# ---- matmul_seq_core ----
==> matmul_seq_core/logic_types.png <==
Scale bar: 50 microns.
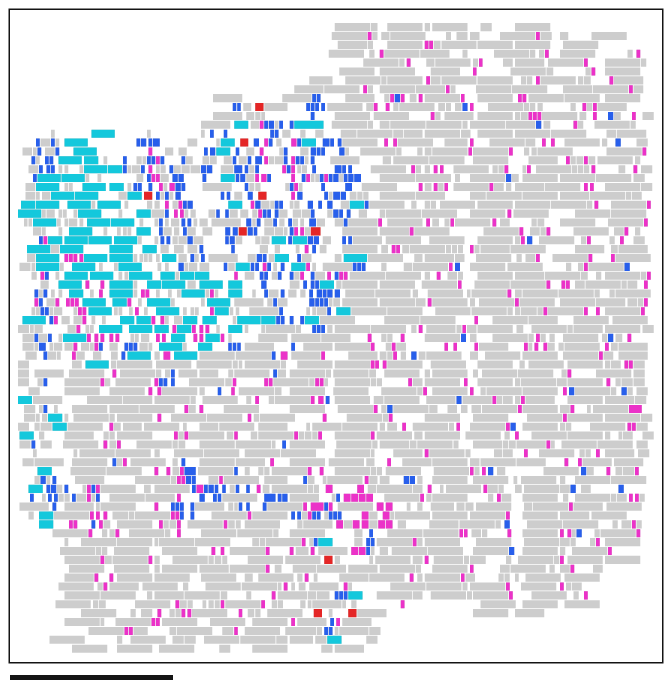

===== src/rtl/matmul_pkg.sv =====
// Shared types and helpers for the sequential matrix-multiply core.
//   state_e : controller states (IDLE -> LOAD -> COMPUTE -> DONE)
//   addr_w  : index width for a count of n items, never narrower than 1 bit
package matmul_pkg;

  typedef enum logic [1:0] {
    IDLE,
    LOAD,
    COMPUTE,
    DONE
  } state_e;

  function automatic int unsigned addr_w(input int unsigned n);
    return (n > 1) ? $clog2(n) : 1;
  endfunction

endpackage


===== src/rtl/matmul_mac.sv =====
// Serial signed multiply-accumulate.
//   clk, rst : clock, asynchronous active-high reset
//   en       : update the accumulator this cycle
//   clr      : load the product instead of adding it (start of a dot product)
//   a, b     : signed operands (DATA_W, COEF_W)
//   acc      : registered accumulator
//   acc_nxt  : value acc takes on an enabled edge (used to write results without a bubble)
module matmul_mac #(
  parameter int unsigned DATA_W = 8,
  parameter int unsigned COEF_W = 8,
  parameter int unsigned ACC_W  = 18
) (
  input  logic              clk,
  input  logic              rst,
  input  logic              en,
  input  logic              clr,
  input  logic [DATA_W-1:0] a,
  input  logic [COEF_W-1:0] b,
  output logic [ACC_W-1:0]  acc,
  output logic [ACC_W-1:0]  acc_nxt
);

  localparam int unsigned PW = DATA_W + COEF_W;

  logic signed [PW-1:0] prod;
  logic        [ACC_W-1:0] prod_ext;

  assign prod = $signed(a) * $signed(b);
  // Signed source: widening sign-extends, narrowing keeps low bits (wraps).
  assign prod_ext = ACC_W'(prod);
  assign acc_nxt  = clr ? prod_ext : acc + prod_ext;

  always_ff @(posedge clk or posedge rst) begin
    if (rst) begin
      acc <= '0;
    end else if (en) begin
      acc <= acc_nxt;
    end
  end

endmodule


===== src/rtl/matmul_seq_core.sv =====
// Sequential Y = X*C engine: streams in an M x K matrix X, multiplies by a K x N ROM matrix C
// with one MAC, buffers Y and serves addressed reads once done.
//   clk, rst            : clock, asynchronous active-high reset
//   start_in            : start pulse, honoured in IDLE or DONE
//   valid_input, x_data : X stream (row-major); x_ready high throughout LOAD
//   coef_addr           : ROM address k*N+j; coef_rdata returns one cycle later
//   read_n, r_addr      : active-low read strobe and Y address (i*N+j), served in DONE only
//   ry, data_out        : registered read response, one cycle after the strobe
//   busy, finish        : LOAD/COMPUTE indicator, DONE level
module matmul_seq_core
  import matmul_pkg::*;
#(
  parameter int unsigned M      = 4,
  parameter int unsigned K      = 4,
  parameter int unsigned N      = 4,
  parameter int unsigned DATA_W = 8,
  parameter int unsigned COEF_W = 8,
  parameter int unsigned ACC_W  = DATA_W + COEF_W + $clog2(K),
  localparam int unsigned X_AW  = addr_w(M * K),
  localparam int unsigned C_AW  = addr_w(K * N),
  localparam int unsigned Y_AW  = addr_w(M * N)
) (
  input  logic              clk,
  input  logic              rst,
  input  logic              start_in,
  input  logic              valid_input,
  input  logic [DATA_W-1:0] x_data,
  output logic              x_ready,
  output logic [C_AW-1:0]   coef_addr,
  input  logic [COEF_W-1:0] coef_rdata,
  input  logic              read_n,
  input  logic [Y_AW-1:0]   r_addr,
  output logic              ry,
  output logic [ACC_W-1:0]  data_out,
  output logic              busy,
  output logic              finish
);

  localparam int unsigned IW = addr_w(M);
  localparam int unsigned JW = addr_w(N);
  localparam int unsigned KW = addr_w(K);
  localparam logic [IW-1:0]   I_LAST = IW'(M - 1);
  localparam logic [JW-1:0]   J_LAST = JW'(N - 1);
  localparam logic [KW-1:0]   K_LAST = KW'(K - 1);
  localparam logic [X_AW-1:0] X_LAST = X_AW'(M * K - 1);

  state_e state_q, state_d;

  logic [X_AW-1:0] ld_cnt_q;
  logic [IW-1:0]   i_q, i_p_q;
  logic [JW-1:0]   j_q, j_p_q;
  logic [KW-1:0]   k_q, k_p_q;
  logic            drain_q;
  logic            issue_p_q;   // a coefficient issued last cycle is on coef_rdata now
  logic            ry_q;
  logic [ACC_W-1:0] data_out_q;

  logic [DATA_W-1:0] x_mem [M*K];
  logic [ACC_W-1:0]  y_mem [M*N];

  logic             accept, last_beat, issue, last_issue, y_we;
  logic [X_AW-1:0]  x_rd_idx;
  logic [Y_AW-1:0]  y_wr_idx;
  logic [ACC_W-1:0] acc, acc_nxt;

  assign accept     = (state_q == LOAD) && valid_input;
  assign last_beat  = accept && (ld_cnt_q == X_LAST);
  assign issue      = (state_q == COMPUTE) && !drain_q;
  assign last_issue = issue && (i_q == I_LAST) && (j_q == J_LAST) && (k_q == K_LAST);
  assign y_we       = issue_p_q && (k_p_q == K_LAST);
  assign x_rd_idx   = X_AW'(i_p_q * K + k_p_q);
  assign y_wr_idx   = Y_AW'(i_p_q * N + j_p_q);

  assign x_ready   = (state_q == LOAD);
  assign busy      = (state_q == LOAD) || (state_q == COMPUTE);
  assign finish    = (state_q == DONE);
  // Counters idle at zero outside COMPUTE, so the address also rests at zero.
  assign coef_addr = C_AW'(k_q * N + j_q);
  assign ry        = ry_q;
  assign data_out  = data_out_q;

  always_comb begin
    state_d = state_q;
    unique case (state_q)
      IDLE:    if (start_in) state_d = LOAD;
      LOAD:    if (last_beat) state_d = COMPUTE;
      COMPUTE: if (drain_q) state_d = DONE;
      DONE:    if (start_in) state_d = LOAD;
      default: state_d = IDLE;
    endcase
  end

  always_ff @(posedge clk or posedge rst) begin
    if (rst) begin
      state_q    <= IDLE;
      ld_cnt_q   <= '0;
      i_q        <= '0;
      j_q        <= '0;
      k_q        <= '0;
      i_p_q      <= '0;
      j_p_q      <= '0;
      k_p_q      <= '0;
      drain_q    <= 1'b0;
      issue_p_q  <= 1'b0;
      ry_q       <= 1'b0;
      data_out_q <= '0;
    end else begin
      state_q <= state_d;
      if (accept) ld_cnt_q <= last_beat ? '0 : ld_cnt_q + 1'b1;
      drain_q   <= last_issue;
      issue_p_q <= issue;
      i_p_q     <= i_q;
      j_p_q     <= j_q;
      k_p_q     <= k_q;
      if (issue) begin
        if (k_q == K_LAST) begin
          k_q <= '0;
          if (j_q == J_LAST) begin
            j_q <= '0;
            i_q <= (i_q == I_LAST) ? '0 : i_q + 1'b1;
          end else begin
            j_q <= j_q + 1'b1;
          end
        end else begin
          k_q <= k_q + 1'b1;
        end
      end
      if ((state_q == DONE) && !read_n) begin
        ry_q       <= 1'b1;
        data_out_q <= (32'(r_addr) < M * N) ? y_mem[r_addr] : '0;
      end else begin
        ry_q <= 1'b0;
      end
    end
  end

  // Storage arrays carry no reset; their contents are only observable after a full run.
  always_ff @(posedge clk) begin
    if (accept) x_mem[ld_cnt_q] <= x_data;
    if (y_we)   y_mem[y_wr_idx] <= acc_nxt;
  end

  matmul_mac #(
    .DATA_W (DATA_W),
    .COEF_W (COEF_W),
    .ACC_W  (ACC_W)
  ) u_mac (
    .clk     (clk),
    .rst     (rst),
    .en      (issue_p_q),
    .clr     (k_p_q == '0),
    .a       (x_mem[x_rd_idx]),
    .b       (coef_rdata),
    .acc     (acc),
    .acc_nxt (acc_nxt)
  );

endmodule


===== config.mk =====
export PLATFORM = sky130hd
export DESIGN_NAME = matmul_seq_core
export DESIGN_NICKNAME = d
export VERILOG_FILES = /design/src/rtl/matmul_pkg.sv /design/src/rtl/matmul_mac.sv /design/src/rtl/matmul_seq_core.sv
export SDC_FILE = /design/constraint.sdc
export NUM_CORES = 1
export LEC_CHECK = 0
export ABC_AREA = 1
export ABC_CLOCK_PERIOD_IN_PS = 7100
export CAP_MARGIN = 20
export CORE_MARGIN = 2
export CORE_UTILIZATION = 58
export DETAILED_ROUTE_END_ITERATION = 8
export PLACE_DENSITY = 0.75
export SLEW_MARGIN = 20
export SYNTH_ARGS = -nofsm -noshare
export SYNTH_HDL_FRONTEND = slang
export SYNTH_SLANG_ARGS = --single-unit

===== constraint.sdc =====
create_clock -name clk -period 7.1 [get_ports clk]
set_input_delay 1.42 -clock clk [delete_from_list [all_inputs] [get_ports clk]]
set_output_delay 1.42 -clock clk [all_outputs]
set_load 0.02 [all_outputs]

# ---- t05_sram_arbiter ----
`src/rtl/t05_sram_arbiter.sv`:
```
// Round-robin arbiter sharing the single-port Huffman histogram/tree SRAM
// between the pipeline stages (0 histogram, 1 find-least, 2 tree builder,
// 3 codebook). One word transaction at a time: IDLE -> ISSUE -> (WAIT) -> DONE.
// Optional feature macro: T05_ARB_LOCK_EN (grant lock for atomic read-modify-write).
module t05_sram_arbiter #(
    parameter int unsigned NREQ   = 4,
    parameter int unsigned AW     = 8,
    parameter int unsigned DW     = 32,
    parameter int unsigned RD_LAT = 1
) (
    input  logic                    clk,
    input  logic                    rst,
    input  logic [NREQ-1:0]         req,
    input  logic [2*NREQ-1:0]       wr_r_en,
    input  logic [AW*NREQ-1:0]      addr,
    input  logic [DW*NREQ-1:0]      wdata,
    input  logic [NREQ-1:0]         lock,
    output logic [NREQ-1:0]         ack,
    output logic [DW-1:0]           rdata,
    output logic [$clog2(NREQ)-1:0] gnt_id,
    output logic                    busy,
    output logic [AW-1:0]           sram_addr,
    output logic [DW-1:0]           sram_wdata,
    output logic [1:0]              sram_wr_r_en,
    input  logic [DW-1:0]           sram_rdata
);

    localparam int unsigned IW = $clog2(NREQ);
    localparam int unsigned CW = (RD_LAT > 1) ? $clog2(RD_LAT) : 1;

    localparam logic [1:0] OP_RD = 2'b01;
    localparam logic [1:0] OP_WR = 2'b10;

    typedef enum logic [1:0] {
        S_IDLE  = 2'd0,
        S_ISSUE = 2'd1,
        S_WAIT  = 2'd2,
        S_DONE  = 2'd3
    } state_t;

    state_t          state, state_n;
    logic [IW-1:0]   rr_ptr, rr_n;
    logic [IW-1:0]   gnt_n;
    logic [CW-1:0]   cnt, cnt_n;
    logic [NREQ-1:0] ack_n;
    logic [DW-1:0]   rdata_n;
    logic            busy_n;
    logic [AW-1:0]   sram_addr_n;
    logic [DW-1:0]   sram_wdata_n;
    logic [1:0]      sram_wr_r_en_n;
    logic [1:0]      win_op;

    logic [IW-1:0]   arb_start;
    logic [NREQ-1:0] req_eff;
    logic [IW-1:0]   arb_idx;
    logic [IW-1:0]   arb_win;
    logic            arb_found;

    // Wrapping successor of a requester index
    function automatic logic [IW-1:0] next_id(input logic [IW-1:0] id);
        return (32'(id) == NREQ - 32'd1) ? '0 : IW'(32'(id) + 32'd1);
    endfunction

`ifdef T05_ARB_LOCK_EN
    logic lock_q, lock_n;
    logic hold;

    // While the last grantee keeps its lock, only it may be granted again
    assign hold      = lock_q & lock[gnt_id];
    assign arb_start = lock_q ? next_id(gnt_id) : rr_ptr;
    assign req_eff   = hold ? (req & (NREQ'(1) << gnt_id)) : req;

    // Lock flag register
    always_ff @(posedge clk or posedge rst) begin
        if (rst) lock_q <= 1'b0;
        else     lock_q <= lock_n;
    end
`else
    logic unused_lock;

    assign arb_start   = rr_ptr;
    assign req_eff     = req;
    assign unused_lock = ^lock;
`endif

    // Round-robin search: first active request at or after arb_start
    always_comb begin
        arb_found = 1'b0;
        arb_win   = '0;
        arb_idx   = '0;
        for (int unsigned i = 0; i < NREQ; i++) begin
            arb_idx = IW'((32'(arb_start) + i) % NREQ);
            if (!arb_found && req_eff[arb_idx]) begin
                arb_found = 1'b1;
                arb_win   = arb_idx;
            end
        end
    end

    assign win_op = wr_r_en[32'(arb_win)*2 +: 2];

    // Next-state and next-output logic; every output is registered below
    always_comb begin
        state_n        = state;
        rr_n           = rr_ptr;
        gnt_n          = gnt_id;
        cnt_n          = cnt;
        ack_n          = '0;
        rdata_n        = rdata;
        sram_addr_n    = sram_addr;
        sram_wdata_n   = sram_wdata;
        sram_wr_r_en_n = 2'b00;
`ifdef T05_ARB_LOCK_EN
        lock_n         = lock_q;
`endif
        case (state)
            S_IDLE: begin
`ifdef T05_ARB_LOCK_EN
                if (lock_q && !lock[gnt_id]) lock_n = 1'b0;
`endif
                if (arb_found) begin
                    state_n      = S_ISSUE;
                    gnt_n        = arb_win;
                    sram_addr_n  = addr[32'(arb_win)*AW +: AW];
                    sram_wdata_n = wdata[32'(arb_win)*DW +: DW];
                    // No-op codes never reach the SRAM
                    if (win_op == OP_RD || win_op == OP_WR) sram_wr_r_en_n = win_op;
                end
            end
            S_ISSUE: begin
                if (sram_wr_r_en == OP_RD) begin
                    state_n = S_WAIT;
                    cnt_n   = CW'(RD_LAT - 1);
                end else begin
                    state_n        = S_DONE;
                    ack_n[gnt_id]  = 1'b1;
                end
            end
            S_WAIT: begin
                if (cnt == '0) begin
                    state_n       = S_DONE;
                    rdata_n       = sram_rdata;
                    ack_n[gnt_id] = 1'b1;
                end else begin
                    cnt_n = cnt - CW'(1);
                end
            end
            S_DONE: begin
                state_n = S_IDLE;
`ifdef T05_ARB_LOCK_EN
                lock_n = lock[gnt_id];
                rr_n   = lock[gnt_id] ? rr_ptr : next_id(gnt_id);
`else
                rr_n   = next_id(gnt_id);
`endif
            end
            default: state_n = S_IDLE;
        endcase
        busy_n = (state_n != S_IDLE);
    end

    // State and output registers; reset abandons any in-flight operation
    always_ff @(posedge clk or posedge rst) begin
        if (rst) begin
            state        <= S_IDLE;
            rr_ptr       <= '0;
            gnt_id       <= '0;
            cnt          <= '0;
            ack          <= '0;
            rdata        <= '0;
            busy         <= 1'b0;
            sram_addr    <= '0;
            sram_wdata   <= '0;
            sram_wr_r_en <= 2'b00;
        end else begin
            state        <= state_n;
            rr_ptr       <= rr_n;
            gnt_id       <= gnt_n;
            cnt          <= cnt_n;
            ack          <= ack_n;
            rdata        <= rdata_n;
            busy         <= busy_n;
            sram_addr    <= sram_addr_n;
            sram_wdata   <= sram_wdata_n;
            sram_wr_r_en <= sram_wr_r_en_n;
        end
    end

endmodule

```
`config.mk`:
```
export PLATFORM = sky130hd
export DESIGN_NAME = t05_sram_arbiter
export DESIGN_NICKNAME = d
export VERILOG_FILES = /design/src/rtl/t05_sram_arbiter.sv
export SDC_FILE = /design/constraint.sdc
export NUM_CORES = 1
export LEC_CHECK = 0
export CORE_MARGIN = 3
export CORE_UTILIZATION = 39
export CTS_CLUSTER_SIZE = 16
export DETAILED_ROUTE_END_ITERATION = 8
export PLACE_DENSITY = 0.95
export SLEW_MARGIN = 5
export SYNTH_ARGS = -nofsm -noshare
export SYNTH_HDL_FRONTEND = slang
export SYNTH_SLANG_ARGS = --single-unit
```
`constraint.sdc`:
```
create_clock -name clk -period 5.93 [get_ports clk]
set_clock_uncertainty 0.1 [all_clocks]
set_input_delay 0.8895 -clock clk [delete_from_list [all_inputs] [get_ports clk]]
set_output_delay 0.8895 -clock clk [all_outputs]
set_load 0.02 [all_outputs]
```
# ---- mem_port_arbiter ----
**config.mk**
```make
export PLATFORM = sky130hd
export DESIGN_NAME = mem_port_arbiter
export DESIGN_NICKNAME = d
export VERILOG_FILES = /design/src/rtl/mem_port_arbiter.sv
export SDC_FILE = /design/constraint.sdc
export NUM_CORES = 1
export LEC_CHECK = 0
export CAP_MARGIN = 5
export CORE_ASPECT_RATIO = 1.4
export CORE_UTILIZATION = 43
export CTS_CLUSTER_DIAMETER = 200
export DETAILED_ROUTE_END_ITERATION = 7
export GPL_ROUTABILITY_DRIVEN = 0
export MAX_ROUTING_LAYER = met4
export PLACE_DENSITY = 0.81
export SETUP_SLACK_MARGIN = 0.15
export SLEW_MARGIN = 20
export SYNTH_ARGS = -nofsm -noshare
export SYNTH_HDL_FRONTEND = slang
export SYNTH_SLANG_ARGS = --single-unit
```
**constraint.sdc**
```tcl
create_clock -name clk -period 3.3 [get_ports clk]
set_clock_uncertainty 0.2 [all_clocks]
set_input_delay 0.495 -clock clk [delete_from_list [all_inputs] [get_ports clk]]
set_output_delay 0.495 -clock clk [all_outputs]
set_load 0.005 [all_outputs]
```
**src/rtl/mem_port_arbiter.sv**
```systemverilog
// Arbiter sharing one single-port memory bus between fetch (IF) and load/store (D).
// One access in flight at a time; D has priority with a fairness override for IF.
module mem_port_arbiter #(
  parameter int unsigned FAIR_N   = 4,
  parameter int unsigned MAX_WAIT = 255
) (
  input  logic        clk,
  input  logic        rst_n,
  input  logic        if_req,
  input  logic [31:0] if_addr,
  output logic [31:0] if_rdata,
  output logic        if_valid,
  output logic        if_stall,
  input  logic        d_req,
  input  logic        d_we,
  input  logic [31:0] d_addr,
  input  logic [31:0] d_wdata,
  input  logic [3:0]  d_wmask,
  input  logic [1:0]  d_size,
  output logic [31:0] d_rdata,
  output logic        d_valid,
  output logic        d_stall,
  output logic        mem_req,
  output logic        mem_we,
  output logic [31:0] mem_addr,
  output logic [31:0] mem_wdata,
  output logic [3:0]  mem_wmask,
  output logic [1:0]  mem_size,
  input  logic        mem_gnt,
  input  logic        mem_rvalid,
  input  logic [31:0] mem_rdata,
  output logic        bus_err
);

  localparam logic [3:0] FAIR_MAX  = 4'(FAIR_N);
  localparam logic [7:0] WAIT_LAST = 8'(MAX_WAIT - 1);

  typedef enum logic [1:0] {
    S_IDLE,
    S_REQ,
    S_WAIT,
    S_RESP
  } state_t;

  state_t      state;
  state_t      state_nx;
  logic        own_d;
  logic        own_d_nx;
  logic [3:0]  fair_cnt;
  logic [7:0]  wait_cnt;
  logic        grant;
  logic        pick_if;
  logic        busy;
  logic        rsp_take;
  logic        abort;
  logic [31:0] rsp_data;

  logic        mem_req_nx;
  logic        if_valid_nx;
  logic        d_valid_nx;
  logic [31:0] if_rdata_nx;
  logic [31:0] d_rdata_nx;
  logic        bus_err_nx;

  always_comb begin
    grant    = (state == S_IDLE) & (if_req | d_req);
    pick_if  = if_req & (~d_req | (fair_cnt == FAIR_MAX));
    busy     = (state == S_REQ) | (state == S_WAIT);
    rsp_take = mem_rvalid
             & (((state == S_REQ) & mem_gnt) | (state == S_WAIT));
    // timeout wins over a bare grant on the final allowed cycle
    abort    = busy & ~rsp_take & (wait_cnt == WAIT_LAST);
    own_d_nx = grant ? ~pick_if : own_d;
    rsp_data = (rsp_take & ~mem_we) ? mem_rdata : '0;
  end

  always_ff @(posedge clk or negedge rst_n) begin
    if (!rst_n) begin
      state     <= S_IDLE;
      own_d     <= 1'b0;
      fair_cnt  <= '0;
      wait_cnt  <= '0;
      mem_we    <= 1'b0;
      mem_addr  <= '0;
      mem_wdata <= '0;
      mem_wmask <= '0;
      mem_size  <= '0;
    end else begin
      state <= state_nx;
      own_d <= own_d_nx;
      if (busy && (state_nx == S_REQ || state_nx == S_WAIT))
        wait_cnt <= wait_cnt + 8'd1;
      else
        wait_cnt <= '0;
      if (grant) begin
        if (pick_if) begin
          fair_cnt  <= '0;
          mem_we    <= 1'b0;
          mem_addr  <= if_addr;
          mem_wdata <= '0;
          mem_wmask <= 4'b0000;
          mem_size  <= 2'b10;
        end else begin
          if (if_req && fair_cnt != FAIR_MAX)
            fair_cnt <= fair_cnt + 4'd1;
          mem_we    <= d_we;
          mem_addr  <= d_addr;
          mem_wdata <= d_wdata;
          mem_wmask <= d_wmask;
          mem_size  <= d_size;
        end
      end
    end
  end

  always_comb begin
    state_nx = state;
    unique case (state)
      S_IDLE: if (if_req | d_req) state_nx = S_REQ;
      S_REQ: begin
        if (rsp_take | abort)
          state_nx = S_RESP;
        else if (mem_gnt)
          state_nx = S_WAIT;
      end
      S_WAIT: if (rsp_take | abort) state_nx = S_RESP;
      S_RESP: state_nx = S_IDLE;
      default: state_nx = S_IDLE;
    endcase
  end

  always_comb begin
    mem_req_nx  = (state_nx == S_REQ);
    if_valid_nx = (state_nx == S_RESP) & ~own_d_nx;
    d_valid_nx  = (state_nx == S_RESP) & own_d_nx;
    if_rdata_nx = if_valid_nx ? rsp_data : '0;
    d_rdata_nx  = d_valid_nx ? rsp_data : '0;
    bus_err_nx  = bus_err | abort;
  end

  always_ff @(posedge clk or negedge rst_n) begin
    if (!rst_n) begin
      mem_req  <= 1'b0;
      if_valid <= 1'b0;
      d_valid  <= 1'b0;
      if_rdata <= '0;
      d_rdata  <= '0;
      bus_err  <= 1'b0;
    end else begin
      mem_req  <= mem_req_nx;
      if_valid <= if_valid_nx;
      d_valid  <= d_valid_nx;
      if_rdata <= if_rdata_nx;
      d_rdata  <= d_rdata_nx;
      bus_err  <= bus_err_nx;
    end
  end

  assign if_stall = if_req & ~if_valid;
  assign d_stall  = d_req & ~d_valid;

endmodule
```
# ---- n_bit_seq_divider ----
**src/rtl/n_bit_seq_divider.sv**
```systemverilog
// n_bit_seq_divider: multi-cycle signed/unsigned restoring divider.
//
// Produces one quotient bit per clock after a valid/ready accept. Operands
// are reduced to magnitudes at accept, divided unsigned, then sign-fixed.
// The quotient truncates toward zero and the remainder takes the dividend's
// sign. Division by zero and signed MIN / -1 are flagged.
//
// Build option:
//   SEQ_DIV_EARLY_OUT_EN - when defined, an operation with b != 0 and
//                          |a| < |b| skips the shift loop and finishes at
//                          accept (quotient = 0, remainder = a).
//
// Timing (accept at edge k):
//   b == 0 or early-out : out_valid rises at edge k+1
//   otherwise           : out_valid rises at edge k+N+2

module n_bit_seq_divider #(
    parameter int N = 32
) (
    input  logic         clk,
    input  logic         rst_n,
    input  logic         in_valid,
    output logic         in_ready,
    input  logic         signed_mode,
    input  logic [N-1:0] a,
    input  logic [N-1:0] b,
    output logic         out_valid,
    input  logic         out_ready,
    output logic [N-1:0] quotient,
    output logic [N-1:0] remainder,
    output logic         div_by_zero,
    output logic         overflow
);

    localparam int            CW      = $clog2(N);
    localparam logic [N-1:0]  MIN_VAL = {1'b1, {(N-1){1'b0}}};

    typedef enum logic [1:0] {
        IDLE,
        CALC,
        FIX,
        DONE
    } state_t;

    state_t        state;
    logic [CW-1:0] cnt;        // CALC steps left after the current one
    logic          sign_a;     // dividend negative (signed mode only)
    logic          sign_b;     // divisor negative (signed mode only)
    logic          ovf_pend;   // MIN / -1 detected at accept
    logic [N-1:0]  dvd_q;      // dividend bits shift out of the top while
                               // quotient bits shift in at the bottom
    logic [N-1:0]  dvs_mag;    // |b|
    logic [N-1:0]  rem_r;      // partial remainder; always < |b| so N bits hold it

    // Accept-time operand decode and the per-cycle restoring step.
    logic          in_sign_a;
    logic          in_sign_b;
    logic [N-1:0]  in_mag_a;
    logic [N-1:0]  in_mag_b;
    logic          in_ovf;
    logic [N:0]    rem_shift;
    logic [N:0]    rem_diff;
    logic          q_bit;

    // Combinational decode of the incoming operands and the trial subtraction.
    // NOTE: every signal written here gets a value on every path, so no latch is inferred.
    always_comb begin
        in_sign_a = signed_mode & a[N-1];
        in_sign_b = signed_mode & b[N-1];
        // Negating MIN yields MIN again, which read as unsigned is 2^(N-1):
        // exactly the magnitude we need, so no extra bit is required.
        in_mag_a  = in_sign_a ? -a : a;
        in_mag_b  = in_sign_b ? -b : b;
        in_ovf    = signed_mode && (a == MIN_VAL) && (b == '1);

        // rem_r < |b|, so the shifted value is < 2*|b| and fits in N+1 bits;
        // a non-negative difference is then < |b| and its top bit is 0.
        rem_shift = {rem_r, dvd_q[N-1]};
        rem_diff  = rem_shift - {1'b0, dvs_mag};
        q_bit     = ~rem_diff[N];
    end

    // Control FSM, datapath registers and registered outputs.
    // NOTE: sequential state uses non-blocking assignments so every register
    // samples pre-edge values regardless of statement order.
    always_ff @(posedge clk or negedge rst_n) begin
        if (!rst_n) begin
            state       <= IDLE;
            in_ready    <= 1'b1;
            out_valid   <= 1'b0;
            quotient    <= '0;
            remainder   <= '0;
            div_by_zero <= 1'b0;
            overflow    <= 1'b0;
            cnt         <= '0;
            sign_a      <= 1'b0;
            sign_b      <= 1'b0;
            ovf_pend    <= 1'b0;
            dvd_q       <= '0;
            dvs_mag     <= '0;
            rem_r       <= '0;
        end else begin
            case (state)
                IDLE: begin
                    if (in_valid && in_ready) begin
                        in_ready <= 1'b0;
                        sign_a   <= in_sign_a;
                        sign_b   <= in_sign_b;
                        ovf_pend <= in_ovf;
                        dvd_q    <= in_mag_a;
                        dvs_mag  <= in_mag_b;
                        rem_r    <= '0;
                        cnt      <= CW'(N - 1);
                        if (b == '0) begin
                            // Divide by zero: report all-ones / dividend.
                            quotient    <= '1;
                            remainder   <= a;
                            div_by_zero <= 1'b1;
                            overflow    <= 1'b0;
                            state       <= DONE;
                        end
`ifdef SEQ_DIV_EARLY_OUT_EN
                        else if (in_mag_a < in_mag_b) begin
                            // Dividend smaller than divisor: quotient is 0
                            // and the remainder is the dividend unchanged.
                            quotient    <= '0;
                            remainder   <= a;
                            div_by_zero <= 1'b0;
                            overflow    <= 1'b0;
                            state       <= DONE;
                        end
`endif
                        else begin
                            state <= CALC;
                        end
                    end
                end

                CALC: begin
                    // One restoring step: keep the difference if it did not
                    // go negative, otherwise keep the shifted remainder.
                    dvd_q <= {dvd_q[N-2:0], q_bit};
                    if (q_bit) begin
                        rem_r <= rem_diff[N-1:0];
                    end else begin
                        rem_r <= rem_shift[N-1:0];
                    end
                    if (cnt == '0) begin
                        state <= FIX;
                    end else begin
                        cnt <= cnt - CW'(1);
                    end
                end

                FIX: begin
                    // MIN / -1 needs no special case: the magnitude quotient
                    // 2^(N-1) negates back to MIN and the remainder is 0.
                    quotient    <= (sign_a ^ sign_b) ? -dvd_q : dvd_q;
                    remainder   <= sign_a ? -rem_r : rem_r;
                    div_by_zero <= 1'b0;
                    overflow    <= ovf_pend;
                    state       <= DONE;
                end

                DONE: begin
                    // Results were written on entry; valid follows one cycle
                    // later and then holds until the consumer takes it.
                    if (!out_valid) begin
                        out_valid <= 1'b1;
                    end else if (out_ready) begin
                        out_valid <= 1'b0;
                        in_ready  <= 1'b1;
                        state     <= IDLE;
                    end
                end

                default: begin
                    state    <= IDLE;
                    in_ready <= 1'b1;
                end
            endcase
        end
    end

endmodule

```
**config.mk**
```make
export PLATFORM = sky130hd
export DESIGN_NAME = n_bit_seq_divider
export DESIGN_NICKNAME = d
export VERILOG_FILES = /design/src/rtl/n_bit_seq_divider.sv
export SDC_FILE = /design/constraint.sdc
export NUM_CORES = 1
export LEC_CHECK = 0
export CAP_MARGIN = 20
export CORE_UTILIZATION = 48
export DETAILED_ROUTE_END_ITERATION = 7
export PLACE_DENSITY = 0.7
export SLEW_MARGIN = 20
export SYNTH_ARGS = -nofsm -noshare
export SYNTH_HDL_FRONTEND = slang
export SYNTH_SLANG_ARGS = --single-unit
export TNS_END_PERCENT = 1
```
**constraint.sdc**
```tcl
create_clock -name clk -period 9.3 [get_ports clk]
set_clock_uncertainty 0.1 [all_clocks]
set_input_delay 1.86 -clock clk [delete_from_list [all_inputs] [get_ports clk]]
set_output_delay 1.86 -clock clk [all_outputs]
set_load 0.02 [all_outputs]
```

==> notes/layouts.md <==
Pictures saved along the way, in no particular order.

Metal 1.
Plate I
Scale bar: 20 microns. Supply wires on this layer in grey.
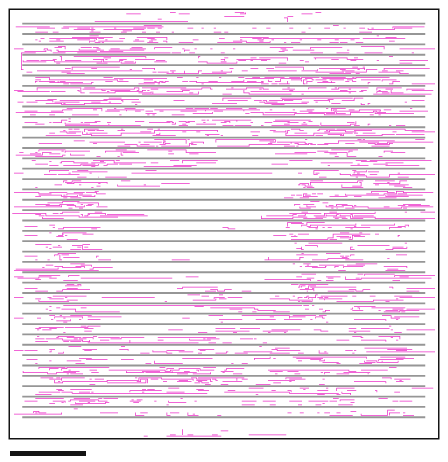
Plate II
Scale bar: 20 microns. Supply wires on this layer in grey.
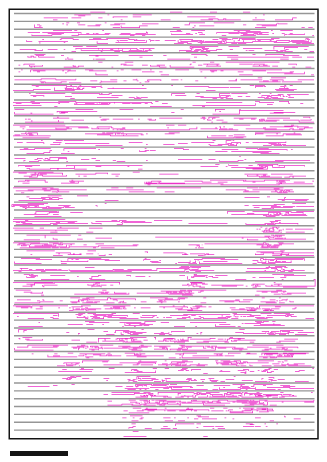
Plate III
Scale bar: 50 microns. Supply wires on this layer in grey.
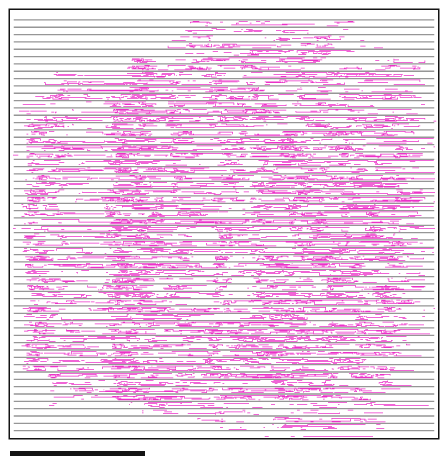
Plate IV
Scale bar: 50 microns. Supply wires on this layer in grey.
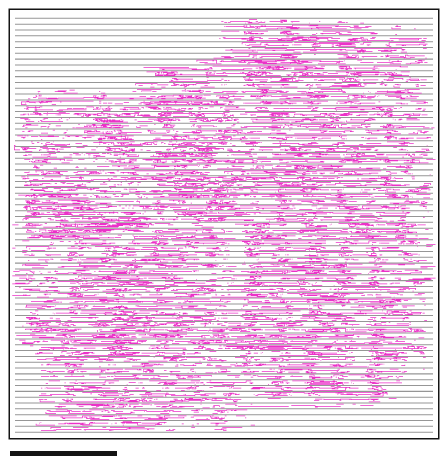
Plate III -> n_bit_seq_divider
Plate I -> t05_sram_arbiter
Plate IV -> matmul_seq_core
Plate II -> mem_port_arbiter
The one with the smallest die is Plate I.

==> matmul_seq_core/congestion.png <==
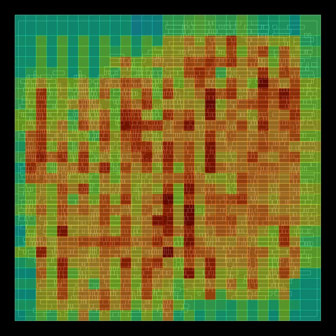
M2 GR Usage: 0.4725
GR Util met3: 0.04641
mean routed wirelength per cell: 20.27 microns

## Picture notes: matmul_seq_core/logic_types.png
Key: adder and majority cells = cyan [cells 113]; NOR gates = magenta [cells 378, most used nor2_1, where spread over the die]; NAND gates = blue [cells 318, most used nand2_1]; AND-OR and OR-AND gates = red [cells 9, most used o21a_1]

==> impl_metrics.ini, matmul_seq_core <==
; synthesis and place-and-route metrics
[outcome]
outcome = completed

[clocking]
cts_made_buffers = 45
cts.sinks = 473

[worst_setup_path]
reg2reg_to = y_mem[7][17]
worst_ep_required_time_ns = 7.40
cpMaxStageDelayCell = fa_1
regToRegStartpoint = k_p_q[0]

[cells_and_area]
most-common-layout-cells = edfxtp_1 (416), nor2_1 (352), nand2_1 (236)
fillers = 2702
clockNetworkAreaShare = 0.06287
dominant_cells = sequential cells

[final_timing]
fin_crit_ns = 6.704

[synthesis]
yosys-stat-area_sq_um = 22220

[global_route]
busiest_layer = met2
==> matmul_seq_core: sequential cells by signal, summed over array words and instances (netlist names) <==
signal,count
i_q,2
issue_p_q,1
state_q,2
y_mem,288
k_p_q,2
ld_cnt_q,4
u_mac.acc,18
k_q,2
i_p_q,2
j_q,2
j_p_q,2
ry,1
drain_q,1
data_out,18
x_mem,128
==> matmul_seq_core: timing repair <==
item | in CTS | in global routing
resized | 0 | 13
endpoints found under the setup margin | 0 | 64
buffers inserted | 0 | 2
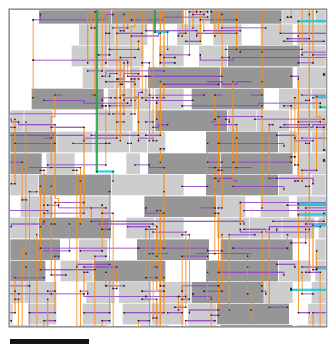
(t05_sram_arbiter/detail.png)
Scale bar: 10 microns. Region (64, 8) to (104, 48) microns. Cells in grey, sequential cells in the stronger grey; small squares are vias.
Key: metal 4 = green; metal 2 = orange; metal 1 = purple; metal 3 = cyan
Most frequent: clkdlybuf4s50_1 (30), dfrtp_1 (24), mux2_2 (19). Netlist names of flops here include rdata (17), ack (4). 92 logic cells have their middle in the window. Sequential cells in the window: 24.

==> impl_metrics.ini, t05_sram_arbiter <==
; synthesis and place-and-route metrics
[synthesis]
yosys.area_share.adder = 0.02551
floorplan.nets = 574
ff_type = dfrtp_1
yosys-stat-area_sq_um = 4414
topCombFamilyByArea = multiplexers
synthMuxAreaShare = 0.2851

[worst_setup_path]
critical_path_depth = 7
crit_family = buffers and inverters
endpoint_kind = flop
worst_ep_required_time_ns = 6.05
max_stage_delay_ns = 0.91
cp-endpoint = sram_wr_r_en[1]

[cells_and_area]
flop-count = 85
post-route-util = 0.7022
regArea_sq_um = 2127
layout.non_clock_inverters = 7
buf_share = 0.3787

[outcome]
outcome = completed

[final_timing]
fmax_ghz = 0.2600
tightest_slew_ns = 1.210
fin_tns_setup_ns = 0
rsz0062_at_grt = false
hold_slack_ns = 0.4032

[global_route]
grt_pass1_vias = 4438
grt_use_total = 0.2308
grt_pass1_wl_mm = 23.10
grt_max_degree = 86

[worst_hold_path]
worstHoldStart = sram_wdata[15]

[routing]
firstDrtPassIters = 4
drt_wl_total_mm = 14.63
drcViolationCount = 0

[clocking]
clk_pin_slew_ns = 0.06
-- t05_sram_arbiter: cells in the final DEF, fill, tap and decap left out, drive strengths merged --
cell type	n
bufinv	1
clkbuf	9
or3b	1
buf	6
nor2b	2
nor3	1
dfrtp	85
a2bb2oi	40
mux2i	83
mux2	36
inv	11
and3	1
and2	5
nand2	3
clkdlybuf4s50	286
o221ai	1
mux4	1
or2	2
or4	1
a21oi	2
clkinv	2
nand2b	2
a311oi	1
ha	9
o21ai	43
a21boi	1
nor2	2
or3	1
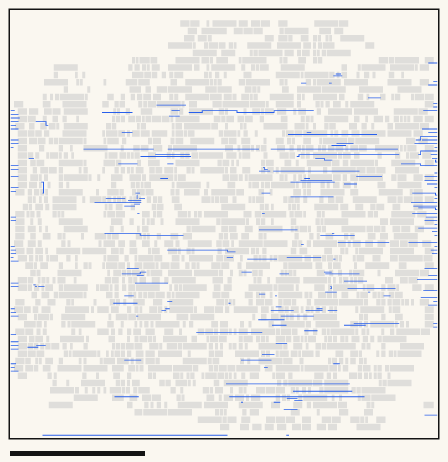
(n_bit_seq_divider/layer_met3.png)
Scale bar: 50 microns.
The layer carries 1,330 microns of wire. The wires run mostly horizontal. The longest straight run is 68.3 microns. The layer holds 4.2% of the routed length. 161 nets have wire on it.

==> impl_metrics.ini, n_bit_seq_divider <==
; synthesis and place-and-route metrics
[global_route]
grt_pass1_wl_mm = 51.90
grtUsageMet3 = 0.03370

[synthesis]
synth.distinct_cells = 67
synth.most_common_cell = nand2_1
yosysTopAreaCell = dfrtp_1
netlist_instances = 1431

[final_timing]
period_used_share = 0.6814

[cells_and_area]
buffers = 144

[outcome]
outcome = completed

[die]
die-area_sq_um = 25190

[placed_design]
dp_slack_ns = 2.590

[worst_setup_path]
start_kind = input port
max_stage_delay_ns = 0.84

[run]
cap_viol_max_count = 0
[n_bit_seq_divider: flip-flops by register name, indices dropped and copies added (netlist names), 2 cells and up]
signal	flops
quotient	32
state	2
dvd_q	32
rem_r	32
dvs_mag	32
cnt	5
remainder	32
[n_bit_seq_divider: through the flow]
step / hold WS [ns] / cell area (sq um) / util
after floorplan: 0.3493 / 11790 / -
after global placement: 0.3614 / 13310 / 0.5604
after detailed placement: 0.3700 / 13310 / 0.5604
after CTS: 0.3872 / 13930 / 0.5865
after global routing: 0.3985 / 13930 / 0.5865
final: 0.3798 / 13930 / 0.5866
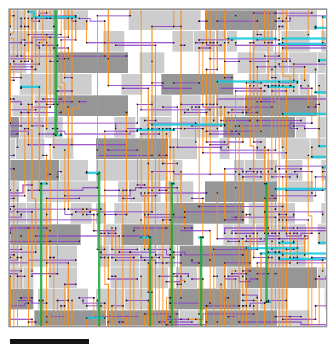
(mem_port_arbiter/detail.png)
Scale bar: 10 microns. Region (60, 17) to (100, 57) microns. Cells in grey, sequential cells in the stronger grey; small squares are vias.
Key: metal 4 = green; metal 1 = purple; metal 3 = cyan; metal 2 = orange
Sequential cells in the window: 18. Most frequent: nand2_1 (26), clkdlybuf4s50_1 (25), dfrtp_1 (18). Netlist names of flops here include mem_addr (17), fair_cnt (1). 121 logic cells have their middle in the window.

==> impl_metrics.ini, mem_port_arbiter <==
; synthesis and place-and-route metrics
[cells_and_area]
clkbuf_count = 18
post-route-util = 0.6792
flop-count = 154
drive_gt1_frac = 0.1461
layout.cells.most_common = clkdlybuf4s50_1
layout.non_clock_inverters = 7

[global_route]
overflow = 0

[final_timing]
slew_violations = 0
fin_crit_ns = 3.028
period_used_share = 0.9177
fmax_ghz = 0.3302
tightest_slew_ns = 0.9564

[synthesis]
topCombFamilyByArea = simple AND/OR/NAND/NOR gates
synthMuxAreaShare = 0.001718
synth.most_common_cell = dfrtp_1
yosysSeqAreaShare = 0.5879
topCellsByArea = dfrtp_1 (59%), nor3b_2 (11%), a22o_1 (5.5%)
yosysWarnings = 0
edf_count = 0

[worst_setup_path]
cp_cell_sequence = clkdlybuf4s50_1, buf_4, inv_1, nor2_1, clkdlybuf4s50_1
arrival_ns = 2.33
critPathLaunch = d_req
crit_family = buffers and inverters
worst-path-buf-inv = 4

[routing]
drcViolationCount = 0
num_vias = 5483
drt_iter0_markers = 295
drt_wl_total_mm = 19.38
ant_nets = 0

[die]
die_h_microns = 148.1

[outcome]
outcome = completed

[clocking]
postCtsSetupRepairBufs = 0
-- mem_port_arbiter: per-stage QoR --
step           instance area [sq um]  setup WS (ns)  TNS, ns  hold WS, ns  instances
2_1_floorplan                   6555         0.5431        0   -0.0005910        516
3_3_place_gp                    9532         0.1180        0       0.2323        962
3_5_place_dp                    9532       -0.05342  -0.2875       0.2432        962
4_1_cts                        10170         0.1985        0       0.3046        993
5_1_grt                        10180         0.1771        0       0.3188        993
6_report                       10180         0.2716        0       0.2994        994

# ---- fetch_control_flat ----
File: src/rtl/fetch_control_if.sv
// Fetch-control handshake bundle: branch/hazard/icache inputs and next-PC controls.
// master = hazard/branch side, slave = fetch_control.
interface fetch_control_if #(
    parameter int unsigned ADDRESS_BITS = 20
);
    logic                    redirect_valid;
    logic [ADDRESS_BITS-1:0] redirect_PC;
    logic                    stall;
    logic                    icache_ready;
    logic [1:0]              next_PC_select;
    logic [ADDRESS_BITS-1:0] target_PC;
    logic                    fetch_valid;
    logic                    flush;

    modport master (
        output redirect_valid, redirect_PC, stall, icache_ready,
        input  next_PC_select, target_PC, fetch_valid, flush
    );

    modport slave (
        input  redirect_valid, redirect_PC, stall, icache_ready,
        output next_PC_select, target_PC, fetch_valid, flush
    );
endinterface

File: src/rtl/fetch_control.sv
// Next-PC sequencer for the fetch-issue PC register: boot, redirects, stalls, icache misses.
// Optional macro FETCH_CONTROL_PERF_EN adds saturating redirect/miss performance counters.
module fetch_control #(
    parameter int unsigned              CORE            = 0,
    parameter int unsigned              ADDRESS_BITS    = 20,
    parameter logic [ADDRESS_BITS-1:0]  RESET_PC        = '0,
    parameter int unsigned              FLUSH_CYCLES    = 2,
    parameter int unsigned              SCAN_CYCLES_MIN = 1,
    parameter int unsigned              SCAN_CYCLES_MAX = 1000
) (
    input  logic              clock,
    input  logic              reset,
    input  logic              scan,
    fetch_control_if.slave    bus
);
    typedef enum logic [1:0] {StBoot, StRun, StMissWait, StFlush} state_e;

    localparam logic [1:0] SelInc  = 2'b00;
    localparam logic [1:0] SelHold = 2'b01;
    localparam logic [1:0] SelLoad = 2'b10;
    localparam logic [3:0] FlushInit = 4'(FLUSH_CYCLES);

    state_e                  state_q, state_d;
    logic                    pending_valid_q, pending_valid_d;
    logic [ADDRESS_BITS-1:0] pending_pc_q, pending_pc_d;
    logic [3:0]              flush_cnt_q, flush_cnt_d;
    logic [ADDRESS_BITS-1:0] last_target_q;
    logic [31:0]             cycle_q;

    logic [1:0]              sel;
    logic [ADDRESS_BITS-1:0] tgt;
    logic                    fetch_valid;
    logic                    flush;

    always_comb begin
        state_d         = state_q;
        pending_valid_d = pending_valid_q;
        pending_pc_d    = pending_pc_q;
        flush_cnt_d     = flush_cnt_q;
        sel             = SelHold;
        tgt             = last_target_q;
        fetch_valid     = 1'b0;
        flush           = 1'b0;

        unique case (state_q)
            StBoot: begin
                sel         = SelLoad;
                tgt         = RESET_PC;
                flush       = 1'b1;
                state_d     = StFlush;
                flush_cnt_d = FlushInit;
            end
            StRun: begin
                if (!bus.icache_ready) begin
                    state_d = StMissWait;
                    if (bus.redirect_valid) begin
                        pending_valid_d = 1'b1;
                        pending_pc_d    = bus.redirect_PC;
                    end
                end else if (bus.redirect_valid) begin
                    sel         = SelLoad;
                    tgt         = bus.redirect_PC;
                    flush       = 1'b1;
                    state_d     = StFlush;
                    flush_cnt_d = FlushInit;
                end else if (!bus.stall) begin
                    sel         = SelInc;
                    fetch_valid = 1'b1;
                end
            end
            StMissWait: begin
                flush = pending_valid_q;
                if (bus.icache_ready && (pending_valid_q || bus.redirect_valid)) begin
                    // A redirect arriving with the refill beats the captured one.
                    sel             = SelLoad;
                    tgt             = bus.redirect_valid ? bus.redirect_PC : pending_pc_q;
                    pending_valid_d = 1'b0;
                    state_d         = StFlush;
                    flush_cnt_d     = FlushInit;
                end else if (bus.icache_ready) begin
                    state_d = StRun;
                end else if (bus.redirect_valid) begin
                    pending_valid_d = 1'b1;
                    pending_pc_d    = bus.redirect_PC;
                end
            end
            StFlush: begin
                flush = 1'b1;
                sel   = (bus.icache_ready && !bus.stall) ? SelInc : SelHold;
                if (bus.redirect_valid) begin
                    sel         = SelLoad;
                    tgt         = bus.redirect_PC;
                    flush_cnt_d = FlushInit;
                end else begin
                    flush_cnt_d = flush_cnt_q - 4'd1;
                    if (flush_cnt_q == 4'd1) state_d = StRun;
                end
            end
        endcase

        // Reset overrides the outputs combinationally so they change without waiting on a clock.
        if (reset) begin
            sel         = SelHold;
            tgt         = RESET_PC;
            fetch_valid = 1'b0;
            flush       = 1'b1;
        end
    end

    assign bus.next_PC_select = sel;
    assign bus.target_PC      = tgt;
    assign bus.fetch_valid    = fetch_valid;
    assign bus.flush          = flush;

    always_ff @(posedge clock or posedge reset) begin
        if (reset) begin
            state_q         <= StBoot;
            pending_valid_q <= 1'b0;
            pending_pc_q    <= '0;
            flush_cnt_q     <= 4'd0;
            last_target_q   <= RESET_PC;
            cycle_q         <= 32'd0;
        end else begin
            state_q         <= state_d;
            pending_valid_q <= pending_valid_d;
            pending_pc_q    <= pending_pc_d;
            flush_cnt_q     <= flush_cnt_d;
            cycle_q         <= cycle_q + 32'd1;
            if (sel == SelLoad) last_target_q <= tgt;
        end
    end

`ifdef FETCH_CONTROL_PERF_EN
    logic [31:0] redirect_count_q;
    logic [31:0] miss_cycles_q;

    always_ff @(posedge clock or posedge reset) begin
        if (reset) begin
            redirect_count_q <= 32'd0;
            miss_cycles_q    <= 32'd0;
        end else begin
            if (bus.redirect_valid && state_q != StBoot && redirect_count_q != '1) begin
                redirect_count_q <= redirect_count_q + 32'd1;
            end
            if ((state_q == StMissWait || (state_q == StRun && !bus.icache_ready))
                && miss_cycles_q != '1) begin
                miss_cycles_q <= miss_cycles_q + 32'd1;
            end
        end
    end
`endif

`ifndef SYNTHESIS
    always_ff @(posedge clock) begin
        if (scan && cycle_q >= SCAN_CYCLES_MIN && cycle_q <= SCAN_CYCLES_MAX) begin
`ifdef FETCH_CONTROL_PERF_EN
            $display("[fetch_control %0d] cyc=%0d st=%s sel=%b tgt=%h flush=%b fv=%b pend=%b/%h redir=%0d miss=%0d",
                     CORE, cycle_q, state_q.name(), sel, tgt, flush, fetch_valid,
                     pending_valid_q, pending_pc_q, redirect_count_q, miss_cycles_q);
`else
            $display("[fetch_control %0d] cyc=%0d st=%s sel=%b tgt=%h flush=%b fv=%b pend=%b/%h",
                     CORE, cycle_q, state_q.name(), sel, tgt, flush, fetch_valid,
                     pending_valid_q, pending_pc_q);
`endif
        end
    end
`endif
endmodule
File: src/flat_wrapper.sv
// flat-port wrapper written by rule: the top's interface ports become plain ports
module fetch_control_flat 
#(
    parameter int unsigned              CORE            = 0,
    parameter int unsigned              ADDRESS_BITS    = 20,
    parameter logic [ADDRESS_BITS-1:0]  RESET_PC        = '0,
    parameter int unsigned              FLUSH_CYCLES    = 2,
    parameter int unsigned              SCAN_CYCLES_MIN = 1,
    parameter int unsigned              SCAN_CYCLES_MAX = 1000
)
  (clock, reset, scan, bus_redirect_valid, bus_redirect_PC, bus_stall, bus_icache_ready, bus_next_PC_select, bus_target_PC, bus_fetch_valid, bus_flush);
  fetch_control_if #(.ADDRESS_BITS(ADDRESS_BITS)) bus_i ();
  input  logic clock;
  input  logic reset;
  input  logic scan;
  input wire logic [$bits(bus_i.redirect_valid)-1:0] bus_redirect_valid;
  input wire logic [$bits(bus_i.redirect_PC)-1:0] bus_redirect_PC;
  input wire logic [$bits(bus_i.stall)-1:0] bus_stall;
  input wire logic [$bits(bus_i.icache_ready)-1:0] bus_icache_ready;
  output wire logic [$bits(bus_i.next_PC_select)-1:0] bus_next_PC_select;
  output wire logic [$bits(bus_i.target_PC)-1:0] bus_target_PC;
  output wire logic [$bits(bus_i.fetch_valid)-1:0] bus_fetch_valid;
  output wire logic [$bits(bus_i.flush)-1:0] bus_flush;
  assign bus_i.redirect_valid = bus_redirect_valid;
  assign bus_i.redirect_PC = bus_redirect_PC;
  assign bus_i.stall = bus_stall;
  assign bus_i.icache_ready = bus_icache_ready;
  assign bus_next_PC_select = bus_i.next_PC_select;
  assign bus_target_PC = bus_i.target_PC;
  assign bus_fetch_valid = bus_i.fetch_valid;
  assign bus_flush = bus_i.flush;
  fetch_control #(.CORE(CORE), .ADDRESS_BITS(ADDRESS_BITS), .RESET_PC(RESET_PC), .FLUSH_CYCLES(FLUSH_CYCLES), .SCAN_CYCLES_MIN(SCAN_CYCLES_MIN), .SCAN_CYCLES_MAX(SCAN_CYCLES_MAX)) u_core (.clock(clock), .reset(reset), .scan(scan), .bus(bus_i));
endmodule
File: config.mk
export PLATFORM = sky130hd
export DESIGN_NAME = fetch_control_flat
export DESIGN_NICKNAME = d
export VERILOG_FILES = /design/src/rtl/fetch_control_if.sv /design/src/rtl/fetch_control.sv /design/src/flat_wrapper.sv
export SDC_FILE = /design/constraint.sdc
export NUM_CORES = 1
export LEC_CHECK = 0
export CORE_AREA = 2 2 74 76
export DETAILED_ROUTE_END_ITERATION = 10
export DIE_AREA = 0 0 76 78
export PLACE_DENSITY = 0.79
export SLEW_MARGIN = 20
export SYNTH_ARGS = -nofsm -noshare
export SYNTH_HDL_FRONTEND = slang
export SYNTH_SLANG_ARGS = --single-unit
File: constraint.sdc
create_clock -name clock -period 2.6 [get_ports clock]
set_input_delay 0.52 -clock clock [delete_from_list [all_inputs] [get_ports clock]]
set_output_delay 0.52 -clock clock [all_outputs]
set_load 0.03 [all_outputs]
# ---- dm_port_arbiter ----
## config.mk

```make
export PLATFORM = sky130hd
export DESIGN_NAME = dm_port_arbiter
export DESIGN_NICKNAME = d
export VERILOG_FILES = /design/src/rtl/dm_port_arbiter.sv
export SDC_FILE = /design/constraint.sdc
export NUM_CORES = 1
export LEC_CHECK = 0
export CORE_AREA = 3 3 116 118
export DETAILED_ROUTE_END_ITERATION = 10
export DIE_AREA = 0 0 119 121
export HOLD_SLACK_MARGIN = 0.06
export PLACE_DENSITY = 0.78
export SYNTH_ARGS = -nofsm -noshare
export SYNTH_HDL_FRONTEND = slang
export SYNTH_SLANG_ARGS = --single-unit
```

## constraint.sdc

```tcl
create_clock -name clk -period 4.6 [get_ports clk]
set_clock_uncertainty 0.05 [all_clocks]
set_input_delay 0.92 -clock clk [delete_from_list [all_inputs] [get_ports clk]]
set_output_delay 0.92 -clock clk [all_outputs]
set_load 0.02 [all_outputs]
```

## src/rtl/dm_port_arbiter.sv

```systemverilog
// dm_port_arbiter: round-robin two-port arbiter and access sequencer for a single-port data memory
module dm_port_arbiter #(
    parameter int AW = 32,
    parameter int DW = 32
) (
    input  logic          clk,
    input  logic          rst_n,
    input  logic          req0_valid,
    input  logic          req0_we,
    input  logic [AW-1:0] req0_addr,
    input  logic [DW-1:0] req0_wdata,
    output logic          req0_ready,
    output logic          rsp0_valid,
    output logic [DW-1:0] rsp0_rdata,
    input  logic          req1_valid,
    input  logic          req1_we,
    input  logic [AW-1:0] req1_addr,
    input  logic [DW-1:0] req1_wdata,
    output logic          req1_ready,
    output logic          rsp1_valid,
    output logic [DW-1:0] rsp1_rdata,
    output logic [AW-1:0] mem_addr,
    output logic [DW-1:0] mem_wdata,
    output logic          mem_write,
    output logic          mem_read,
    input  logic [DW-1:0] mem_rdata,
    output logic          busy
);
    typedef enum logic [1:0] {IDLE, ACCESS, RESP} state_t;
    state_t state_q, state_d;
    logic last_q, last_d, port_q, port_d, we_q, we_d;
    logic [AW-1:0] addr_q, addr_d;
    logic [DW-1:0] wdata_q, wdata_d, rdata_q, rdata_d;
    logic accept, win;
    // Pick the winner in IDLE (the port that did not win last time on contention) and sequence the access.
    always_comb begin
        accept = rst_n && (state_q == IDLE) && (req0_valid || req1_valid);
        win = (req0_valid && req1_valid) ? ~last_q : req1_valid;
        state_d = state_q;
        last_d = last_q;
        port_d = port_q;
        we_d = we_q;
        addr_d = addr_q;
        wdata_d = wdata_q;
        rdata_d = rdata_q;
        unique case (state_q)
            IDLE: if (accept) begin
                state_d = ACCESS;
                last_d = win;
                port_d = win;
                we_d = win ? req1_we : req0_we;
                addr_d = win ? req1_addr : req0_addr;
                wdata_d = win ? req1_wdata : req0_wdata;
            end
            ACCESS: begin
                state_d = RESP;
                rdata_d = we_q ? rdata_q : mem_rdata;
            end
            default: state_d = IDLE;
        endcase
    end
    // Single state register; reset leaves port 0 as the first contention winner.
    always_ff @(posedge clk) begin
        if (!rst_n) begin
            state_q <= IDLE;
            last_q <= 1'b1;
            port_q <= 1'b0;
            we_q <= 1'b0;
            addr_q <= '0;
            wdata_q <= '0;
            rdata_q <= '0;
        end else begin
            state_q <= state_d;
            last_q <= last_d;
            port_q <= port_d;
            we_q <= we_d;
            addr_q <= addr_d;
            wdata_q <= wdata_d;
            rdata_q <= rdata_d;
        end
    end
    assign req0_ready = accept && !win;
    assign req1_ready = accept && win;
    assign rsp0_valid = (state_q == RESP) && !port_q;
    assign rsp1_valid = (state_q == RESP) && port_q;
    assign rsp0_rdata = rdata_q;
    assign rsp1_rdata = rdata_q;
    assign mem_addr = addr_q;
    assign mem_wdata = wdata_q;
    assign mem_write = rst_n && (state_q == ACCESS) && we_q;
    assign mem_read = (state_q == ACCESS) && !we_q;
    assign busy = state_q != IDLE;
endmodule
```

# ---- alu_mult_sequencer ----
===== config.mk =====
export PLATFORM = sky130hd
export DESIGN_NAME = alu_mult_sequencer
export DESIGN_NICKNAME = d
export VERILOG_FILES = /design/src/rtl/alu_mult_sequencer_pkg.sv /design/src/rtl/alu_mult_sequencer.sv
export SDC_FILE = /design/constraint.sdc
export NUM_CORES = 1
export LEC_CHECK = 0
export ABC_AREA = 1
export CAP_MARGIN = 0
export CORE_UTILIZATION = 38
export CTS_CLUSTER_SIZE = 10
export DETAILED_ROUTE_END_ITERATION = 10
export PLACE_DENSITY = 0.75
export SYNTH_ARGS = -nofsm -noshare
export SYNTH_HDL_FRONTEND = slang
export SYNTH_SLANG_ARGS = --single-unit

===== constraint.sdc =====
create_clock -name clock -period 1.3 [get_ports clock]
set_input_delay 0.13 -clock clock [delete_from_list [all_inputs] [get_ports clock]]
set_output_delay 0.13 -clock clock [all_outputs]
set_load 0.05 [all_outputs]

===== src/rtl/alu_mult_sequencer_pkg.sv =====
// alu_mult_sequencer_pkg: MIPSALU control codes and multiply sequencer state encodings
package alu_mult_sequencer_pkg;
  localparam logic [3:0] ALUCTL_AND = 4'h0;
  localparam logic [3:0] ALUCTL_OR  = 4'h1;
  localparam logic [3:0] ALUCTL_ADD = 4'h2;
  localparam logic [3:0] ALUCTL_SUB = 4'h6;
  localparam logic [3:0] ALUCTL_SLT = 4'h7;
  localparam logic [3:0] ALUCTL_NOR = 4'hC;
  localparam logic [1:0] ST_IDLE = 2'd0;
  localparam logic [1:0] ST_RUN  = 2'd1;
  localparam logic [1:0] ST_DONE = 2'd2;
endpackage


===== src/rtl/alu_mult_sequencer.sv =====
// alu_mult_sequencer: 32x32 unsigned shift-add multiply driven through the shared MIPSALU
module alu_mult_sequencer
  import alu_mult_sequencer_pkg::*;
#(
  parameter int WIDTH = 32,
  parameter logic [3:0] ALU_ADD = ALUCTL_ADD,
  parameter logic [3:0] ALU_IDLE = ALUCTL_AND
) (
  input  logic             clock,
  input  logic             reset,
  input  logic             start,
  input  logic [WIDTH-1:0] a,
  input  logic [WIDTH-1:0] b,
  output logic             busy,
  output logic             done,
  output logic [WIDTH-1:0] hi,
  output logic [WIDTH-1:0] lo,
  output logic             alu_req,
  input  logic             alu_gnt,
  output logic [3:0]       alu_ctl,
  output logic [WIDTH-1:0] alu_a,
  output logic [WIDTH-1:0] alu_b,
  input  logic [WIDTH-1:0] alu_out
);
  logic [1:0] state, nxt;
  logic [WIDTH-1:0] mcand;
  logic [4:0] count;
  logic accept, fire, carry;
  assign accept = start && (state == ST_IDLE || state == ST_DONE);
  assign fire = state == ST_RUN && alu_gnt;
  assign carry = alu_out < hi;
  assign alu_req = busy;
  assign alu_ctl = busy ? ALU_ADD : ALU_IDLE;
  assign alu_a = busy ? hi : '0;
  assign alu_b = busy && lo[0] ? mcand : '0;
  // next state: start wins in IDLE/DONE, RUN leaves only on the 32nd granted add
  always_comb
    nxt = accept ? ST_RUN : state == ST_RUN ? (fire && &count ? ST_DONE : ST_RUN) : ST_IDLE;
  // state, registered status outputs and the hi/lo/mcand datapath
  always_ff @(posedge clock)
    if (reset) begin
      state <= ST_IDLE;
      busy <= 1'b0;
      done <= 1'b0;
      hi <= '0;
      lo <= '0;
      mcand <= '0;
      count <= '0;
    end else begin
      state <= nxt;
      busy <= nxt == ST_RUN;
      done <= nxt == ST_DONE;
      if (accept) begin
        mcand <= a;
        lo <= b;
        hi <= '0;
        count <= '0;
      end else if (fire) begin
        hi <= {carry, alu_out[WIDTH-1:1]};
        lo <= {alu_out[0], lo[WIDTH-1:1]};
        count <= count + 5'd1;
      end
    end
endmodule


==> alu_mult_sequencer/layer_met1.png <==
Scale bar: 20 microns. Supply wires on this layer in grey.
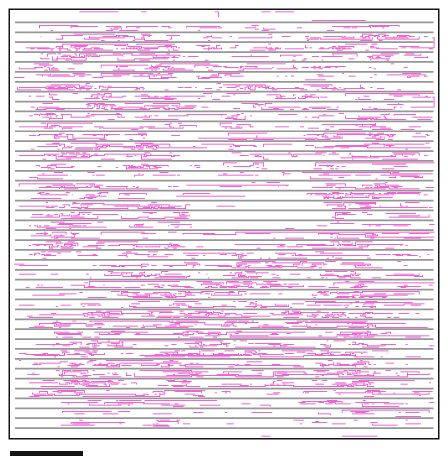
The layer carries 7,240 microns of wire. The longest straight run is 54.5 microns. The layer holds 39% of the routed length. The wires run mostly horizontal. 977 nets have wire on it.

==> impl_metrics.ini, alu_mult_sequencer <==
; synthesis and place-and-route metrics
[outcome]
outcome = complete, but fails checks
violations = negative setup slack

[placed_design]
placement.io_buffers = 231
dp_slack_ns = -0.4621

[die]
taps = 172
io_pins = 235
die_h_microns = 117.7

[routing]
wl_per_cell_microns = 16.01
met2RoutedLength_mm = 9.643

[synthesis]
ys.flops = 105
netlist_area_sq_um = 5082
synthMuxAreaShare = 0
yosys-stat-area_sq_um = 5082

[final_timing]
period_used_share = 1.212
hold_slack_ns = 0.3520
hold_violations = 0
finalSetupViolCount = 69
slew_violations = 0
fin_skew_ns = 0.006028
fin_ws_ns = -0.2756

[cells_and_area]
dominant_cells = buffers
buf_share = 0.4243
comb_share = 0.2713

[worst_setup_path]
critPathLaunch = hi[31]
cp-endpoint = hi[31]
cp_cell_sequence = inv_2, ha_4, nand2_2, nor2_4, nand4_1, nor4_1, nand2_1, nand2_1, a21oi_1
start_kind = flop

[clocking]
clk_pin_slew_ns = 0.07
postCtsHoldBufs = 0
cts_resized = 18

[worst_hold_path]
worstHoldStart = b[15]

[global_route]
grt_pass1_vias = 5529

[run]
cap_viol_max_count = 0
## alu_mult_sequencer: routing by layer
metal / up-vias / GRT usage
met5: - / 0
met1: 2723 / 0.2733
li1: 2845 / -
met3: 45 / 0.07122
met2: 223 / 0.4504
met4: 0 / 0.09856
## alu_mult_sequencer: flip-flops by register name, summed over array words and instances, names as in the netlist
name / count
hi: 32
lo: 32
mcand: 32
count: 5
state: 2
alu_req: 1
done: 1
## alu_mult_sequencer: power by group
group | total, mW | switching, mW | internal (mW)
clock network | 2.59 | 1.22 | 1.37
logic | 2.73 | 1.44 | 1.29
registers | 3.53 | 0.152 | 3.38
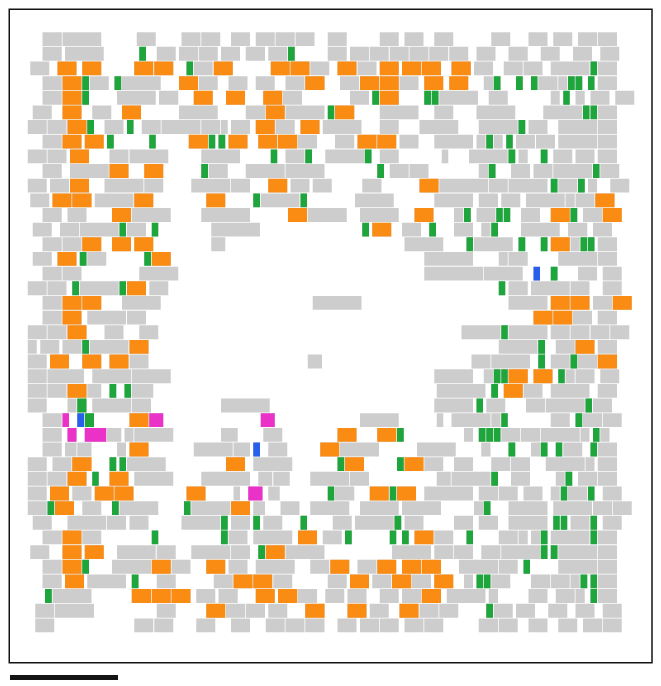
(dm_port_arbiter/logic_types.png)
Scale bar: 20 microns.
Key: NOR gates = magenta [cells 6, most used nor3b_1]; inverters = blue [cells 3]; NAND gates = green [cells 131, most used nand2_1, where spread over the die]; multiplexers = orange [cells 130, most used mux2i_1, where spread over the die]

==> impl_metrics.ini, dm_port_arbiter <==
; synthesis and place-and-route metrics
[outcome]
outcome = completed

[synthesis]
ys_sh_xor = 0
synthMuxAreaShare = 0.2846
yosys.area_share.aoi = 0.03996
syn_avg_cell_area_sq_um = 9.585
yosys-stat-area_sq_um = 4572
common_cells = mux2i_1 (130), nand2_1 (129), dfxtp_1 (101)

[power_and_ir_drop]
top_power_group = sequential cells
p_comb_frac = 0.297
total_power_mw = 2.491
internal-power_mw = 1.785

[final_timing]
hold_violations = 0
period_used_share = 0.7929
finalSetupViolCount = 0

[global_route]
grt_use_total = 0.1906

[placed_design]
placement.io_buffers = 300
placed_cells = 891

[cells_and_area]
layout.cells.most_common = clkdlybuf4s50_1

[routing]
num_vias = 4212
top_layer_used = met4
drt_iter0_markers = 141
wl_per_cell_microns = 15.79

[worst_setup_path]
reg2reg_to = mem_wdata[14]
worst-path-buf-inv = 2
cp-endpoint = req0_ready
r2r.worst_path.cells = 4

[clocking]
clk_pin_slew_ns = 0.06
cts_made_buffers = 9

[die]
io_pins = 301
## dm_port_arbiter: registers in the layout, indices dropped and copies added, names as in the netlist
register    flops
last_q          1
port_q          1
state_q         2
rsp0_rdata     32
we_q            1
mem_addr       32
mem_wdata      32
## dm_port_arbiter: layout make-up
class	instances	area share
tap	172	0.02810
clock buffer	13	0.03137
timing repair buffer	306	0.3974
multi-input combinational	309	0.2716
sequential	101	0.2641
clock inverter	3	0.006046
inverter	3	0.001471
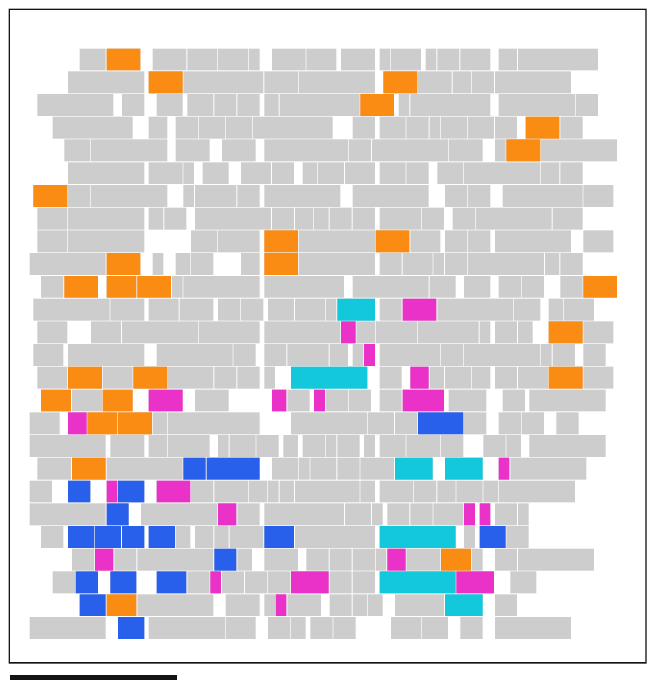
(fetch_control_flat/logic_types.png)
Scale bar: 20 microns.
Key: NOR gates = magenta [cells 21, most used nor2_1]; AND-OR and OR-AND gates = blue [cells 18, most used a22o_1, where lower left]; adder and majority cells = cyan [cells 7, most used ha_1]; multiplexers = orange [cells 26, most used mux2_2]

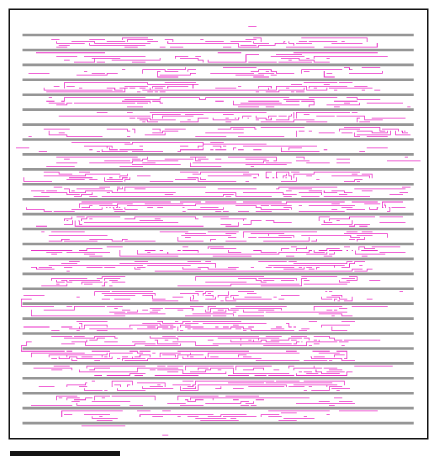
(fetch_control_flat/layer_met1.png)
Scale bar: 20 microns. Supply wires on this layer in grey.
The layer holds 38% of the routed length. The wires run mostly horizontal. The layer carries 3,810 microns of wire. 367 nets have wire on it. The longest straight run is 35.9 microns.

==> impl_metrics.ini, fetch_control_flat <==
; synthesis and place-and-route metrics
[placed_design]
placement.io_buffers = 48
placed_cells = 387

[final_timing]
fin_tns_setup_ns = -4.050
fin_skew_ns = 0.009411
rsz0062_at_grt = true
fin_ws_ns = -0.3300
hold_slack_ns = 0.5084
finalSetupViolCount = 23

[power_and_ir_drop]
powerClk_uw = 588
powerSeq_mw = 1.29
total_power_mw = 4.964
comb_power_mw = 3.09
seqPwrFrac = 0.259

[worst_hold_path]
hp-class = reg2reg
min_to = u_core.pending_pc_q[3]

[outcome]
violations = negative setup slack
outcome = complete, but fails checks

[cells_and_area]
num-multi-input-gates = 181
top_regs = u_core.last_target_q (20), u_core.pending_pc_q (20), u_core.flush_cnt_q (4)
clkbuf_count = 6
most-common-layout-cells = buf_4 (84), dfrtp_1 (45), clkdlybuf4s50_1 (22)
antennaDiodeCount = 0

[worst_setup_path]
r2r.worst_path.cells = 16
crit_type = reg2out
start_kind = flop

[global_route]
grt_use_met1 = 0.3255
grtUsageMet3 = 0.05233

[clocking]
postCtsSetupRepairBufs = 25
cts_made_buffers = 5

[synthesis]
syn_avg_cell_area_sq_um = 10.48
top_area_frac = 0.4489

[routing]
num_vias = 2831

[die]
fp_util = 0.5196
fetch_control_flat: synth_stat cells (2+ instances only):
cell type	n
dfrtp_1	47
nand2_1	23
a21oi_1	20
mux2_2	20
nor2_1	14
o2bb2ai_1	14
inv_1	8
a221oi_1	7
a222oi_1	7
a22o_1	7
and2_1	7
buf_2	7
clkbuf_1	7
ha_1	7
a21o_1	6
mux2i_1	6
nand3_1	3
a31o_2	2
a31oi_1	2
nor2b_1	2
nor3_1	2
nor3b_1	2
o21ai_0	2
o21ai_1	2
o21ai_2	2
o31ai_1	2

# ---- dm_arbiter_flat ----
==> dm_arbiter_flat/layer_met3.png <==
Scale bar: 20 microns.
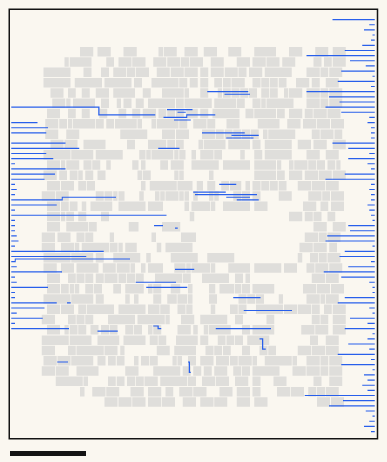

<file path="src/rtl/dm_arb_pkg.sv">
// Shared types and constants for the data-memory arbiter.
package dm_arb_pkg;

  localparam int unsigned AW = 6;
  localparam int unsigned DW = 32;

  typedef enum logic [1:0] {
    IDLE,
    ACCESS,
    RESP
  } state_e;

  // Index of the other requester in a two-way arbiter.
  function automatic logic other_idx(input logic idx);
    return ~idx;
  endfunction

endpackage

</file>
<file path="src/rtl/dm_arbiter_if.sv">
// Requester/memory bundle of the data-memory arbiter.
// The slave modport is the arbiter's view; the master modport is its environment.
interface dm_arbiter_if #(
  parameter int unsigned AW = dm_arb_pkg::AW,
  parameter int unsigned DW = dm_arb_pkg::DW
);
  import dm_arb_pkg::*;

  logic [1:0]    req_i;
  logic [1:0]    we_i;
  logic [AW-1:0] addr0_i;
  logic [AW-1:0] addr1_i;
  logic [DW-1:0] wdata0_i;
  logic [DW-1:0] wdata1_i;
  logic [1:0]    ack_o;
  logic [DW-1:0] rdata_o;
  logic          busy_o;
  logic          Men_Write;
  logic [AW-1:0] DM_Addr;
  logic [DW-1:0] M_W_Data;
  logic [DW-1:0] M_R_Data;

  modport slave (
    input  req_i, we_i, addr0_i, addr1_i, wdata0_i, wdata1_i, M_R_Data,
    output ack_o, rdata_o, busy_o, Men_Write, DM_Addr, M_W_Data
  );

  modport master (
    output req_i, we_i, addr0_i, addr1_i, wdata0_i, wdata1_i, M_R_Data,
    input  ack_o, rdata_o, busy_o, Men_Write, DM_Addr, M_W_Data
  );

endinterface

</file>
<file path="src/rtl/dm_rr_pick.sv">
// Combinational two-way round-robin pick: the pointer names the preferred requester.
module dm_rr_pick (
  input  logic [1:0] req_i,
  input  logic       ptr_i,
  output logic       valid_o,
  output logic       win_o
);

  // Preferred requester wins if it asks, otherwise the other one.
  always_comb begin
    valid_o = |req_i;
    win_o   = ptr_i;
    if (!req_i[ptr_i]) begin
      win_o = ~ptr_i;
    end
  end

endmodule

</file>
<file path="src/rtl/dm_arbiter.sv">
// Two-requester round-robin arbiter in front of a single-port data memory.
// Each grant takes ACCESS (strobe memory) then RESP (ack + read data).
module dm_arbiter #(
  parameter int unsigned N_REQ = 2,
  parameter int unsigned AW    = dm_arb_pkg::AW,
  parameter int unsigned DW    = dm_arb_pkg::DW
) (
  input logic         clk_dm,
  input logic         rst_dm,
  dm_arbiter_if.slave bus
);
  import dm_arb_pkg::*;

  state_e        state_q, state_d;
  logic          ptr_q, ptr_d;
  logic          win_q, win_d;
  logic          we_q, we_d;
  logic [AW-1:0] addr_q, addr_d;
  logic [DW-1:0] wdata_q, wdata_d;

  logic [N_REQ-1:0] req_eff;
  logic             pick_valid;
  logic             pick_win;

  // In RESP the just-served requester still holds req high; mask it so it cannot be re-granted.
  always_comb begin
    req_eff = bus.req_i;
    if (state_q == RESP) begin
      req_eff[win_q] = 1'b0;
    end
  end

  dm_rr_pick u_pick (
    .req_i   (req_eff),
    .ptr_i   (ptr_q),
    .valid_o (pick_valid),
    .win_o   (pick_win)
  );

  // Next-state: grant from IDLE or directly from RESP, latching the winner's request.
  always_comb begin
    state_d = state_q;
    ptr_d   = ptr_q;
    win_d   = win_q;
    we_d    = we_q;
    addr_d  = addr_q;
    wdata_d = wdata_q;
    unique case (state_q)
      IDLE, RESP: begin
        state_d = IDLE;
        if (pick_valid) begin
          state_d = ACCESS;
          ptr_d   = other_idx(pick_win);
          win_d   = pick_win;
          we_d    = bus.we_i[pick_win];
          addr_d  = pick_win ? bus.addr1_i : bus.addr0_i;
          wdata_d = pick_win ? bus.wdata1_i : bus.wdata0_i;
        end
      end
      ACCESS:  state_d = RESP;
      default: state_d = IDLE;
    endcase
  end

  // Outputs: memory bus always shows latched values; strobe only in ACCESS.
  always_comb begin
    bus.ack_o     = '0;
    bus.rdata_o   = '0;
    bus.busy_o    = (state_q != IDLE);
    bus.Men_Write = (state_q == ACCESS) && we_q;
    bus.DM_Addr   = addr_q;
    bus.M_W_Data  = wdata_q;
    if (state_q == RESP) begin
      bus.ack_o[win_q] = 1'b1;
      if (!we_q) begin
        bus.rdata_o = bus.M_R_Data;
      end
    end
  end

  // State register; reset aborts any in-flight access.
  always_ff @(posedge clk_dm) begin
    if (rst_dm) begin
      state_q <= IDLE;
      ptr_q   <= 1'b0;
      win_q   <= 1'b0;
      we_q    <= 1'b0;
      addr_q  <= '0;
      wdata_q <= '0;
    end else begin
      state_q <= state_d;
      ptr_q   <= ptr_d;
      win_q   <= win_d;
      we_q    <= we_d;
      addr_q  <= addr_d;
      wdata_q <= wdata_d;
    end
  end

endmodule

</file>
<file path="src/flat_wrapper.sv">
// flat-port wrapper written by rule: the top's interface ports become plain ports
module dm_arbiter_flat import dm_arb_pkg::*;
#(
  parameter int unsigned N_REQ = 2,
  parameter int unsigned AW    = dm_arb_pkg::AW,
  parameter int unsigned DW    = dm_arb_pkg::DW
)
  (clk_dm, rst_dm, bus_req_i, bus_we_i, bus_addr0_i, bus_addr1_i, bus_wdata0_i, bus_wdata1_i, bus_M_R_Data, bus_ack_o, bus_rdata_o, bus_busy_o, bus_Men_Write, bus_DM_Addr, bus_M_W_Data);
  dm_arbiter_if #(.AW(AW), .DW(DW)) bus_i ();
  input logic clk_dm;
  input logic rst_dm;
  input wire logic [$bits(bus_i.req_i)-1:0] bus_req_i;
  input wire logic [$bits(bus_i.we_i)-1:0] bus_we_i;
  input wire logic [$bits(bus_i.addr0_i)-1:0] bus_addr0_i;
  input wire logic [$bits(bus_i.addr1_i)-1:0] bus_addr1_i;
  input wire logic [$bits(bus_i.wdata0_i)-1:0] bus_wdata0_i;
  input wire logic [$bits(bus_i.wdata1_i)-1:0] bus_wdata1_i;
  input wire logic [$bits(bus_i.M_R_Data)-1:0] bus_M_R_Data;
  output wire logic [$bits(bus_i.ack_o)-1:0] bus_ack_o;
  output wire logic [$bits(bus_i.rdata_o)-1:0] bus_rdata_o;
  output wire logic [$bits(bus_i.busy_o)-1:0] bus_busy_o;
  output wire logic [$bits(bus_i.Men_Write)-1:0] bus_Men_Write;
  output wire logic [$bits(bus_i.DM_Addr)-1:0] bus_DM_Addr;
  output wire logic [$bits(bus_i.M_W_Data)-1:0] bus_M_W_Data;
  assign bus_i.req_i = bus_req_i;
  assign bus_i.we_i = bus_we_i;
  assign bus_i.addr0_i = bus_addr0_i;
  assign bus_i.addr1_i = bus_addr1_i;
  assign bus_i.wdata0_i = bus_wdata0_i;
  assign bus_i.wdata1_i = bus_wdata1_i;
  assign bus_i.M_R_Data = bus_M_R_Data;
  assign bus_ack_o = bus_i.ack_o;
  assign bus_rdata_o = bus_i.rdata_o;
  assign bus_busy_o = bus_i.busy_o;
  assign bus_Men_Write = bus_i.Men_Write;
  assign bus_DM_Addr = bus_i.DM_Addr;
  assign bus_M_W_Data = bus_i.M_W_Data;
  dm_arbiter #(.N_REQ(N_REQ), .AW(AW), .DW(DW)) u_core (.clk_dm(clk_dm), .rst_dm(rst_dm), .bus(bus_i));
endmodule
</file>
<file path="config.mk">
export PLATFORM = sky130hd
export DESIGN_NAME = dm_arbiter_flat
export DESIGN_NICKNAME = d
export VERILOG_FILES = /design/src/rtl/dm_arb_pkg.sv /design/src/rtl/dm_arbiter_if.sv /design/src/rtl/dm_rr_pick.sv /design/src/rtl/dm_arbiter.sv /design/src/flat_wrapper.sv
export SDC_FILE = /design/constraint.sdc
export NUM_CORES = 1
export LEC_CHECK = 0
export CAP_MARGIN = 20
export CORE_ASPECT_RATIO = 1.2
export CORE_MARGIN = 8
export CORE_UTILIZATION = 40
export DETAILED_ROUTE_END_ITERATION = 10
export GPL_TIMING_DRIVEN = 0
export PLACE_DENSITY = 0.95
export SKIP_LAST_GASP = 1
export SYNTH_ARGS = -nofsm -noshare
export SYNTH_HDL_FRONTEND = slang
export SYNTH_SLANG_ARGS = --single-unit
</file>
<file path="constraint.sdc">
create_clock -name clk_dm -period 4.3 [get_ports clk_dm]
set_input_delay 0.86 -clock clk_dm [delete_from_list [all_inputs] [get_ports clk_dm]]
set_output_delay 0.86 -clock clk_dm [all_outputs]
set_load 0.03 [all_outputs]
</file>
# ---- pipelined_addsub_flat ----
$ cat config.mk
export PLATFORM = sky130hd
export DESIGN_NAME = pipelined_addsub_flat
export DESIGN_NICKNAME = d
export VERILOG_FILES = /design/src/rtl/pipelined_addsub_if.sv /design/src/rtl/pipelined_addsub.sv /design/src/flat_wrapper.sv
export SDC_FILE = /design/constraint.sdc
export NUM_CORES = 1
export LEC_CHECK = 0
export ABC_AREA = 1
export CAP_MARGIN = 10
export CORE_UTILIZATION = 45
export CTS_BUF_LIST = sky130_fd_sc_hd__clkbuf_16
export CTS_CLUSTER_SIZE = 12
export DETAILED_ROUTE_END_ITERATION = 16
export PLACE_DENSITY = 0.67
export SETUP_SLACK_MARGIN = 0.05
export SLEW_MARGIN = 20
export SYNTH_ARGS = -nofsm -noshare
export SYNTH_HDL_FRONTEND = slang
export SYNTH_SLANG_ARGS = --single-unit
$ cat constraint.sdc
create_clock -name clk -period 6.3 [get_ports clk]
set_input_delay 0.63 -clock clk [delete_from_list [all_inputs] [get_ports clk]]
set_output_delay 0.63 -clock clk [all_outputs]
set_load 0.1 [all_outputs]
$ cat src/rtl/pipelined_addsub_if.sv
// Handshake bundle for pipelined_addsub: operand side (in_*) and result side (out_*).
// The master drives operands and out_ready; the slave (the adder) drives everything else.
interface pipelined_addsub_if #(
  parameter int WIDTH = 16
);
  logic             in_valid;
  logic             in_ready;
  logic [WIDTH-1:0] a;
  logic [WIDTH-1:0] b;
  logic             mode;
  logic             out_valid;
  logic             out_ready;
  logic [WIDTH-1:0] sum;
  logic             c_out;
  logic             overflow;

  modport master (
    output in_valid, a, b, mode, out_ready,
    input  in_ready, out_valid, sum, c_out, overflow
  );

  modport slave (
    input  in_valid, a, b, mode, out_ready,
    output in_ready, out_valid, sum, c_out, overflow
  );
endinterface

$ cat src/rtl/pipelined_addsub.sv
// Two's-complement add/sub with the WIDTH-bit carry chain cut into STAGES registered
// segments; per-stage valids form an elastic pipeline with a full-throughput ready chain.
module pipelined_addsub #(
  parameter int WIDTH  = 16,
  parameter int STAGES = 4
) (
  input  logic              clk,
  input  logic              rst,
  pipelined_addsub_if.slave bus
);
  localparam int SEG = WIDTH / ((STAGES < 1) ? 1 : STAGES);

  if (STAGES < 1 || (WIDTH % ((STAGES < 1) ? 1 : STAGES)) != 0) begin : g_bad_cfg
    $error("pipelined_addsub: STAGES must be >= 1 and divide WIDTH");
  end

  // b is inverted once at entry, so later stages only need the carry, not the mode.
  logic             sub_s;
  logic [WIDTH-1:0] b_eff_s;
  assign sub_s   = ~bus.mode;
  assign b_eff_s = bus.b ^ {WIDTH{sub_s}};

  for (genvar s = 0; s < STAGES; s++) begin : g_stage
    localparam int DONE = (s + 1) * SEG;
    localparam int REM  = WIDTH - DONE;

    logic            v_q;
    logic            en_s;
    logic            load_s;
    logic            valid_in_s;
    logic            cin_s;
    logic [SEG-1:0]  a_seg_s;
    logic [SEG-1:0]  b_seg_s;
    logic [SEG:0]    add_s;
    logic [DONE-1:0] sum_d;
    logic [DONE-1:0] sum_q;
    logic            cy_q;

    if (s == 0) begin : g_head
      assign valid_in_s = bus.in_valid;
      assign a_seg_s    = bus.a[SEG-1:0];
      assign b_seg_s    = b_eff_s[SEG-1:0];
      assign cin_s      = sub_s;
      assign sum_d      = add_s[SEG-1:0];
    end else begin : g_body
      assign valid_in_s = g_stage[s-1].v_q;
      assign a_seg_s    = g_stage[s-1].g_skew.a_q[SEG-1:0];
      assign b_seg_s    = g_stage[s-1].g_skew.b_q[SEG-1:0];
      assign cin_s      = g_stage[s-1].cy_q;
      assign sum_d      = {add_s[SEG-1:0], g_stage[s-1].sum_q};
    end

    assign add_s  = {1'b0, a_seg_s} + {1'b0, b_seg_s} + {{SEG{1'b0}}, cin_s};
    assign load_s = en_s & valid_in_s;

    if (s == STAGES - 1) begin : g_tail
      logic ovf_q;
      assign en_s = ~v_q | bus.out_ready;

      // Carry into the MSB is recovered from the MSB sum bit; overflow compares it with carry out.
      always_ff @(posedge clk or posedge rst) begin
        if (rst) begin
          ovf_q <= 1'b0;
        end else if (load_s) begin
          ovf_q <= (sum_d[WIDTH-1] ^ a_seg_s[SEG-1] ^ b_seg_s[SEG-1]) ^ add_s[SEG];
        end
      end
    end else begin : g_mid
      assign en_s = ~v_q | g_stage[s+1].en_s;
    end

    if (REM > 0) begin : g_skew
      logic [REM-1:0] a_d;
      logic [REM-1:0] b_d;
      logic [REM-1:0] a_q;
      logic [REM-1:0] b_q;

      if (s == 0) begin : g_from_bus
        assign a_d = bus.a[WIDTH-1:SEG];
        assign b_d = b_eff_s[WIDTH-1:SEG];
      end else begin : g_from_prev
        assign a_d = g_stage[s-1].g_skew.a_q[REM+SEG-1:SEG];
        assign b_d = g_stage[s-1].g_skew.b_q[REM+SEG-1:SEG];
      end

      // Operand bits not yet consumed travel alongside their partial result.
      always_ff @(posedge clk or posedge rst) begin
        if (rst) begin
          a_q <= '0;
          b_q <= '0;
        end else if (load_s) begin
          a_q <= a_d;
          b_q <= b_d;
        end
      end
    end

    // Valid moves on every enable; data only moves with a real operation so idle outputs hold.
    always_ff @(posedge clk or posedge rst) begin
      if (rst) begin
        v_q   <= 1'b0;
        sum_q <= '0;
        cy_q  <= 1'b0;
      end else begin
        if (en_s) begin
          v_q <= valid_in_s;
        end
        if (load_s) begin
          sum_q <= sum_d;
          cy_q  <= add_s[SEG];
        end
      end
    end
  end

  assign bus.in_ready  = ~rst & g_stage[0].en_s;
  assign bus.out_valid = g_stage[STAGES-1].v_q;
  assign bus.sum       = g_stage[STAGES-1].sum_q;
  assign bus.c_out     = g_stage[STAGES-1].cy_q;
  assign bus.overflow  = g_stage[STAGES-1].g_tail.ovf_q;
endmodule
$ cat src/flat_wrapper.sv
// flat-port wrapper written by rule: the top's interface ports become plain ports
module pipelined_addsub_flat 
#(
  parameter int WIDTH  = 16,
  parameter int STAGES = 4
)
  (clk, rst, bus_in_valid, bus_a, bus_b, bus_mode, bus_out_ready, bus_in_ready, bus_out_valid, bus_sum, bus_c_out, bus_overflow);
  pipelined_addsub_if #(.WIDTH(WIDTH)) bus_i ();
  input  logic clk;
  input  logic rst;
  input wire logic [$bits(bus_i.in_valid)-1:0] bus_in_valid;
  input wire logic [$bits(bus_i.a)-1:0] bus_a;
  input wire logic [$bits(bus_i.b)-1:0] bus_b;
  input wire logic [$bits(bus_i.mode)-1:0] bus_mode;
  input wire logic [$bits(bus_i.out_ready)-1:0] bus_out_ready;
  output wire logic [$bits(bus_i.in_ready)-1:0] bus_in_ready;
  output wire logic [$bits(bus_i.out_valid)-1:0] bus_out_valid;
  output wire logic [$bits(bus_i.sum)-1:0] bus_sum;
  output wire logic [$bits(bus_i.c_out)-1:0] bus_c_out;
  output wire logic [$bits(bus_i.overflow)-1:0] bus_overflow;
  assign bus_i.in_valid = bus_in_valid;
  assign bus_i.a = bus_a;
  assign bus_i.b = bus_b;
  assign bus_i.mode = bus_mode;
  assign bus_i.out_ready = bus_out_ready;
  assign bus_in_ready = bus_i.in_ready;
  assign bus_out_valid = bus_i.out_valid;
  assign bus_sum = bus_i.sum;
  assign bus_c_out = bus_i.c_out;
  assign bus_overflow = bus_i.overflow;
  pipelined_addsub #(.WIDTH(WIDTH), .STAGES(STAGES)) u_core (.clk(clk), .rst(rst), .bus(bus_i));
endmodule

==> gallery <==
A small window of the routed layout.
shot_01.png
Scale bar: 10 microns. Region (53, 8) to (93, 48) microns. Cells in grey, sequential cells in the stronger grey; small squares are vias.
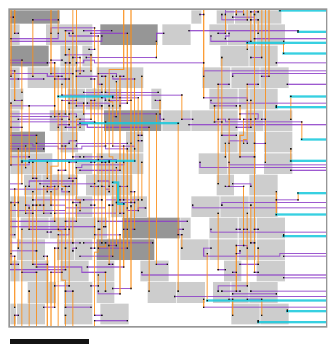
shot_02.png
Scale bar: 10 microns. Region (56, 5) to (96, 45) microns. Cells in grey, sequential cells in the stronger grey; small squares are vias.
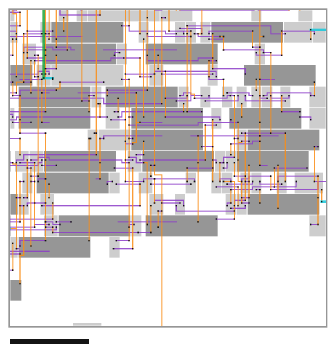
shot_02.png comes from pipelined_addsub_flat.
shot_01.png comes from dm_arbiter_flat.

==> dm_arbiter_flat/congestion.png <==
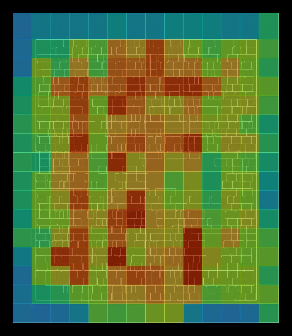
M2 GR Usage: 0.3978
Finished Core Util: 0.6780
grt met1 use: 0.2293

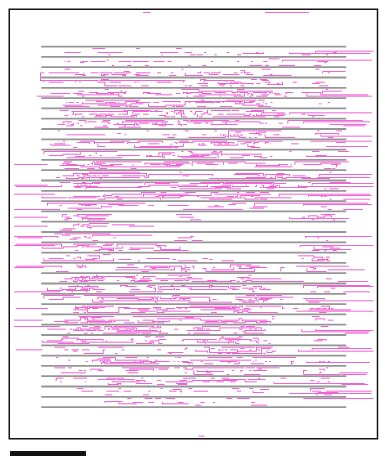
(dm_arbiter_flat/layer_met1.png)
Scale bar: 20 microns. Supply wires on this layer in grey.
The layer carries 4,870 microns of wire. The longest straight run is 29.9 microns.

About dm_arbiter_flat/layer_met3.png:
The layer carries 972 microns of wire. The layer holds 7.9% of the routed length. 143 nets have wire on it. The longest straight run is 40.7 microns.

==> impl_metrics.ini, dm_arbiter_flat <==
; synthesis and place-and-route metrics
[worst_setup_path]
critical_path_depth = 5
worst-path-buf-inv = 3

[clocking]
cts.sinks = 43
cts_resized = 0
htree_levels = 2

[synthesis]
synthMuxAreaShare = 0
common_cells = nor2b_1 (80), nand4_1 (78), dfxtp_1 (43)
top_area_frac = 0.2743

[final_timing]
fin_ws_ns = 1.101

[cells_and_area]
clockNetworkAreaShare = 0.01565
flop-count = 43

[worst_hold_path]
hp-class = reg2reg
min_to = u_core.ptr_q

[global_route]
grt_use_total = 0.2112

[outcome]
outcome = completed
==> dm_arbiter_flat: report_power, final <==
group	total, mW	internal [mW]	switching, mW
clock	0.262	0.115	0.148
combinational	0.567	0.268	0.299
sequential	0.466	0.441	0.0245
==> dm_arbiter_flat: logic make-up (layout without fill, tap and decap cells) <==
family / count (synthesis) / in the layout
simple gates: 199 / 199
buf+inv: 87 / 281
compound gates: 45 / 45
flops: 43 / 43
==> dm_arbiter_flat: worst reg2reg max path, stage by stage (launching register included) <==
cell and delay (ns):
dfxtp_1 0.36, nor2b_1 0.32, clkbuf_1 0.50, nand4_1 0.23
o311ai_2 0.13
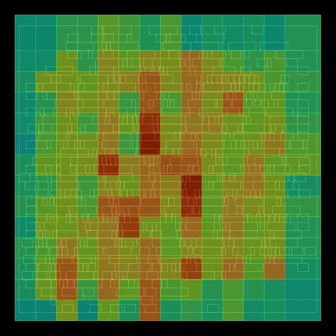
(pipelined_addsub_flat/congestion.png)
grt met1 use: 0.2157
gr usage total: 0.1699
M2 GR Usage: 0.2879
GR peak layer: met2

==> impl_metrics.ini, pipelined_addsub_flat <==
; synthesis and place-and-route metrics
[cells_and_area]
regArea_sq_um = 2427
post-route-util = 0.5658
nets = 574
syn_to_final_growth_pct = 19.51
stdcell_count = 652

[clocking]
htree_levels = 3
cts_made_buffers = 9
cts_resized = 0

[outcome]
outcome = completed

[synthesis]
topCombFamilyByArea = simple AND/OR/NAND/NOR gates
edf_count = 0
ys.flops = 97
netlist_instances = 469
netlist_area_sq_um = 4458

[power_and_ir_drop]
powerClk_uw = 526
power_density_nw_per_um2 = 501.1
power_leakage_nw = 2.587
top_power_group = combinational logic

[placed_design]
place_area_sq_um = 5037
placed_cells = 636
hpwl_mm = 5.438
place_congestion = 0.7322

[worst_setup_path]
reg2reg_to = u_core.g_stage[1].cy_q
max_stage_delay_ns = 1.13
critPathLaunch = bus_out_ready
worst_ep_required_time_ns = 5.67
worst-path-buf-inv = 3
regToRegSetupSlack_ns = 4.53
crit_type = in2out

[global_route]
antenna_found_initial = 0

[final_timing]
fin_crit_ns = 3.221
finalSetupViolCount = 0
rsz0062_at_grt = false

[routing]
ant_nets = 0
drt_iter0_markers = 112

[worst_hold_path]
holdPathStages = 2

[run]
cap_viol_max_count = 0
==> pipelined_addsub_flat: routing by layer <==
layer	wire length, microns	global-route usage	up-vias
met5	0	0	-
met4	129	0.06577	0
met2	3537	0.2879	64
met1	3765	0.2157	1431
met3	273	0.03244	10
li1	-	-	1573
==> pipelined_addsub_flat: cell type report <==
type / instances / area share
Sequential cell: 97 / 0.4556
Tap cell: 129 / 0.03030
Multi-Input combinational cell: 308 / 0.3206
Clock inverter: 7 / 0.01151
Inverter: 45 / 0.03241
Clock buffer: 9 / 0.04227
Timing Repair Buffer: 57 / 0.1073

# ---- complex_fir_data_streamer ----
==> complex_fir_data_streamer/congestion.png <==
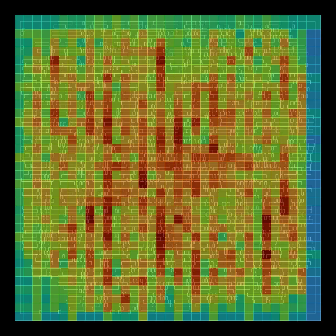

`src/rtl/complex_fir_data_streamer_pkg.sv`:
```
// rtl/complex_fir_data_streamer_pkg.sv - shared defaults and FSM encoding for the complex FIR data path
package complex_fir_data_streamer_pkg;

  localparam int DEFAULT_DATA_WIDTH    = 8;
  localparam int DEFAULT_NUM_SAMPLES   = 28;
  localparam int DEFAULT_FILTER_LENGTH = 12;
  localparam int DEFAULT_LEAD_CYCLES   = 5;

  // Per-state cycle counter; wide enough for LEAD_CYCLES, NUM_SAMPLES and FILTER_LENGTH.
  localparam int CNT_WIDTH = 16;

  typedef enum logic [2:0] {
    IDLE   = 3'd0,
    LEAD   = 3'd1,
    STREAM = 3'd2,
    PAD    = 3'd3,
    STOP   = 3'd4
  } streamState_e;

endpackage

```
`src/rtl/complex_fir_data_streamer_ram.sv`:
```
// rtl/complex_fir_data_streamer_ram.sv - complex sample buffer with registered, zero-when-idle read port
module complex_sample_ram #(
  parameter int DATA_WIDTH = 8,
  parameter int DEPTH      = 28,
  parameter int ADDR_WIDTH = $clog2(DEPTH)
) (
  input  logic                         clock,
  input  logic                         reset,
  input  logic                         wrEnable,
  input  logic [ADDR_WIDTH-1:0]        wrAddr,
  input  logic signed [DATA_WIDTH-1:0] wrDataRe,
  input  logic signed [DATA_WIDTH-1:0] wrDataIm,
  input  logic                         rdEnable,
  input  logic [ADDR_WIDTH-1:0]        rdAddr,
  output logic signed [DATA_WIDTH-1:0] rdDataRe,
  output logic signed [DATA_WIDTH-1:0] rdDataIm
);

  logic [2*DATA_WIDTH-1:0] mem [DEPTH];

  // Write port; storage is never reset so contents survive an abort.
  always_ff @(posedge clock) begin
    if (wrEnable) begin
      mem[wrAddr] <= {wrDataRe, wrDataIm};
    end
  end

  // Read register doubles as the streamer's data output, so it reads zero when not enabled.
  always_ff @(posedge clock) begin
    if (reset) begin
      rdDataRe <= '0;
      rdDataIm <= '0;
    end else if (rdEnable) begin
      {rdDataRe, rdDataIm} <= mem[rdAddr];
    end else begin
      rdDataRe <= '0;
      rdDataIm <= '0;
    end
  end

endmodule

```
`src/rtl/complex_fir_data_streamer.sv`:
```
// rtl/complex_fir_data_streamer.sv - streams buffered complex samples into a FIR with lead zeros and tail padding
module complex_fir_data_streamer
  import complex_fir_data_streamer_pkg::*;
#(
  parameter int DATA_WIDTH    = DEFAULT_DATA_WIDTH,
  parameter int NUM_SAMPLES   = DEFAULT_NUM_SAMPLES,
  parameter int FILTER_LENGTH = DEFAULT_FILTER_LENGTH,
  parameter int LEAD_CYCLES   = DEFAULT_LEAD_CYCLES
) (
  input  logic                           clock,
  input  logic                           reset,
  input  logic                           wrEnable,
  input  logic [$clog2(NUM_SAMPLES)-1:0] wrAddr,
  input  logic signed [DATA_WIDTH-1:0]   wrDataRe,
  input  logic signed [DATA_WIDTH-1:0]   wrDataIm,
  input  logic                           start,
  output logic                           loadDataFlag,
  output logic                           stopDataLoadFlag,
  output logic signed [DATA_WIDTH-1:0]   dataOutRe,
  output logic signed [DATA_WIDTH-1:0]   dataOutIm,
  output logic                           busy,
  output logic                           done
);

  localparam int ADDR_WIDTH = $clog2(NUM_SAMPLES);

  streamState_e         state, nextState;
  logic [CNT_WIDTH-1:0] cnt, nextCnt;
  logic                 nextLoad, nextStop, nextBusy;
  logic                 ramWrEnable, ramRdEnable;
  logic                 addrInRange;

  // State and per-state counter register.
  always_ff @(posedge clock) begin
    if (reset) begin
      state <= IDLE;
      cnt   <= '0;
    end else begin
      state <= nextState;
      cnt   <= nextCnt;
    end
  end

  // Next-state logic; the counter restarts from zero on every state change.
  always_comb begin
    nextState = state;
    nextCnt   = cnt + CNT_WIDTH'(1);
    case (state)
      IDLE: begin
        nextCnt = '0;
        if (start) nextState = LEAD;
      end
      LEAD: begin
        if (cnt == CNT_WIDTH'(LEAD_CYCLES - 1)) begin
          nextState = STREAM;
          nextCnt   = '0;
        end
      end
      STREAM: begin
        if (cnt == CNT_WIDTH'(NUM_SAMPLES - 1)) begin
          nextState = (FILTER_LENGTH > 1) ? PAD : STOP;
          nextCnt   = '0;
        end
      end
      PAD: begin
        if (cnt == CNT_WIDTH'(FILTER_LENGTH - 2)) begin
          nextState = STOP;
          nextCnt   = '0;
        end
      end
      default: begin
        nextState = IDLE;
        nextCnt   = '0;
      end
    endcase
  end

  // Output decode from the upcoming state so every output lands in a register on the same edge as the state.
  always_comb begin
    nextLoad    = (nextState == LEAD) || (nextState == STREAM) || (nextState == PAD);
    nextStop    = (nextState == STOP);
    nextBusy    = (nextState != IDLE);
    ramRdEnable = (nextState == STREAM);
  end

  // Flag registers.
  always_ff @(posedge clock) begin
    if (reset) begin
      loadDataFlag     <= 1'b0;
      stopDataLoadFlag <= 1'b0;
      busy             <= 1'b0;
      done             <= 1'b0;
    end else begin
      loadDataFlag     <= nextLoad;
      stopDataLoadFlag <= nextStop;
      busy             <= nextBusy;
      done             <= nextStop;
    end
  end

  assign addrInRange = ({1'b0, wrAddr} < (ADDR_WIDTH + 1)'(NUM_SAMPLES));
  assign ramWrEnable = wrEnable && !reset && (state == IDLE) && addrInRange;

  // Read address is the upcoming sample index, fetched one edge before it must appear.
  complex_sample_ram #(
    .DATA_WIDTH (DATA_WIDTH),
    .DEPTH      (NUM_SAMPLES),
    .ADDR_WIDTH (ADDR_WIDTH)
  ) sampleRam (
    .clock    (clock),
    .reset    (reset),
    .wrEnable (ramWrEnable),
    .wrAddr   (wrAddr),
    .wrDataRe (wrDataRe),
    .wrDataIm (wrDataIm),
    .rdEnable (ramRdEnable),
    .rdAddr   (nextCnt[ADDR_WIDTH-1:0]),
    .rdDataRe (dataOutRe),
    .rdDataIm (dataOutIm)
  );

endmodule

```
`config.mk`:
```
export PLATFORM = sky130hd
export DESIGN_NAME = complex_fir_data_streamer
export DESIGN_NICKNAME = d
export VERILOG_FILES = /design/src/rtl/complex_fir_data_streamer_pkg.sv /design/src/rtl/complex_fir_data_streamer_ram.sv /design/src/rtl/complex_fir_data_streamer.sv
export SDC_FILE = /design/constraint.sdc
export NUM_CORES = 1
export LEC_CHECK = 0
export ABC_AREA = 1
export CAP_MARGIN = 40
export CELL_PAD_IN_SITES_DETAIL_PLACEMENT = 1
export CELL_PAD_IN_SITES_GLOBAL_PLACEMENT = 2
export CORE_MARGIN = 4
export CORE_UTILIZATION = 40
export CTS_CLUSTER_DIAMETER = 200
export DETAILED_ROUTE_END_ITERATION = 12
export GPL_TIMING_DRIVEN = 0
export PLACE_DENSITY_LB_ADDON = 0.1
export SYNTH_ARGS = -nofsm -noshare
export SYNTH_HDL_FRONTEND = slang
export SYNTH_SLANG_ARGS = --single-unit
```
`constraint.sdc`:
```
create_clock -name clock -period 2.67 [get_ports clock]
set_input_delay 0.534 -clock clock [delete_from_list [all_inputs] [get_ports clock]]
set_output_delay 0.534 -clock clock [all_outputs]
set_load 0.03 [all_outputs]
```
# ---- add32_rr_sched ----
## config.mk

```make
export PLATFORM = sky130hd
export DESIGN_NAME = add32_rr_sched
export DESIGN_NICKNAME = d
export VERILOG_FILES = /design/src/rtl/add32_sched_pkg.sv /design/src/rtl/add32_rr_sched_rr_arbiter.sv /design/src/rtl/add32_rr_sched.sv
export SDC_FILE = /design/constraint.sdc
export NUM_CORES = 1
export LEC_CHECK = 0
export CAP_MARGIN = 10
export CORE_AREA = 2 2 731 733
export CTS_BUF_LIST = sky130_fd_sc_hd__clkbuf_16
export DETAILED_ROUTE_END_ITERATION = 12
export DIE_AREA = 0 0 733 735
export PLACE_DENSITY = 0.3
export SKIP_LAST_GASP = 1
export SLEW_MARGIN = 5
export SYNTH_ARGS = -nofsm -noshare
export SYNTH_HDL_FRONTEND = slang
export SYNTH_SLANG_ARGS = --single-unit
```

## constraint.sdc

```tcl
create_clock -name clk -period 4.7 [get_ports clk]
set_input_delay 0.47 -clock clk [delete_from_list [all_inputs] [get_ports clk]]
set_output_delay 0.47 -clock clk [all_outputs]
set_load 0.01 [all_outputs]
```

## src/rtl/add32_sched_pkg.sv

```systemverilog
// rtl/add32_sched_pkg.sv - shared types and constants for the add32 round-robin scheduler
package add32_sched_pkg;

   localparam int NREQ_DFLT = 4;

   // Lane status bit positions within each 32-bit lane of the status word
   localparam int ST_LS = 0;
   localparam int ST_EQ = 1;
   localparam int ST_GT = 2;

   typedef struct packed {
      logic [127:0] src0;
      logic [127:0] src1;
      logic         sign_s0;
      logic         sign_s1;
      logic         sign_d;
   } add_op_t;

endpackage

```

## src/rtl/add32_rr_sched_rr_arbiter.sv

```systemverilog
// rtl/add32_rr_sched_rr_arbiter.sv - combinational round-robin arbiter searching upward from a pointer
module rr_arbiter #(
   parameter int NREQ = 4,
   parameter int IDW  = $clog2(NREQ)
) (
   input  logic [NREQ-1:0] i_req,
   input  logic [IDW-1:0]  i_ptr,
   output logic [NREQ-1:0] o_gnt,
   output logic [IDW-1:0]  o_idx
);

   always_comb begin
      int             k;
      logic [IDW-1:0] w_k;
      logic           w_found;
      o_gnt   = '0;
      o_idx   = '0;
      w_found = 1'b0;
      k       = 0;
      w_k     = '0;
      // Visit ptr, ptr+1, ... with wrap; the first valid requester wins
      for (int i = 0; i < NREQ; i++) begin
         k = int'(i_ptr) + i;
         if (k >= NREQ) k = k - NREQ;
         w_k = k[IDW-1:0];
         if (!w_found && i_req[w_k]) begin
            w_found    = 1'b1;
            o_gnt[w_k] = 1'b1;
            o_idx      = w_k;
         end
      end
   end

endmodule

```

## src/rtl/add32_rr_sched.sv

```systemverilog
// rtl/add32_rr_sched.sv - shares one 4-lane 32-bit add/compare datapath among NREQ requesters
module add32_rr_sched
   import add32_sched_pkg::*;
#(
   parameter int NREQ = NREQ_DFLT,
   parameter int IDW  = $clog2(NREQ),
   parameter int CNTW = 32
) (
   input  logic              clk,
   input  logic              rst_n,
   input  logic              en,
   input  logic [NREQ-1:0]   req_valid,
   output logic [NREQ-1:0]   req_ready,
   input  logic [NREQ*128-1:0] req_src0,
   input  logic [NREQ*128-1:0] req_src1,
   input  logic [NREQ-1:0]   req_sign_s0,
   input  logic [NREQ-1:0]   req_sign_s1,
   input  logic [NREQ-1:0]   req_sign_d,
   output logic [127:0]      dp_src0,
   output logic [127:0]      dp_src1,
   output logic              dp_sign_s0,
   output logic              dp_sign_s1,
   output logic              dp_sign_d,
   input  logic [127:0]      dp_dst,
   input  logic [127:0]      dp_st,
   output logic              rsp_valid,
   input  logic              rsp_ready,
   output logic [127:0]      rsp_dst,
   output logic [127:0]      rsp_st,
   output logic [IDW-1:0]    rsp_id,
   output logic [CNTW-1:0]   op_cnt,
   output logic              busy
);

   add_op_t         w_ops [NREQ];
   add_op_t         w_sel_op;
   logic [NREQ-1:0] w_gnt;
   logic [IDW-1:0]  w_idx;
   logic [IDW-1:0]  w_sel;
   logic [IDW-1:0]  w_ptr_nxt;
   logic            w_any;
   logic            w_slot_free;
   logic            w_can_grant;

   logic [IDW-1:0]  r_ptr;
   logic            r_rsp_valid;
   logic [127:0]    r_rsp_dst;
   logic [127:0]    r_rsp_st;
   logic [IDW-1:0]  r_rsp_id;
   logic [CNTW-1:0] r_op_cnt;

   for (genvar k = 0; k < NREQ; k++) begin : g_ops
      assign w_ops[k] = {req_src0[128*k +: 128], req_src1[128*k +: 128],
                         req_sign_s0[k], req_sign_s1[k], req_sign_d[k]};
   end

   rr_arbiter #(
      .NREQ (NREQ),
      .IDW  (IDW)
   ) u_arb (
      .i_req (req_valid),
      .i_ptr (r_ptr),
      .o_gnt (w_gnt),
      .o_idx (w_idx)
   );

   assign w_any       = |req_valid;
   assign w_slot_free = !r_rsp_valid || rsp_ready;
   assign w_can_grant = en && w_slot_free && w_any;
   assign w_ptr_nxt   = (w_idx == IDW'(NREQ - 1)) ? '0 : w_idx + 1'b1;

   // With no request pending the mux parks on the pointer so dp_* never floats
   assign w_sel      = w_any ? w_idx : r_ptr;
   assign w_sel_op   = w_ops[w_sel];
   assign dp_src0    = w_sel_op.src0;
   assign dp_src1    = w_sel_op.src1;
   assign dp_sign_s0 = w_sel_op.sign_s0;
   assign dp_sign_s1 = w_sel_op.sign_s1;
   assign dp_sign_d  = w_sel_op.sign_d;

   assign req_ready = (w_can_grant && rst_n) ? w_gnt : '0;

   always_ff @(posedge clk or negedge rst_n) begin
      if (!rst_n) begin
         r_ptr       <= '0;
         r_rsp_valid <= 1'b0;
         r_rsp_dst   <= '0;
         r_rsp_st    <= '0;
         r_rsp_id    <= '0;
         r_op_cnt    <= '0;
      end else begin
         if (r_rsp_valid && rsp_ready) r_op_cnt <= r_op_cnt + 1'b1;
         if (w_can_grant) begin
            r_rsp_dst   <= dp_dst;
            r_rsp_st    <= dp_st;
            r_rsp_id    <= w_idx;
            r_rsp_valid <= 1'b1;
            r_ptr       <= w_ptr_nxt;
         end else if (rsp_ready) begin
            r_rsp_valid <= 1'b0;
         end
      end
   end

   assign rsp_valid = r_rsp_valid;
   assign rsp_dst   = r_rsp_dst;
   assign rsp_st    = r_rsp_st;
   assign rsp_id    = r_rsp_id;
   assign op_cnt    = r_op_cnt;
   assign busy      = r_rsp_valid || w_any;

endmodule

```

# ---- fetch_pc_unit ----
$ cat config.mk
export PLATFORM = sky130hd
export DESIGN_NAME = fetch_pc_unit
export DESIGN_NICKNAME = d
export VERILOG_FILES = /design/src/rtl/fetch_pc_unit.sv
export SDC_FILE = /design/constraint.sdc
export NUM_CORES = 1
export LEC_CHECK = 0
export ABC_AREA = 1
export CORE_MARGIN = 2
export CORE_UTILIZATION = 50
export CTS_CLUSTER_DIAMETER = 200
export DETAILED_ROUTE_END_ITERATION = 10
export PLACE_DENSITY_LB_ADDON = 0.1
export REMOVE_ABC_BUFFERS = 1
export SLEW_MARGIN = 25
export SYNTH_ARGS = -nofsm -noshare
export SYNTH_HDL_FRONTEND = slang
export SYNTH_SLANG_ARGS = --single-unit
$ cat constraint.sdc
create_clock -name clk -period 2.8 [get_ports clk]
set_clock_uncertainty 0.15 [all_clocks]
set_input_delay 0.42 -clock clk [delete_from_list [all_inputs] [get_ports clk]]
set_output_delay 0.42 -clock clk [all_outputs]
set_load 0.05 [all_outputs]
$ cat src/rtl/fetch_pc_unit.sv
// PC / instruction-fetch sequencer: req/ack fetch, valid/ready delivery, redirect with wrong-path squash.
// Optional misaligned-redirect trap is built when FETCH_ALIGN_CHECK_EN is defined.
module fetch_pc_unit #(
    parameter int                ADDR_W   = 32,
    parameter logic [ADDR_W-1:0] RESET_PC = '0
) (
    input  logic              clk,
    input  logic              rst_n,
    input  logic              redirect_valid,
    input  logic [ADDR_W-1:0] redirect_addr,
    output logic              imem_req,
    output logic [ADDR_W-1:0] imem_addr,
    input  logic              imem_ack,
    input  logic [31:0]       imem_data,
    output logic              instr_valid,
    output logic [31:0]       instr,
    output logic [ADDR_W-1:0] instr_pc,
    output logic [ADDR_W-1:0] instr_pc_plus4,
    input  logic              instr_ready,
    output logic              align_fault
);
    typedef enum logic [1:0] {IDLE, FETCH, HOLD, FAULT} state_t;

    state_t            state, state_n;
    logic [ADDR_W-1:0] pc, pc_n, target, target_n, redir_addr;
    logic              squash, squash_n, fault_pend, fault_pend_n;
    logic              armed, latch, redir_bad;

`ifdef FETCH_ALIGN_CHECK_EN
    logic set_fault;
    assign redir_addr = redirect_addr;
    assign redir_bad  = |redirect_addr[1:0];
    assign set_fault  = redirect_valid & redir_bad & (state != FAULT);

    always_ff @(posedge clk or negedge rst_n) begin
        if (!rst_n)         align_fault <= 1'b0;
        else if (set_fault) align_fault <= 1'b1;
    end
`else
    logic unused_lsb;
    assign unused_lsb  = ^redirect_addr[1:0];
    assign redir_addr  = {redirect_addr[ADDR_W-1:2], 2'b00};
    assign redir_bad   = 1'b0;
    assign align_fault = 1'b0;
`endif

    assign imem_req    = (state == FETCH);
    assign imem_addr   = pc;
    assign instr_valid = (state == HOLD);

    always_comb begin
        state_n      = state;
        pc_n         = pc;
        target_n     = target;
        squash_n     = squash;
        fault_pend_n = fault_pend;
        latch        = 1'b0;
        case (state)
            IDLE: begin
                // armed keeps IDLE for one full cycle after reset release
                if (redirect_valid) begin
                    pc_n    = redir_addr;
                    state_n = redir_bad ? FAULT : FETCH;
                end else if (armed) begin
                    state_n = FETCH;
                end
            end
            FETCH: begin
                if (imem_ack) begin
                    squash_n = 1'b0;
                    if (redirect_valid) begin
                        pc_n = redir_addr;
                        if (redir_bad || fault_pend) state_n = FAULT;
                    end else if (squash) begin
                        pc_n = target;
                        if (fault_pend) state_n = FAULT;
                    end else begin
                        latch   = 1'b1;
                        state_n = HOLD;
                    end
                end else if (redirect_valid) begin
                    // request is in flight: keep imem_addr, drop its data later
                    squash_n = 1'b1;
                    target_n = redir_addr;
                    if (redir_bad) fault_pend_n = 1'b1;
                end
            end
            HOLD: begin
                if (redirect_valid) begin
                    pc_n    = redir_addr;
                    state_n = redir_bad ? FAULT : FETCH;
                end else if (instr_ready) begin
                    pc_n    = pc + ADDR_W'(4);
                    state_n = FETCH;
                end
            end
`ifdef FETCH_ALIGN_CHECK_EN
            FAULT: state_n = FAULT;
`endif
            default: state_n = IDLE;
        endcase
    end

    always_ff @(posedge clk or negedge rst_n) begin
        if (!rst_n) begin
            state          <= IDLE;
            armed          <= 1'b0;
            pc             <= RESET_PC;
            target         <= '0;
            squash         <= 1'b0;
            fault_pend     <= 1'b0;
            instr          <= '0;
            instr_pc       <= '0;
            instr_pc_plus4 <= '0;
        end else begin
            state      <= state_n;
            armed      <= 1'b1;
            pc         <= pc_n;
            target     <= target_n;
            squash     <= squash_n;
            fault_pend <= fault_pend_n;
            if (latch) begin
                instr          <= imem_data;
                instr_pc       <= pc;
                instr_pc_plus4 <= pc + ADDR_W'(4);
            end
        end
    end
endmodule

# ---- comms_rx_data_path ----
<file path="src/rtl/comms_rx_data_path.sv">
// Receive data path: reassembles one {src,len} framed packet stream into a local buffer,
// acks the sender, then streams the words to the GPP. Optional macro: COMMS_RX_TIMEOUT_EN.
module comms_rx_data_path #(
    parameter int DEPTH   = 16,
    parameter int TIMEOUT = 64
) (
    input  logic        clk,
    input  logic        rst,
    input  logic [15:0] node_id,
    input  logic [31:0] data_rx_packet,
    input  logic        data_rx_valid,
    input  logic        gpp_rtr_dp,
    output logic [15:0] RAM_rx_data_out,
    output logic        data_rx_flag,
    output logic [15:0] data_rx_node_id,
    output logic [31:0] control_tx_packet,
    output logic        rx_err
);
    // DEPTH must be >= 2; the extra pointer bit lets wr_ptr reach len == DEPTH
    localparam int AW = $clog2(DEPTH);
    localparam int PW = AW + 1;

    typedef enum logic [1:0] {IDLE, RECV, ACK, READY} state_t;

    state_t         state, next_state;
    logic [15:0]    src;
    logic [PW-1:0]  len, wr_ptr, rd_ptr;
    logic [15:0]    ram [DEPTH];

    logic           hdr_take, wr_en, rd_en, rd_last, drop, timeout;
    logic           full, accept, hdr_ok;

    assign full    = (wr_ptr == len);
    assign accept  = data_rx_valid && (data_rx_packet[31:16] == src);
    assign hdr_ok  = (data_rx_packet[15:0] != 16'd0) && (data_rx_packet[15:0] <= 16'(DEPTH));
    assign rd_last = (rd_ptr == len - PW'(1));

    assign data_rx_flag    = (state == READY);
    assign data_rx_node_id = (state == READY) ? src : 16'd0;

`ifdef COMMS_RX_TIMEOUT_EN
    localparam int CW = $clog2(TIMEOUT + 1);
    logic [CW-1:0] tmo_cnt;

    // Counts consecutive RECV cycles without an accepted payload word
    always_ff @(posedge clk or posedge rst) begin
        if (rst)
            tmo_cnt <= '0;
        else if (state != RECV || accept)
            tmo_cnt <= '0;
        else
            tmo_cnt <= tmo_cnt + CW'(1);
    end

    assign timeout = (state == RECV) && !full && !accept && (tmo_cnt == CW'(TIMEOUT - 1));
`else
    // No abort path in this build; a stalled frame waits indefinitely
    assign timeout = (TIMEOUT < 0);
`endif

    always_ff @(posedge clk or posedge rst) begin
        if (rst) state <= IDLE;
        else     state <= next_state;
    end

    always_comb begin
        next_state = state;
        hdr_take   = 1'b0;
        wr_en      = 1'b0;
        rd_en      = 1'b0;
        drop       = 1'b0;
        case (state)
            IDLE: begin
                if (data_rx_valid) begin
                    if (hdr_ok) begin
                        hdr_take   = 1'b1;
                        next_state = RECV;
                    end else begin
                        drop = 1'b1;
                    end
                end
            end
            RECV: begin
                if (full) begin
                    next_state = ACK;
                    drop       = data_rx_valid;
                end else if (accept) begin
                    wr_en = 1'b1;
                end else begin
                    drop = data_rx_valid;
                    if (timeout) next_state = IDLE;
                end
            end
            ACK: begin
                next_state = READY;
                drop       = data_rx_valid;
            end
            READY: begin
                drop = data_rx_valid;
                if (gpp_rtr_dp) begin
                    rd_en = 1'b1;
                    if (rd_last) next_state = IDLE;
                end
            end
            default: next_state = IDLE;
        endcase
    end

    always_ff @(posedge clk or posedge rst) begin
        if (rst) begin
            src               <= '0;
            len               <= '0;
            wr_ptr            <= '0;
            rd_ptr            <= '0;
            RAM_rx_data_out   <= '0;
            control_tx_packet <= '0;
            rx_err            <= 1'b0;
        end else begin
            rx_err            <= drop | timeout;
            control_tx_packet <= '0;
            if (state == RECV && full)
                control_tx_packet <= {node_id, 16'hFFFF};
            if (timeout) begin
                control_tx_packet <= {node_id, 16'h0000};
                wr_ptr            <= '0;
            end
            if (hdr_take) begin
                src    <= data_rx_packet[31:16];
                len    <= data_rx_packet[PW-1:0];
                wr_ptr <= '0;
                rd_ptr <= '0;
            end
            if (wr_en) wr_ptr <= wr_ptr + PW'(1);
            if (rd_en) begin
                RAM_rx_data_out <= ram[rd_ptr[AW-1:0]];
                if (rd_last) begin
                    rd_ptr <= '0;
                    wr_ptr <= '0;
                end else begin
                    rd_ptr <= rd_ptr + PW'(1);
                end
            end
        end
    end

    always_ff @(posedge clk) begin
        if (wr_en) ram[wr_ptr[AW-1:0]] <= data_rx_packet[15:0];
    end

endmodule
</file>
<file path="config.mk">
export PLATFORM = sky130hd
export DESIGN_NAME = comms_rx_data_path
export DESIGN_NICKNAME = d
export VERILOG_FILES = /design/src/rtl/comms_rx_data_path.sv
export SDC_FILE = /design/constraint.sdc
export NUM_CORES = 1
export LEC_CHECK = 0
export ABC_AREA = 1
export CORE_AREA = 2 2 164 326
export CTS_CLUSTER_SIZE = 24
export DETAILED_ROUTE_END_ITERATION = 8
export DIE_AREA = 0 0 166 328
export MAX_ROUTING_LAYER = met4
export PLACE_DENSITY_LB_ADDON = 0.05
export SETUP_SLACK_MARGIN = 0.5
export SLEW_MARGIN = 15
export SYNTH_ARGS = -nofsm -noshare
export SYNTH_HDL_FRONTEND = slang
export SYNTH_SLANG_ARGS = --single-unit
</file>
<file path="constraint.sdc">
create_clock -name clk -period 2.65 [get_ports clk]
set_input_delay 0.3975 -clock clk [delete_from_list [all_inputs] [get_ports clk]]
set_output_delay 0.3975 -clock clk [all_outputs]
set_load 0.02 [all_outputs]
</file>
==> fetch_pc_unit/layer_met1.png <==
Scale bar: 50 microns. Supply wires on this layer in grey.
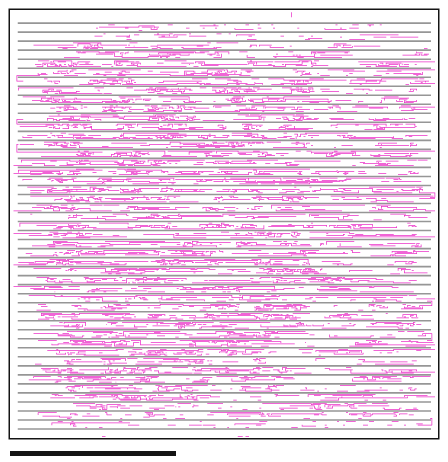
The longest straight run is 38.6 microns. The layer carries 9,670 microns of wire. 1,161 nets have wire on it. The layer holds 44% of the routed length.

==> impl_metrics.ini, fetch_pc_unit <==
; synthesis and place-and-route metrics
[outcome]
outcome = completed

[worst_setup_path]
cp-endpoint = imem_addr[12]
crit_family = buffers and inverters
reg2reg_to = imem_addr[4]
arrival_ns = 1.81

[die]
die_h_microns = 129.1

[global_route]
grtUsageMet2 = 0.4413
grt_use_met1 = 0.3630
grt_max_degree = 71
busiest_layer = met2

[cells_and_area]
final_area_sq_um = 10590
layout.non_clock_inverters = 73
buf_share = 0.2010

[worst_hold_path]
holdPathStages = 2

[power_and_ir_drop]
p_switching_mw = 7.466
total_power_mw = 15.02
p_sw_frac = 0.4971

[final_timing]
period_used_share = 0.8510
fmax_ghz = 0.4197
fin_ws_ns = 0.4173

[clocking]
cts.sinks = 156

[synthesis]
synthMuxAreaShare = 0
ys_sh_xor = 0.01456
top_area_frac = 0.4991

[routing]
dr_wl_met3_mm = 1.578
fetch_pc_unit: stage by stage:
stage	hold slack, ns	std cells	utilization	setup TNS, ns
3_3_place_gp	0.2785	1435	0.6530	0
5_1_grt	0.3358	1467	0.6938	0
6_report	0.3184	1467	0.6938	0
3_5_place_dp	0.2799	1435	0.6530	0
4_1_cts	0.3224	1467	0.6938	0
2_1_floorplan	-0.02559	1013	-	-158.47
fetch_pc_unit: sequential cells by signal, summed over array words and instances (netlist names):
register	cells
state	2
armed	1
target	30
squash	1
instr	32
instr_pc	30
instr_pc_plus4	30
imem_addr	30
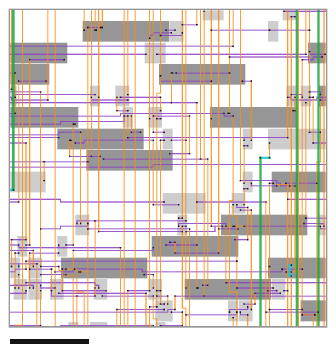
(comms_rx_data_path/detail.png)
Scale bar: 10 microns. Region (104, 62) to (144, 102) microns. Cells in grey, sequential cells in the stronger grey; small squares are vias.
Key: metal 4 = green; metal 1 = purple; metal 3 = cyan; metal 2 = orange
Most frequent: edfxtp_1 (13), o21ai_0 (12), nor2_1 (11). Netlist names of flops here include ram (13). 44 logic cells have their middle in the window. Sequential cells in the window: 13.

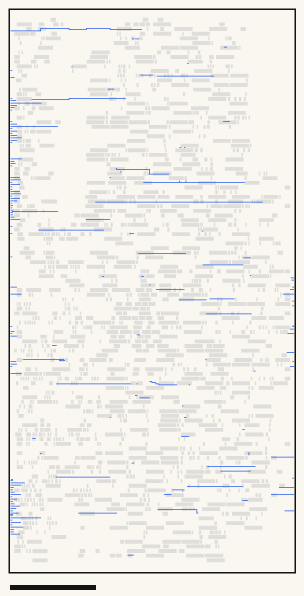
(comms_rx_data_path/layer_met3.png)
Scale bar: 50 microns.
The wires run mostly horizontal. The longest straight run is 97.5 microns.

==> impl_metrics.ini, comms_rx_data_path <==
; synthesis and place-and-route metrics
[outcome]
outcome = completed

[cells_and_area]
num-multi-input-gates = 768
comb_share = 0.2157
drive_gt1_frac = 0.1546
comb_area_sq_um = 3872
antennaDiodeCount = 0
largest_register_ffs = 256
clockNetworkAreaShare = 0.05987

[power_and_ir_drop]
comb_power_mw = 4.40
total_power_mw = 14.98
pwr-share-clk = 0.318
p_sw_frac = 0.3363

[final_timing]
period_used_share = 0.8661

[global_route]
grt_pass1_wl_mm = 66.34
grt_use_met1 = 0.1742

[clocking]
clk_path_buf_depth = 3

[worst_hold_path]
hp-class = in2async

[routing]
firstDrtPassIters = 4
drt_wl_total_mm = 46.15

[synthesis]
edf_count = 256
ys.flops = 323

[worst_setup_path]
arrival_ns = 2.53

[die]
die_h_microns = 328
fp_util = 0.2668
-- comms_rx_data_path: critical path: stages, from the launching register on --
cell       delay [ns]
dfrtp_1          0.40
xor2_1           0.15
nor2_1           0.19
nand2_2          0.10
nor2_4           0.13
nand2_2          0.08
nor3_4           0.18
buf_6            0.15
buf_6            0.10
nand2_8          0.06
nor2_4           0.25
clkbuf_16        0.21
-- comms_rx_data_path: cell families after synthesis --
| group | synth area share |
|---|---|
| buf+inv | 0.05991 |
| fa+ha+maj | 0.009955 |
| compound gates | 0.09520 |
| simple gates | 0.1381 |
| flops | 0.6773 |
| xor+xnor | 0.01014 |
| mux | 0.009411 |
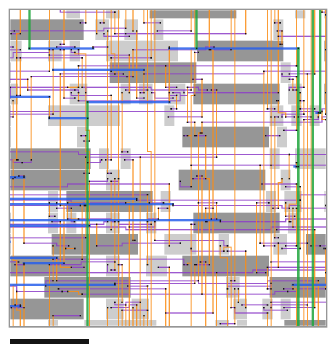
(complex_fir_data_streamer/detail.png)
Scale bar: 10 microns. Region (159, 40) to (199, 80) microns. Cells in grey, sequential cells in the stronger grey; small squares are vias.
Key: metal 2 = orange; metal 1 = purple; metal 4 = green; metal 3 = blue
Sequential cells in the window: 16. 62 logic cells have their middle in the window. Netlist names of flops here include sampleRam.mem (16). Most frequent: edfxtp_1 (16), inv_1 (13), nand3_1 (12).

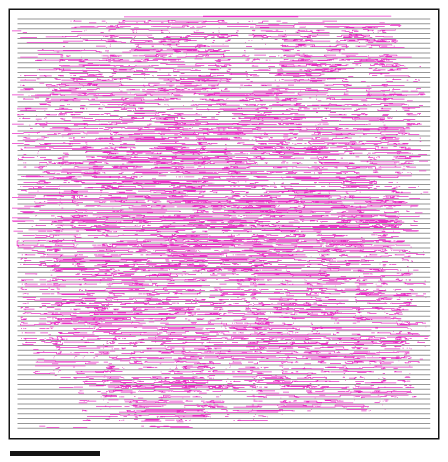
(complex_fir_data_streamer/layer_met1.png)
Scale bar: 50 microns. Supply wires on this layer in grey.
The layer carries 30.7 mm of wire. The longest straight run is 110 microns. 2,128 nets have wire on it. The wires run mostly horizontal.

## Picture notes: complex_fir_data_streamer/congestion.png
mean routed wirelength per cell: 24.19 microns
M2 GR Usage: 0.4114

==> impl_metrics.ini, complex_fir_data_streamer <==
; synthesis and place-and-route metrics
[routing]
drcViolationCount = 0
wl_met1_mm = 30.67

[die]
core_area_sq_um = 52660
die_h_microns = 238.9

[cells_and_area]
drive_gt1_frac = 0.1578
buf_share = 0.07632
top_regs = sampleRam.mem (448), cnt (16)
sh_seq_area = 0.5528

[synthesis]
yosys-stat-area_sq_um = 21330
topCellsByArea = edfxtp_1 (63%), nand3_1 (7.9%), nand2_1 (7.3%)
yosysSeqAreaShare = 0.6665
common_cells = edfxtp_1 (448), nand2_1 (412), inv_1 (370)
topCombFamilyByArea = simple AND/OR/NAND/NOR gates

[worst_setup_path]
arrival_ns = 3.07
endpoint_kind = flop
cpMaxStageDelayCell = dfxtp_4

[power_and_ir_drop]
pwr-share-clk = 0.438
seqPwrFrac = 0.491
internal-power_mw = 13.09
powerClk_mw = 7.44

[outcome]
outcome = completed

[placed_design]
placement.io_buffers = 43

[final_timing]
hold_violations = 0
slew_violations = 0

[clocking]
clkLatencyLatePin_ns = 0.61

[worst_hold_path]
worstHoldStart = reset
==> complex_fir_data_streamer: stage by stage <==
step | setup TNS, ns | hold slack [ns] | cells | util
after floorplan | 0 | 0.4604 | 2080 | -
after global placement | -333.01 | 0.4757 | 2811 | 0.4295
after detailed placement | -37.74 | 0.5029 | 2845 | 0.4393
after CTS | -0.03552 | 0.2796 | 2949 | 0.4793
after global routing | -0.4527 | 0.3317 | 2956 | 0.4885
final | 0 | 0.3088 | 2956 | 0.4885
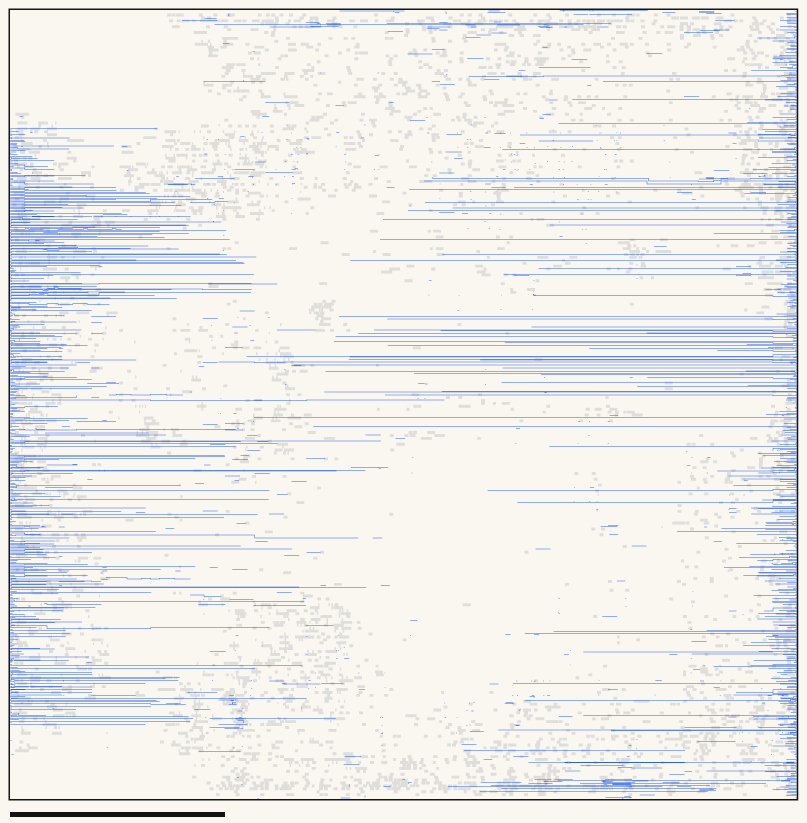
(add32_rr_sched/layer_met3.png)
Scale bar: 200 microns.
The longest straight run is 505 microns. The layer carries 57.6 mm of wire. The layer holds 14% of the routed length. The wires run mostly horizontal. 1,237 nets have wire on it.

==> impl_metrics.ini, add32_rr_sched <==
; synthesis and place-and-route metrics
[outcome]
outcome = completed

[worst_setup_path]
cp-endpoint = dp_src1[12]
cp_max_fo = 8
crit_type = reg2out
critPathLaunch = r_ptr[0]
worst_ep_required_time_ns = 4.23
critical_path_depth = 12
worst-path-buf-inv = 6

[synthesis]
netlist_area_sq_um = 20140
ff_type = dfrtp_1
yosysWarnings = 0
common_cells = nand2_1 (788), mux2i_1 (779), dfrtp_1 (293)
floorplan.nets = 3461
async_flop_share = 1.000

[global_route]
grt_pass1_wl_mm = 487.5
grt_pass1_vias = 28100
grt_use_total = 0.1502
antenna_found_initial = 372
overflow = 0

[clocking]
clk_pin_slew_ns = 0.07
cts.sinks = 293

[placed_design]
place_area_sq_um = 50230

[power_and_ir_drop]
power_leakage_nw = 21.58
total_power_mw = 35.04
seqPwrFrac = 0.090
p_sw_frac = 0.4842

[final_timing]
fin_ws_ns = 0.04066
hold_violations = 0

[cells_and_area]
buffers = 2143
clkbuf_count = 42
fillers = 61310
stdcell_count = 11290
regArea_sq_um = 7332
layout.non_clock_inverters = 6

[die]
die-area_sq_um = 538800
die_x_microns = 733

[routing]
drt_wl_total_mm = 422.3
met2RoutedLength_mm = 206.6
ant_nets = 0

[run]
warnings = 40
add32_rr_sched: kinds of logic (layout without fill, tap and decap cells):
logic type,after synthesis,count (layout),synth area share
xor gates and xnor gates,32,32,0.01391
buffers and inverters,161,2227,0.05155
muxes,786,786,0.3932
other,0,46,0
adders and majority gates,8,8,0.004969
AOI/OAI and AO/OA,26,26,0.009193
and+or+nand+nor,847,847,0.1632
DFF,293,293,0.3640
add32_rr_sched: sequential cells by signal, indices dropped and copies added (netlist names):
signal and count:
r_ptr 2, op_cnt 32, rsp_st 128, rsp_id 2
rsp_dst 128, rsp_valid 1

==> screenshots <==
Selected gate families.
Scale bar: 50 microns.
image #1
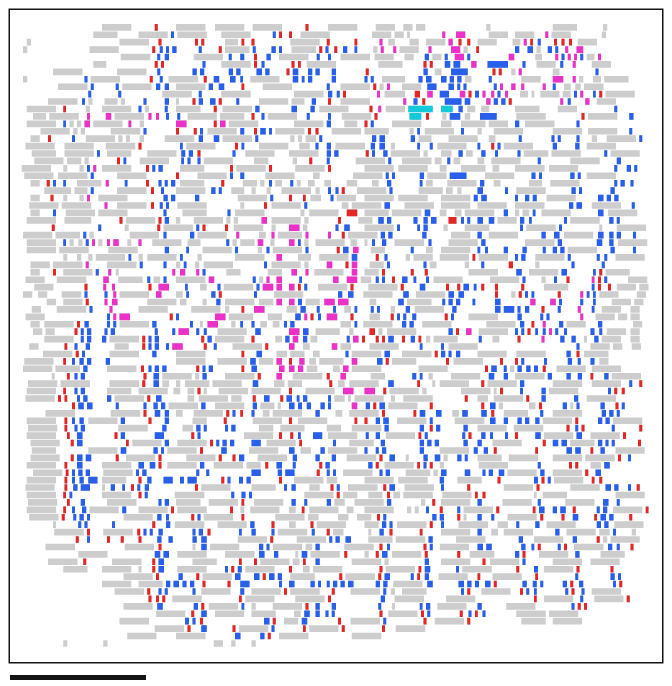
image #2
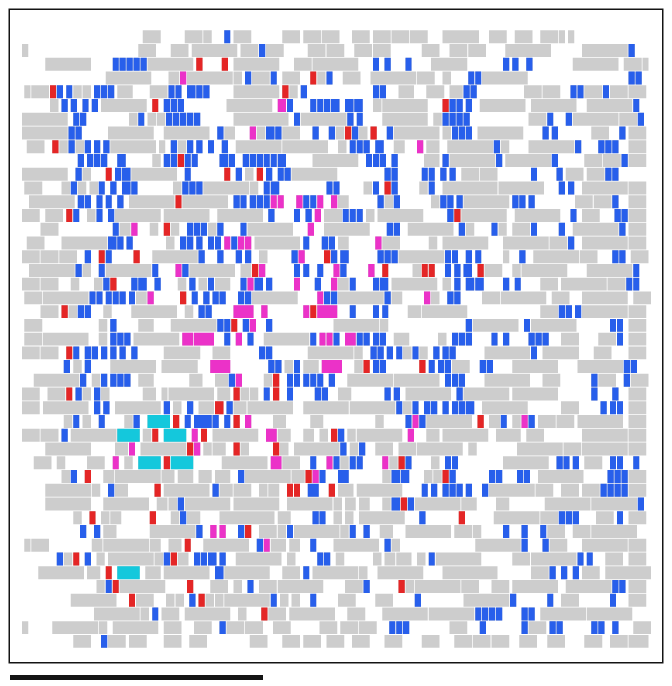
image #3
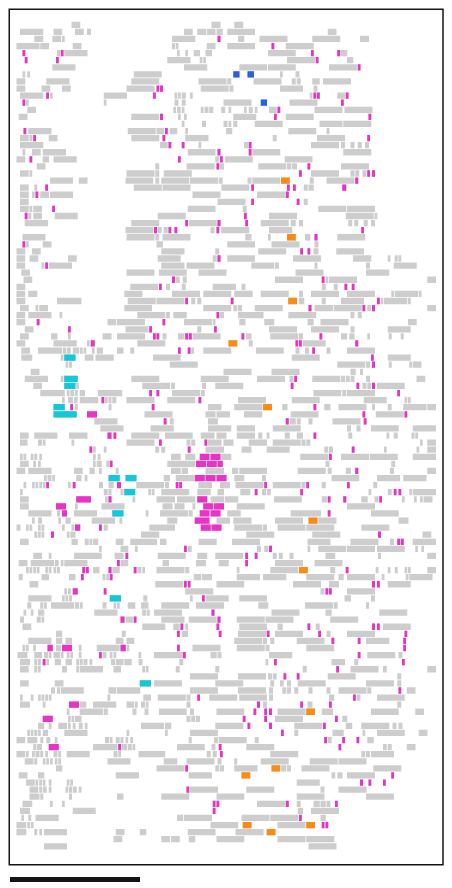
The one with the fewest cells is image #2.
comms_rx_data_path: image #3
complex_fir_data_streamer: image #1
fetch_pc_unit: image #2

Key to image #1:
Key: inverters = red [cells 381, most used inv_1, where spread over the die]; NOR gates = magenta [cells 133, most used nor2_1]; NAND gates = blue [cells 891, most used nand2_1, where spread over the die]; adder and majority cells = cyan [cells 3, most used ha_1]


# ---- dec_out_buffer ----
==> dec_out_buffer/detail.png <==
Scale bar: 10 microns. Region (134, 32) to (174, 72) microns. Cells in grey, sequential cells in the stronger grey; small squares are vias.
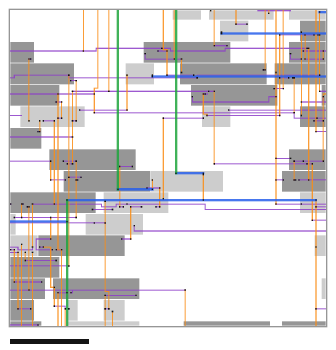

<file path="src/rtl/aes_pkg.sv">
// Shared AES constants: block width and the legal range of buffer depths.
// Also sets the occupancy counter width exposed by the decrypt-side buffers.
package aes_pkg;
  localparam int AES_BLK_W = 128;
  localparam int DEPTH_MIN = 2;
  localparam int DEPTH_MAX = 16;
  localparam int CNT_W     = 5;
endpackage

</file>
<file path="src/rtl/aes_blk_fifo.sv">
// Circular store of 128-bit blocks with wrapping read/write pointers and occupancy count.
// Caller qualifies push/pop; storage is not reset, only pointers and count are.
import aes_pkg::*;

module aes_blk_fifo #(
  parameter int DEPTH = 4
) (
  input  logic                 clk_i,
  input  logic                 rst_ni,
  input  logic                 push_i,
  input  logic                 pop_i,
  input  logic [AES_BLK_W-1:0] wdata_i,
  output logic [AES_BLK_W-1:0] rdata_o,
  output logic [CNT_W-1:0]     count_o,
  output logic                 full_o,
  output logic                 empty_o
);

  localparam int PW = $clog2(DEPTH);

  logic [PW-1:0]        wr_ptr_q, wr_ptr_d;
  logic [PW-1:0]        rd_ptr_q, rd_ptr_d;
  logic [CNT_W-1:0]     cnt_q, cnt_d;
  logic [AES_BLK_W-1:0] mem_q [DEPTH];

  // DEPTH is a power of two, so pointer overflow is the wrap.
  always_comb begin
    wr_ptr_d = push_i ? wr_ptr_q + PW'(1) : wr_ptr_q;
    rd_ptr_d = pop_i  ? rd_ptr_q + PW'(1) : rd_ptr_q;
    cnt_d    = cnt_q;
    case ({push_i, pop_i})
      2'b10:   cnt_d = cnt_q + CNT_W'(1);
      2'b01:   cnt_d = cnt_q - CNT_W'(1);
      default: cnt_d = cnt_q;
    endcase
  end

  always_ff @(posedge clk_i or negedge rst_ni) begin
    if (!rst_ni) begin
      wr_ptr_q <= '0;
      rd_ptr_q <= '0;
      cnt_q    <= '0;
    end else begin
      wr_ptr_q <= wr_ptr_d;
      rd_ptr_q <= rd_ptr_d;
      cnt_q    <= cnt_d;
    end
  end

  always_ff @(posedge clk_i) begin
    if (push_i) mem_q[wr_ptr_q] <= wdata_i;
  end

  assign rdata_o = mem_q[rd_ptr_q];
  assign count_o = cnt_q;
  assign full_o  = (cnt_q == CNT_W'(DEPTH));
  assign empty_o = (cnt_q == '0);

endmodule

</file>
<file path="src/rtl/dec_out_buffer.sv">
// Plaintext output buffer after the final AES decryption round; one-cycle latency, full blocks input, sticky overflow.
// Define DEC_OUT_CBC_EN to XOR each block with the CBC chaining value before storing it.
import aes_pkg::*;

module dec_out_buffer #(
  parameter int DEPTH = 4
) (
  input  logic                 clk,
  input  logic                 rst,
  input  logic                 in_valid,
  output logic                 in_ready,
  input  logic [AES_BLK_W-1:0] din,
  input  logic [AES_BLK_W-1:0] ct_in,
  input  logic                 iv_load,
  input  logic [AES_BLK_W-1:0] iv,
  output logic                 out_valid,
  input  logic                 out_ready,
  output logic [AES_BLK_W-1:0] dout,
  output logic [CNT_W-1:0]     count,
  output logic                 overflow
);

  logic                 push, pop;
  logic                 full, empty;
  logic                 overflow_q, overflow_d;
  logic [AES_BLK_W-1:0] wdata;

  assign in_ready  = ~full;
  assign out_valid = ~empty;
  assign push      = in_valid & in_ready;
  assign pop       = out_valid & out_ready;

`ifdef DEC_OUT_CBC_EN
  logic [AES_BLK_W-1:0] chain_q, chain_d;
  logic [AES_BLK_W-1:0] chain_val;

  // A fresh IV takes effect for the block pushed in the same cycle.
  assign chain_val = iv_load ? iv : chain_q;
  assign wdata     = din ^ chain_val;

  always_comb begin
    chain_d = chain_q;
    if (push)         chain_d = ct_in;
    else if (iv_load) chain_d = iv;
  end

  always_ff @(posedge clk or negedge rst) begin
    if (!rst) chain_q <= '0;
    else      chain_q <= chain_d;
  end
`else
  logic unused_chain_inputs;

  assign unused_chain_inputs = ^{ct_in, iv, iv_load};
  assign wdata               = din;
`endif

  // A block offered while full is dropped and latched as an error.
  assign overflow_d = overflow_q | (in_valid & full);

  always_ff @(posedge clk or negedge rst) begin
    if (!rst) overflow_q <= 1'b0;
    else      overflow_q <= overflow_d;
  end

  assign overflow = overflow_q;

  aes_blk_fifo #(
    .DEPTH(DEPTH)
  ) u_fifo (
    .clk_i   (clk),
    .rst_ni  (rst),
    .push_i  (push),
    .pop_i   (pop),
    .wdata_i (wdata),
    .rdata_o (dout),
    .count_o (count),
    .full_o  (full),
    .empty_o (empty)
  );

endmodule

</file>
<file path="config.mk">
export PLATFORM = sky130hd
export DESIGN_NAME = dec_out_buffer
export DESIGN_NICKNAME = d
export VERILOG_FILES = /design/src/rtl/aes_pkg.sv /design/src/rtl/aes_blk_fifo.sv /design/src/rtl/dec_out_buffer.sv
export SDC_FILE = /design/constraint.sdc
export NUM_CORES = 1
export LEC_CHECK = 0
export CORE_AREA = 2 2 203 205
export DETAILED_ROUTE_END_ITERATION = 16
export DIE_AREA = 0 0 205 207
export PLACE_DENSITY = 0.79
export RECOVER_POWER = 25
export SKIP_LAST_GASP = 1
export SYNTH_ARGS = -nofsm -noshare
export SYNTH_HDL_FRONTEND = slang
export SYNTH_SLANG_ARGS = --single-unit
</file>
<file path="constraint.sdc">
create_clock -name clk -period 5.5 [get_ports clk]
set_input_delay 1.1 -clock clk [delete_from_list [all_inputs] [get_ports clk]]
set_output_delay 1.1 -clock clk [all_outputs]
set_load 0.05 [all_outputs]
</file>
# ---- demux_frame_rx ----
==> src/rtl/demux_pkg.sv <==
// rtl/demux_pkg.sv - shared states and frame constants for demux_frame_rx (DEMUX_FRAME_PARITY_EN adds the parity bit)
package demux_pkg;

  localparam int SEL_W      = 3;
  localparam int ADDR_BITS  = 3;
  localparam int START_BITS = 1;
  localparam int DATA_BITS  = 1;
`ifdef DEMUX_FRAME_PARITY_EN
  localparam int PAR_BITS   = 1;
`else
  localparam int PAR_BITS   = 0;
`endif
  localparam int FRAME_LEN  = START_BITS + ADDR_BITS + DATA_BITS + PAR_BITS;

  // Idle-gap counter width; covers the full 1..255 timeout range.
  localparam int TIMER_W    = 8;

  typedef enum logic [1:0] {
    ST_IDLE = 2'd0,
    ST_ADDR = 2'd1,
    ST_DATA = 2'd2
`ifdef DEMUX_FRAME_PARITY_EN
    ,
    ST_PAR  = 2'd3
`endif
  } state_e;

`ifdef DEMUX_FRAME_PARITY_EN
  // Returns 1 when the word holds an odd number of ones (frame rejected).
  function automatic logic odd_parity(input logic [ADDR_BITS+1:0] bits);
    return ^bits;
  endfunction
`endif

endpackage

==> src/rtl/frame_timer.sv <==
// rtl/frame_timer.sv - consecutive idle-cycle counter that flags an in-frame timeout
module frame_timer
  import demux_pkg::*;
#(
  parameter int IDLE_TIMEOUT = 15
) (
  input  logic clk,
  input  logic rst,
  input  logic clear,
  input  logic tick,
  output logic expired
);

  localparam logic [TIMER_W-1:0] LIMIT = TIMER_W'(IDLE_TIMEOUT - 1);

  logic [TIMER_W-1:0] cnt_q;
  logic [TIMER_W-1:0] cnt_d;

  // The tick that would make the count reach IDLE_TIMEOUT is the expiring one;
  // a clear in that same cycle (accepted bit) wins and suppresses the timeout.
  assign expired = tick && !clear && (cnt_q == LIMIT);

  // Next count: restart on clear, otherwise advance on each idle tick.
  always_comb begin
    cnt_d = cnt_q;
    if (clear) begin
      cnt_d = '0;
    end else if (tick) begin
      cnt_d = cnt_q + 1'b1;
    end
  end

  // Counter register.
  always_ff @(posedge clk or posedge rst) begin
    if (rst) begin
      cnt_q <= '0;
    end else begin
      cnt_q <= cnt_d;
    end
  end

endmodule

==> src/rtl/demux_frame_rx.sv <==
// rtl/demux_frame_rx.sv - serial frame receiver driving a 1-to-8 demux (DEMUX_FRAME_PARITY_EN enables parity check)
module demux_frame_rx
  import demux_pkg::*;
#(
  parameter int IDLE_TIMEOUT = 15
) (
  input  logic             clk,
  input  logic             rst,
  input  logic             ser_in,
  input  logic             ser_vld,
  output logic [SEL_W-1:0] sel,
  output logic             din,
  output logic             strobe,
  output logic             busy,
  output logic             err
);

  localparam logic [1:0] ADDR_LAST = 2'(ADDR_BITS - 1);

  state_e               state_q;
  logic [ADDR_BITS-1:0] addr_q;
  logic [1:0]           bit_cnt_q;
  logic [SEL_W-1:0]     sel_q;
  logic                 din_q;
  logic                 strobe_q;
  logic                 busy_q;
  logic                 err_q;
`ifdef DEMUX_FRAME_PARITY_EN
  logic                 data_q;
`endif

  logic in_frame;
  logic timer_tick;
  logic timer_clear;
  logic timeout;

  // Idle gaps only count while a frame is open; any accepted bit restarts the gap.
  assign in_frame    = (state_q != ST_IDLE);
  assign timer_tick  = in_frame && !ser_vld;
  assign timer_clear = !in_frame || ser_vld;

  frame_timer #(
    .IDLE_TIMEOUT(IDLE_TIMEOUT)
  ) u_timer (
    .clk    (clk),
    .rst    (rst),
    .clear  (timer_clear),
    .tick   (timer_tick),
    .expired(timeout)
  );

  // Frame FSM with registered demux outputs; strobe/err default to a one-cycle pulse.
  always_ff @(posedge clk or posedge rst) begin
    if (rst) begin
      state_q   <= ST_IDLE;
      addr_q    <= '0;
      bit_cnt_q <= '0;
      sel_q     <= '0;
      din_q     <= 1'b0;
      strobe_q  <= 1'b0;
      busy_q    <= 1'b0;
      err_q     <= 1'b0;
`ifdef DEMUX_FRAME_PARITY_EN
      data_q    <= 1'b0;
`endif
    end else begin
      strobe_q <= 1'b0;
      err_q    <= 1'b0;
      if (in_frame && timeout) begin
        // Abandon the partial frame; sel/din keep their last committed values.
        state_q   <= ST_IDLE;
        busy_q    <= 1'b0;
        bit_cnt_q <= '0;
        err_q     <= 1'b1;
      end else begin
        case (state_q)
          ST_IDLE: begin
            // Only a qualified 1 opens a frame; qualified zeros are line noise.
            if (ser_vld && ser_in) begin
              state_q   <= ST_ADDR;
              busy_q    <= 1'b1;
              bit_cnt_q <= '0;
            end
          end
          ST_ADDR: begin
            if (ser_vld) begin
              addr_q <= {addr_q[ADDR_BITS-2:0], ser_in};
              if (bit_cnt_q == ADDR_LAST) begin
                bit_cnt_q <= '0;
                state_q   <= ST_DATA;
              end else begin
                bit_cnt_q <= bit_cnt_q + 2'd1;
              end
            end
          end
          ST_DATA: begin
            if (ser_vld) begin
`ifdef DEMUX_FRAME_PARITY_EN
              data_q  <= ser_in;
              state_q <= ST_PAR;
`else
              sel_q    <= addr_q;
              din_q    <= ser_in;
              strobe_q <= 1'b1;
              busy_q   <= 1'b0;
              state_q  <= ST_IDLE;
`endif
            end
          end
`ifdef DEMUX_FRAME_PARITY_EN
          ST_PAR: begin
            if (ser_vld) begin
              if (!odd_parity({addr_q, data_q, ser_in})) begin
                sel_q    <= addr_q;
                din_q    <= data_q;
                strobe_q <= 1'b1;
              end else begin
                err_q <= 1'b1;
              end
              busy_q  <= 1'b0;
              state_q <= ST_IDLE;
            end
          end
`endif
          default: begin
            state_q <= ST_IDLE;
            busy_q  <= 1'b0;
          end
        endcase
      end
    end
  end

  assign sel    = sel_q;
  assign din    = din_q;
  assign strobe = strobe_q;
  assign busy   = busy_q;
  assign err    = err_q;

endmodule

==> config.mk <==
export PLATFORM = sky130hd
export DESIGN_NAME = demux_frame_rx
export DESIGN_NICKNAME = d
export VERILOG_FILES = /design/src/rtl/demux_pkg.sv /design/src/rtl/frame_timer.sv /design/src/rtl/demux_frame_rx.sv
export SDC_FILE = /design/constraint.sdc
export NUM_CORES = 1
export LEC_CHECK = 0
export CAP_MARGIN = 40
export CELL_PAD_IN_SITES_DETAIL_PLACEMENT = 0
export CELL_PAD_IN_SITES_GLOBAL_PLACEMENT = 1
export CORE_MARGIN = 2
export CORE_UTILIZATION = 40
export CTS_CLUSTER_DIAMETER = 30
export DETAILED_ROUTE_END_ITERATION = 8
export GPL_TIMING_DRIVEN = 0
export PLACE_DENSITY_LB_ADDON = 0.1
export SYNTH_ARGS = -nofsm -noshare
export SYNTH_HDL_FRONTEND = slang
export SYNTH_SLANG_ARGS = --single-unit
==> constraint.sdc <==
create_clock -name clk -period 3.7 [get_ports clk]
set_input_delay 0.555 -clock clk [delete_from_list [all_inputs] [get_ports clk]]
set_output_delay 0.555 -clock clk [all_outputs]
set_load 0.05 [all_outputs]
# ---- cmn_credit_tx ----
## src/rtl/cmn_pkg.sv

```systemverilog
// Shared helpers for the credit-link blocks (transmitter and receiver-side
// credit issuer). Holds no types; payloads stay type parameters on each block.
package cmn_pkg;

  // Legal credit range; the receiver buffer depth must fall inside it.
  localparam int unsigned CRD_NUM_MIN = 1;
  localparam int unsigned CRD_NUM_MAX = 255;

  // Width of a counter able to hold 0..n inclusive.
  function automatic int unsigned crd_w(input int unsigned n);
    return $clog2(n + 1);
  endfunction

endpackage

```

## src/rtl/cmn_credit_cnt.sv

```systemverilog
// Up/down credit counter with saturation at CREDIT_NUM and a sticky overflow
// flag. Shared by the transmit side and the matching receiver-side issuer.
//
// Ports:
//   clk   - clock
//   rst_n - asynchronous active-low reset; count resets to CREDIT_NUM
//   inc   - credit returned this cycle
//   dec   - credit consumed this cycle; only asserted while cnt != 0
//   cnt   - current credit count
//   err   - sticky: a return arrived with the counter already full
module cmn_credit_cnt
  import cmn_pkg::*;
#(
  parameter int unsigned CREDIT_NUM = 4,
  parameter int unsigned CNT_W      = crd_w(CREDIT_NUM)
) (
  input  logic             clk,
  input  logic             rst_n,
  input  logic             inc,
  input  logic             dec,
  output logic [CNT_W-1:0] cnt,
  output logic             err
);

  localparam logic [CNT_W:0] CNT_MAX = (CNT_W + 1)'(CREDIT_NUM);

  logic [CNT_W:0] sum;
  logic           ovf;

  // One extra bit so full + return is visible before it wraps.
  always_comb begin
    sum = {1'b0, cnt} + (CNT_W + 1)'(inc) - (CNT_W + 1)'(dec);
    ovf = (sum > CNT_MAX);
  end

  always_ff @(posedge clk or negedge rst_n) begin
    if (!rst_n) begin
      cnt <= CNT_MAX[CNT_W-1:0];
      err <= 1'b0;
    end else begin
      cnt <= ovf ? CNT_MAX[CNT_W-1:0] : sum[CNT_W-1:0];
      if (ovf) err <= 1'b1;
    end
  end

endmodule

```

## src/rtl/cmn_credit_tx.sv

```systemverilog
// Transmit end of a credit-based link. Converts a local valid/ready source
// into a registered, non-backpressured beat stream, sending only while a
// credit is held. Credits come back from the receiver as single-cycle pulses.
//
// Ports:
//   clk      - clock
//   rst_n    - asynchronous active-low reset
//   s_vld    - upstream payload valid
//   s_rdy    - upstream ready: a credit is held (registered state only)
//   s_pld    - upstream payload
//   tx_vld   - link beat valid, one beat per asserted cycle
//   tx_pld   - link payload, registered
//   crd_rtn  - credit return pulse, one credit per asserted cycle
//   crd_cnt  - credits currently held
//   crd_idle - all credits home and no beat on the link
//   crd_err  - sticky credit-overflow error
module cmn_credit_tx
  import cmn_pkg::*;
#(
  parameter type         PLD_TYPE   = logic,
  parameter int unsigned CREDIT_NUM = 4,
  parameter int unsigned CNT_W      = crd_w(CREDIT_NUM)
) (
  input  logic             clk,
  input  logic             rst_n,
  input  logic             s_vld,
  output logic             s_rdy,
  input  PLD_TYPE          s_pld,
  output logic             tx_vld,
  output PLD_TYPE          tx_pld,
  input  logic             crd_rtn,
  output logic [CNT_W-1:0] crd_cnt,
  output logic             crd_idle,
  output logic             crd_err
);

  localparam logic [CNT_W-1:0] CNT_FULL = CNT_W'(CREDIT_NUM);

  logic accept;

  // s_rdy looks only at the held count, so a return never bypasses into
  // the same cycle; it takes effect after the next edge.
  always_comb begin
    s_rdy    = (crd_cnt != '0);
    accept   = s_vld && s_rdy;
    crd_idle = (crd_cnt == CNT_FULL) && !tx_vld;
  end

  cmn_credit_cnt #(
    .CREDIT_NUM (CREDIT_NUM),
    .CNT_W      (CNT_W)
  ) u_cnt (
    .clk   (clk),
    .rst_n (rst_n),
    .inc   (crd_rtn),
    .dec   (accept),
    .cnt   (crd_cnt),
    .err   (crd_err)
  );

  always_ff @(posedge clk or negedge rst_n) begin
    if (!rst_n) begin
      tx_vld <= 1'b0;
      tx_pld <= PLD_TYPE'('0);
    end else begin
      tx_vld <= accept;
      if (accept) tx_pld <= s_pld;
    end
  end

endmodule

```

## config.mk

```make
export PLATFORM = sky130hd
export DESIGN_NAME = cmn_credit_tx
export DESIGN_NICKNAME = d
export VERILOG_FILES = /design/src/rtl/cmn_pkg.sv /design/src/rtl/cmn_credit_cnt.sv /design/src/rtl/cmn_credit_tx.sv
export SDC_FILE = /design/constraint.sdc
export NUM_CORES = 1
export LEC_CHECK = 0
export ABC_AREA = 1
export CAP_MARGIN = 10
export CORE_AREA = 2 2 39 41
export CTS_BUF_LIST = sky130_fd_sc_hd__clkbuf_8
export DETAILED_ROUTE_END_ITERATION = 8
export DIE_AREA = 0 0 41 43
export GPL_ROUTABILITY_DRIVEN = 0
export PLACE_DENSITY = 0.52
export SLEW_MARGIN = 20
export SYNTH_ARGS = -nofsm -noshare
export SYNTH_HDL_FRONTEND = slang
export SYNTH_SLANG_ARGS = --single-unit
export TNS_END_PERCENT = 30
```

## constraint.sdc

```tcl
create_clock -name clk -period 6.6 [get_ports clk]
set_input_delay 1.32 -clock clk [delete_from_list [all_inputs] [get_ports clk]]
set_output_delay 1.32 -clock clk [all_outputs]
set_load 0.01 [all_outputs]
```

==> dec_out_buffer/layer_met3.png <==
Scale bar: 50 microns.
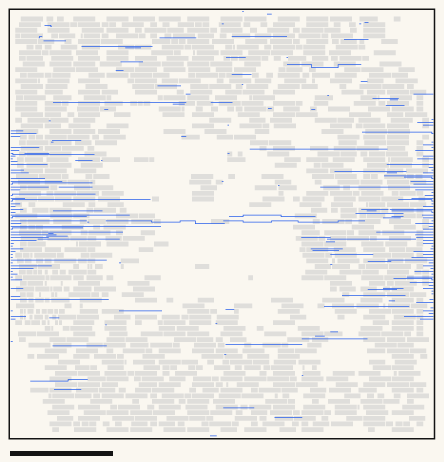
The layer carries 2,620 microns of wire. The longest straight run is 72.5 microns. 156 nets have wire on it. The layer holds 7.1% of the routed length.

Notes on dec_out_buffer/detail.png above:
Key: metal 2 = orange; metal 1 = purple; metal 4 = green; metal 3 = blue
Sequential cells in the window: 13. 22 logic cells have their middle in the window. Most frequent: edfxtp_1 (13), clkdlybuf4s50_1 (3), mux4_2 (2). Netlist names of flops here include u_fifo.mem_q (13).

==> impl_metrics.ini, dec_out_buffer <==
; synthesis and place-and-route metrics
[cells_and_area]
largest-register = u_fifo.mem_q
comb_area_sq_um = 3299
nets = 1440
clockNetworkAreaShare = 0.07091
sh_seq_area = 0.6439
antennaDiodeCount = 8
num-multi-input-gates = 175

[worst_setup_path]
cp_cell_sequence = buf_4, mux4_2, clkdlybuf4s50_1
critical_path_depth = 3
regToRegStartpoint = u_fifo.count_o[1]
cp-endpoint = dout[28]

[global_route]
grtUsageMet2 = 0.2982
grtUsageMet3 = 0.04720

[final_timing]
fin_tns_setup_ns = 0
fin_ws_ns = 1.138
hold_slack_ns = 0.4802
relSlewSlack = 0.4083

[synthesis]
common_cells = edfxtp_1 (512), mux4_2 (128), buf_4 (10), dfrtp_1 (10), buf_1 (9)
async_flop_share = 0.01916
ys.flops = 522
top_area_frac = 0.8055
synthMuxAreaShare = 0.1518

[outcome]
outcome = completed

[placed_design]
place_congestion = 0.6833
placement.io_buffers = 267

[die]
rows = 74
die_x_microns = 205

[routing]
wl_met1_mm = 14.69
met2RoutedLength_mm = 18.80
drt_wl_total_mm = 37.07

[clocking]
clkLatencyLatePin_ns = 0.58
cts_made_buffers = 52
postCtsHoldBufs = 0
clk_pin_slew_ns = 0.06
## dec_out_buffer: power breakdown
group	switching (mW)	internal (mW)	total [mW]
sequential	0.350	5.26	5.61
clock	1.40	2.14	3.54
combinational	3.93	2.33	6.26
total	5.68	9.72	15.4
## dec_out_buffer: cells by family after synthesis
| family | count (synthesis) |
|---|---|
| adders and majority gates | 9 |
| DFF | 522 |
| buffers and inverters | 37 |
| and+or+nand+nor | 20 |
| xor gates and xnor gates | 6 |
| AOI/OAI and AO/OA | 11 |
| muxes | 129 |
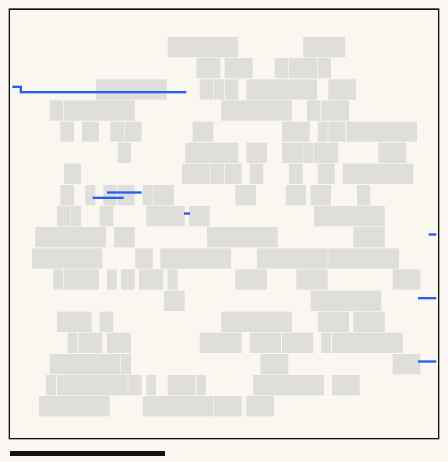
(demux_frame_rx/layer_met3.png)
Scale bar: 20 microns.
The layer carries 35.6 microns of wire. The longest straight run is 21.2 microns. The layer holds 1.8% of the routed length. The wires run mostly horizontal.

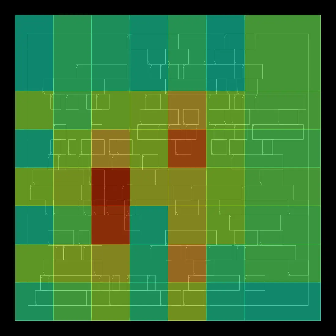
(demux_frame_rx/congestion.png)
Finished Core Util: 0.4924
grt met1 use: 0.1795
M2 GR Usage: 0.2560
GR peak layer: met2

==> impl_metrics.ini, demux_frame_rx <==
; synthesis and place-and-route metrics
[worst_setup_path]
max_stage_delay_ns = 0.80
crit_type = reg2out
cp_max_fo = 3
endpoint_kind = primary output
worst_ep_required_time_ns = 3.14

[final_timing]
fmax_ghz = 0.4928
hold_violations = 0
fin_crit_ns = 2.029

[synthesis]
floorplan.nets = 99
synthMuxAreaShare = 0.08503
synth.most_common_cell = dfrtp_1
common_cells = dfrtp_1 (22), a21oi_1 (7), mux2_2 (7), nor2_1 (7)
synth.distinct_cells = 30
top_area_frac = 0.5269
edf_count = 0
yosys.area_share.adder = 0.02395
yosys-stat-area_sq_um = 1045
ff_type = dfrtp_1

[cells_and_area]
most-common-layout-cells = dfrtp_1 (22), clkdlybuf4s50_1 (10), mux2_2 (7), a21oi_1 (7), nor2_1 (7)
stdcell_count = 137
flop-count = 22

[routing]
drcViolationCount = 0
ant_nets = 0
drt_wl_total_mm = 1.922
drt_iter0_markers = 6

[placed_design]
placement.io_buffers = 10
place_congestion = 0.7169
hpwl_mm = 1.405
placed_cells = 134

[clocking]
cts-root-buf = clkbuf_4
clk_path_buf_depth = 2

[power_and_ir_drop]
pwr-share-clk = 0.144
p_comb_frac = 0.387

[outcome]
outcome = completed

[global_route]
grt_pass1_vias = 708
## demux_frame_rx: how the worst max path moves through the flow
stage	end	slack (ns)	startpoint	depth (start not counted)
6_report	busy	1.67	busy	1
5_1_grt	busy	1.60	busy	1
4_1_cts	busy	1.65	busy	1
3_5_place_dp	u_timer.cnt_q[3]	1.56	ser_vld	4
3_3_place_gp	u_timer.cnt_q[2]	1.60	ser_vld	4
2_1_floorplan	bit_cnt_q[1]	2.22	u_timer.cnt_q[0]	5
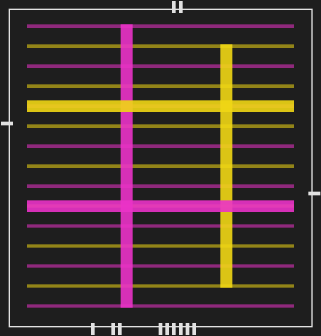
(cmn_credit_tx/power_grid.png)
Pins as bars on the die edge.
Key: VSS = magenta; VDD = yellow
2 straps on met5. The core has 14 rows. 2 straps on met4. 15 met1 rails follow the rows. 13 signal pins sit on the boundary.

==> impl_metrics.ini, cmn_credit_tx <==
; synthesis and place-and-route metrics
[placed_design]
place_area_sq_um = 509.2
hpwl_microns = 579.9

[synthesis]
syn_avg_cell_area_sq_um = 9.228
yosysWarnings = 0
ys.flops = 6
synthMuxAreaShare = 0
netlist_instances = 40
floorplan.nets = 50

[final_timing]
relSlewSlack = 0.8320
hold_violations = 0
fin_skew_ns = 0.004102
finalSetupViolCount = 0
rsz0062_at_grt = false
fin_tns_setup_ns = 0
fin_crit_ns = 3.201

[cells_and_area]
layout.non_clock_inverters = 9
fillers = 148
clockNetworkAreaShare = 0.08126
regArea_sq_um = 151.4
comb_share = 0.3318

[routing]
wl_per_cell_microns = 9.208
dr_wl_met3_microns = 18
firstDrtPassIters = 1
num_vias = 294

[global_route]
grt_max_degree = 7
grt_pass1_vias = 283
grt_use_total = 0.1014
grt_pass1_wl_mm = 1.117

[worst_setup_path]
cp-endpoint = u_cnt.err
cp_max_fo = 4
reg2reg_to = u_cnt.err
crit_family = adder cells
r2r.worst_path.cells = 10

[die]
taps = 16
die_x_microns = 41

[clocking]
postCtsSetupRepairBufs = 0
postCtsHoldBufs = 0
htree_levels = 1
cts-root-buf = clkbuf_8

[outcome]
outcome = completed

[power_and_ir_drop]
p_comb_frac = 0.552
vdd_drop_max_mv = 0.1717
power_density_nw_per_um2 = 446.5
==> cmn_credit_tx: cell usage after synthesis (all sizes together) <==
master  number  share of area
a21boi       1          0.031
nand3        5           0.11
nor2         6          0.061
a21oi        1          0.014
o21ai        1          0.014
nand2        4          0.041
xnor2        1          0.024
nor4         1          0.017
dfstp        1          0.071
ha           4           0.14
dfrtp        5           0.34
inv          9          0.092
fa           1          0.054
==> cmn_credit_tx: state kept, by name (all words and copies together) (netlist names) <==
name	flops
tx_pld	1
tx_vld	1
u_cnt.cnt	3
u_cnt.err	1

# ---- nav_drive_scheduler ----
==> nav_drive_scheduler/layer_met3.png <==
Scale bar: 20 microns.
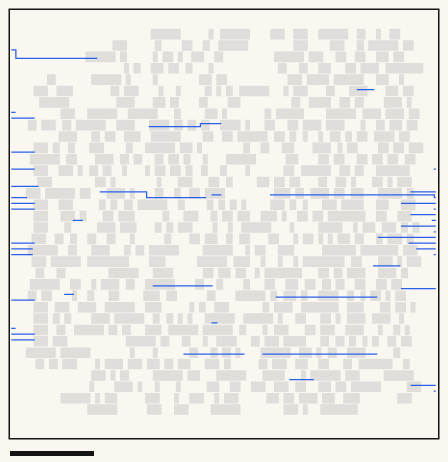

--- src/rtl/nav_drive_scheduler_pkg.sv ---
// Shared encodings and tuning constants for the navigation drive scheduler.
// MC word layout: bit 4 = direction (1 forward), bits 3:0 = speed magnitude.
package nav_drive_scheduler_pkg;

    localparam int MC_W   = 5;
    localparam int MAG_W  = 4;
    localparam int DIST_W = 8;
    localparam int MC_DIR = 4;

    localparam logic [MC_W-1:0] MC_ZERO = 5'h10;

    localparam logic [2:0] ST_MANUAL = 3'd0;
    localparam logic [2:0] ST_CRUISE = 3'd1;
    localparam logic [2:0] ST_BRAKE  = 3'd2;
    localparam logic [2:0] ST_TURN   = 3'd3;
    localparam logic [2:0] ST_FAULT  = 3'd4;

    localparam logic [DIST_W-1:0] STOP_DIST  = 8'd20;
    localparam logic [DIST_W-1:0] CLEAR_DIST = 8'd30;
    localparam logic [DIST_W-1:0] TURN_TICKS = 8'd40;
    localparam logic [DIST_W-1:0] WD_TICKS   = 8'd100;
    localparam logic [MAG_W-1:0]  CRUISE_SPD = 4'd10;
    localparam logic [MAG_W-1:0]  TURN_SPD   = 4'd6;
    localparam logic [MAG_W-1:0]  RAMP_STEP  = 4'd1;

    typedef logic [MC_W-1:0] mc_word_t;

    function automatic logic [MAG_W-1:0] step_limit(input logic [MAG_W-1:0] diff);
        return (diff < RAMP_STEP) ? diff : RAMP_STEP;
    endfunction

endpackage

--- src/rtl/nav_drive_scheduler_mc_ramp.sv ---
// Slew-rate limiter for one motor command word; moves at most RAMP_STEP per TICK
// and passes through magnitude zero before reversing direction.
module mc_ramp
    import nav_drive_scheduler_pkg::*;
(
    input  logic            clk_i,
    input  logic            reset_n_i,
    input  logic            tick_i,
    input  logic [MC_W-1:0] target_i,
    output logic [MC_W-1:0] mc_o
);

    mc_word_t         mc_q;
    mc_word_t         mc_d;
    logic [MAG_W-1:0] cur_mag_s;
    logic [MAG_W-1:0] tgt_mag_s;

    assign cur_mag_s = mc_q[MAG_W-1:0];
    assign tgt_mag_s = target_i[MAG_W-1:0];

    // Next ramp value: decelerate to zero on a reversal, otherwise approach target
    always_comb begin
        mc_d = mc_q;
        if (tick_i) begin
            if (mc_q[MC_DIR] != target_i[MC_DIR]) begin
                if (cur_mag_s != 4'd0) begin
                    mc_d[MAG_W-1:0] = cur_mag_s - step_limit(cur_mag_s);
                end else begin
                    mc_d[MC_DIR] = target_i[MC_DIR];
                end
            end else if (cur_mag_s < tgt_mag_s) begin
                mc_d[MAG_W-1:0] = cur_mag_s + step_limit(tgt_mag_s - cur_mag_s);
            end else if (cur_mag_s > tgt_mag_s) begin
                mc_d[MAG_W-1:0] = cur_mag_s - step_limit(cur_mag_s - tgt_mag_s);
            end else begin
                mc_d = mc_q;
            end
        end else begin
            mc_d = mc_q;
        end
    end

    // Command register; reset snaps straight to stop without ramping
    always_ff @(posedge clk_i) begin
        if (!reset_n_i) begin
            mc_q <= MC_ZERO;
        end else begin
            mc_q <= mc_d;
        end
    end

    assign mc_o = mc_q;

endmodule

--- src/rtl/nav_drive_scheduler.sv ---
// Selects manual or autonomous obstacle-avoidance motor targets and feeds them
// through per-motor slew limiters toward the PWM block.
module nav_drive_scheduler
    import nav_drive_scheduler_pkg::*;
(
    input  logic              clk_i,
    input  logic              reset_n_i,
    input  logic              tick_i,
    input  logic              auto_en_i,
    input  logic [MC_W-1:0]   man_mc1_i,
    input  logic [MC_W-1:0]   man_mc2_i,
    input  logic [DIST_W-1:0] dist1_i,
    input  logic [DIST_W-1:0] dist2_i,
    input  logic              dist_valid_i,
    output logic [MC_W-1:0]   mc1_o,
    output logic [MC_W-1:0]   mc2_o,
    output logic [2:0]        state_o,
    output logic              obst_o
);

    logic [2:0]        state_q, state_d;
    logic [DIST_W-1:0] d1_q, d1_d, d2_q, d2_d;
    logic [DIST_W-1:0] turn_tmr_q, turn_tmr_d;
    logic [DIST_W-1:0] wd_q, wd_d;
    logic              turn_right_q, turn_right_d;
    logic              obst_q, obst_d;
    logic [DIST_W-1:0] min_s;
    logic              wd_expired_s;
    mc_word_t          tgt1_s, tgt2_s, mc1_s, mc2_s;

    // Fresh readings take effect in the cycle they arrive
    always_comb begin
        d1_d  = dist_valid_i ? dist1_i : d1_q;
        d2_d  = dist_valid_i ? dist2_i : d2_q;
        min_s = (d1_d < d2_d) ? d1_d : d2_d;
    end

    // Motor targets follow the registered state, so a TICK coinciding with a
    // state change still ramps toward the old target
    always_comb begin
        case (state_q)
            ST_MANUAL: begin
                tgt1_s = man_mc1_i;
                tgt2_s = man_mc2_i;
            end
            ST_CRUISE: begin
                tgt1_s = {1'b1, CRUISE_SPD};
                tgt2_s = {1'b1, CRUISE_SPD};
            end
            ST_TURN: begin
                tgt1_s = {turn_right_q, TURN_SPD};
                tgt2_s = {~turn_right_q, TURN_SPD};
            end
            default: begin
                tgt1_s = MC_ZERO;
                tgt2_s = MC_ZERO;
            end
        endcase
    end

    // Watchdog: TICKs since the last reading, idle in manual mode, saturating
    always_comb begin
        if (dist_valid_i || (state_q == ST_MANUAL)) begin
            wd_d = 8'd0;
        end else if (tick_i && (wd_q < WD_TICKS)) begin
            wd_d = wd_q + 8'd1;
        end else begin
            wd_d = wd_q;
        end
        wd_expired_s = (wd_q == WD_TICKS) && !dist_valid_i;
    end

    // Mode FSM with turn-slice timer and turn-direction latch
    always_comb begin
        state_d      = state_q;
        turn_tmr_d   = turn_tmr_q;
        turn_right_d = turn_right_q;
        if (!auto_en_i) begin
            state_d = ST_MANUAL;
        end else if (wd_expired_s) begin
            state_d = ST_FAULT;
        end else begin
            case (state_q)
                ST_MANUAL: state_d = ST_CRUISE;
                ST_CRUISE: begin
                    if (dist_valid_i && (min_s < STOP_DIST)) begin
                        state_d = ST_BRAKE;
                    end else begin
                        state_d = ST_CRUISE;
                    end
                end
                ST_BRAKE: begin
                    if ((mc1_s[MAG_W-1:0] == 4'd0) && (mc2_s[MAG_W-1:0] == 4'd0)) begin
                        state_d      = ST_TURN;
                        turn_right_d = (d1_d <= d2_d);
                        turn_tmr_d   = TURN_TICKS;
                    end else begin
                        state_d = ST_BRAKE;
                    end
                end
                ST_TURN: begin
                    if (turn_tmr_q == 8'd0) begin
                        if (min_s >= CLEAR_DIST) begin
                            state_d = ST_CRUISE;
                        end else begin
                            turn_tmr_d = TURN_TICKS;
                        end
                    end else if (tick_i) begin
                        turn_tmr_d = turn_tmr_q - 8'd1;
                    end else begin
                        turn_tmr_d = turn_tmr_q;
                    end
                end
                ST_FAULT: begin
                    if (dist_valid_i) begin
                        state_d = ST_BRAKE;
                    end else begin
                        state_d = ST_FAULT;
                    end
                end
                default: state_d = ST_MANUAL;
            endcase
        end
        obst_d = (state_d == ST_BRAKE) || (state_d == ST_TURN) || (state_d == ST_FAULT);
    end

    // State, timers and captured distances
    always_ff @(posedge clk_i) begin
        if (!reset_n_i) begin
            state_q      <= ST_MANUAL;
            d1_q         <= 8'd0;
            d2_q         <= 8'd0;
            turn_tmr_q   <= 8'd0;
            wd_q         <= 8'd0;
            turn_right_q <= 1'b1;
            obst_q       <= 1'b0;
        end else begin
            state_q      <= state_d;
            d1_q         <= d1_d;
            d2_q         <= d2_d;
            turn_tmr_q   <= turn_tmr_d;
            wd_q         <= wd_d;
            turn_right_q <= turn_right_d;
            obst_q       <= obst_d;
        end
    end

    mc_ramp u_ramp1 (
        .clk_i     (clk_i),
        .reset_n_i (reset_n_i),
        .tick_i    (tick_i),
        .target_i  (tgt1_s),
        .mc_o      (mc1_s)
    );

    mc_ramp u_ramp2 (
        .clk_i     (clk_i),
        .reset_n_i (reset_n_i),
        .tick_i    (tick_i),
        .target_i  (tgt2_s),
        .mc_o      (mc2_s)
    );

    assign mc1_o   = mc1_s;
    assign mc2_o   = mc2_s;
    assign state_o = state_q;
    assign obst_o  = obst_q;

endmodule

--- config.mk ---
export PLATFORM = sky130hd
export DESIGN_NAME = nav_drive_scheduler
export DESIGN_NICKNAME = d
export VERILOG_FILES = /design/src/rtl/nav_drive_scheduler_pkg.sv /design/src/rtl/nav_drive_scheduler_mc_ramp.sv /design/src/rtl/nav_drive_scheduler.sv
export SDC_FILE = /design/constraint.sdc
export NUM_CORES = 1
export LEC_CHECK = 0
export CAP_MARGIN = 15
export CELL_PAD_IN_SITES_DETAIL_PLACEMENT = 1
export CELL_PAD_IN_SITES_GLOBAL_PLACEMENT = 1
export CORE_MARGIN = 3
export CORE_UTILIZATION = 38
export DETAILED_ROUTE_END_ITERATION = 8
export PLACE_DENSITY_LB_ADDON = 0.1
export SLEW_MARGIN = 20
export SYNTH_ARGS = -nofsm -noshare
export SYNTH_HDL_FRONTEND = slang
export SYNTH_SLANG_ARGS = --single-unit
--- constraint.sdc ---
create_clock -name clk_i -period 4.3 [get_ports clk_i]
set_clock_uncertainty 0.2 [all_clocks]
set_input_delay 1.075 -clock clk_i [delete_from_list [all_inputs] [get_ports clk_i]]
set_output_delay 1.075 -clock clk_i [all_outputs]
set_load 0.01 [all_outputs]
# ---- rf80386_bus_arb ----
==> src/rtl/fta_bus_pkg.sv <==
// Request/response types of the fta 128-bit master port.
package fta_bus_pkg;

  typedef enum logic [4:0] {
    CMD_NONE  = 5'd0,
    CMD_LOAD  = 5'd1,
    CMD_STORE = 5'd2,
    CMD_LOADZ = 5'd3,
    CMD_IO    = 5'd4
  } fta_cmd_t;

  typedef struct packed {
    logic [5:0] core;
    logic [2:0] channel;
    logic [3:0] tranid;
  } fta_tranid_t;

  typedef struct packed {
    fta_tranid_t  tid;
    fta_cmd_t     cmd;
    logic         cyc;
    logic         we;
    logic [15:0]  sel;
    logic [31:0]  adr;
    logic [127:0] data1;
  } fta_cmd_request128_t;

  typedef struct packed {
    fta_tranid_t  tid;
    logic         ack;
    logic         rty;
    logic         err;
    logic [31:0]  adr;
    logic [127:0] dat;
  } fta_cmd_response128_t;

endpackage

==> src/rtl/rf80386_pkg.sv <==
// Shared arbiter types: owner-table entry and requester encodings.
package rf80386_pkg;

  localparam int NUM_TID = 16;

  localparam logic REQ_INSN = 1'b0;
  localparam logic REQ_DATA = 1'b1;

  typedef struct packed {
    logic valid;
    logic req;
  } owner_entry_t;

endpackage

==> src/rtl/rf80386_tid_table.sv <==
// Owner table indexed by tranid plus the outstanding-transaction counter.
module rf80386_tid_table
  import rf80386_pkg::*;
(
  input  logic       clk_i,
  input  logic       rst_i,
  input  logic       alloc_i,
  input  logic [3:0] alloc_tid_i,
  input  logic       alloc_req_i,
  output logic       alloc_busy_o,
  input  logic       lookup_i,
  input  logic [3:0] lookup_tid_i,
  output logic       hit_o,
  output logic       hit_req_o,
  output logic [3:0] outstanding_o
);

  owner_entry_t [NUM_TID-1:0] owner_q, owner_d;
  logic [3:0] outstanding_q, outstanding_d;

  assign alloc_busy_o  = owner_q[alloc_tid_i].valid;
  assign hit_o         = lookup_i && owner_q[lookup_tid_i].valid;
  assign hit_req_o     = owner_q[lookup_tid_i].req;
  assign outstanding_o = outstanding_q;

  // Alloc needs an invalid entry and free needs a valid one, so they never collide.
  always_comb begin
    owner_d       = owner_q;
    outstanding_d = outstanding_q;
    if (alloc_i) begin
      owner_d[alloc_tid_i].valid = 1'b1;
      owner_d[alloc_tid_i].req   = alloc_req_i;
    end
    if (hit_o) begin
      owner_d[lookup_tid_i].valid = 1'b0;
    end
    case ({alloc_i, hit_o})
      2'b10:   outstanding_d = outstanding_q + 4'd1;
      2'b01:   outstanding_d = outstanding_q - 4'd1;
      default: outstanding_d = outstanding_q;
    endcase
  end

  always_ff @(posedge clk_i or negedge rst_i) begin
    if (!rst_i) begin
      owner_q       <= '0;
      outstanding_q <= 4'd0;
    end else begin
      owner_q       <= owner_d;
      outstanding_q <= outstanding_d;
    end
  end

endmodule

==> src/rtl/rf80386_bus_arb.sv <==
// Two-requester round-robin arbiter in front of the fta master port,
// with tranid stamping and response routing.
module rf80386_bus_arb
  import fta_bus_pkg::*;
  import rf80386_pkg::*;
#(
  parameter logic [5:0] CORENO  = 6'd1,
  parameter logic [2:0] CID     = 3'd1,
  parameter int         MAX_OUT = 4
) (
  input  logic                 clk_i,
  input  logic                 rst_i,
  input  fta_cmd_request128_t  ireq_i,
  output logic                 irdy_o,
  output fta_cmd_response128_t iresp_o,
  input  fta_cmd_request128_t  dreq_i,
  output logic                 drdy_o,
  output fta_cmd_response128_t dresp_o,
  output fta_cmd_request128_t  ftam_req,
  input  fta_cmd_response128_t ftam_resp,
  input  logic                 bus_busy_i,
  output logic                 orphan_o,
  output logic [3:0]           outstanding_o
);

  localparam logic [3:0] MAX_OUT_L = 4'(MAX_OUT);

  fta_cmd_request128_t  islot_q, islot_d, dslot_q, dslot_d;
  fta_cmd_request128_t  ftam_req_q, ftam_req_d;
  fta_cmd_response128_t iresp_q, iresp_d, dresp_q, dresp_d;
  logic       ifull_q, ifull_d, dfull_q, dfull_d;
  logic       rr_q, rr_d;
  logic [3:0] tranid_q, tranid_d;
  logic       orphan_q, orphan_d;

  logic can_issue, ins_elig, data_elig, issue, pick_data;
  logic alloc_busy, resp_valid, resp_hit, hit_req;

  // The counter never skips a busy tranid, so a still-owned entry stalls issue.
  assign can_issue  = !bus_busy_i && (outstanding_o < MAX_OUT_L) && !alloc_busy;
  assign ins_elig   = ifull_q && can_issue;
  assign data_elig  = dfull_q && can_issue;
  assign issue      = ins_elig || data_elig;
  assign pick_data  = data_elig && (!ins_elig || (rr_q == REQ_DATA));
  assign resp_valid = ftam_resp.ack || ftam_resp.rty;

  rf80386_tid_table u_tid_table (
    .clk_i        (clk_i),
    .rst_i        (rst_i),
    .alloc_i      (issue),
    .alloc_tid_i  (tranid_q),
    .alloc_req_i  (pick_data),
    .alloc_busy_o (alloc_busy),
    .lookup_i     (resp_valid),
    .lookup_tid_i (ftam_resp.tid.tranid),
    .hit_o        (resp_hit),
    .hit_req_o    (hit_req),
    .outstanding_o(outstanding_o)
  );

  always_comb begin
    islot_d    = islot_q;
    dslot_d    = dslot_q;
    ifull_d    = ifull_q;
    dfull_d    = dfull_q;
    rr_d       = rr_q;
    tranid_d   = tranid_q;
    ftam_req_d = '0;
    iresp_d    = '0;
    dresp_d    = '0;
    orphan_d   = resp_valid && !resp_hit;

    if (issue) begin
      ftam_req_d            = pick_data ? dslot_q : islot_q;
      ftam_req_d.tid.core    = CORENO;
      ftam_req_d.tid.channel = CID;
      ftam_req_d.tid.tranid  = tranid_q;
      tranid_d = (tranid_q == 4'd15) ? 4'd1 : tranid_q + 4'd1;
      if (pick_data) dfull_d = 1'b0;
      else           ifull_d = 1'b0;
      if (ins_elig && data_elig) rr_d = pick_data ? REQ_INSN : REQ_DATA;
    end

    if (ireq_i.cyc && !ifull_q) begin
      islot_d = ireq_i;
      ifull_d = 1'b1;
    end
    if (dreq_i.cyc && !dfull_q) begin
      dslot_d = dreq_i;
      dfull_d = 1'b1;
    end

    if (resp_hit) begin
      if (hit_req == REQ_DATA) dresp_d = ftam_resp;
      else                     iresp_d = ftam_resp;
    end
  end

  always_ff @(posedge clk_i or negedge rst_i) begin
    if (!rst_i) begin
      islot_q    <= '0;
      dslot_q    <= '0;
      ifull_q    <= 1'b0;
      dfull_q    <= 1'b0;
      rr_q       <= REQ_INSN;
      tranid_q   <= 4'd1;
      ftam_req_q <= '0;
      iresp_q    <= '0;
      dresp_q    <= '0;
      orphan_q   <= 1'b0;
    end else begin
      islot_q    <= islot_d;
      dslot_q    <= dslot_d;
      ifull_q    <= ifull_d;
      dfull_q    <= dfull_d;
      rr_q       <= rr_d;
      tranid_q   <= tranid_d;
      ftam_req_q <= ftam_req_d;
      iresp_q    <= iresp_d;
      dresp_q    <= dresp_d;
      orphan_q   <= orphan_d;
    end
  end

  assign irdy_o   = !ifull_q;
  assign drdy_o   = !dfull_q;
  assign ftam_req = ftam_req_q;
  assign iresp_o  = iresp_q;
  assign dresp_o  = dresp_q;
  assign orphan_o = orphan_q;

endmodule

==> config.mk <==
export PLATFORM = sky130hd
export DESIGN_NAME = rf80386_bus_arb
export DESIGN_NICKNAME = d
export VERILOG_FILES = /design/src/rtl/fta_bus_pkg.sv /design/src/rtl/rf80386_pkg.sv /design/src/rtl/rf80386_tid_table.sv /design/src/rtl/rf80386_bus_arb.sv
export SDC_FILE = /design/constraint.sdc
export NUM_CORES = 1
export LEC_CHECK = 0
export CAP_MARGIN = 20
export CELL_PAD_IN_SITES_DETAIL_PLACEMENT = 1
export CELL_PAD_IN_SITES_GLOBAL_PLACEMENT = 1
export CORE_AREA = 2 2 440 442
export DETAILED_ROUTE_END_ITERATION = 12
export DIE_AREA = 0 0 442 444
export PLACE_DENSITY_LB_ADDON = 0.1
export SYNTH_ARGS = -nofsm -noshare
export SYNTH_HDL_FRONTEND = slang
export SYNTH_SLANG_ARGS = --single-unit
==> constraint.sdc <==
create_clock -name clk_i -period 9.4 [get_ports clk_i]
set_clock_uncertainty 0.1 [all_clocks]
set_input_delay 2.82 -clock clk_i [delete_from_list [all_inputs] [get_ports clk_i]]
set_output_delay 2.82 -clock clk_i [all_outputs]
set_load 0.02 [all_outputs]
==> rf80386_bus_arb/detail.png <==
Scale bar: 10 microns. Region (312, 91) to (352, 131) microns. Cells in grey, sequential cells in the stronger grey; small squares are vias.
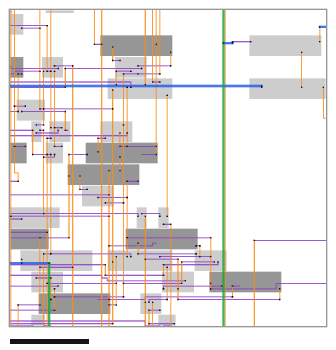
Key: metal 1 = purple; metal 2 = orange; metal 3 = blue; metal 4 = green
Netlist names of flops here include u_tid_table.owner_q (1). 29 logic cells have their middle in the window. Most frequent: dfrtp_1 (7), mux2_2 (4). Sequential cells in the window: 7.

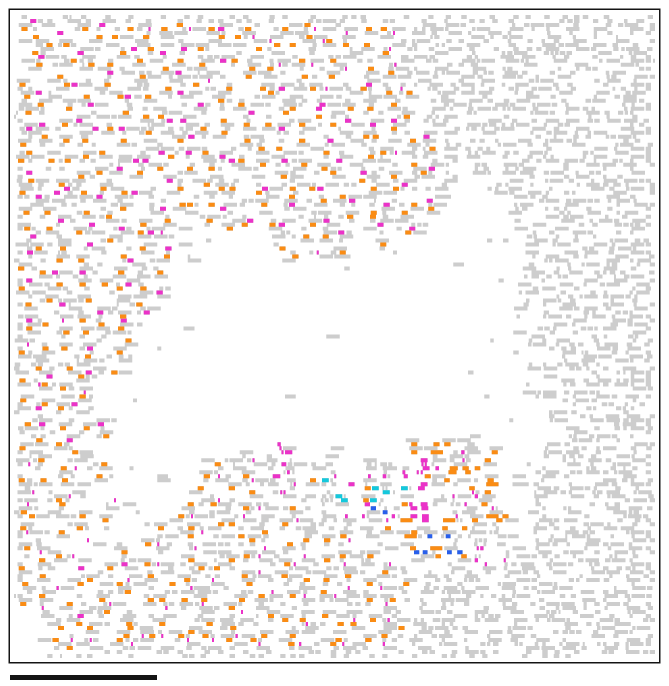
(rf80386_bus_arb/logic_types.png)
Scale bar: 100 microns.
Key: NOR gates = magenta [cells 233, most used nor2_1]; multiplexers = orange [cells 402, most used mux2_2]; AND-OR and OR-AND gates = blue [cells 8, most used o22a_1]; adder and majority cells = cyan [cells 7, most used ha_1, where bottom centre]

==> impl_metrics.ini, rf80386_bus_arb <==
; synthesis and place-and-route metrics
[power_and_ir_drop]
vdd_drop_max_mv = 0.3718
powerClk_mw = 4.67
p_sw_frac = 0.3442

[worst_setup_path]
crit_type = in2reg
max_stage_delay_ns = 0.78
arrival_ns = 6.42

[outcome]
outcome = completed

[synthesis]
synth.distinct_cells = 54
yosysSeqAreaShare = 0.6715
yosys-stat-area_sq_um = 35410
top_area_frac = 0.6707

[clocking]
cts.sinks = 950
clk_pin_slew_ns = 0.06

[global_route]
grt_use_total = 0.1468
grt_pass1_wl_mm = 206.2

[final_timing]
fin_tns_setup_ns = 0
fmax_ghz = 0.1710

[cells_and_area]
buf_share = 0.2140
fillers = 20660
buffers = 1128

[placed_design]
placement.io_buffers = 1092
## rf80386_bus_arb: registers in the layout, summed over array words and instances (netlist names), named ones only
signal,flops
iresp_o,176
dslot_q,183
ifull_q,1
dfull_q,1
islot_q,183
tranid_q,4
u_tid_table.outstanding_o,4
dresp_o,176
ftam_req,188
rr_q,1
orphan_o,1
u_tid_table.owner_q,16
## rf80386_bus_arb: metal layers
metal	up-vias	wire length [microns]	global-route usage	part of all wire
met5	-	295	0	0.0020
met4	48	3421	0.04402	0.023
met3	229	11680	0.05543	0.080
li1	10290	-	-	-
met1	12100	52630	0.1549	0.36
met2	714	78080	0.2690	0.53
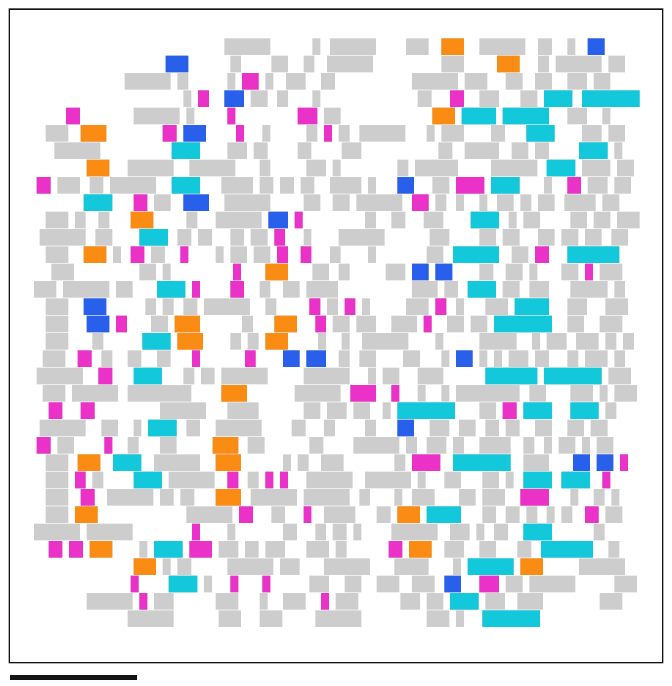
(nav_drive_scheduler/logic_types.png)
Scale bar: 20 microns.
Key: adder and majority cells = cyan [cells 40, most used ha_1, where spread over the die]; NOR gates = magenta [cells 65, most used nor2_1, where spread over the die]; multiplexers = orange [cells 23, most used mux2i_1]; AND-OR and OR-AND gates = blue [cells 18, most used a21o_1]

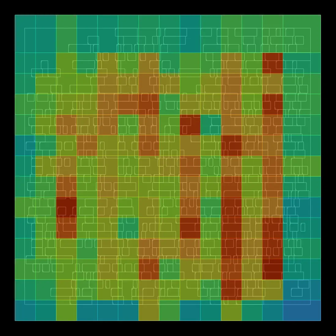
(nav_drive_scheduler/congestion.png)
mean routed wirelength per cell: 16.88 microns
M2 GR Usage: 0.3643

Notes on nav_drive_scheduler/layer_met3.png above:
The layer carries 345 microns of wire. The layer holds 3.3% of the routed length. The wires run mostly horizontal. 39 nets have wire on it.

==> impl_metrics.ini, nav_drive_scheduler <==
; synthesis and place-and-route metrics
[global_route]
grt_pass1_wl_mm = 16.86
grt_use_met1 = 0.2533

[synthesis]
yosysTopAreaCell = dfxtp_1
netlist_instances = 415
yosys-stat-area_sq_um = 3526

[die]
io_pins = 45
die-area_sq_um = 10470

[power_and_ir_drop]
powerSeq_uw = 540
internal-power_mw = 1.244
power_leakage_nw = 1.989
p_switching_uw = 814.4

[outcome]
outcome = completed

[cells_and_area]
sh_seq_area = 0.1971
clockNetworkAreaShare = 0.01861
post-route-util = 0.5395

[worst_hold_path]
worstHoldStart = wd_q[7]

[clocking]
cts_made_buffers = 5

[worst_setup_path]
regToRegSetupSlack_ns = 0.17
[nav_drive_scheduler: worst max-delay path, cell delays in order]
cell	delay, ns
buf_2	0.08
nand2_1	0.08
ha_2	0.21
fa_2	0.40
xor2_4	0.17
nand3_2	0.09
or4b_4	0.55
o21ai_4	0.10
ha_4	0.22
and2_4	0.14
inv_4	0.05
ha_4	0.18
a21o_1	0.18
a21oi_2	0.16
xor2_1	0.10
or3_4	0.35
a21boi_2	0.16

# ---- scan_reg_bank ----
==> scan_reg_bank/layer_met1.png <==
Scale bar: 10 microns. Supply wires on this layer in grey.
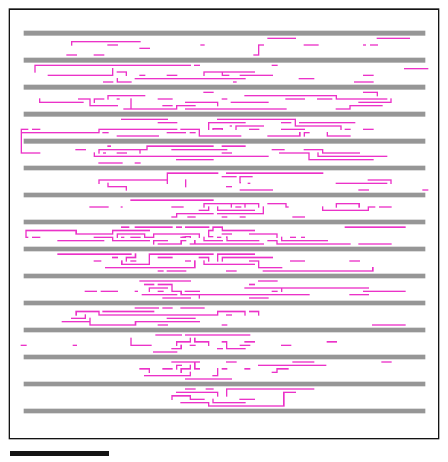

**src/rtl/scan_pkg.sv**
```systemverilog
`default_nettype none
// ============================================================================
// Module      : scan_pkg
// Description : Shared types and helpers for the scan register bank. It holds
//               the per-cycle operating mode and the functions that size a
//               chain and its shift counter.
// Revision    : 1.0 - initial release
// ============================================================================
package scan_pkg;

    // Operating mode, decoded once per cycle from the control inputs.
    typedef enum logic [2:0] {
        HOLD    = 3'd0,
        CAPTURE = 3'd1,
        SHIFT   = 3'd2,
        SET     = 3'd3,
        CLR     = 3'd4
    } scan_mode_e;

    // Length of one chain. A bad CHAINS value is trapped at elaboration;
    // the guard only keeps this division from faulting before that check.
    function automatic int chain_len(input int width, input int chains);
        if (chains < 1) begin
            return 1;
        end
        return width / chains;
    endfunction

    // Bits needed to hold a count from 0 to l inclusive.
    function automatic int cnt_width(input int l);
        int w;
        w = $clog2(l + 1);
        return (w < 1) ? 1 : w;
    endfunction

endpackage : scan_pkg
`default_nettype wire

```
**src/rtl/scan_chain_seg.sv**
```systemverilog
`default_nettype none
// ============================================================================
// Module      : scan_chain_seg
// Description : One L-bit segment of the scan register bank. Applies the
//               decoded mode to its slice: reset, clear, set, shift from SI
//               toward the MSB, capture of D, or hold.
// Ports       : CLK  - rising-edge clock
//               RST  - synchronous active-high reset, loads RESET_VAL
//               mode - decoded operating mode for this cycle
//               D    - functional data slice
//               SI   - scan-in bit entering bit 0
//               Q    - segment state
//               SO   - scan-out, the MSB of the segment
// Revision    : 1.0 - initial release
// ============================================================================
module scan_chain_seg
    import scan_pkg::*;
#(
    parameter int             L         = 4,
    parameter logic [L-1:0]   RESET_VAL = '0
) (
    input  logic             CLK,
    input  logic             RST,
    input  scan_mode_e       mode,
    input  logic [L-1:0]     D,
    input  logic             SI,
    output logic [L-1:0]     Q,
    output logic             SO
);

    logic [L-1:0] shift_next;

    // A one-bit chain has no lower bits to move up, so it simply loads SI.
    if (L == 1) begin : g_len_one
        assign shift_next = SI;
    end else begin : g_len_multi
        assign shift_next = {Q[L-2:0], SI};
    end

    always_ff @(posedge CLK) begin
        if (RST) begin
            Q <= RESET_VAL;
        end else begin
            case (mode)
                CLR:     Q <= '0;
                SET:     Q <= '1;
                SHIFT:   Q <= shift_next;
                CAPTURE: Q <= D;
                default: Q <= Q;
            endcase
        end
    end

    assign SO = Q[L-1];

endmodule : scan_chain_seg
`default_nettype wire

```
**src/rtl/scan_reg_bank.sv**
```systemverilog
`default_nettype none
// ============================================================================
// Module      : scan_reg_bank
// Description : WIDTH-bit scan-testable register bank split into CHAINS
//               independent scan chains of length L = WIDTH/CHAINS. Supports
//               functional capture, synchronous set/clear and parallel scan
//               shift, with a saturating shift counter and scan_done flag.
// Ports       : CLK       - rising-edge clock
//               RST       - synchronous active-high reset
//               EN        - functional capture enable
//               D         - functional data
//               SE        - scan enable, 1 = shift
//               SI        - scan-in, one bit per chain
//               SETB      - synchronous set, active-low
//               CLRB      - synchronous clear, active-low (wins over SETB)
//               Q / QN    - register state and its complement
//               SO        - scan-out, MSB of each chain
//               scan_done - high while the shift count equals L
// Revision    : 1.0 - initial release
// ============================================================================
module scan_reg_bank
    import scan_pkg::*;
#(
    parameter int                 WIDTH     = 8,
    parameter int                 CHAINS    = 2,
    parameter logic [WIDTH-1:0]   RESET_VAL = 8'hA5
) (
    input  logic                CLK,
    input  logic                RST,
    input  logic                EN,
    input  logic [WIDTH-1:0]    D,
    input  logic                SE,
    input  logic [CHAINS-1:0]   SI,
    input  logic                SETB,
    input  logic                CLRB,
    output logic [WIDTH-1:0]    Q,
    output logic [WIDTH-1:0]    QN,
    output logic [CHAINS-1:0]   SO,
    output logic                scan_done
);

    localparam int L  = chain_len(WIDTH, CHAINS);
    localparam int CW = cnt_width(L);
    localparam logic [CW-1:0] CNT_MAX = CW'(L);

    if ((WIDTH < 1) || (CHAINS < 1) || ((WIDTH % CHAINS) != 0)) begin : g_param_check
        $fatal(1, "scan_reg_bank: WIDTH must be >= 1 and a multiple of CHAINS >= 1");
    end

    scan_mode_e      mode;
    logic [CW-1:0]   shift_cnt;
    logic [CW-1:0]   cnt_next;

    // Priority: clear, set, shift, capture, hold. Reset is applied in the
    // registers themselves so it overrides every mode.
    always_comb begin
        mode = HOLD;
        if (!CLRB) begin
            mode = CLR;
        end else if (!SETB) begin
            mode = SET;
        end else if (SE) begin
            mode = SHIFT;
        end else if (EN) begin
            mode = CAPTURE;
        end
    end

    // Count shift edges up to L and hold there; any non-shift edge restarts.
    always_comb begin
        cnt_next = '0;
        if (mode == SHIFT) begin
            cnt_next = (shift_cnt == CNT_MAX) ? shift_cnt : shift_cnt + CW'(1);
        end
    end

    always_ff @(posedge CLK) begin
        if (RST) begin
            shift_cnt <= '0;
            scan_done <= 1'b0;
        end else begin
            shift_cnt <= cnt_next;
            scan_done <= (cnt_next == CNT_MAX);
        end
    end

    for (genvar c = 0; c < CHAINS; c++) begin : g_chain
        scan_chain_seg #(
            .L         (L),
            .RESET_VAL (RESET_VAL[c*L +: L])
        ) u_seg (
            .CLK  (CLK),
            .RST  (RST),
            .mode (mode),
            .D    (D[c*L +: L]),
            .SI   (SI[c]),
            .Q    (Q[c*L +: L]),
            .SO   (SO[c])
        );
    end

    assign QN = ~Q;

endmodule : scan_reg_bank
`default_nettype wire

```
**config.mk**
```make
export PLATFORM = sky130hd
export DESIGN_NAME = scan_reg_bank
export DESIGN_NICKNAME = d
export VERILOG_FILES = /design/src/rtl/scan_pkg.sv /design/src/rtl/scan_chain_seg.sv /design/src/rtl/scan_reg_bank.sv
export SDC_FILE = /design/constraint.sdc
export NUM_CORES = 1
export LEC_CHECK = 0
export ABC_AREA = 1
export ABC_CLOCK_PERIOD_IN_PS = 2300
export CAP_MARGIN = 20
export CORE_UTILIZATION = 42
export DETAILED_ROUTE_END_ITERATION = 8
export GPL_ROUTABILITY_DRIVEN = 1
export PLACE_DENSITY_LB_ADDON = 0.25
export SLEW_MARGIN = 30
export SYNTH_ARGS = -nofsm -noshare
export SYNTH_HDL_FRONTEND = slang
export SYNTH_SLANG_ARGS = --single-unit
```
**constraint.sdc**
```tcl
create_clock -name CLK -period 2.3 [get_ports CLK]
set_input_delay 0.345 -clock CLK [delete_from_list [all_inputs] [get_ports CLK]]
set_output_delay 0.345 -clock CLK [all_outputs]
set_load 0.05 [all_outputs]
```
# ---- multu_hilo ----
**config.mk**
```make
export PLATFORM = sky130hd
export DESIGN_NAME = multu_hilo
export DESIGN_NICKNAME = d
export VERILOG_FILES = /design/src/rtl/multu_hilo.sv
export SDC_FILE = /design/constraint.sdc
export NUM_CORES = 1
export LEC_CHECK = 0
export CAP_MARGIN = 40
export CORE_UTILIZATION = 30
export DETAILED_ROUTE_END_ITERATION = 10
export GPL_TIMING_DRIVEN = 0
export SLEW_MARGIN = 10
export SYNTH_ARGS = -nofsm -noshare
export SYNTH_HDL_FRONTEND = slang
export SYNTH_SLANG_ARGS = --single-unit
export TNS_END_PERCENT = 100
```
**constraint.sdc**
```tcl
create_clock -name clk -period 4 [get_ports clk]
set_clock_uncertainty 0.15 [all_clocks]
set_input_delay 0.6 -clock clk [delete_from_list [all_inputs] [get_ports clk]]
set_output_delay 0.6 -clock clk [all_outputs]
set_load 0.005 [all_outputs]
```
**src/rtl/multu_hilo.sv**
```systemverilog
// multu_hilo: sequential 32x32 unsigned shift-add multiplier with HI/LO pair.
// One partial-product step per clock. A HILO_WR that arrives while the
// multiply is still running is held as "pending" and committed on the final
// step, so the ALU control stage never has to stall.
module multu_hilo (
  input  logic        clk,
  input  logic        rst_n,
  input  logic [5:0]  Signal,
  input  logic [31:0] dataA,
  input  logic [31:0] dataB,
  output logic [31:0] dataOut,
  output logic        busy,
  output logic        ready
);

  localparam logic [5:0] OP_MUL     = 6'b011001;
  localparam logic [5:0] OP_HILO_WR = 6'b111111;
  localparam logic [5:0] OP_MFHI    = 6'b010000;
  localparam logic [5:0] OP_MFLO    = 6'b010010;

  typedef enum logic [1:0] {
    S_IDLE = 2'd0,
    S_RUN  = 2'd1,
    S_DONE = 2'd2
  } state_t;

  state_t      state_reg, state_next;
  logic [5:0]  cnt_reg;
  logic [31:0] mcand_reg;
  logic [63:0] p_reg;
  logic        pending_reg;
  logic [31:0] hi_reg, lo_reg;

  // Datapath control strobes produced by the next-state logic
  logic        do_load;
  logic        do_step;
  logic        do_set_pending;
  logic        commit_step;   // commit the product produced by this edge's step
  logic        commit_hold;   // commit the already-finished product held in P

  logic [32:0] sum;
  logic [63:0] p_step;
  logic        last_step;

  // The 33-bit sum keeps the carry, so the shifted product never overflows
  assign sum       = {1'b0, p_reg[63:32]} + {1'b0, (p_reg[0] ? mcand_reg : 32'd0)};
  assign p_step    = {sum, p_reg[31:1]};
  assign last_step = (cnt_reg == 6'd31);

  // State register
  always_ff @(posedge clk or negedge rst_n) begin
    if (!rst_n) state_reg <= S_IDLE;
    else        state_reg <= state_next;
  end

  // Next-state and datapath strobes; command decode depends on state
  always_comb begin
    state_next     = state_reg;
    do_load        = 1'b0;
    do_step        = 1'b0;
    do_set_pending = 1'b0;
    commit_step    = 1'b0;
    commit_hold    = 1'b0;
    case (state_reg)
      S_IDLE: begin
        if (Signal == OP_MUL) begin
          do_load    = 1'b1;
          state_next = S_RUN;
        end
      end
      S_RUN: begin
        if (pending_reg) begin
          // Commit already requested: finish regardless of the command
          do_step = 1'b1;
          if (last_step) begin
            commit_step = 1'b1;
            state_next  = S_IDLE;
          end
        end else if (Signal == OP_MUL || Signal == OP_HILO_WR) begin
          do_step        = 1'b1;
          do_set_pending = (Signal == OP_HILO_WR);
          if (last_step) begin
            if (Signal == OP_HILO_WR) begin
              commit_step = 1'b1;
              state_next  = S_IDLE;
            end else begin
              state_next  = S_DONE;
            end
          end
        end else begin
          // Any other command abandons the multiply; HI/LO untouched
          state_next = S_IDLE;
        end
      end
      S_DONE: begin
        if (Signal == OP_HILO_WR) begin
          commit_hold = 1'b1;
          state_next  = S_IDLE;
        end else if (Signal == OP_MUL) begin
          do_load    = 1'b1;
          state_next = S_RUN;
        end
      end
      default: state_next = S_IDLE;
    endcase
  end

  // Multiplier datapath and the committed HI/LO pair
  always_ff @(posedge clk or negedge rst_n) begin
    if (!rst_n) begin
      cnt_reg     <= 6'd0;
      mcand_reg   <= 32'd0;
      p_reg       <= 64'd0;
      pending_reg <= 1'b0;
      hi_reg      <= 32'd0;
      lo_reg      <= 32'd0;
    end else begin
      if (do_load) begin
        mcand_reg   <= dataA;
        p_reg       <= {32'd0, dataB};
        cnt_reg     <= 6'd0;
        pending_reg <= 1'b0;
      end else if (do_step) begin
        p_reg   <= p_step;
        cnt_reg <= cnt_reg + 6'd1;
        if (do_set_pending) pending_reg <= 1'b1;
      end
      if (commit_step) begin
        hi_reg      <= p_step[63:32];
        lo_reg      <= p_step[31:0];
        pending_reg <= 1'b0;
      end else if (commit_hold) begin
        hi_reg <= p_reg[63:32];
        lo_reg <= p_reg[31:0];
      end
    end
  end

  // Read-back always shows committed HI/LO, never the partial product
  always_comb begin
    dataOut = 32'd0;
    if (Signal == OP_MFHI)      dataOut = hi_reg;
    else if (Signal == OP_MFLO) dataOut = lo_reg;
  end

  assign busy  = (state_reg == S_RUN);
  assign ready = (state_reg == S_DONE);

endmodule
```
# ---- walk_sync_filter ----
**config.mk**
```make
export PLATFORM = sky130hd
export DESIGN_NAME = walk_sync_filter
export DESIGN_NICKNAME = d
export VERILOG_FILES = /design/src/rtl/walk_check_pkg.sv /design/src/rtl/walk_sync_filter.sv
export SDC_FILE = /design/constraint.sdc
export NUM_CORES = 1
export LEC_CHECK = 0
export CAP_MARGIN = 20
export CORE_UTILIZATION = 30
export DETAILED_ROUTE_END_ITERATION = 6
export PLACE_DENSITY_LB_ADDON = 0.15
export SYNTH_ARGS = -nofsm -noshare
export SYNTH_HDL_FRONTEND = slang
export SYNTH_SLANG_ARGS = --single-unit
```
**constraint.sdc**
```tcl
create_clock -name CLK -period 1.6 [get_ports CLK]
set_clock_uncertainty 0.15 [all_clocks]
set_input_delay 0.32 -clock CLK [delete_from_list [all_inputs] [get_ports CLK]]
set_output_delay 0.32 -clock CLK [all_outputs]
set_load 0.01 [all_outputs]
```
**src/rtl/walk_check_pkg.sv**
```systemverilog
// Shared types and helpers for the walking-one checker: FSM states, modulo step, one-hot decode.
package walk_check_pkg;

  localparam int unsigned MAX_W = 64;

  typedef enum logic [1:0] {
    HUNT  = 2'd0,
    TRACK = 2'd1,
    LOCK  = 2'd2
  } state_t;

  typedef struct packed {
    logic        valid;
    logic [31:0] idx;
  } onehot_t;

  // Step through a ring of n positions; n need not be a power of two.
  function automatic logic [31:0] mod_inc(input logic [31:0] v, input int unsigned n);
    return (v + 32'd1 >= n) ? 32'd0 : v + 32'd1;
  endfunction

  function automatic onehot_t onehot_enc(input logic [MAX_W-1:0] w, input int unsigned npos);
    onehot_t     r;
    int unsigned ones;
    r    = '0;
    ones = 0;
    for (int unsigned i = 0; i < MAX_W; i++) begin
      if (w[i]) begin
        ones++;
        r.idx = i;
      end
    end
    r.valid = (ones == 1) && (r.idx < npos);
    return r;
  endfunction

endpackage

```
**src/rtl/walk_sync_filter.sv**
```systemverilog
// Two-flop pin synchronizer plus stability filter; emits the accepted word with a one-cycle strobe.
// WALK_CHECK_DEBOUNCE_EN selects the filter; without it every synchronized change is accepted.
module walk_sync_filter
  import walk_check_pkg::*;
#(
  parameter int WIDTH = 23
`ifdef WALK_CHECK_DEBOUNCE_EN
  , parameter int STABLE_CYCLES = 16
`endif
) (
  input  logic             CLK,
  input  logic             RST_N,
  input  logic [WIDTH-1:0] pin,
  output logic [WIDTH-1:0] word,
  output logic             accept
);

  logic [WIDTH-1:0] meta;
  logic [WIDTH-1:0] sync;
  logic [WIDTH-1:0] last;

  always_ff @(posedge CLK or negedge RST_N) begin
    if (!RST_N) begin
      meta <= '0;
      sync <= '0;
      last <= '0;
    end else begin
      meta <= pin;
      sync <= meta;
      if (accept) last <= sync;
    end
  end

`ifdef WALK_CHECK_DEBOUNCE_EN
  localparam int CW = $clog2(STABLE_CYCLES + 1);

  logic [WIDTH-1:0] prev;
  logic [CW-1:0]    cnt;

  always_ff @(posedge CLK or negedge RST_N) begin
    if (!RST_N) begin
      prev <= '0;
      cnt  <= '0;
    end else begin
      prev <= sync;
      if (sync != prev) cnt <= '0;
      else if (cnt != CW'(STABLE_CYCLES)) cnt <= cnt + 1'b1;
    end
  end

  // Comparing against the last accepted word keeps a long hold from re-firing.
  assign accept = (sync == prev) && (cnt >= CW'(STABLE_CYCLES - 1)) && (sync != last);
`else
  assign accept = (sync != last);
`endif

  assign word = sync;

endmodule

```
# ---- uart_tx_ctrl ----
**src/rtl/uart_tx_ctrl.sv**
```systemverilog
// uart_tx_ctrl: UART transmit controller FSM (start/data/parity/stop); define UART_TX_BACK2BACK_EN for gap-free back-to-back frames
module uart_tx_ctrl #(
  parameter int DATA_WIDTH = 8
) (
  input  logic                  CLK,
  input  logic                  RST,
  input  logic [DATA_WIDTH-1:0] P_DATA,
  input  logic                  DATA_VALID,
  input  logic                  PAR_EN,
  input  logic                  PAR_TYP,
  output logic [1:0]            mux_sel,
  output logic                  ser_data,
  output logic                  par_bit,
  output logic                  busy
);
  localparam int CW = $clog2(DATA_WIDTH);
  localparam logic [CW-1:0] LAST = CW'(DATA_WIDTH - 1);
  typedef enum logic [2:0] {IDLE, START, DATA, PARITY, STOP} state_t;
  state_t state, state_nx;
  logic [CW-1:0] cnt;
  logic [DATA_WIDTH-1:0] shreg;
  logic par_en_q;
  logic accept;
`ifdef UART_TX_BACK2BACK_EN
  assign accept = DATA_VALID && (state == IDLE || state == STOP);
`else
  assign accept = DATA_VALID && state == IDLE;
`endif
  always_comb begin
    state_nx = state;
    case (state)
      IDLE:    state_nx = accept ? START : IDLE;
      START:   state_nx = DATA;
      DATA:    state_nx = cnt != LAST ? DATA : par_en_q ? PARITY : STOP;
      PARITY:  state_nx = STOP;
      STOP:    state_nx = accept ? START : IDLE;
      default: state_nx = IDLE;
    endcase
  end
  always_comb begin
    mux_sel  = state == START ? 2'b00 : state == DATA ? 2'b10 : state == PARITY ? 2'b11 : 2'b01;
    ser_data = state == DATA ? shreg[0] : 1'b1;
    busy     = state != IDLE;
  end
  // payload and parity config are only captured on acceptance, so they hold for the whole frame
  always_ff @(posedge CLK or posedge RST) begin
    if (RST) begin
      state    <= IDLE;
      cnt      <= '0;
      shreg    <= '0;
      par_en_q <= 1'b0;
      par_bit  <= 1'b0;
    end else begin
      state <= state_nx;
      cnt   <= state == DATA && cnt != LAST ? cnt + 1'b1 : '0;
      if (accept) begin
        shreg    <= P_DATA;
        par_en_q <= PAR_EN;
        par_bit  <= ^P_DATA ^ PAR_TYP;
      end else if (state == DATA) begin
        shreg <= shreg >> 1;
      end
    end
  end
endmodule
```
**config.mk**
```make
export PLATFORM = sky130hd
export DESIGN_NAME = uart_tx_ctrl
export DESIGN_NICKNAME = d
export VERILOG_FILES = /design/src/rtl/uart_tx_ctrl.sv
export SDC_FILE = /design/constraint.sdc
export NUM_CORES = 1
export LEC_CHECK = 0
export CAP_MARGIN = 20
export CELL_PAD_IN_SITES_DETAIL_PLACEMENT = 1
export CELL_PAD_IN_SITES_GLOBAL_PLACEMENT = 2
export CORE_ASPECT_RATIO = 1.4
export CORE_MARGIN = 5
export CORE_UTILIZATION = 25
export CTS_CLUSTER_DIAMETER = 150
export DETAILED_ROUTE_END_ITERATION = 8
export HOLD_SLACK_MARGIN = 0.12
export PLACE_DENSITY = 0.61
export SYNTH_ARGS = -nofsm -noshare
export SYNTH_HDL_FRONTEND = slang
export SYNTH_SLANG_ARGS = --single-unit
export TNS_END_PERCENT = 10
```
**constraint.sdc**
```tcl
create_clock -name CLK -period 2.7 [get_ports CLK]
set_input_delay 0.54 -clock CLK [delete_from_list [all_inputs] [get_ports CLK]]
set_output_delay 0.54 -clock CLK [all_outputs]
set_load 0.005 [all_outputs]
```

==> screenshots <==
Routing congestion map.
panel A
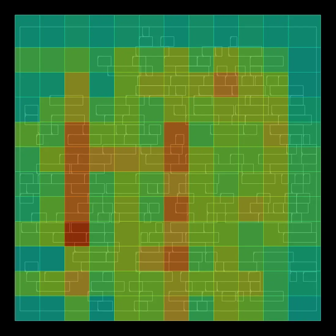
panel B
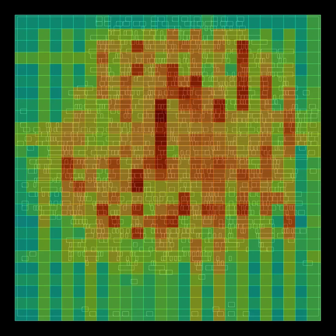
panel C
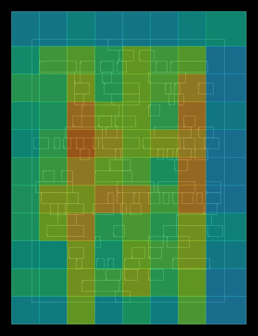
panel D
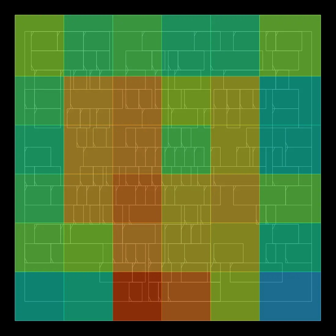
panel D -> scan_reg_bank
panel B -> multu_hilo
panel C -> uart_tx_ctrl
panel A -> walk_sync_filter

==> scan_reg_bank/power_grid.png <==
Pins as bars on the die edge.
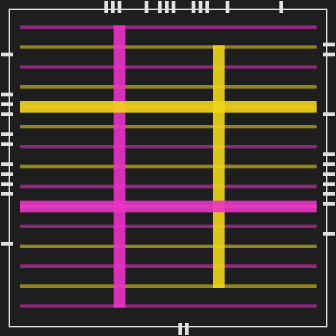
Key: VDD = yellow; VSS = magenta
2 straps on met4. 35 signal pins sit on the boundary. The core has 14 rows. 2 straps on met5. 15 met1 rails follow the rows.

Notes on scan_reg_bank/layer_met1.png above:
The layer holds 44% of the routed length. The layer carries 772 microns of wire. The longest straight run is 17.5 microns.

==> impl_metrics.ini, scan_reg_bank <==
; synthesis and place-and-route metrics
[worst_setup_path]
critical_path_depth = 1
max_stage_delay_ns = 0.83
endpoint_kind = primary output
regToRegSetupSlack_ns = 1.02

[routing]
dr_wl_met3_microns = 112
drt_iter0_markers = 25
num_vias = 788

[cells_and_area]
top_regs = g_chain.u_seg.Q (8), shift_cnt (3), scan_done (1)
comb_area_sq_um = 350.3
stdcell_count = 153
comb_share = 0.3329

[global_route]
grt_use_total = 0.2135
overflow = 0

[clocking]
cts.sinks = 12
cts_tree = built
clk_path_buf_depth = 2

[final_timing]
finalSetupViolCount = 0
fin_ws_ns = 0.4557

[placed_design]
dp_slack_ns = 0.6468
hpwl_mm = 1.352

[synthesis]
yosys-stat-area_sq_um = 710.7
synth.distinct_cells = 18
synthMuxAreaShare = 0
ys_sh_simple = 0.4225
ys_cells = 105

[power_and_ir_drop]
top_power_group = sequential cells
seqPwrFrac = 0.399

[die]
core_area_sq_um = 1541
die-area_sq_um = 1861
taps = 16

[worst_hold_path]
hp-class = reg2reg

[run]
warnings = 27

[outcome]
outcome = completed
==> scan_reg_bank: cell usage after synthesis <==
library cell  number  area [sq um]
buf_6              1         11.26
nor2_4             2         22.52
nor3_1             1         5.000
nor2_8             1         20.02
nand2_2            2         12.51
a21oi_1            4         20.02
inv_2              1         3.750
nand2_1           23         86.33
nor2_1             3         11.26
inv_1             19         71.32
or2_2              1         6.260
dfxtp_1           12         240.2
nand3_1           26         130.1
nor2_2             1         6.260
o21ai_0            1         5.000
clkinv_1           1         3.750
ha_1               2         25.02
buf_4              4         30.03
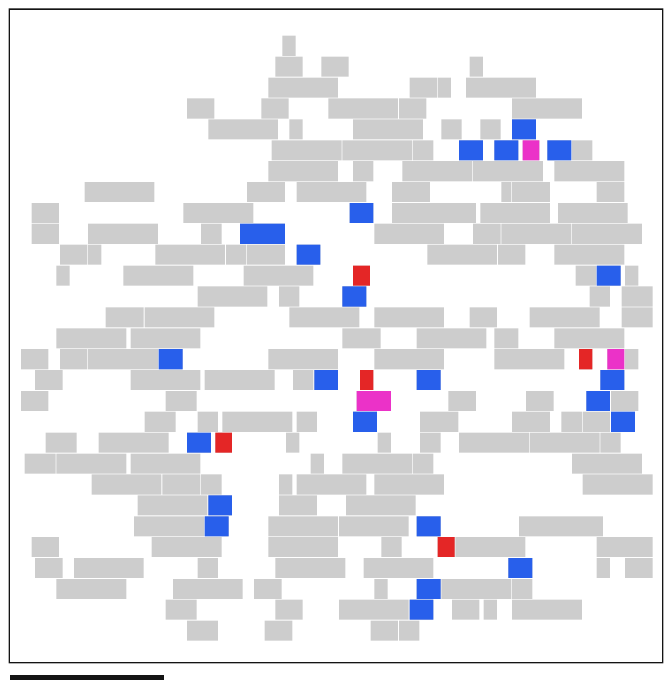
(walk_sync_filter/logic_types.png)
Scale bar: 20 microns.
Key: NOR gates = magenta [cells 3, most used nor4_1]; XOR/XNOR gates = blue [cells 23, most used xnor2_1]; NAND gates = red [cells 5, most used nand4_1]

==> impl_metrics.ini, walk_sync_filter <==
; synthesis and place-and-route metrics
[final_timing]
fin_crit_ns = 2.085
period_used_share = 1.303
hold_slack_ns = 0.1951
fin_ws_ns = -0.4850
finalSetupViolCount = 1

[die]
rows = 29
io_pins = 49

[routing]
num_vias = 1057
firstDrtPassIters = 5
via_per_inst = 3.974

[placed_design]
placed_cells = 248
place_area_sq_um = 2733

[cells_and_area]
comb_share = 0.08948
layout.non_clock_inverters = 0
syn_to_final_growth_pct = 42.42
antennaDiodeCount = 0

[synthesis]
yosys.area_share.adder = 0
yosys.area_share.aoi = 0
top_area_frac = 0.8374
ys_cells = 123
netlist_instances = 123
syn_avg_cell_area_sq_um = 16.76

[worst_setup_path]
cp_cell_sequence = xnor2_2, nand4_1, nor4_2, nand3_1, buf_2
reg2reg_to = last[15]
worst_ep_required_time_ns = 1.13
cp_max_fo = 1

[clocking]
clk_path_buf_depth = 2
postCtsHoldBufs = 1
cts.sinks = 69

[outcome]
violations = negative setup slack
outcome = complete, but fails checks

[power_and_ir_drop]
vdd_drop_max_mv = 0.6594
power_leakage_nw = 1.321

[run]
warnings = 28

[global_route]
grtUsageMet3 = 0.05253
## walk_sync_filter: sequential cells by signal (all words and copies together) (netlist names)
signal	flops
last	23
meta	23
word	23
## walk_sync_filter: report_power, final
group / total [mW] / internal, mW / leakage [nW] / switching (mW)
Sequential: 1.87 / 1.83 / 0.804 / 0.0416
Combinational: 0.265 / 0.162 / 0.412 / 0.103
Clock: 1.49 / 0.909 / 0.105 / 0.583
## walk_sync_filter: routing by layer
metal | wire [microns] | part of all wire
met4 | 36 | 0.011
met5 | 0 | 0
met1 | 1331 | 0.42
met2 | 1683 | 0.52
met3 | 156 | 0.049
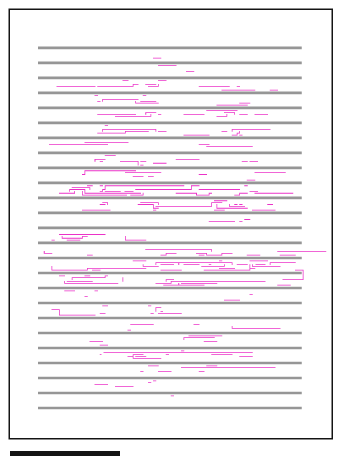
(uart_tx_ctrl/layer_met1.png)
Scale bar: 20 microns. Supply wires on this layer in grey.
The wires run mostly horizontal. The longest straight run is 26.9 microns. The layer holds 39% of the routed length.

==> impl_metrics.ini, uart_tx_ctrl <==
; synthesis and place-and-route metrics
[clocking]
htree_levels = 1
postCtsHoldBufs = 0
cts_resized = 0
cts_tree = built

[power_and_ir_drop]
p_switching_uw = 379.5
powerClk_uw = 177
power_leakage_nw = 0.4886
powerSeq_uw = 426

[worst_setup_path]
cp_max_fo = 6
cp-endpoint = ser_data
reg2reg_to = par_bit
critPathLaunch = state[1]

[global_route]
grt_use_met1 = 0.09816
grt_max_degree = 17

[cells_and_area]
layout.non_clock_inverters = 2
final_area_sq_um = 1075
buffers = 19

[die]
core_area_sq_um = 3123
fp_util = 0.2612
die-area_sq_um = 4522

[worst_hold_path]
holdPathStages = 1

[routing]
top_layer_used = met4
drt_wl_total_mm = 1.774

[final_timing]
fin_tns_setup_ns = 0
hold_violations = 0
relSlewSlack = 0.5718

[outcome]
outcome = completed

[synthesis]
topCellsByArea = dfrtp_1 (49%), nand2_1 (7.4%), a22oi_1 (5.5%)
ys_cells = 73
ys_sh_simple = 0.2071
yosysSeqAreaShare = 0.4908

[placed_design]
place_area_sq_um = 1033
==> uart_tx_ctrl: state kept, by name (all words and copies together), names as in the netlist <==
| name | cells |
|---|---|
| par_en_q | 1 |
| shreg | 8 |
| state | 3 |
| cnt | 3 |
| par_bit | 1 |
==> uart_tx_ctrl: cells in the final DEF, fill, tap and decap left out, types with 2 or more instances in the layout <==
master,n
a22oi_1,6
buf_4,2
clkbuf_8,3
clkdlybuf4s50_1,17
dfrtp_1,16
ha_1,2
inv_1,2
mux2i_1,2
nand2_1,16
nand2b_1,2
nor2_1,2
nor2b_1,2
nor3b_1,2
o21ai_0,2
xnor2_1,5
xor2_1,2
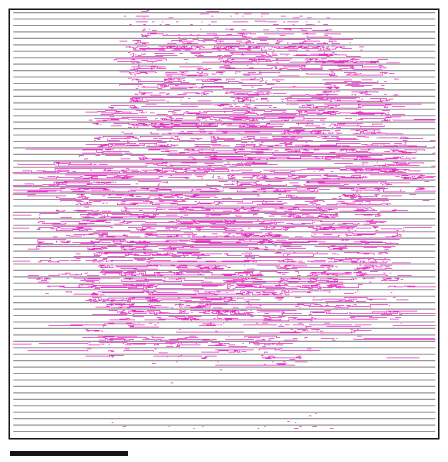
(multu_hilo/layer_met1.png)
Scale bar: 50 microns. Supply wires on this layer in grey.
The wires run mostly horizontal. The layer carries 14,200 microns of wire. The layer holds 48% of the routed length. The longest straight run is 64.4 microns.

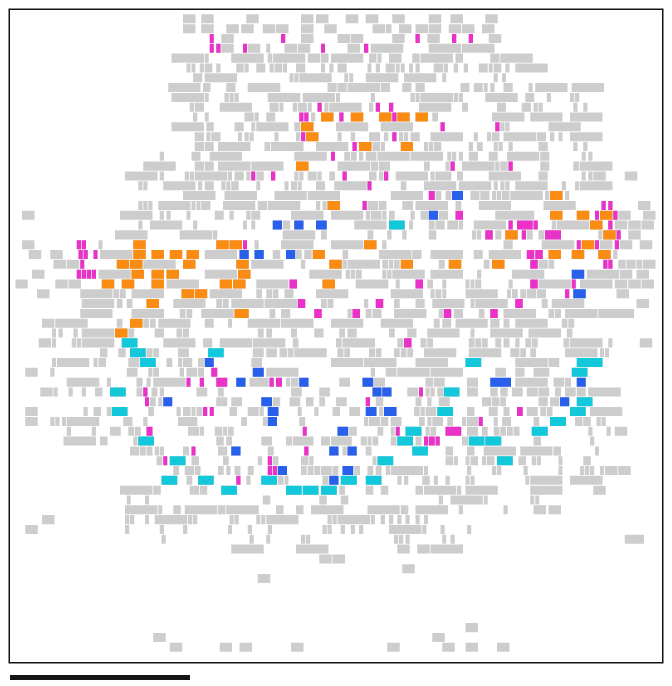
(multu_hilo/logic_types.png)
Scale bar: 50 microns.
Key: adder and majority cells = cyan [cells 34, most used ha_1]; AND-OR and OR-AND gates = blue [cells 33, most used a21o_1]; NOR gates = magenta [cells 105, most used nor2_1]; multiplexers = orange [cells 55, most used mux2i_1]

==> impl_metrics.ini, multu_hilo <==
; synthesis and place-and-route metrics
[outcome]
outcome = completed

[synthesis]
yosys-stat-area_sq_um = 9570
async_flop_share = 1.000
common_cells = nand2_1 (277), dfrtp_1 (169), nor2_1 (79)

[die]
fp_util = 0.3041
die_x_microns = 180.6
rows = 65
die_h_microns = 180.6

[worst_setup_path]
regToRegStartpoint = p_reg[0]
regToRegSetupSlack_ns = 0.48
r2r.worst_path.cells = 10
worst_ep_required_time_ns = 3.25

[global_route]
antenna_found_initial = 0
grtUsageMet2 = 0.3059
grtUsageMet3 = 0.03395

[final_timing]
fin_ws_ns = 0.2669
relSlewSlack = 0.4401
finalSetupViolCount = 0
fin_tns_setup_ns = 0
rsz0062_at_grt = false

[placed_design]
hpwl_mm = 22.76
placement.io_buffers = 104

[routing]
firstDrtPassIters = 5
drt_iter0_markers = 689
via_per_inst = 5.196
top_layer_used = met4
num_vias = 8474
drcViolationCount = 0

[cells_and_area]
drive_gt1_frac = 0.06509
comb_area_sq_um = 5010
fillers = 3199
comb_share = 0.4283
clkbuf_count = 18
final_area_sq_um = 11700
stdcell_count = 1631
antennaDiodeCount = 0

[power_and_ir_drop]
power_density_nw_per_um2 = 355.3

[clocking]
cts-root-buf = clkbuf_16
cts_made_buffers = 17
-- multu_hilo: critical path: stages --
cell	delay, ns
clkdlybuf4s50_1	0.48
nand2b_1	0.16
or4_1	0.40
clkbuf_1	0.30
clkbuf_1	0.31
nor2_1	0.22
clkdlybuf4s50_1	0.53
-- multu_hilo: power by group --
part	leakage (nW)	internal (mW)	total, mW	switching (mW)
logic	2.93	0.241	0.550	0.310
registers	2.28	1.87	2.00	0.138
clock network	0.255	0.860	1.60	0.742

# ---- add_share_arbiter ----
==> add_share_arbiter/layer_met3.png <==
Scale bar: 20 microns.
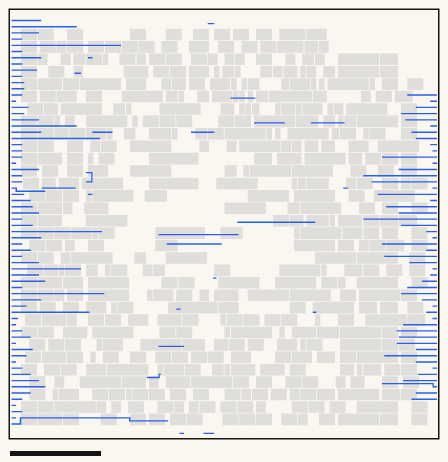

[src/rtl/add_share_arbiter.sv]
// Round-robin arbiter sharing one external fixed-latency adder among N_REQ requesters.
// Latency: grant combinational; operands 1 cycle after transfer; response ADD_LAT+2 cycles after transfer.
// Backpressure: a requester holds i_req until granted; no new grants in IDLE or DRAIN.
module add_share_arbiter #(
    parameter int N_REQ   = 4,
    parameter int DATA_W  = 14,
    parameter int ADD_LAT = 1
) (
    input  logic                      clk,
    input  logic                      rst,
    input  logic                      i_enable,
    input  logic [N_REQ-1:0]          i_req,
    input  logic [N_REQ*DATA_W-1:0]   i_data_1,
    input  logic [N_REQ*DATA_W-1:0]   i_data_2,
    output logic [N_REQ-1:0]          o_gnt,
    output logic [DATA_W-1:0]         o_add_a,
    output logic [DATA_W-1:0]         o_add_b,
    output logic                      o_add_valid,
    input  logic [DATA_W:0]           i_add_sum,
    output logic [N_REQ-1:0]          o_rsp_valid,
    output logic [DATA_W:0]           o_rsp_data,
    output logic                      o_idle
);
    localparam int IDX_W = (N_REQ > 1) ? $clog2(N_REQ) : 1;
    localparam int CNT_W = $clog2(ADD_LAT + 3);

    typedef enum logic [1:0] {S_IDLE, S_RUN, S_DRAIN} state_t;

    state_t                          state_q, state_d;
    logic [IDX_W-1:0]                rr_ptr_q, rr_ptr_d;
    logic [IDX_W-1:0]                gnt_idx;
    logic [IDX_W:0]                  cand;
    logic                            xfer;
    logic [CNT_W-1:0]                cnt_q, cnt_d;
    logic [DATA_W-1:0]               add_a_q, add_a_d, add_b_q, add_b_d;
    logic                            add_vld_q, add_vld_d;
    logic [IDX_W-1:0]                add_idx_q, add_idx_d;
    logic [ADD_LAT-1:0]              tag_vld_q, tag_vld_d;
    logic [ADD_LAT-1:0][IDX_W-1:0]   tag_idx_q, tag_idx_d;
    logic [N_REQ-1:0]                rsp_vld_q, rsp_vld_d;
    logic [DATA_W:0]                 rsp_data_q, rsp_data_d;
    logic                            rsp_any;

    // Cyclic search for the first requester at or after rr_ptr, only while running
    always_comb begin
        gnt_idx = '0;
        xfer    = 1'b0;
        cand    = '0;
        if (state_q == S_RUN) begin
            for (int i = 0; i < N_REQ; i++) begin
                cand = {1'b0, rr_ptr_q} + (IDX_W+1)'(i);
                if (cand >= (IDX_W+1)'(N_REQ)) cand = cand - (IDX_W+1)'(N_REQ);
                if (!xfer && i_req[cand[IDX_W-1:0]]) begin
                    xfer    = 1'b1;
                    gnt_idx = cand[IDX_W-1:0];
                end
            end
        end
    end

    assign o_gnt = xfer ? (N_REQ'(1) << gnt_idx) : '0;

    // Operand capture and pointer advance on a transfer; operands hold otherwise
    always_comb begin
        rr_ptr_d  = rr_ptr_q;
        add_a_d   = add_a_q;
        add_b_d   = add_b_q;
        add_vld_d = xfer;
        add_idx_d = add_idx_q;
        if (xfer) begin
            rr_ptr_d  = (gnt_idx == IDX_W'(N_REQ-1)) ? '0 : gnt_idx + IDX_W'(1);
            add_a_d   = i_data_1[gnt_idx*DATA_W +: DATA_W];
            add_b_d   = i_data_2[gnt_idx*DATA_W +: DATA_W];
            add_idx_d = gnt_idx;
        end
    end

    // Requester tag travels alongside the adder so the sum is routed back to its owner
    always_comb begin
        tag_vld_d    = tag_vld_q;
        tag_idx_d    = tag_idx_q;
        tag_vld_d[0] = add_vld_q;
        tag_idx_d[0] = add_idx_q;
        for (int i = 1; i < ADD_LAT; i++) begin
            tag_vld_d[i] = tag_vld_q[i-1];
            tag_idx_d[i] = tag_idx_q[i-1];
        end
        rsp_vld_d  = '0;
        rsp_data_d = rsp_data_q;
        if (tag_vld_q[ADD_LAT-1]) begin
            rsp_vld_d  = N_REQ'(1) << tag_idx_q[ADD_LAT-1];
            rsp_data_d = i_add_sum;
        end
    end

    // In-flight bookkeeping and mode control; DRAIN only retires once nothing is outstanding
    always_comb begin
        rsp_any = |rsp_vld_q;
        cnt_d   = cnt_q;
        if (xfer && !rsp_any)      cnt_d = cnt_q + CNT_W'(1);
        else if (!xfer && rsp_any) cnt_d = cnt_q - CNT_W'(1);
        state_d = state_q;
        case (state_q)
            S_IDLE:  if (i_enable) state_d = S_RUN;
            S_RUN:   if (!i_enable) state_d = S_DRAIN;
            S_DRAIN: begin
                if (i_enable)            state_d = S_RUN;
                else if (cnt_q == '0)    state_d = S_IDLE;
            end
            default: state_d = S_IDLE;
        endcase
    end

    // All state, cleared asynchronously so in-flight work is discarded on reset
    always_ff @(posedge clk or posedge rst) begin
        if (rst) begin
            state_q    <= S_IDLE;
            rr_ptr_q   <= '0;
            cnt_q      <= '0;
            add_a_q    <= '0;
            add_b_q    <= '0;
            add_vld_q  <= 1'b0;
            add_idx_q  <= '0;
            tag_vld_q  <= '0;
            tag_idx_q  <= '0;
            rsp_vld_q  <= '0;
            rsp_data_q <= '0;
        end else begin
            state_q    <= state_d;
            rr_ptr_q   <= rr_ptr_d;
            cnt_q      <= cnt_d;
            add_a_q    <= add_a_d;
            add_b_q    <= add_b_d;
            add_vld_q  <= add_vld_d;
            add_idx_q  <= add_idx_d;
            tag_vld_q  <= tag_vld_d;
            tag_idx_q  <= tag_idx_d;
            rsp_vld_q  <= rsp_vld_d;
            rsp_data_q <= rsp_data_d;
        end
    end

    assign o_add_a     = add_a_q;
    assign o_add_b     = add_b_q;
    assign o_add_valid = add_vld_q;
    assign o_rsp_valid = rsp_vld_q;
    assign o_rsp_data  = rsp_data_q;
    assign o_idle      = (state_q == S_IDLE);
endmodule

[config.mk]
export PLATFORM = sky130hd
export DESIGN_NAME = add_share_arbiter
export DESIGN_NICKNAME = d
export VERILOG_FILES = /design/src/rtl/add_share_arbiter.sv
export SDC_FILE = /design/constraint.sdc
export NUM_CORES = 1
export LEC_CHECK = 0
export ABC_CLOCK_PERIOD_IN_PS = 3800
export CORE_MARGIN = 2
export CORE_UTILIZATION = 43
export DETAILED_ROUTE_END_ITERATION = 16
export PLACE_DENSITY = 0.95
export REMOVE_ABC_BUFFERS = 1
export SETUP_SLACK_MARGIN = 0.02
export SKIP_LAST_GASP = 1
export SLEW_MARGIN = 40
export SYNTH_ARGS = -nofsm -noshare
export SYNTH_HDL_FRONTEND = slang
export SYNTH_SLANG_ARGS = --single-unit
[constraint.sdc]
create_clock -name clk -period 3.8 [get_ports clk]
set_input_delay 0.76 -clock clk [delete_from_list [all_inputs] [get_ports clk]]
set_output_delay 0.76 -clock clk [all_outputs]
set_load 0.005 [all_outputs]
# ---- retire_stage ----
$ cat src/rtl/retire_stage.sv
// In-order commit stage: retires the longest completed prefix of the ROB exit
// packets, frees T_old registers, updates the architectural map and tracks halt.
`ifndef N
`define N 2
`endif
`ifndef PHYS_REG_SZ
`define PHYS_REG_SZ 64
`endif

module retire_stage #(
  parameter int N           = `N,
  parameter int PHYS_REG_SZ = `PHYS_REG_SZ,
  parameter int ARCH_REG_SZ = 32,
  localparam int PR_W            = $clog2(PHYS_REG_SZ),
  localparam int AR_W            = $clog2(ARCH_REG_SZ),
  localparam int PKT_W           = 2 * PR_W + AR_W + 2,
  localparam int NUM_SCALAR_BITS = $clog2(N + 1)
) (
  input  logic                                clock,
  input  logic                                reset,
  input  logic [N-1:0][PKT_W-1:0]             rob_outputs,
  input  logic [NUM_SCALAR_BITS-1:0]          outputs_valid,
  input  logic [PHYS_REG_SZ-1:0]              complete_list,
  output logic [NUM_SCALAR_BITS-1:0]          num_retiring,
  output logic [N-1:0][PR_W-1:0]              freed_regs,
  output logic [N-1:0]                        freed_valid,
  output logic [ARCH_REG_SZ-1:0][PR_W-1:0]    arch_map,
  output logic                                halted,
  output logic [63:0]                         retired_count
);

  localparam logic RUN    = 1'b0;
  localparam logic HALTED = 1'b1;

  // Packet layout, MSB to LSB: T_new, T_old, Arch_reg, has_dest, halt.
  typedef struct packed {
    logic [PR_W-1:0] t_new;
    logic [PR_W-1:0] t_old;
    logic [AR_W-1:0] arch_reg;
    logic            has_dest;
    logic            halt;
  } pkt_t;

  pkt_t [N-1:0] pkt;
  assign pkt = rob_outputs;

  logic                             state_q, state_d;
  logic [ARCH_REG_SZ-1:0][PR_W-1:0] arch_map_q, arch_map_d;
  logic [63:0]                      retired_count_q, retired_count_d;
  logic [N-1:0]                     retires;
  logic                             blocked;
  logic                             ready;
  logic                             halt_retiring;

  // Retirement stops at the first non-ready entry or right after a halt.
  always_comb begin
    retires       = '0;
    num_retiring  = '0;
    halt_retiring = 1'b0;
    ready         = 1'b0;
    blocked       = (state_q != RUN) || !reset;
    for (int i = 0; i < N; i++) begin
      freed_regs[i] = pkt[i].t_old;
      ready = (i < int'(outputs_valid)) &&
              (!pkt[i].has_dest || complete_list[pkt[i].t_new]);
      if (!blocked && ready) begin
        retires[i]   = 1'b1;
        num_retiring = num_retiring + NUM_SCALAR_BITS'(1);
        if (pkt[i].halt) begin
          halt_retiring = 1'b1;
          blocked       = 1'b1;
        end
      end else begin
        blocked = 1'b1;
      end
      freed_valid[i] = retires[i] && pkt[i].has_dest;
    end
  end

  // Younger entries overwrite older ones; x0 stays hardwired to physical 0.
  always_comb begin
    arch_map_d      = arch_map_q;
    retired_count_d = retired_count_q + 64'(num_retiring);
    state_d         = state_q;
    for (int i = 0; i < N; i++) begin
      if (freed_valid[i] && (pkt[i].arch_reg != '0))
        arch_map_d[pkt[i].arch_reg] = pkt[i].t_new;
    end
    if (state_q == RUN && halt_retiring)
      state_d = HALTED;
  end

  always_ff @(posedge clock) begin
    if (!reset) begin
      state_q         <= RUN;
      retired_count_q <= '0;
      for (int r = 0; r < ARCH_REG_SZ; r++)
        arch_map_q[r] <= PR_W'(r);
    end else begin
      state_q         <= state_d;
      retired_count_q <= retired_count_d;
      arch_map_q      <= arch_map_d;
    end
  end

  assign arch_map      = arch_map_q;
  assign halted        = (state_q == HALTED);
  assign retired_count = retired_count_q;

endmodule

$ cat config.mk
export PLATFORM = sky130hd
export DESIGN_NAME = retire_stage
export DESIGN_NICKNAME = d
export VERILOG_FILES = /design/src/rtl/retire_stage.sv
export SDC_FILE = /design/constraint.sdc
export NUM_CORES = 1
export LEC_CHECK = 0
export ABC_AREA = 1
export CORE_UTILIZATION = 30
export DETAILED_ROUTE_END_ITERATION = 10
export SLEW_MARGIN = 20
export SYNTH_ARGS = -nofsm -noshare
export SYNTH_HDL_FRONTEND = slang
export SYNTH_SLANG_ARGS = --single-unit
$ cat constraint.sdc
create_clock -name clock -period 5.1 [get_ports clock]
set_input_delay 0.51 -clock clock [delete_from_list [all_inputs] [get_ports clock]]
set_output_delay 0.51 -clock clock [all_outputs]
set_load 0.05 [all_outputs]

==> notes/layouts.md <==
Pictures saved along the way, in no particular order.

A small window of the routed layout.
picture 1
Scale bar: 10 microns. Region (151, 37) to (191, 77) microns. Cells in grey, sequential cells in the stronger grey; small squares are vias.
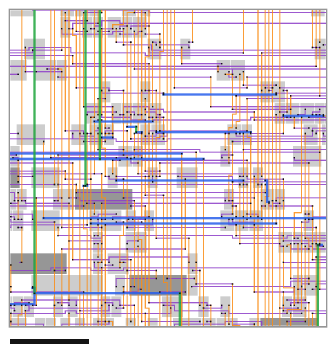
picture 2
Scale bar: 10 microns. Region (50, 3) to (90, 43) microns. Cells in grey, sequential cells in the stronger grey; small squares are vias.
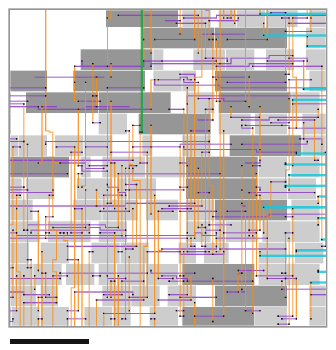
| from | picture |
|---|---|
| retire_stage | picture 1 |
| add_share_arbiter | picture 2 |
Of these, largest die: picture 1

Key to picture 1:
Key: metal 2 = orange; metal 3 = blue; metal 1 = purple; metal 4 = green
Netlist names of flops here include arch_map (3). 92 logic cells have their middle in the window. Most frequent: nand2_1 (34), nand3_1 (25), nor2_1 (11). Sequential cells in the window: 3.

==> add_share_arbiter/congestion.png <==
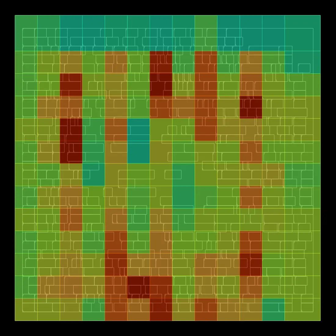
GR Util met3: 0.05618
gr usage total: 0.2374

## Picture notes: add_share_arbiter/layer_met3.png
The layer holds 7.6% of the routed length. 128 nets have wire on it. The longest straight run is 23.9 microns. The layer carries 765 microns of wire. The wires run mostly horizontal.

==> impl_metrics.ini, add_share_arbiter <==
; synthesis and place-and-route metrics
[worst_setup_path]
arrival_ns = 2.87
worst-path-buf-inv = 2
critical_path_depth = 7
regToRegStartpoint = state_q[1]

[power_and_ir_drop]
vdd_drop_max_mv = 0.2418

[synthesis]
async_flop_share = 1.000
top_area_frac = 0.4261
ys.flops = 59
synth.distinct_cells = 42
ys_sh_simple = 0.1452

[clocking]
clk_path_buf_depth = 2
htree_levels = 3

[cells_and_area]
most-common-layout-cells = clkdlybuf4s50_1 (185), dfrtp_1 (59), nor2_1 (36)

[final_timing]
hold_slack_ns = 0.3777

[routing]
num_vias = 3131

[global_route]
busiest_layer = met2

[outcome]
outcome = completed
add_share_arbiter: synth_stat cells (7+ instances only):
library cell,number
a211oi_1,7
a211oi_2,20
a221oi_1,9
a221oi_2,20
and2_1,32
buf_2,10
dfrtp_1,59
mux2_2,15
mux2i_1,27
nand2_1,7
nand2b_1,7
nor2_1,36
add_share_arbiter: registers in the layout, summed over array words and instances (netlist names):
name / flops
add_idx_q: 2
rr_ptr_q: 2
tag_idx_q: 2
o_add_b: 14
state_q: 2
o_rsp_data: 15
tag_vld_q: 1
cnt_q: 2
o_add_a: 14
o_rsp_valid: 4
o_add_valid: 1
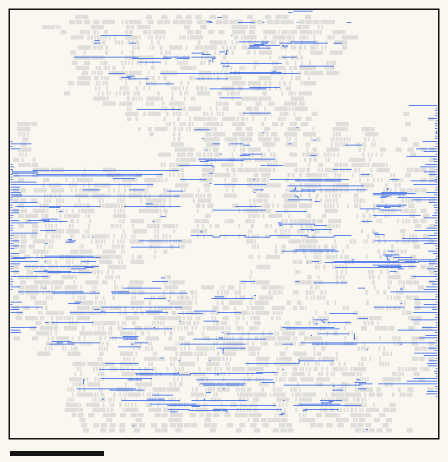
(retire_stage/layer_met3.png)
Scale bar: 50 microns.
The layer holds 7.5% of the routed length. The wires run mostly horizontal. The layer carries 4,950 microns of wire. The longest straight run is 89.2 microns. 325 nets have wire on it.

==> impl_metrics.ini, retire_stage <==
; synthesis and place-and-route metrics
[cells_and_area]
clockNetworkAreaShare = 0.04939
final_area_sq_um = 20160
sh_seq_area = 0.2552
regArea_sq_um = 5145
drive_gt1_frac = 0.07376

[synthesis]
common_cells = nand2_1 (618), nor2_1 (544), dfxtp_1 (257)
netlist_area_sq_um = 15330
ys_sh_simple = 0.4317
yosysWarnings = 0
ys.flops = 257
topCellsByArea = dfxtp_1 (34%), nand2_1 (15%), nor2_1 (13%)
yosysSeqAreaShare = 0.3356
topCombFamilyByArea = simple AND/OR/NAND/NOR gates
yosys-stat-area_sq_um = 15330

[power_and_ir_drop]
p_comb_frac = 0.117
powerSeq_mw = 2.02
top_power_group = the clock network
pwr-share-clk = 0.462
comb_power_uw = 560
seqPwrFrac = 0.421

[outcome]
outcome = completed

[worst_hold_path]
min_to = arch_map[3]

[routing]
firstDrtPassIters = 6

[worst_setup_path]
regToRegSetupSlack_ns = 1.24
critical_path_depth = 25
cp-endpoint = retired_count[48]
crit_family = simple AND/OR/NAND/NOR gates

[final_timing]
relSlewSlack = 0.2909
period_used_share = 0.9025
hold_slack_ns = 0.4352
slew_violations = 0

[clocking]
htree_levels = 1
cts_resized = 0
cts_made_buffers = 31
postCtsSetupRepairBufs = 0
cts_tree = built

[run]
warnings = 26
cap_viol_max_count = 0

[placed_design]
dp_slack_ns = -0.1182
place_congestion = 0.9388
placement.io_buffers = 354

[die]
fp_util = 0.3050
[retire_stage: metal layers]
layer	part of all wire	global-route usage	vias to the layer above
met1	0.44	0.3295	7872
met3	0.075	0.03450	96
met5	0.00041	0	-
met2	0.45	0.3916	726
met4	0.026	0.07194	4
li1	-	-	8209
[retire_stage: worst register-to-register path, delay by kind of cell (launching register included)]
family                   cells  cell delay, ns
AND-OR/OR-AND                2            0.23
buffers and inverters        2            0.29
flip-flops                   1            0.36
AND/OR/NAND/NOR             10            2.10
adder cells (fa/ha/maj)      2            0.75

# ---- rv_multicycle_ctrl_flat ----
## config.mk

```make
export PLATFORM = sky130hd
export DESIGN_NAME = rv_multicycle_ctrl_flat
export DESIGN_NICKNAME = d
export VERILOG_FILES = /design/src/rtl/rv_multicycle_ctrl_if.sv /design/src/rtl/rv_multicycle_ctrl.sv /design/src/flat_wrapper.sv
export SDC_FILE = /design/constraint.sdc
export NUM_CORES = 1
export LEC_CHECK = 0
export CAP_MARGIN = 15
export CORE_ASPECT_RATIO = 0.6
export CORE_UTILIZATION = 43
export CTS_CLUSTER_SIZE = 40
export DETAILED_ROUTE_END_ITERATION = 10
export PLACE_DENSITY_LB_ADDON = 0.25
export SYNTH_ARGS = -nofsm -noshare
export SYNTH_HDL_FRONTEND = slang
export SYNTH_SLANG_ARGS = --single-unit
```

## constraint.sdc

```tcl
create_clock -name clk -period 2.15 [get_ports clk]
set_input_delay 0.5375 -clock clk [delete_from_list [all_inputs] [get_ports clk]]
set_output_delay 0.5375 -clock clk [all_outputs]
set_load 0.05 [all_outputs]
```

## src/rtl/rv_multicycle_ctrl_if.sv

```systemverilog
// Control/status bundle between the RV32I multicycle controller and its datapath.
// The master side is the controller; the slave side is the datapath/memory.
interface rv_multicycle_ctrl_if;
  logic [31:0] instr;
  logic        alu_zero;
  logic        alu_lt;
  logic        mem_ready;
  logic        pc_we;
  logic        pc_src;
  logic        ir_we;
  logic [2:0]  imm_sel;
  logic        alu_src_a;
  logic        alu_src_b;
  logic [3:0]  alu_op;
  logic        mem_req;
  logic        mem_we;
  logic        mem_addr_sel;
  logic        reg_we;
  logic [1:0]  wb_sel;
  logic        trap;
  logic [1:0]  trap_cause;
  logic [31:0] instret;
  logic [2:0]  state_o;

  modport master (
    input  instr, alu_zero, alu_lt, mem_ready,
    output pc_we, pc_src, ir_we, imm_sel, alu_src_a, alu_src_b, alu_op,
           mem_req, mem_we, mem_addr_sel, reg_we, wb_sel,
           trap, trap_cause, instret, state_o
  );

  modport slave (
    output instr, alu_zero, alu_lt, mem_ready,
    input  pc_we, pc_src, ir_we, imm_sel, alu_src_a, alu_src_b, alu_op,
           mem_req, mem_we, mem_addr_sel, reg_we, wb_sel,
           trap, trap_cause, instret, state_o
  );
endinterface

```

## src/rtl/rv_multicycle_ctrl.sv

```systemverilog
// Multicycle RV32I control FSM: fetch/decode/exec/mem/writeback sequencing with
// a memory handshake timeout, sticky trap state and retired-instruction counter.
module rv_multicycle_ctrl #(
  parameter int unsigned MEM_TIMEOUT = 16
) (
  input  logic                 clk,
  input  logic                 rst,
  rv_multicycle_ctrl_if.master bus
);
  localparam int unsigned TMO_W = 8;

  localparam logic [6:0] OPC_OP     = 7'b0110011;
  localparam logic [6:0] OPC_OPI    = 7'b0010011;
  localparam logic [6:0] OPC_LOAD   = 7'b0000011;
  localparam logic [6:0] OPC_STORE  = 7'b0100011;
  localparam logic [6:0] OPC_BRANCH = 7'b1100011;
  localparam logic [6:0] OPC_JAL    = 7'b1101111;
  localparam logic [6:0] OPC_JALR   = 7'b1100111;

  localparam logic [2:0] IMM_I = 3'd0, IMM_S = 3'd1, IMM_B = 3'd2, IMM_J = 3'd3, IMM_NONE = 3'd4;
  localparam logic [3:0] ALU_ADD = 4'd0, ALU_SUB = 4'd1, ALU_AND = 4'd2, ALU_OR = 4'd3,
                         ALU_XOR = 4'd4, ALU_SLL = 4'd5, ALU_SRL = 4'd6, ALU_SRA = 4'd7,
                         ALU_SLT = 4'd8, ALU_SLTU = 4'd9;
  localparam logic [1:0] WB_ALU = 2'd0, WB_MEM = 2'd1, WB_PC4 = 2'd2;
  localparam logic [1:0] CAUSE_ILL = 2'd1, CAUSE_TMO = 2'd2;

  typedef enum logic [2:0] {
    S_FETCH  = 3'd0,
    S_DECODE = 3'd1,
    S_EXEC   = 3'd2,
    S_MEM    = 3'd3,
    S_WB     = 3'd4,
    S_TRAP   = 3'd7
  } state_e;

  state_e             state_q, state_d;
  logic [TMO_W-1:0]   tmo_q, tmo_d;
  logic               trap_q, trap_d;
  logic [1:0]         cause_q, cause_d;
  logic [31:0]        instret_q, instret_d;

  logic [6:0] opcode;
  logic [2:0] funct3;
  logic       funct7b5;
  logic       is_op, is_opi, is_ld, is_st, is_br, is_jal, is_jalr, legal;
  logic       unused_instr;

  assign opcode       = bus.instr[6:0];
  assign funct3       = bus.instr[14:12];
  assign funct7b5     = bus.instr[30];
  assign unused_instr = ^{bus.instr[31], bus.instr[29:15], bus.instr[11:7]};

  assign is_op   = (opcode == OPC_OP);
  assign is_opi  = (opcode == OPC_OPI);
  assign is_ld   = (opcode == OPC_LOAD);
  assign is_st   = (opcode == OPC_STORE);
  assign is_br   = (opcode == OPC_BRANCH);
  assign is_jal  = (opcode == OPC_JAL);
  assign is_jalr = (opcode == OPC_JALR);
  assign legal   = is_op | is_opi | is_ld | is_st | is_br | is_jal | is_jalr;

  // Operand/immediate setup implied by the latched instruction
  logic [2:0] dec_imm;
  logic       dec_src_a, dec_src_b;
  logic [3:0] dec_op, f3_op;

  always_comb begin
    dec_imm   = IMM_NONE;
    dec_src_a = 1'b0;
    dec_src_b = 1'b0;
    dec_op    = ALU_ADD;
    case (funct3)
      3'd0:    f3_op = ALU_ADD;
      3'd1:    f3_op = ALU_SLL;
      3'd2:    f3_op = ALU_SLT;
      3'd3:    f3_op = ALU_SLTU;
      3'd4:    f3_op = ALU_XOR;
      3'd5:    f3_op = funct7b5 ? ALU_SRA : ALU_SRL;
      3'd6:    f3_op = ALU_OR;
      default: f3_op = ALU_AND;
    endcase
    if (is_op) begin
      dec_op = (funct3 == 3'd0 && funct7b5) ? ALU_SUB : f3_op;
    end else if (is_opi) begin
      dec_imm   = IMM_I;
      dec_src_b = 1'b1;
      dec_op    = f3_op;
    end else if (is_ld || is_jalr) begin
      dec_imm   = IMM_I;
      dec_src_b = 1'b1;
    end else if (is_st) begin
      dec_imm   = IMM_S;
      dec_src_b = 1'b1;
    end else if (is_br) begin
      dec_imm = IMM_B;
      dec_op  = ALU_SUB;
    end else if (is_jal) begin
      dec_imm   = IMM_J;
      dec_src_a = 1'b1;
      dec_src_b = 1'b1;
    end
  end

  logic br_ok, br_taken, tmo_hit;

  always_comb begin
    br_ok    = 1'b1;
    br_taken = 1'b0;
    case (funct3)
      3'd0:    br_taken = bus.alu_zero;
      3'd1:    br_taken = !bus.alu_zero;
      3'd4:    br_taken = bus.alu_lt;
      3'd5:    br_taken = !bus.alu_lt;
      default: br_ok    = 1'b0;
    endcase
  end

  // Limit reached on this waiting cycle; a same-cycle mem_ready takes priority
  assign tmo_hit = ((9'(tmo_q) + 9'd1) >= 9'(MEM_TIMEOUT));

  logic       pc_we_c, pc_src_c, ir_we_c, src_a_c, src_b_c;
  logic       mem_req_c, mem_we_c, mem_addr_sel_c, reg_we_c, retire_c;
  logic [2:0] imm_sel_c;
  logic [3:0] alu_op_c;
  logic [1:0] wb_sel_c;

  always_comb begin
    state_d        = state_q;
    tmo_d          = tmo_q;
    trap_d         = trap_q;
    cause_d        = cause_q;
    instret_d      = instret_q;
    pc_we_c        = 1'b0;
    pc_src_c       = 1'b0;
    ir_we_c        = 1'b0;
    imm_sel_c      = IMM_NONE;
    src_a_c        = 1'b0;
    src_b_c        = 1'b0;
    alu_op_c       = ALU_ADD;
    mem_req_c      = 1'b0;
    mem_we_c       = 1'b0;
    mem_addr_sel_c = 1'b0;
    reg_we_c       = 1'b0;
    wb_sel_c       = WB_ALU;
    retire_c       = 1'b0;

    case (state_q)
      S_FETCH: begin
        mem_req_c = 1'b1;
        if (bus.mem_ready) begin
          ir_we_c = 1'b1;
          state_d = S_DECODE;
        end else if (tmo_hit) begin
          state_d = S_TRAP;
          cause_d = CAUSE_TMO;
        end
      end
      S_DECODE: begin
        if (legal) begin
          state_d = S_EXEC;
        end else begin
          state_d = S_TRAP;
          cause_d = CAUSE_ILL;
        end
      end
      S_EXEC: begin
        if (is_op || is_opi) begin
          state_d = S_WB;
        end else if (is_ld || is_st) begin
          state_d = S_MEM;
        end else if (is_br && br_ok) begin
          pc_we_c  = 1'b1;
          pc_src_c = br_taken;
          retire_c = 1'b1;
          state_d  = S_FETCH;
        end else if (is_jal || is_jalr) begin
          pc_we_c  = 1'b1;
          pc_src_c = 1'b1;
          reg_we_c = 1'b1;
          wb_sel_c = WB_PC4;
          retire_c = 1'b1;
          state_d  = S_FETCH;
        end else begin
          state_d = S_TRAP;
          cause_d = CAUSE_ILL;
        end
      end
      S_MEM: begin
        mem_req_c      = 1'b1;
        mem_addr_sel_c = 1'b1;
        mem_we_c       = is_st;
        if (bus.mem_ready) begin
          if (is_st) begin
            pc_we_c  = 1'b1;
            retire_c = 1'b1;
            state_d  = S_FETCH;
          end else begin
            state_d = S_WB;
          end
        end else if (tmo_hit) begin
          state_d = S_TRAP;
          cause_d = CAUSE_TMO;
        end
      end
      S_WB: begin
        reg_we_c = 1'b1;
        wb_sel_c = is_ld ? WB_MEM : WB_ALU;
        pc_we_c  = 1'b1;
        retire_c = 1'b1;
        state_d  = S_FETCH;
      end
      default: ;
    endcase

    if (state_q inside {S_DECODE, S_EXEC, S_MEM, S_WB}) begin
      imm_sel_c = dec_imm;
      src_a_c   = dec_src_a;
      src_b_c   = dec_src_b;
      alu_op_c  = dec_op;
    end

    if (state_d == S_TRAP) trap_d = 1'b1;
    if (retire_c) instret_d = instret_q + 32'd1;

    if (state_d != state_q && (state_d == S_FETCH || state_d == S_MEM)) begin
      tmo_d = '0;
    end else if (mem_req_c && !bus.mem_ready) begin
      tmo_d = tmo_q + TMO_W'(1);
    end

    // Strobes are held low while reset is asserted
    if (rst) begin
      pc_we_c        = 1'b0;
      pc_src_c       = 1'b0;
      ir_we_c        = 1'b0;
      imm_sel_c      = IMM_NONE;
      src_a_c        = 1'b0;
      src_b_c        = 1'b0;
      alu_op_c       = ALU_ADD;
      mem_req_c      = 1'b0;
      mem_we_c       = 1'b0;
      mem_addr_sel_c = 1'b0;
      reg_we_c       = 1'b0;
      wb_sel_c       = WB_ALU;
    end
  end

  always_ff @(posedge clk) begin
    if (rst) begin
      state_q   <= S_FETCH;
      tmo_q     <= '0;
      trap_q    <= 1'b0;
      cause_q   <= 2'd0;
      instret_q <= '0;
    end else begin
      state_q   <= state_d;
      tmo_q     <= tmo_d;
      trap_q    <= trap_d;
      cause_q   <= cause_d;
      instret_q <= instret_d;
    end
  end

  assign bus.pc_we        = pc_we_c;
  assign bus.pc_src       = pc_src_c;
  assign bus.ir_we        = ir_we_c;
  assign bus.imm_sel      = imm_sel_c;
  assign bus.alu_src_a    = src_a_c;
  assign bus.alu_src_b    = src_b_c;
  assign bus.alu_op       = alu_op_c;
  assign bus.mem_req      = mem_req_c;
  assign bus.mem_we       = mem_we_c;
  assign bus.mem_addr_sel = mem_addr_sel_c;
  assign bus.reg_we       = reg_we_c;
  assign bus.wb_sel       = wb_sel_c;
  assign bus.trap         = trap_q;
  assign bus.trap_cause   = cause_q;
  assign bus.instret      = instret_q;
  assign bus.state_o      = state_q;
endmodule

```

## src/flat_wrapper.sv

```systemverilog
// flat-port wrapper written by rule: the top's interface ports become plain ports
module rv_multicycle_ctrl_flat 
#(
  parameter int unsigned MEM_TIMEOUT = 16
)
  (clk, rst, bus_instr, bus_alu_zero, bus_alu_lt, bus_mem_ready, bus_pc_we, bus_pc_src, bus_ir_we, bus_imm_sel, bus_alu_src_a, bus_alu_src_b, bus_alu_op, bus_mem_req, bus_mem_we, bus_mem_addr_sel, bus_reg_we, bus_wb_sel, bus_trap, bus_trap_cause, bus_instret, bus_state_o);
  rv_multicycle_ctrl_if bus_i ();
  input  logic clk;
  input  logic rst;
  input wire logic [$bits(bus_i.instr)-1:0] bus_instr;
  input wire logic [$bits(bus_i.alu_zero)-1:0] bus_alu_zero;
  input wire logic [$bits(bus_i.alu_lt)-1:0] bus_alu_lt;
  input wire logic [$bits(bus_i.mem_ready)-1:0] bus_mem_ready;
  output wire logic [$bits(bus_i.pc_we)-1:0] bus_pc_we;
  output wire logic [$bits(bus_i.pc_src)-1:0] bus_pc_src;
  output wire logic [$bits(bus_i.ir_we)-1:0] bus_ir_we;
  output wire logic [$bits(bus_i.imm_sel)-1:0] bus_imm_sel;
  output wire logic [$bits(bus_i.alu_src_a)-1:0] bus_alu_src_a;
  output wire logic [$bits(bus_i.alu_src_b)-1:0] bus_alu_src_b;
  output wire logic [$bits(bus_i.alu_op)-1:0] bus_alu_op;
  output wire logic [$bits(bus_i.mem_req)-1:0] bus_mem_req;
  output wire logic [$bits(bus_i.mem_we)-1:0] bus_mem_we;
  output wire logic [$bits(bus_i.mem_addr_sel)-1:0] bus_mem_addr_sel;
  output wire logic [$bits(bus_i.reg_we)-1:0] bus_reg_we;
  output wire logic [$bits(bus_i.wb_sel)-1:0] bus_wb_sel;
  output wire logic [$bits(bus_i.trap)-1:0] bus_trap;
  output wire logic [$bits(bus_i.trap_cause)-1:0] bus_trap_cause;
  output wire logic [$bits(bus_i.instret)-1:0] bus_instret;
  output wire logic [$bits(bus_i.state_o)-1:0] bus_state_o;
  assign bus_i.instr = bus_instr;
  assign bus_i.alu_zero = bus_alu_zero;
  assign bus_i.alu_lt = bus_alu_lt;
  assign bus_i.mem_ready = bus_mem_ready;
  assign bus_pc_we = bus_i.pc_we;
  assign bus_pc_src = bus_i.pc_src;
  assign bus_ir_we = bus_i.ir_we;
  assign bus_imm_sel = bus_i.imm_sel;
  assign bus_alu_src_a = bus_i.alu_src_a;
  assign bus_alu_src_b = bus_i.alu_src_b;
  assign bus_alu_op = bus_i.alu_op;
  assign bus_mem_req = bus_i.mem_req;
  assign bus_mem_we = bus_i.mem_we;
  assign bus_mem_addr_sel = bus_i.mem_addr_sel;
  assign bus_reg_we = bus_i.reg_we;
  assign bus_wb_sel = bus_i.wb_sel;
  assign bus_trap = bus_i.trap;
  assign bus_trap_cause = bus_i.trap_cause;
  assign bus_instret = bus_i.instret;
  assign bus_state_o = bus_i.state_o;
  rv_multicycle_ctrl #(.MEM_TIMEOUT(MEM_TIMEOUT)) u_core (.clk(clk), .rst(rst), .bus(bus_i));
endmodule
```

# ---- fifo_unpack_reader ----
===== src/rtl/fifo_unpack_reader.sv =====
// fifo_unpack_reader: dequeues {b,a} packed elements and emits them as two items, a then b.
// Latency: first item is presented the cycle after the dequeue strobe; one element per two cycles sustained.
// Backpressure: dst_enq_rdy low freezes state and payload; no new dequeue until the held b item leaves.
module fifo_unpack_reader #(
    parameter int A_WIDTH = 6,
    parameter int B_WIDTH = 4
) (
    input  logic                       CLK,
    input  logic                       RST,
    input  logic [A_WIDTH+B_WIDTH-1:0] src_first_dat,
    input  logic                       src_first_rdy,
    input  logic                       src_deq_rdy,
    output logic                       src_deq_ena,
    output logic                       dst_enq_ena,
    output logic [A_WIDTH:0]           dst_enq_dat,
    input  logic                       dst_enq_rdy,
    output logic [15:0]                count
);

    localparam logic [1:0] IDLE   = 2'd0;
    localparam logic [1:0] SEND_A = 2'd1;
    localparam logic [1:0] SEND_B = 2'd2;

    logic [1:0]                 r_state;
    logic [A_WIDTH+B_WIDTH-1:0] r_hold;
    logic [15:0]                r_count;

    logic                       w_deq_ena;
    logic                       w_enq_ena;
    logic                       w_xfer;
    logic [A_WIDTH-1:0]         w_b_ext;

    // Dequeue when the hold register is free now, or will be freed by this cycle's b transfer.
    always_comb begin
        w_deq_ena = ((r_state == IDLE) || ((r_state == SEND_B) && dst_enq_rdy))
                    && src_first_rdy && src_deq_rdy;
    end

    // Enqueue strobe depends on state only, never on downstream ready.
    always_comb begin
        w_enq_ena = (r_state == SEND_A) || (r_state == SEND_B);
        w_xfer    = w_enq_ena && dst_enq_rdy;
    end

    // Zero-extend field b to the payload width (works for B_WIDTH == A_WIDTH too).
    always_comb begin
        w_b_ext = '0;
        w_b_ext[B_WIDTH-1:0] = r_hold[A_WIDTH+B_WIDTH-1:A_WIDTH];
    end

    // Output payload: {last, data}; all zeros when nothing is held.
    always_comb begin
        dst_enq_dat = '0;
        case (r_state)
            SEND_A:  dst_enq_dat = {1'b0, r_hold[A_WIDTH-1:0]};
            SEND_B:  dst_enq_dat = {1'b1, w_b_ext};
            default: dst_enq_dat = '0;
        endcase
    end

    // State and hold register: capture on dequeue, advance only on an accepted transfer.
    always_ff @(posedge CLK or posedge RST) begin
        if (RST) begin
            r_state <= IDLE;
            r_hold  <= '0;
        end else if (w_deq_ena) begin
            r_state <= SEND_A;
            r_hold  <= src_first_dat;
        end else begin
            case (r_state)
                IDLE:    r_state <= IDLE;
                SEND_A:  if (w_xfer) r_state <= SEND_B;
                SEND_B:  if (w_xfer) r_state <= IDLE;
                default: r_state <= IDLE;
            endcase
        end
    end

    // Completed-element counter: bumps when the b item is accepted, wraps naturally at 16 bits.
    always_ff @(posedge CLK or posedge RST) begin
        if (RST) begin
            r_count <= '0;
        end else if (w_xfer && (r_state == SEND_B)) begin
            r_count <= r_count + 16'd1;
        end
    end

    assign src_deq_ena = w_deq_ena;
    assign dst_enq_ena = w_enq_ena;
    assign count       = r_count;

endmodule


===== config.mk =====
export PLATFORM = sky130hd
export DESIGN_NAME = fifo_unpack_reader
export DESIGN_NICKNAME = d
export VERILOG_FILES = /design/src/rtl/fifo_unpack_reader.sv
export SDC_FILE = /design/constraint.sdc
export NUM_CORES = 1
export LEC_CHECK = 0
export CORE_ASPECT_RATIO = 1.5
export CORE_MARGIN = 5
export CORE_UTILIZATION = 28
export CTS_BUF_LIST = sky130_fd_sc_hd__clkbuf_4 sky130_fd_sc_hd__clkbuf_8
export DETAILED_ROUTE_END_ITERATION = 6
export MAX_ROUTING_LAYER = met4
export PLACE_DENSITY_LB_ADDON = 0.2
export SYNTH_ARGS = -nofsm -noshare
export SYNTH_HDL_FRONTEND = slang
export SYNTH_SLANG_ARGS = --single-unit

===== constraint.sdc =====
create_clock -name CLK -period 4.2 [get_ports CLK]
set_input_delay 0.63 -clock CLK [delete_from_list [all_inputs] [get_ports CLK]]
set_output_delay 0.63 -clock CLK [all_outputs]
set_load 0.05 [all_outputs]

==> fifo_unpack_reader/layer_met3.png <==
Scale bar: 20 microns.
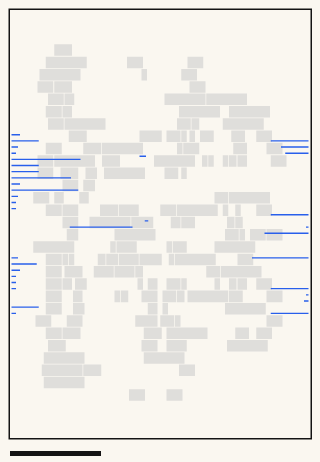
The layer carries 164 microns of wire. The layer holds 5.7% of the routed length.

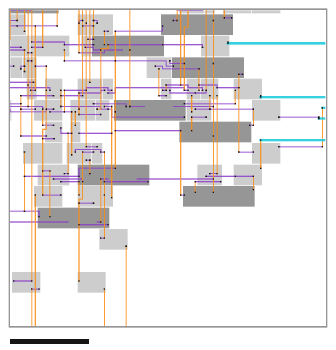
(fifo_unpack_reader/detail.png)
Scale bar: 10 microns. Region (26, 4) to (66, 44) microns. Cells in grey, sequential cells in the stronger grey; small squares are vias.
Key: metal 3 = cyan; metal 2 = orange; metal 1 = purple
Netlist names of flops here include count (8). Most frequent: clkdlybuf4s50_1 (9), dfrtp_1 (8), xnor2_1 (6). Sequential cells in the window: 8. 43 logic cells have their middle in the window.

==> impl_metrics.ini, fifo_unpack_reader <==
; synthesis and place-and-route metrics
[outcome]
outcome = completed

[clocking]
clk_pin_slew_ns = 0.10
postCtsSetupRepairBufs = 0

[worst_setup_path]
cp_max_fo = 9
start_kind = flop
cpMaxStageDelayCell = clkdlybuf4s50_1

[power_and_ir_drop]
power_leakage_nw = 0.7540
powerClk_uw = 169
comb_power_uw = 406
p_sw_frac = 0.3849
total_power_uw = 957.2

[synthesis]
synth.most_common_cell = dfrtp_1
top_area_frac = 0.5253

[placed_design]
placement.io_buffers = 39

[cells_and_area]
num-multi-input-gates = 80
clkbuf_count = 4

[final_timing]
rsz0062_at_grt = false
fmax_ghz = 0.3360

[global_route]
grt_pass1_vias = 1026
grt_use_met1 = 0.1139

[routing]
drt_iter0_markers = 52
ant_nets = 0

[worst_hold_path]
hp-class = reg2reg
[fifo_unpack_reader: worst paths after layout]
check / startpoint / cells after the start / end
worst max-delay path: r_state[0] / 5 / src_deq_ena
worst min-delay path: count[15] / 1 / count[15]
worst max register to register: r_state[0] / 6 / count[15]
worst min register to register: count[15] / 1 / count[15]
max in group asynchronous: RST / 2 / r_hold[1]
min in group asynchronous: RST / 2 / count[8]
[fifo_unpack_reader: sequential cells by signal, summed over array words and instances (netlist names)]
signal,count
count,16
r_hold,10
r_state,2
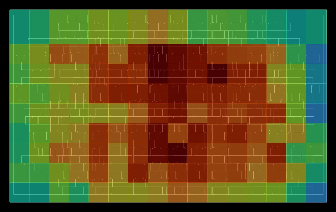
(rv_multicycle_ctrl_flat/congestion.png)
Finished Core Util: 0.7872
mean routed wirelength per cell: 22.56 microns

==> impl_metrics.ini, rv_multicycle_ctrl_flat <==
; synthesis and place-and-route metrics
[placed_design]
dp_slack_ns = -0.7449
placement.io_buffers = 71

[final_timing]
fin_ws_ns = -0.2657
relSlewSlack = 0.5814
fin_skew_ns = 0.008453
finalSetupViolCount = 36

[outcome]
outcome = complete, but fails checks
violations = negative setup slack

[worst_hold_path]
min_to = u_core.bus.trap_cause[1]

[worst_setup_path]
worst_ep_required_time_ns = 1.61

[power_and_ir_drop]
total_power_mw = 4.062
top_power_group = combinational logic

[die]
taps = 87

[global_route]
grt_pass1_wl_mm = 16.56
grt_pass1_vias = 3387
grtUsageMet2 = 0.4775

[cells_and_area]
fillers = 379
layout.non_clock_inverters = 15
buffers = 152

[routing]
via_per_inst = 6.452
dr_wl_met3_mm = 1.388

[synthesis]
yosys.area_share.aoi = 0.2397
-- rv_multicycle_ctrl_flat: how the worst max path moves through the flow --
stage | start | endpoint | slack (ns) | cells after the start
floorplan | bus_instr[2] | bus_pc_src | -0.45 | 5
detailed placement | bus_instr[2] | u_core.tmo_q[5] | -0.74 | 8
global placement | bus_instr[1] | bus_pc_we | -0.60 | 8
global route | bus_instr[2] | bus_imm_sel[2] | -0.30 | 8
finish | bus_instr[4] | bus_pc_we | -0.27 | 8
CTS | bus_instr[4] | bus_pc_we | -0.21 | 8

==> notes/layouts.md <==
Pictures saved along the way, in no particular order.

Selected gate families.
Scale bar: 20 microns.
(a)
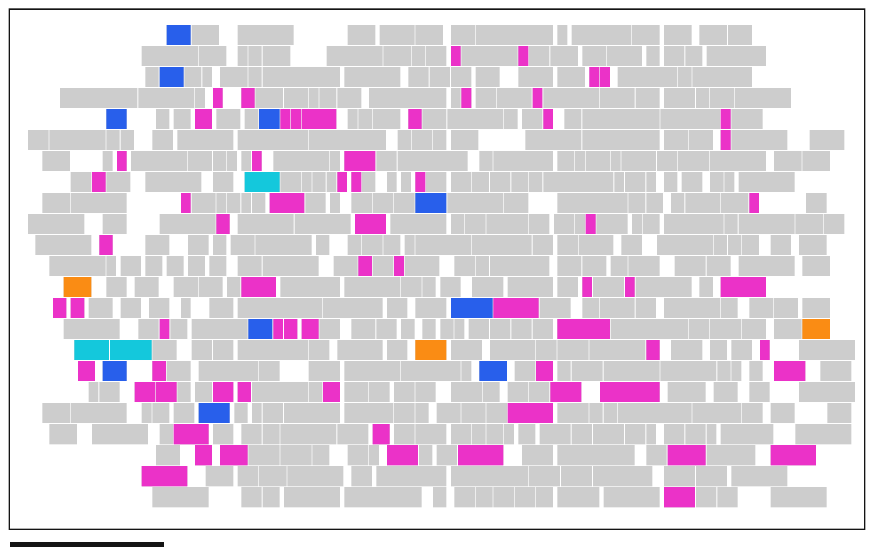
(b)
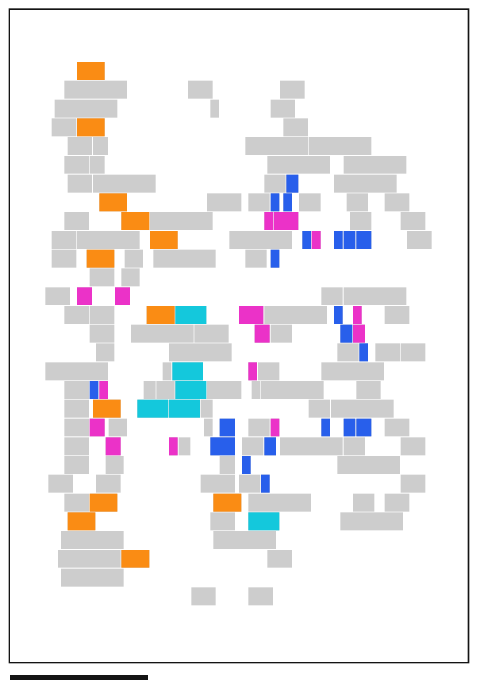
For fifo_unpack_reader, see (b).
For rv_multicycle_ctrl_flat, see (a).

Key to (a):
Key: NOR gates = magenta [cells 68, most used nor2_1, where spread over the die]; adder and majority cells = cyan [cells 3, most used ha_1]; multiplexers = orange [cells 3, most used mux2i_1]; AND-OR and OR-AND gates = blue [cells 10]



## Gallery

Selected gate families.
Plate I
Scale bar: 20 microns.
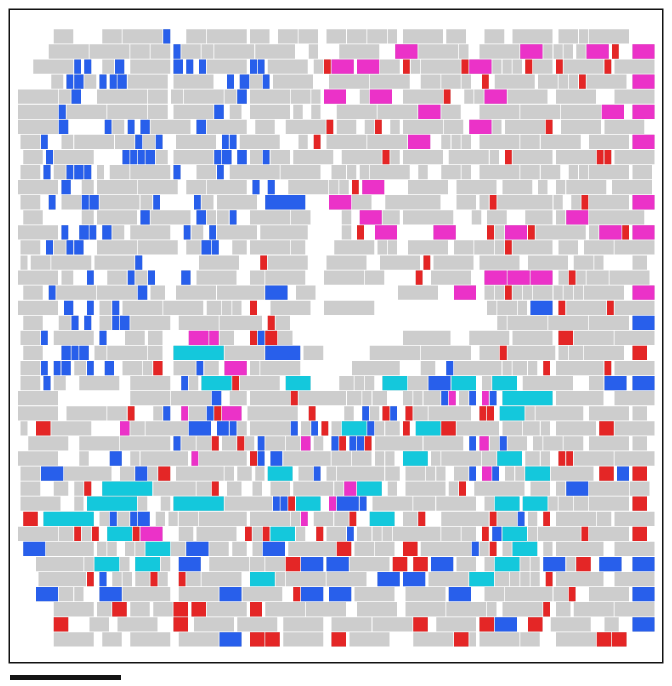
Plate II
Scale bar: 20 microns.
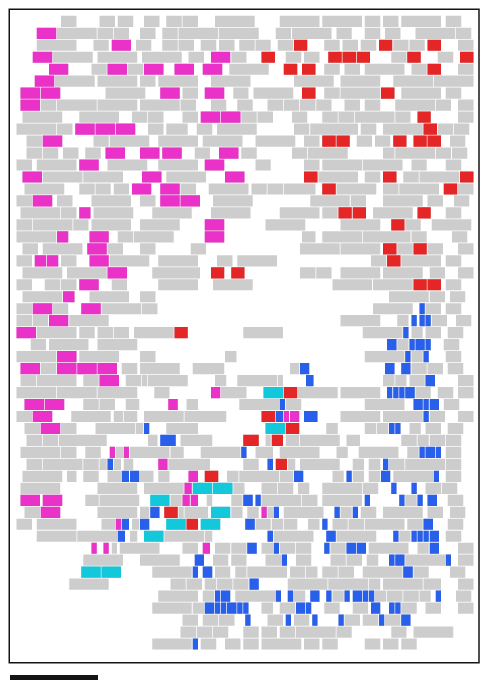
Plate III
Scale bar: 20 microns.
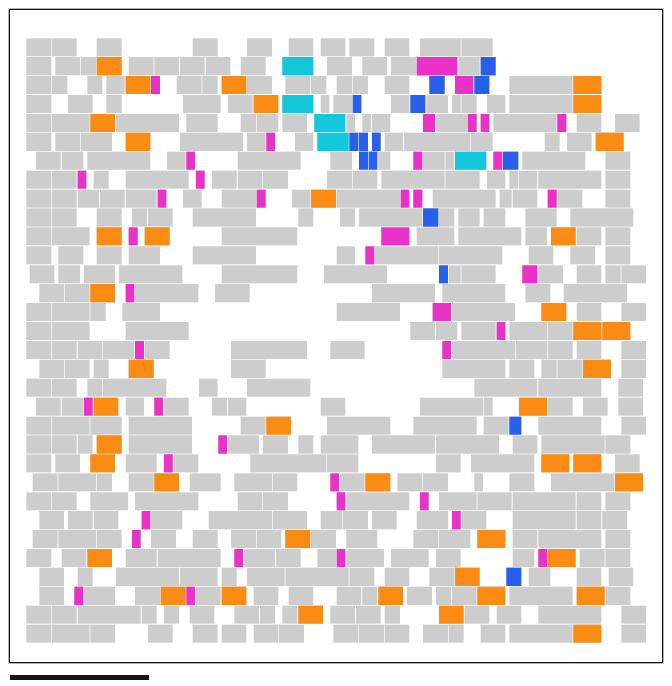
Plate IV
Scale bar: 10 microns.
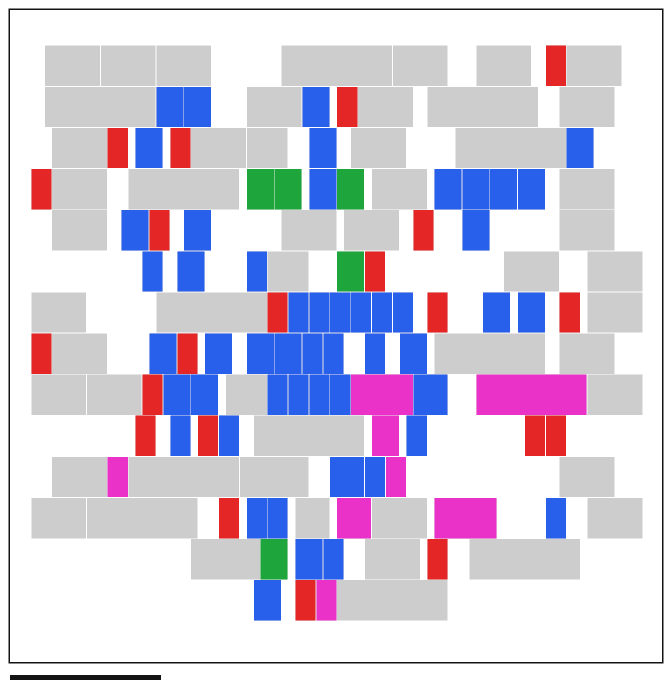
Plate V
Scale bar: 20 microns.
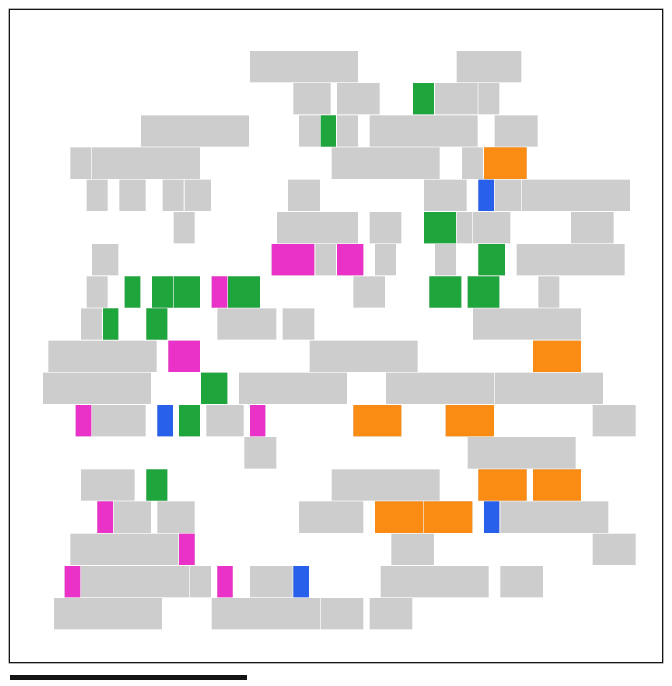
Plate VI
Scale bar: 20 microns.
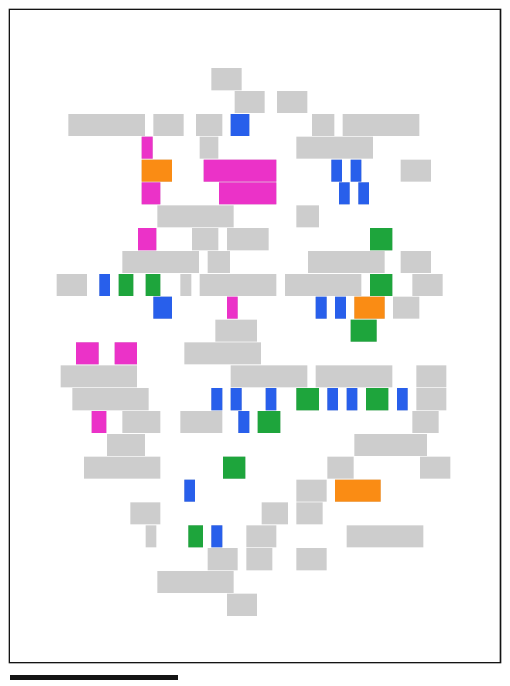
| picture | from |
|---|---|
| Plate I | alu_mult_sequencer |
| Plate IV | scan_reg_bank |
| Plate III | add_share_arbiter |
| Plate II | mem_port_arbiter |
| Plate V | demux_frame_rx |
| Plate VI | uart_tx_ctrl |
- most cells: Plate I
- smallest die: Plate IV

Key to Plate VI:
Key: NAND gates = blue [cells 18, most used nand2_1]; multiplexers = orange [cells 3, most used mux2i_1]; NOR gates = magenta [cells 9]; inverting AOI/OAI gates = green [cells 10, most used a22oi_1]


## Gallery

Selected gate families.
image #1
Scale bar: 20 microns.
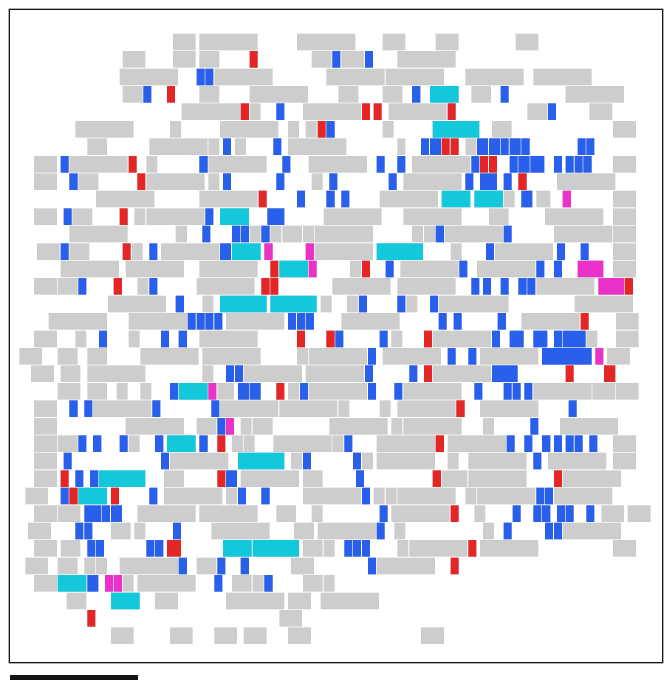
image #2
Scale bar: 50 microns.
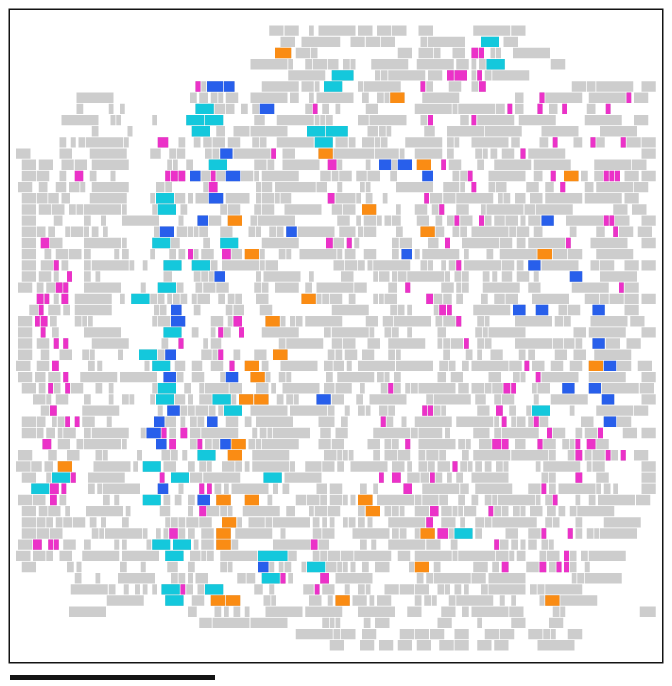
| picture | from |
|---|---|
| image #2 | n_bit_seq_divider |
| image #1 | pipelined_addsub_flat |
Of these, most cells: image #2
Of these, largest die: image #2

Power is estimated from default activity; no workload was simulated.
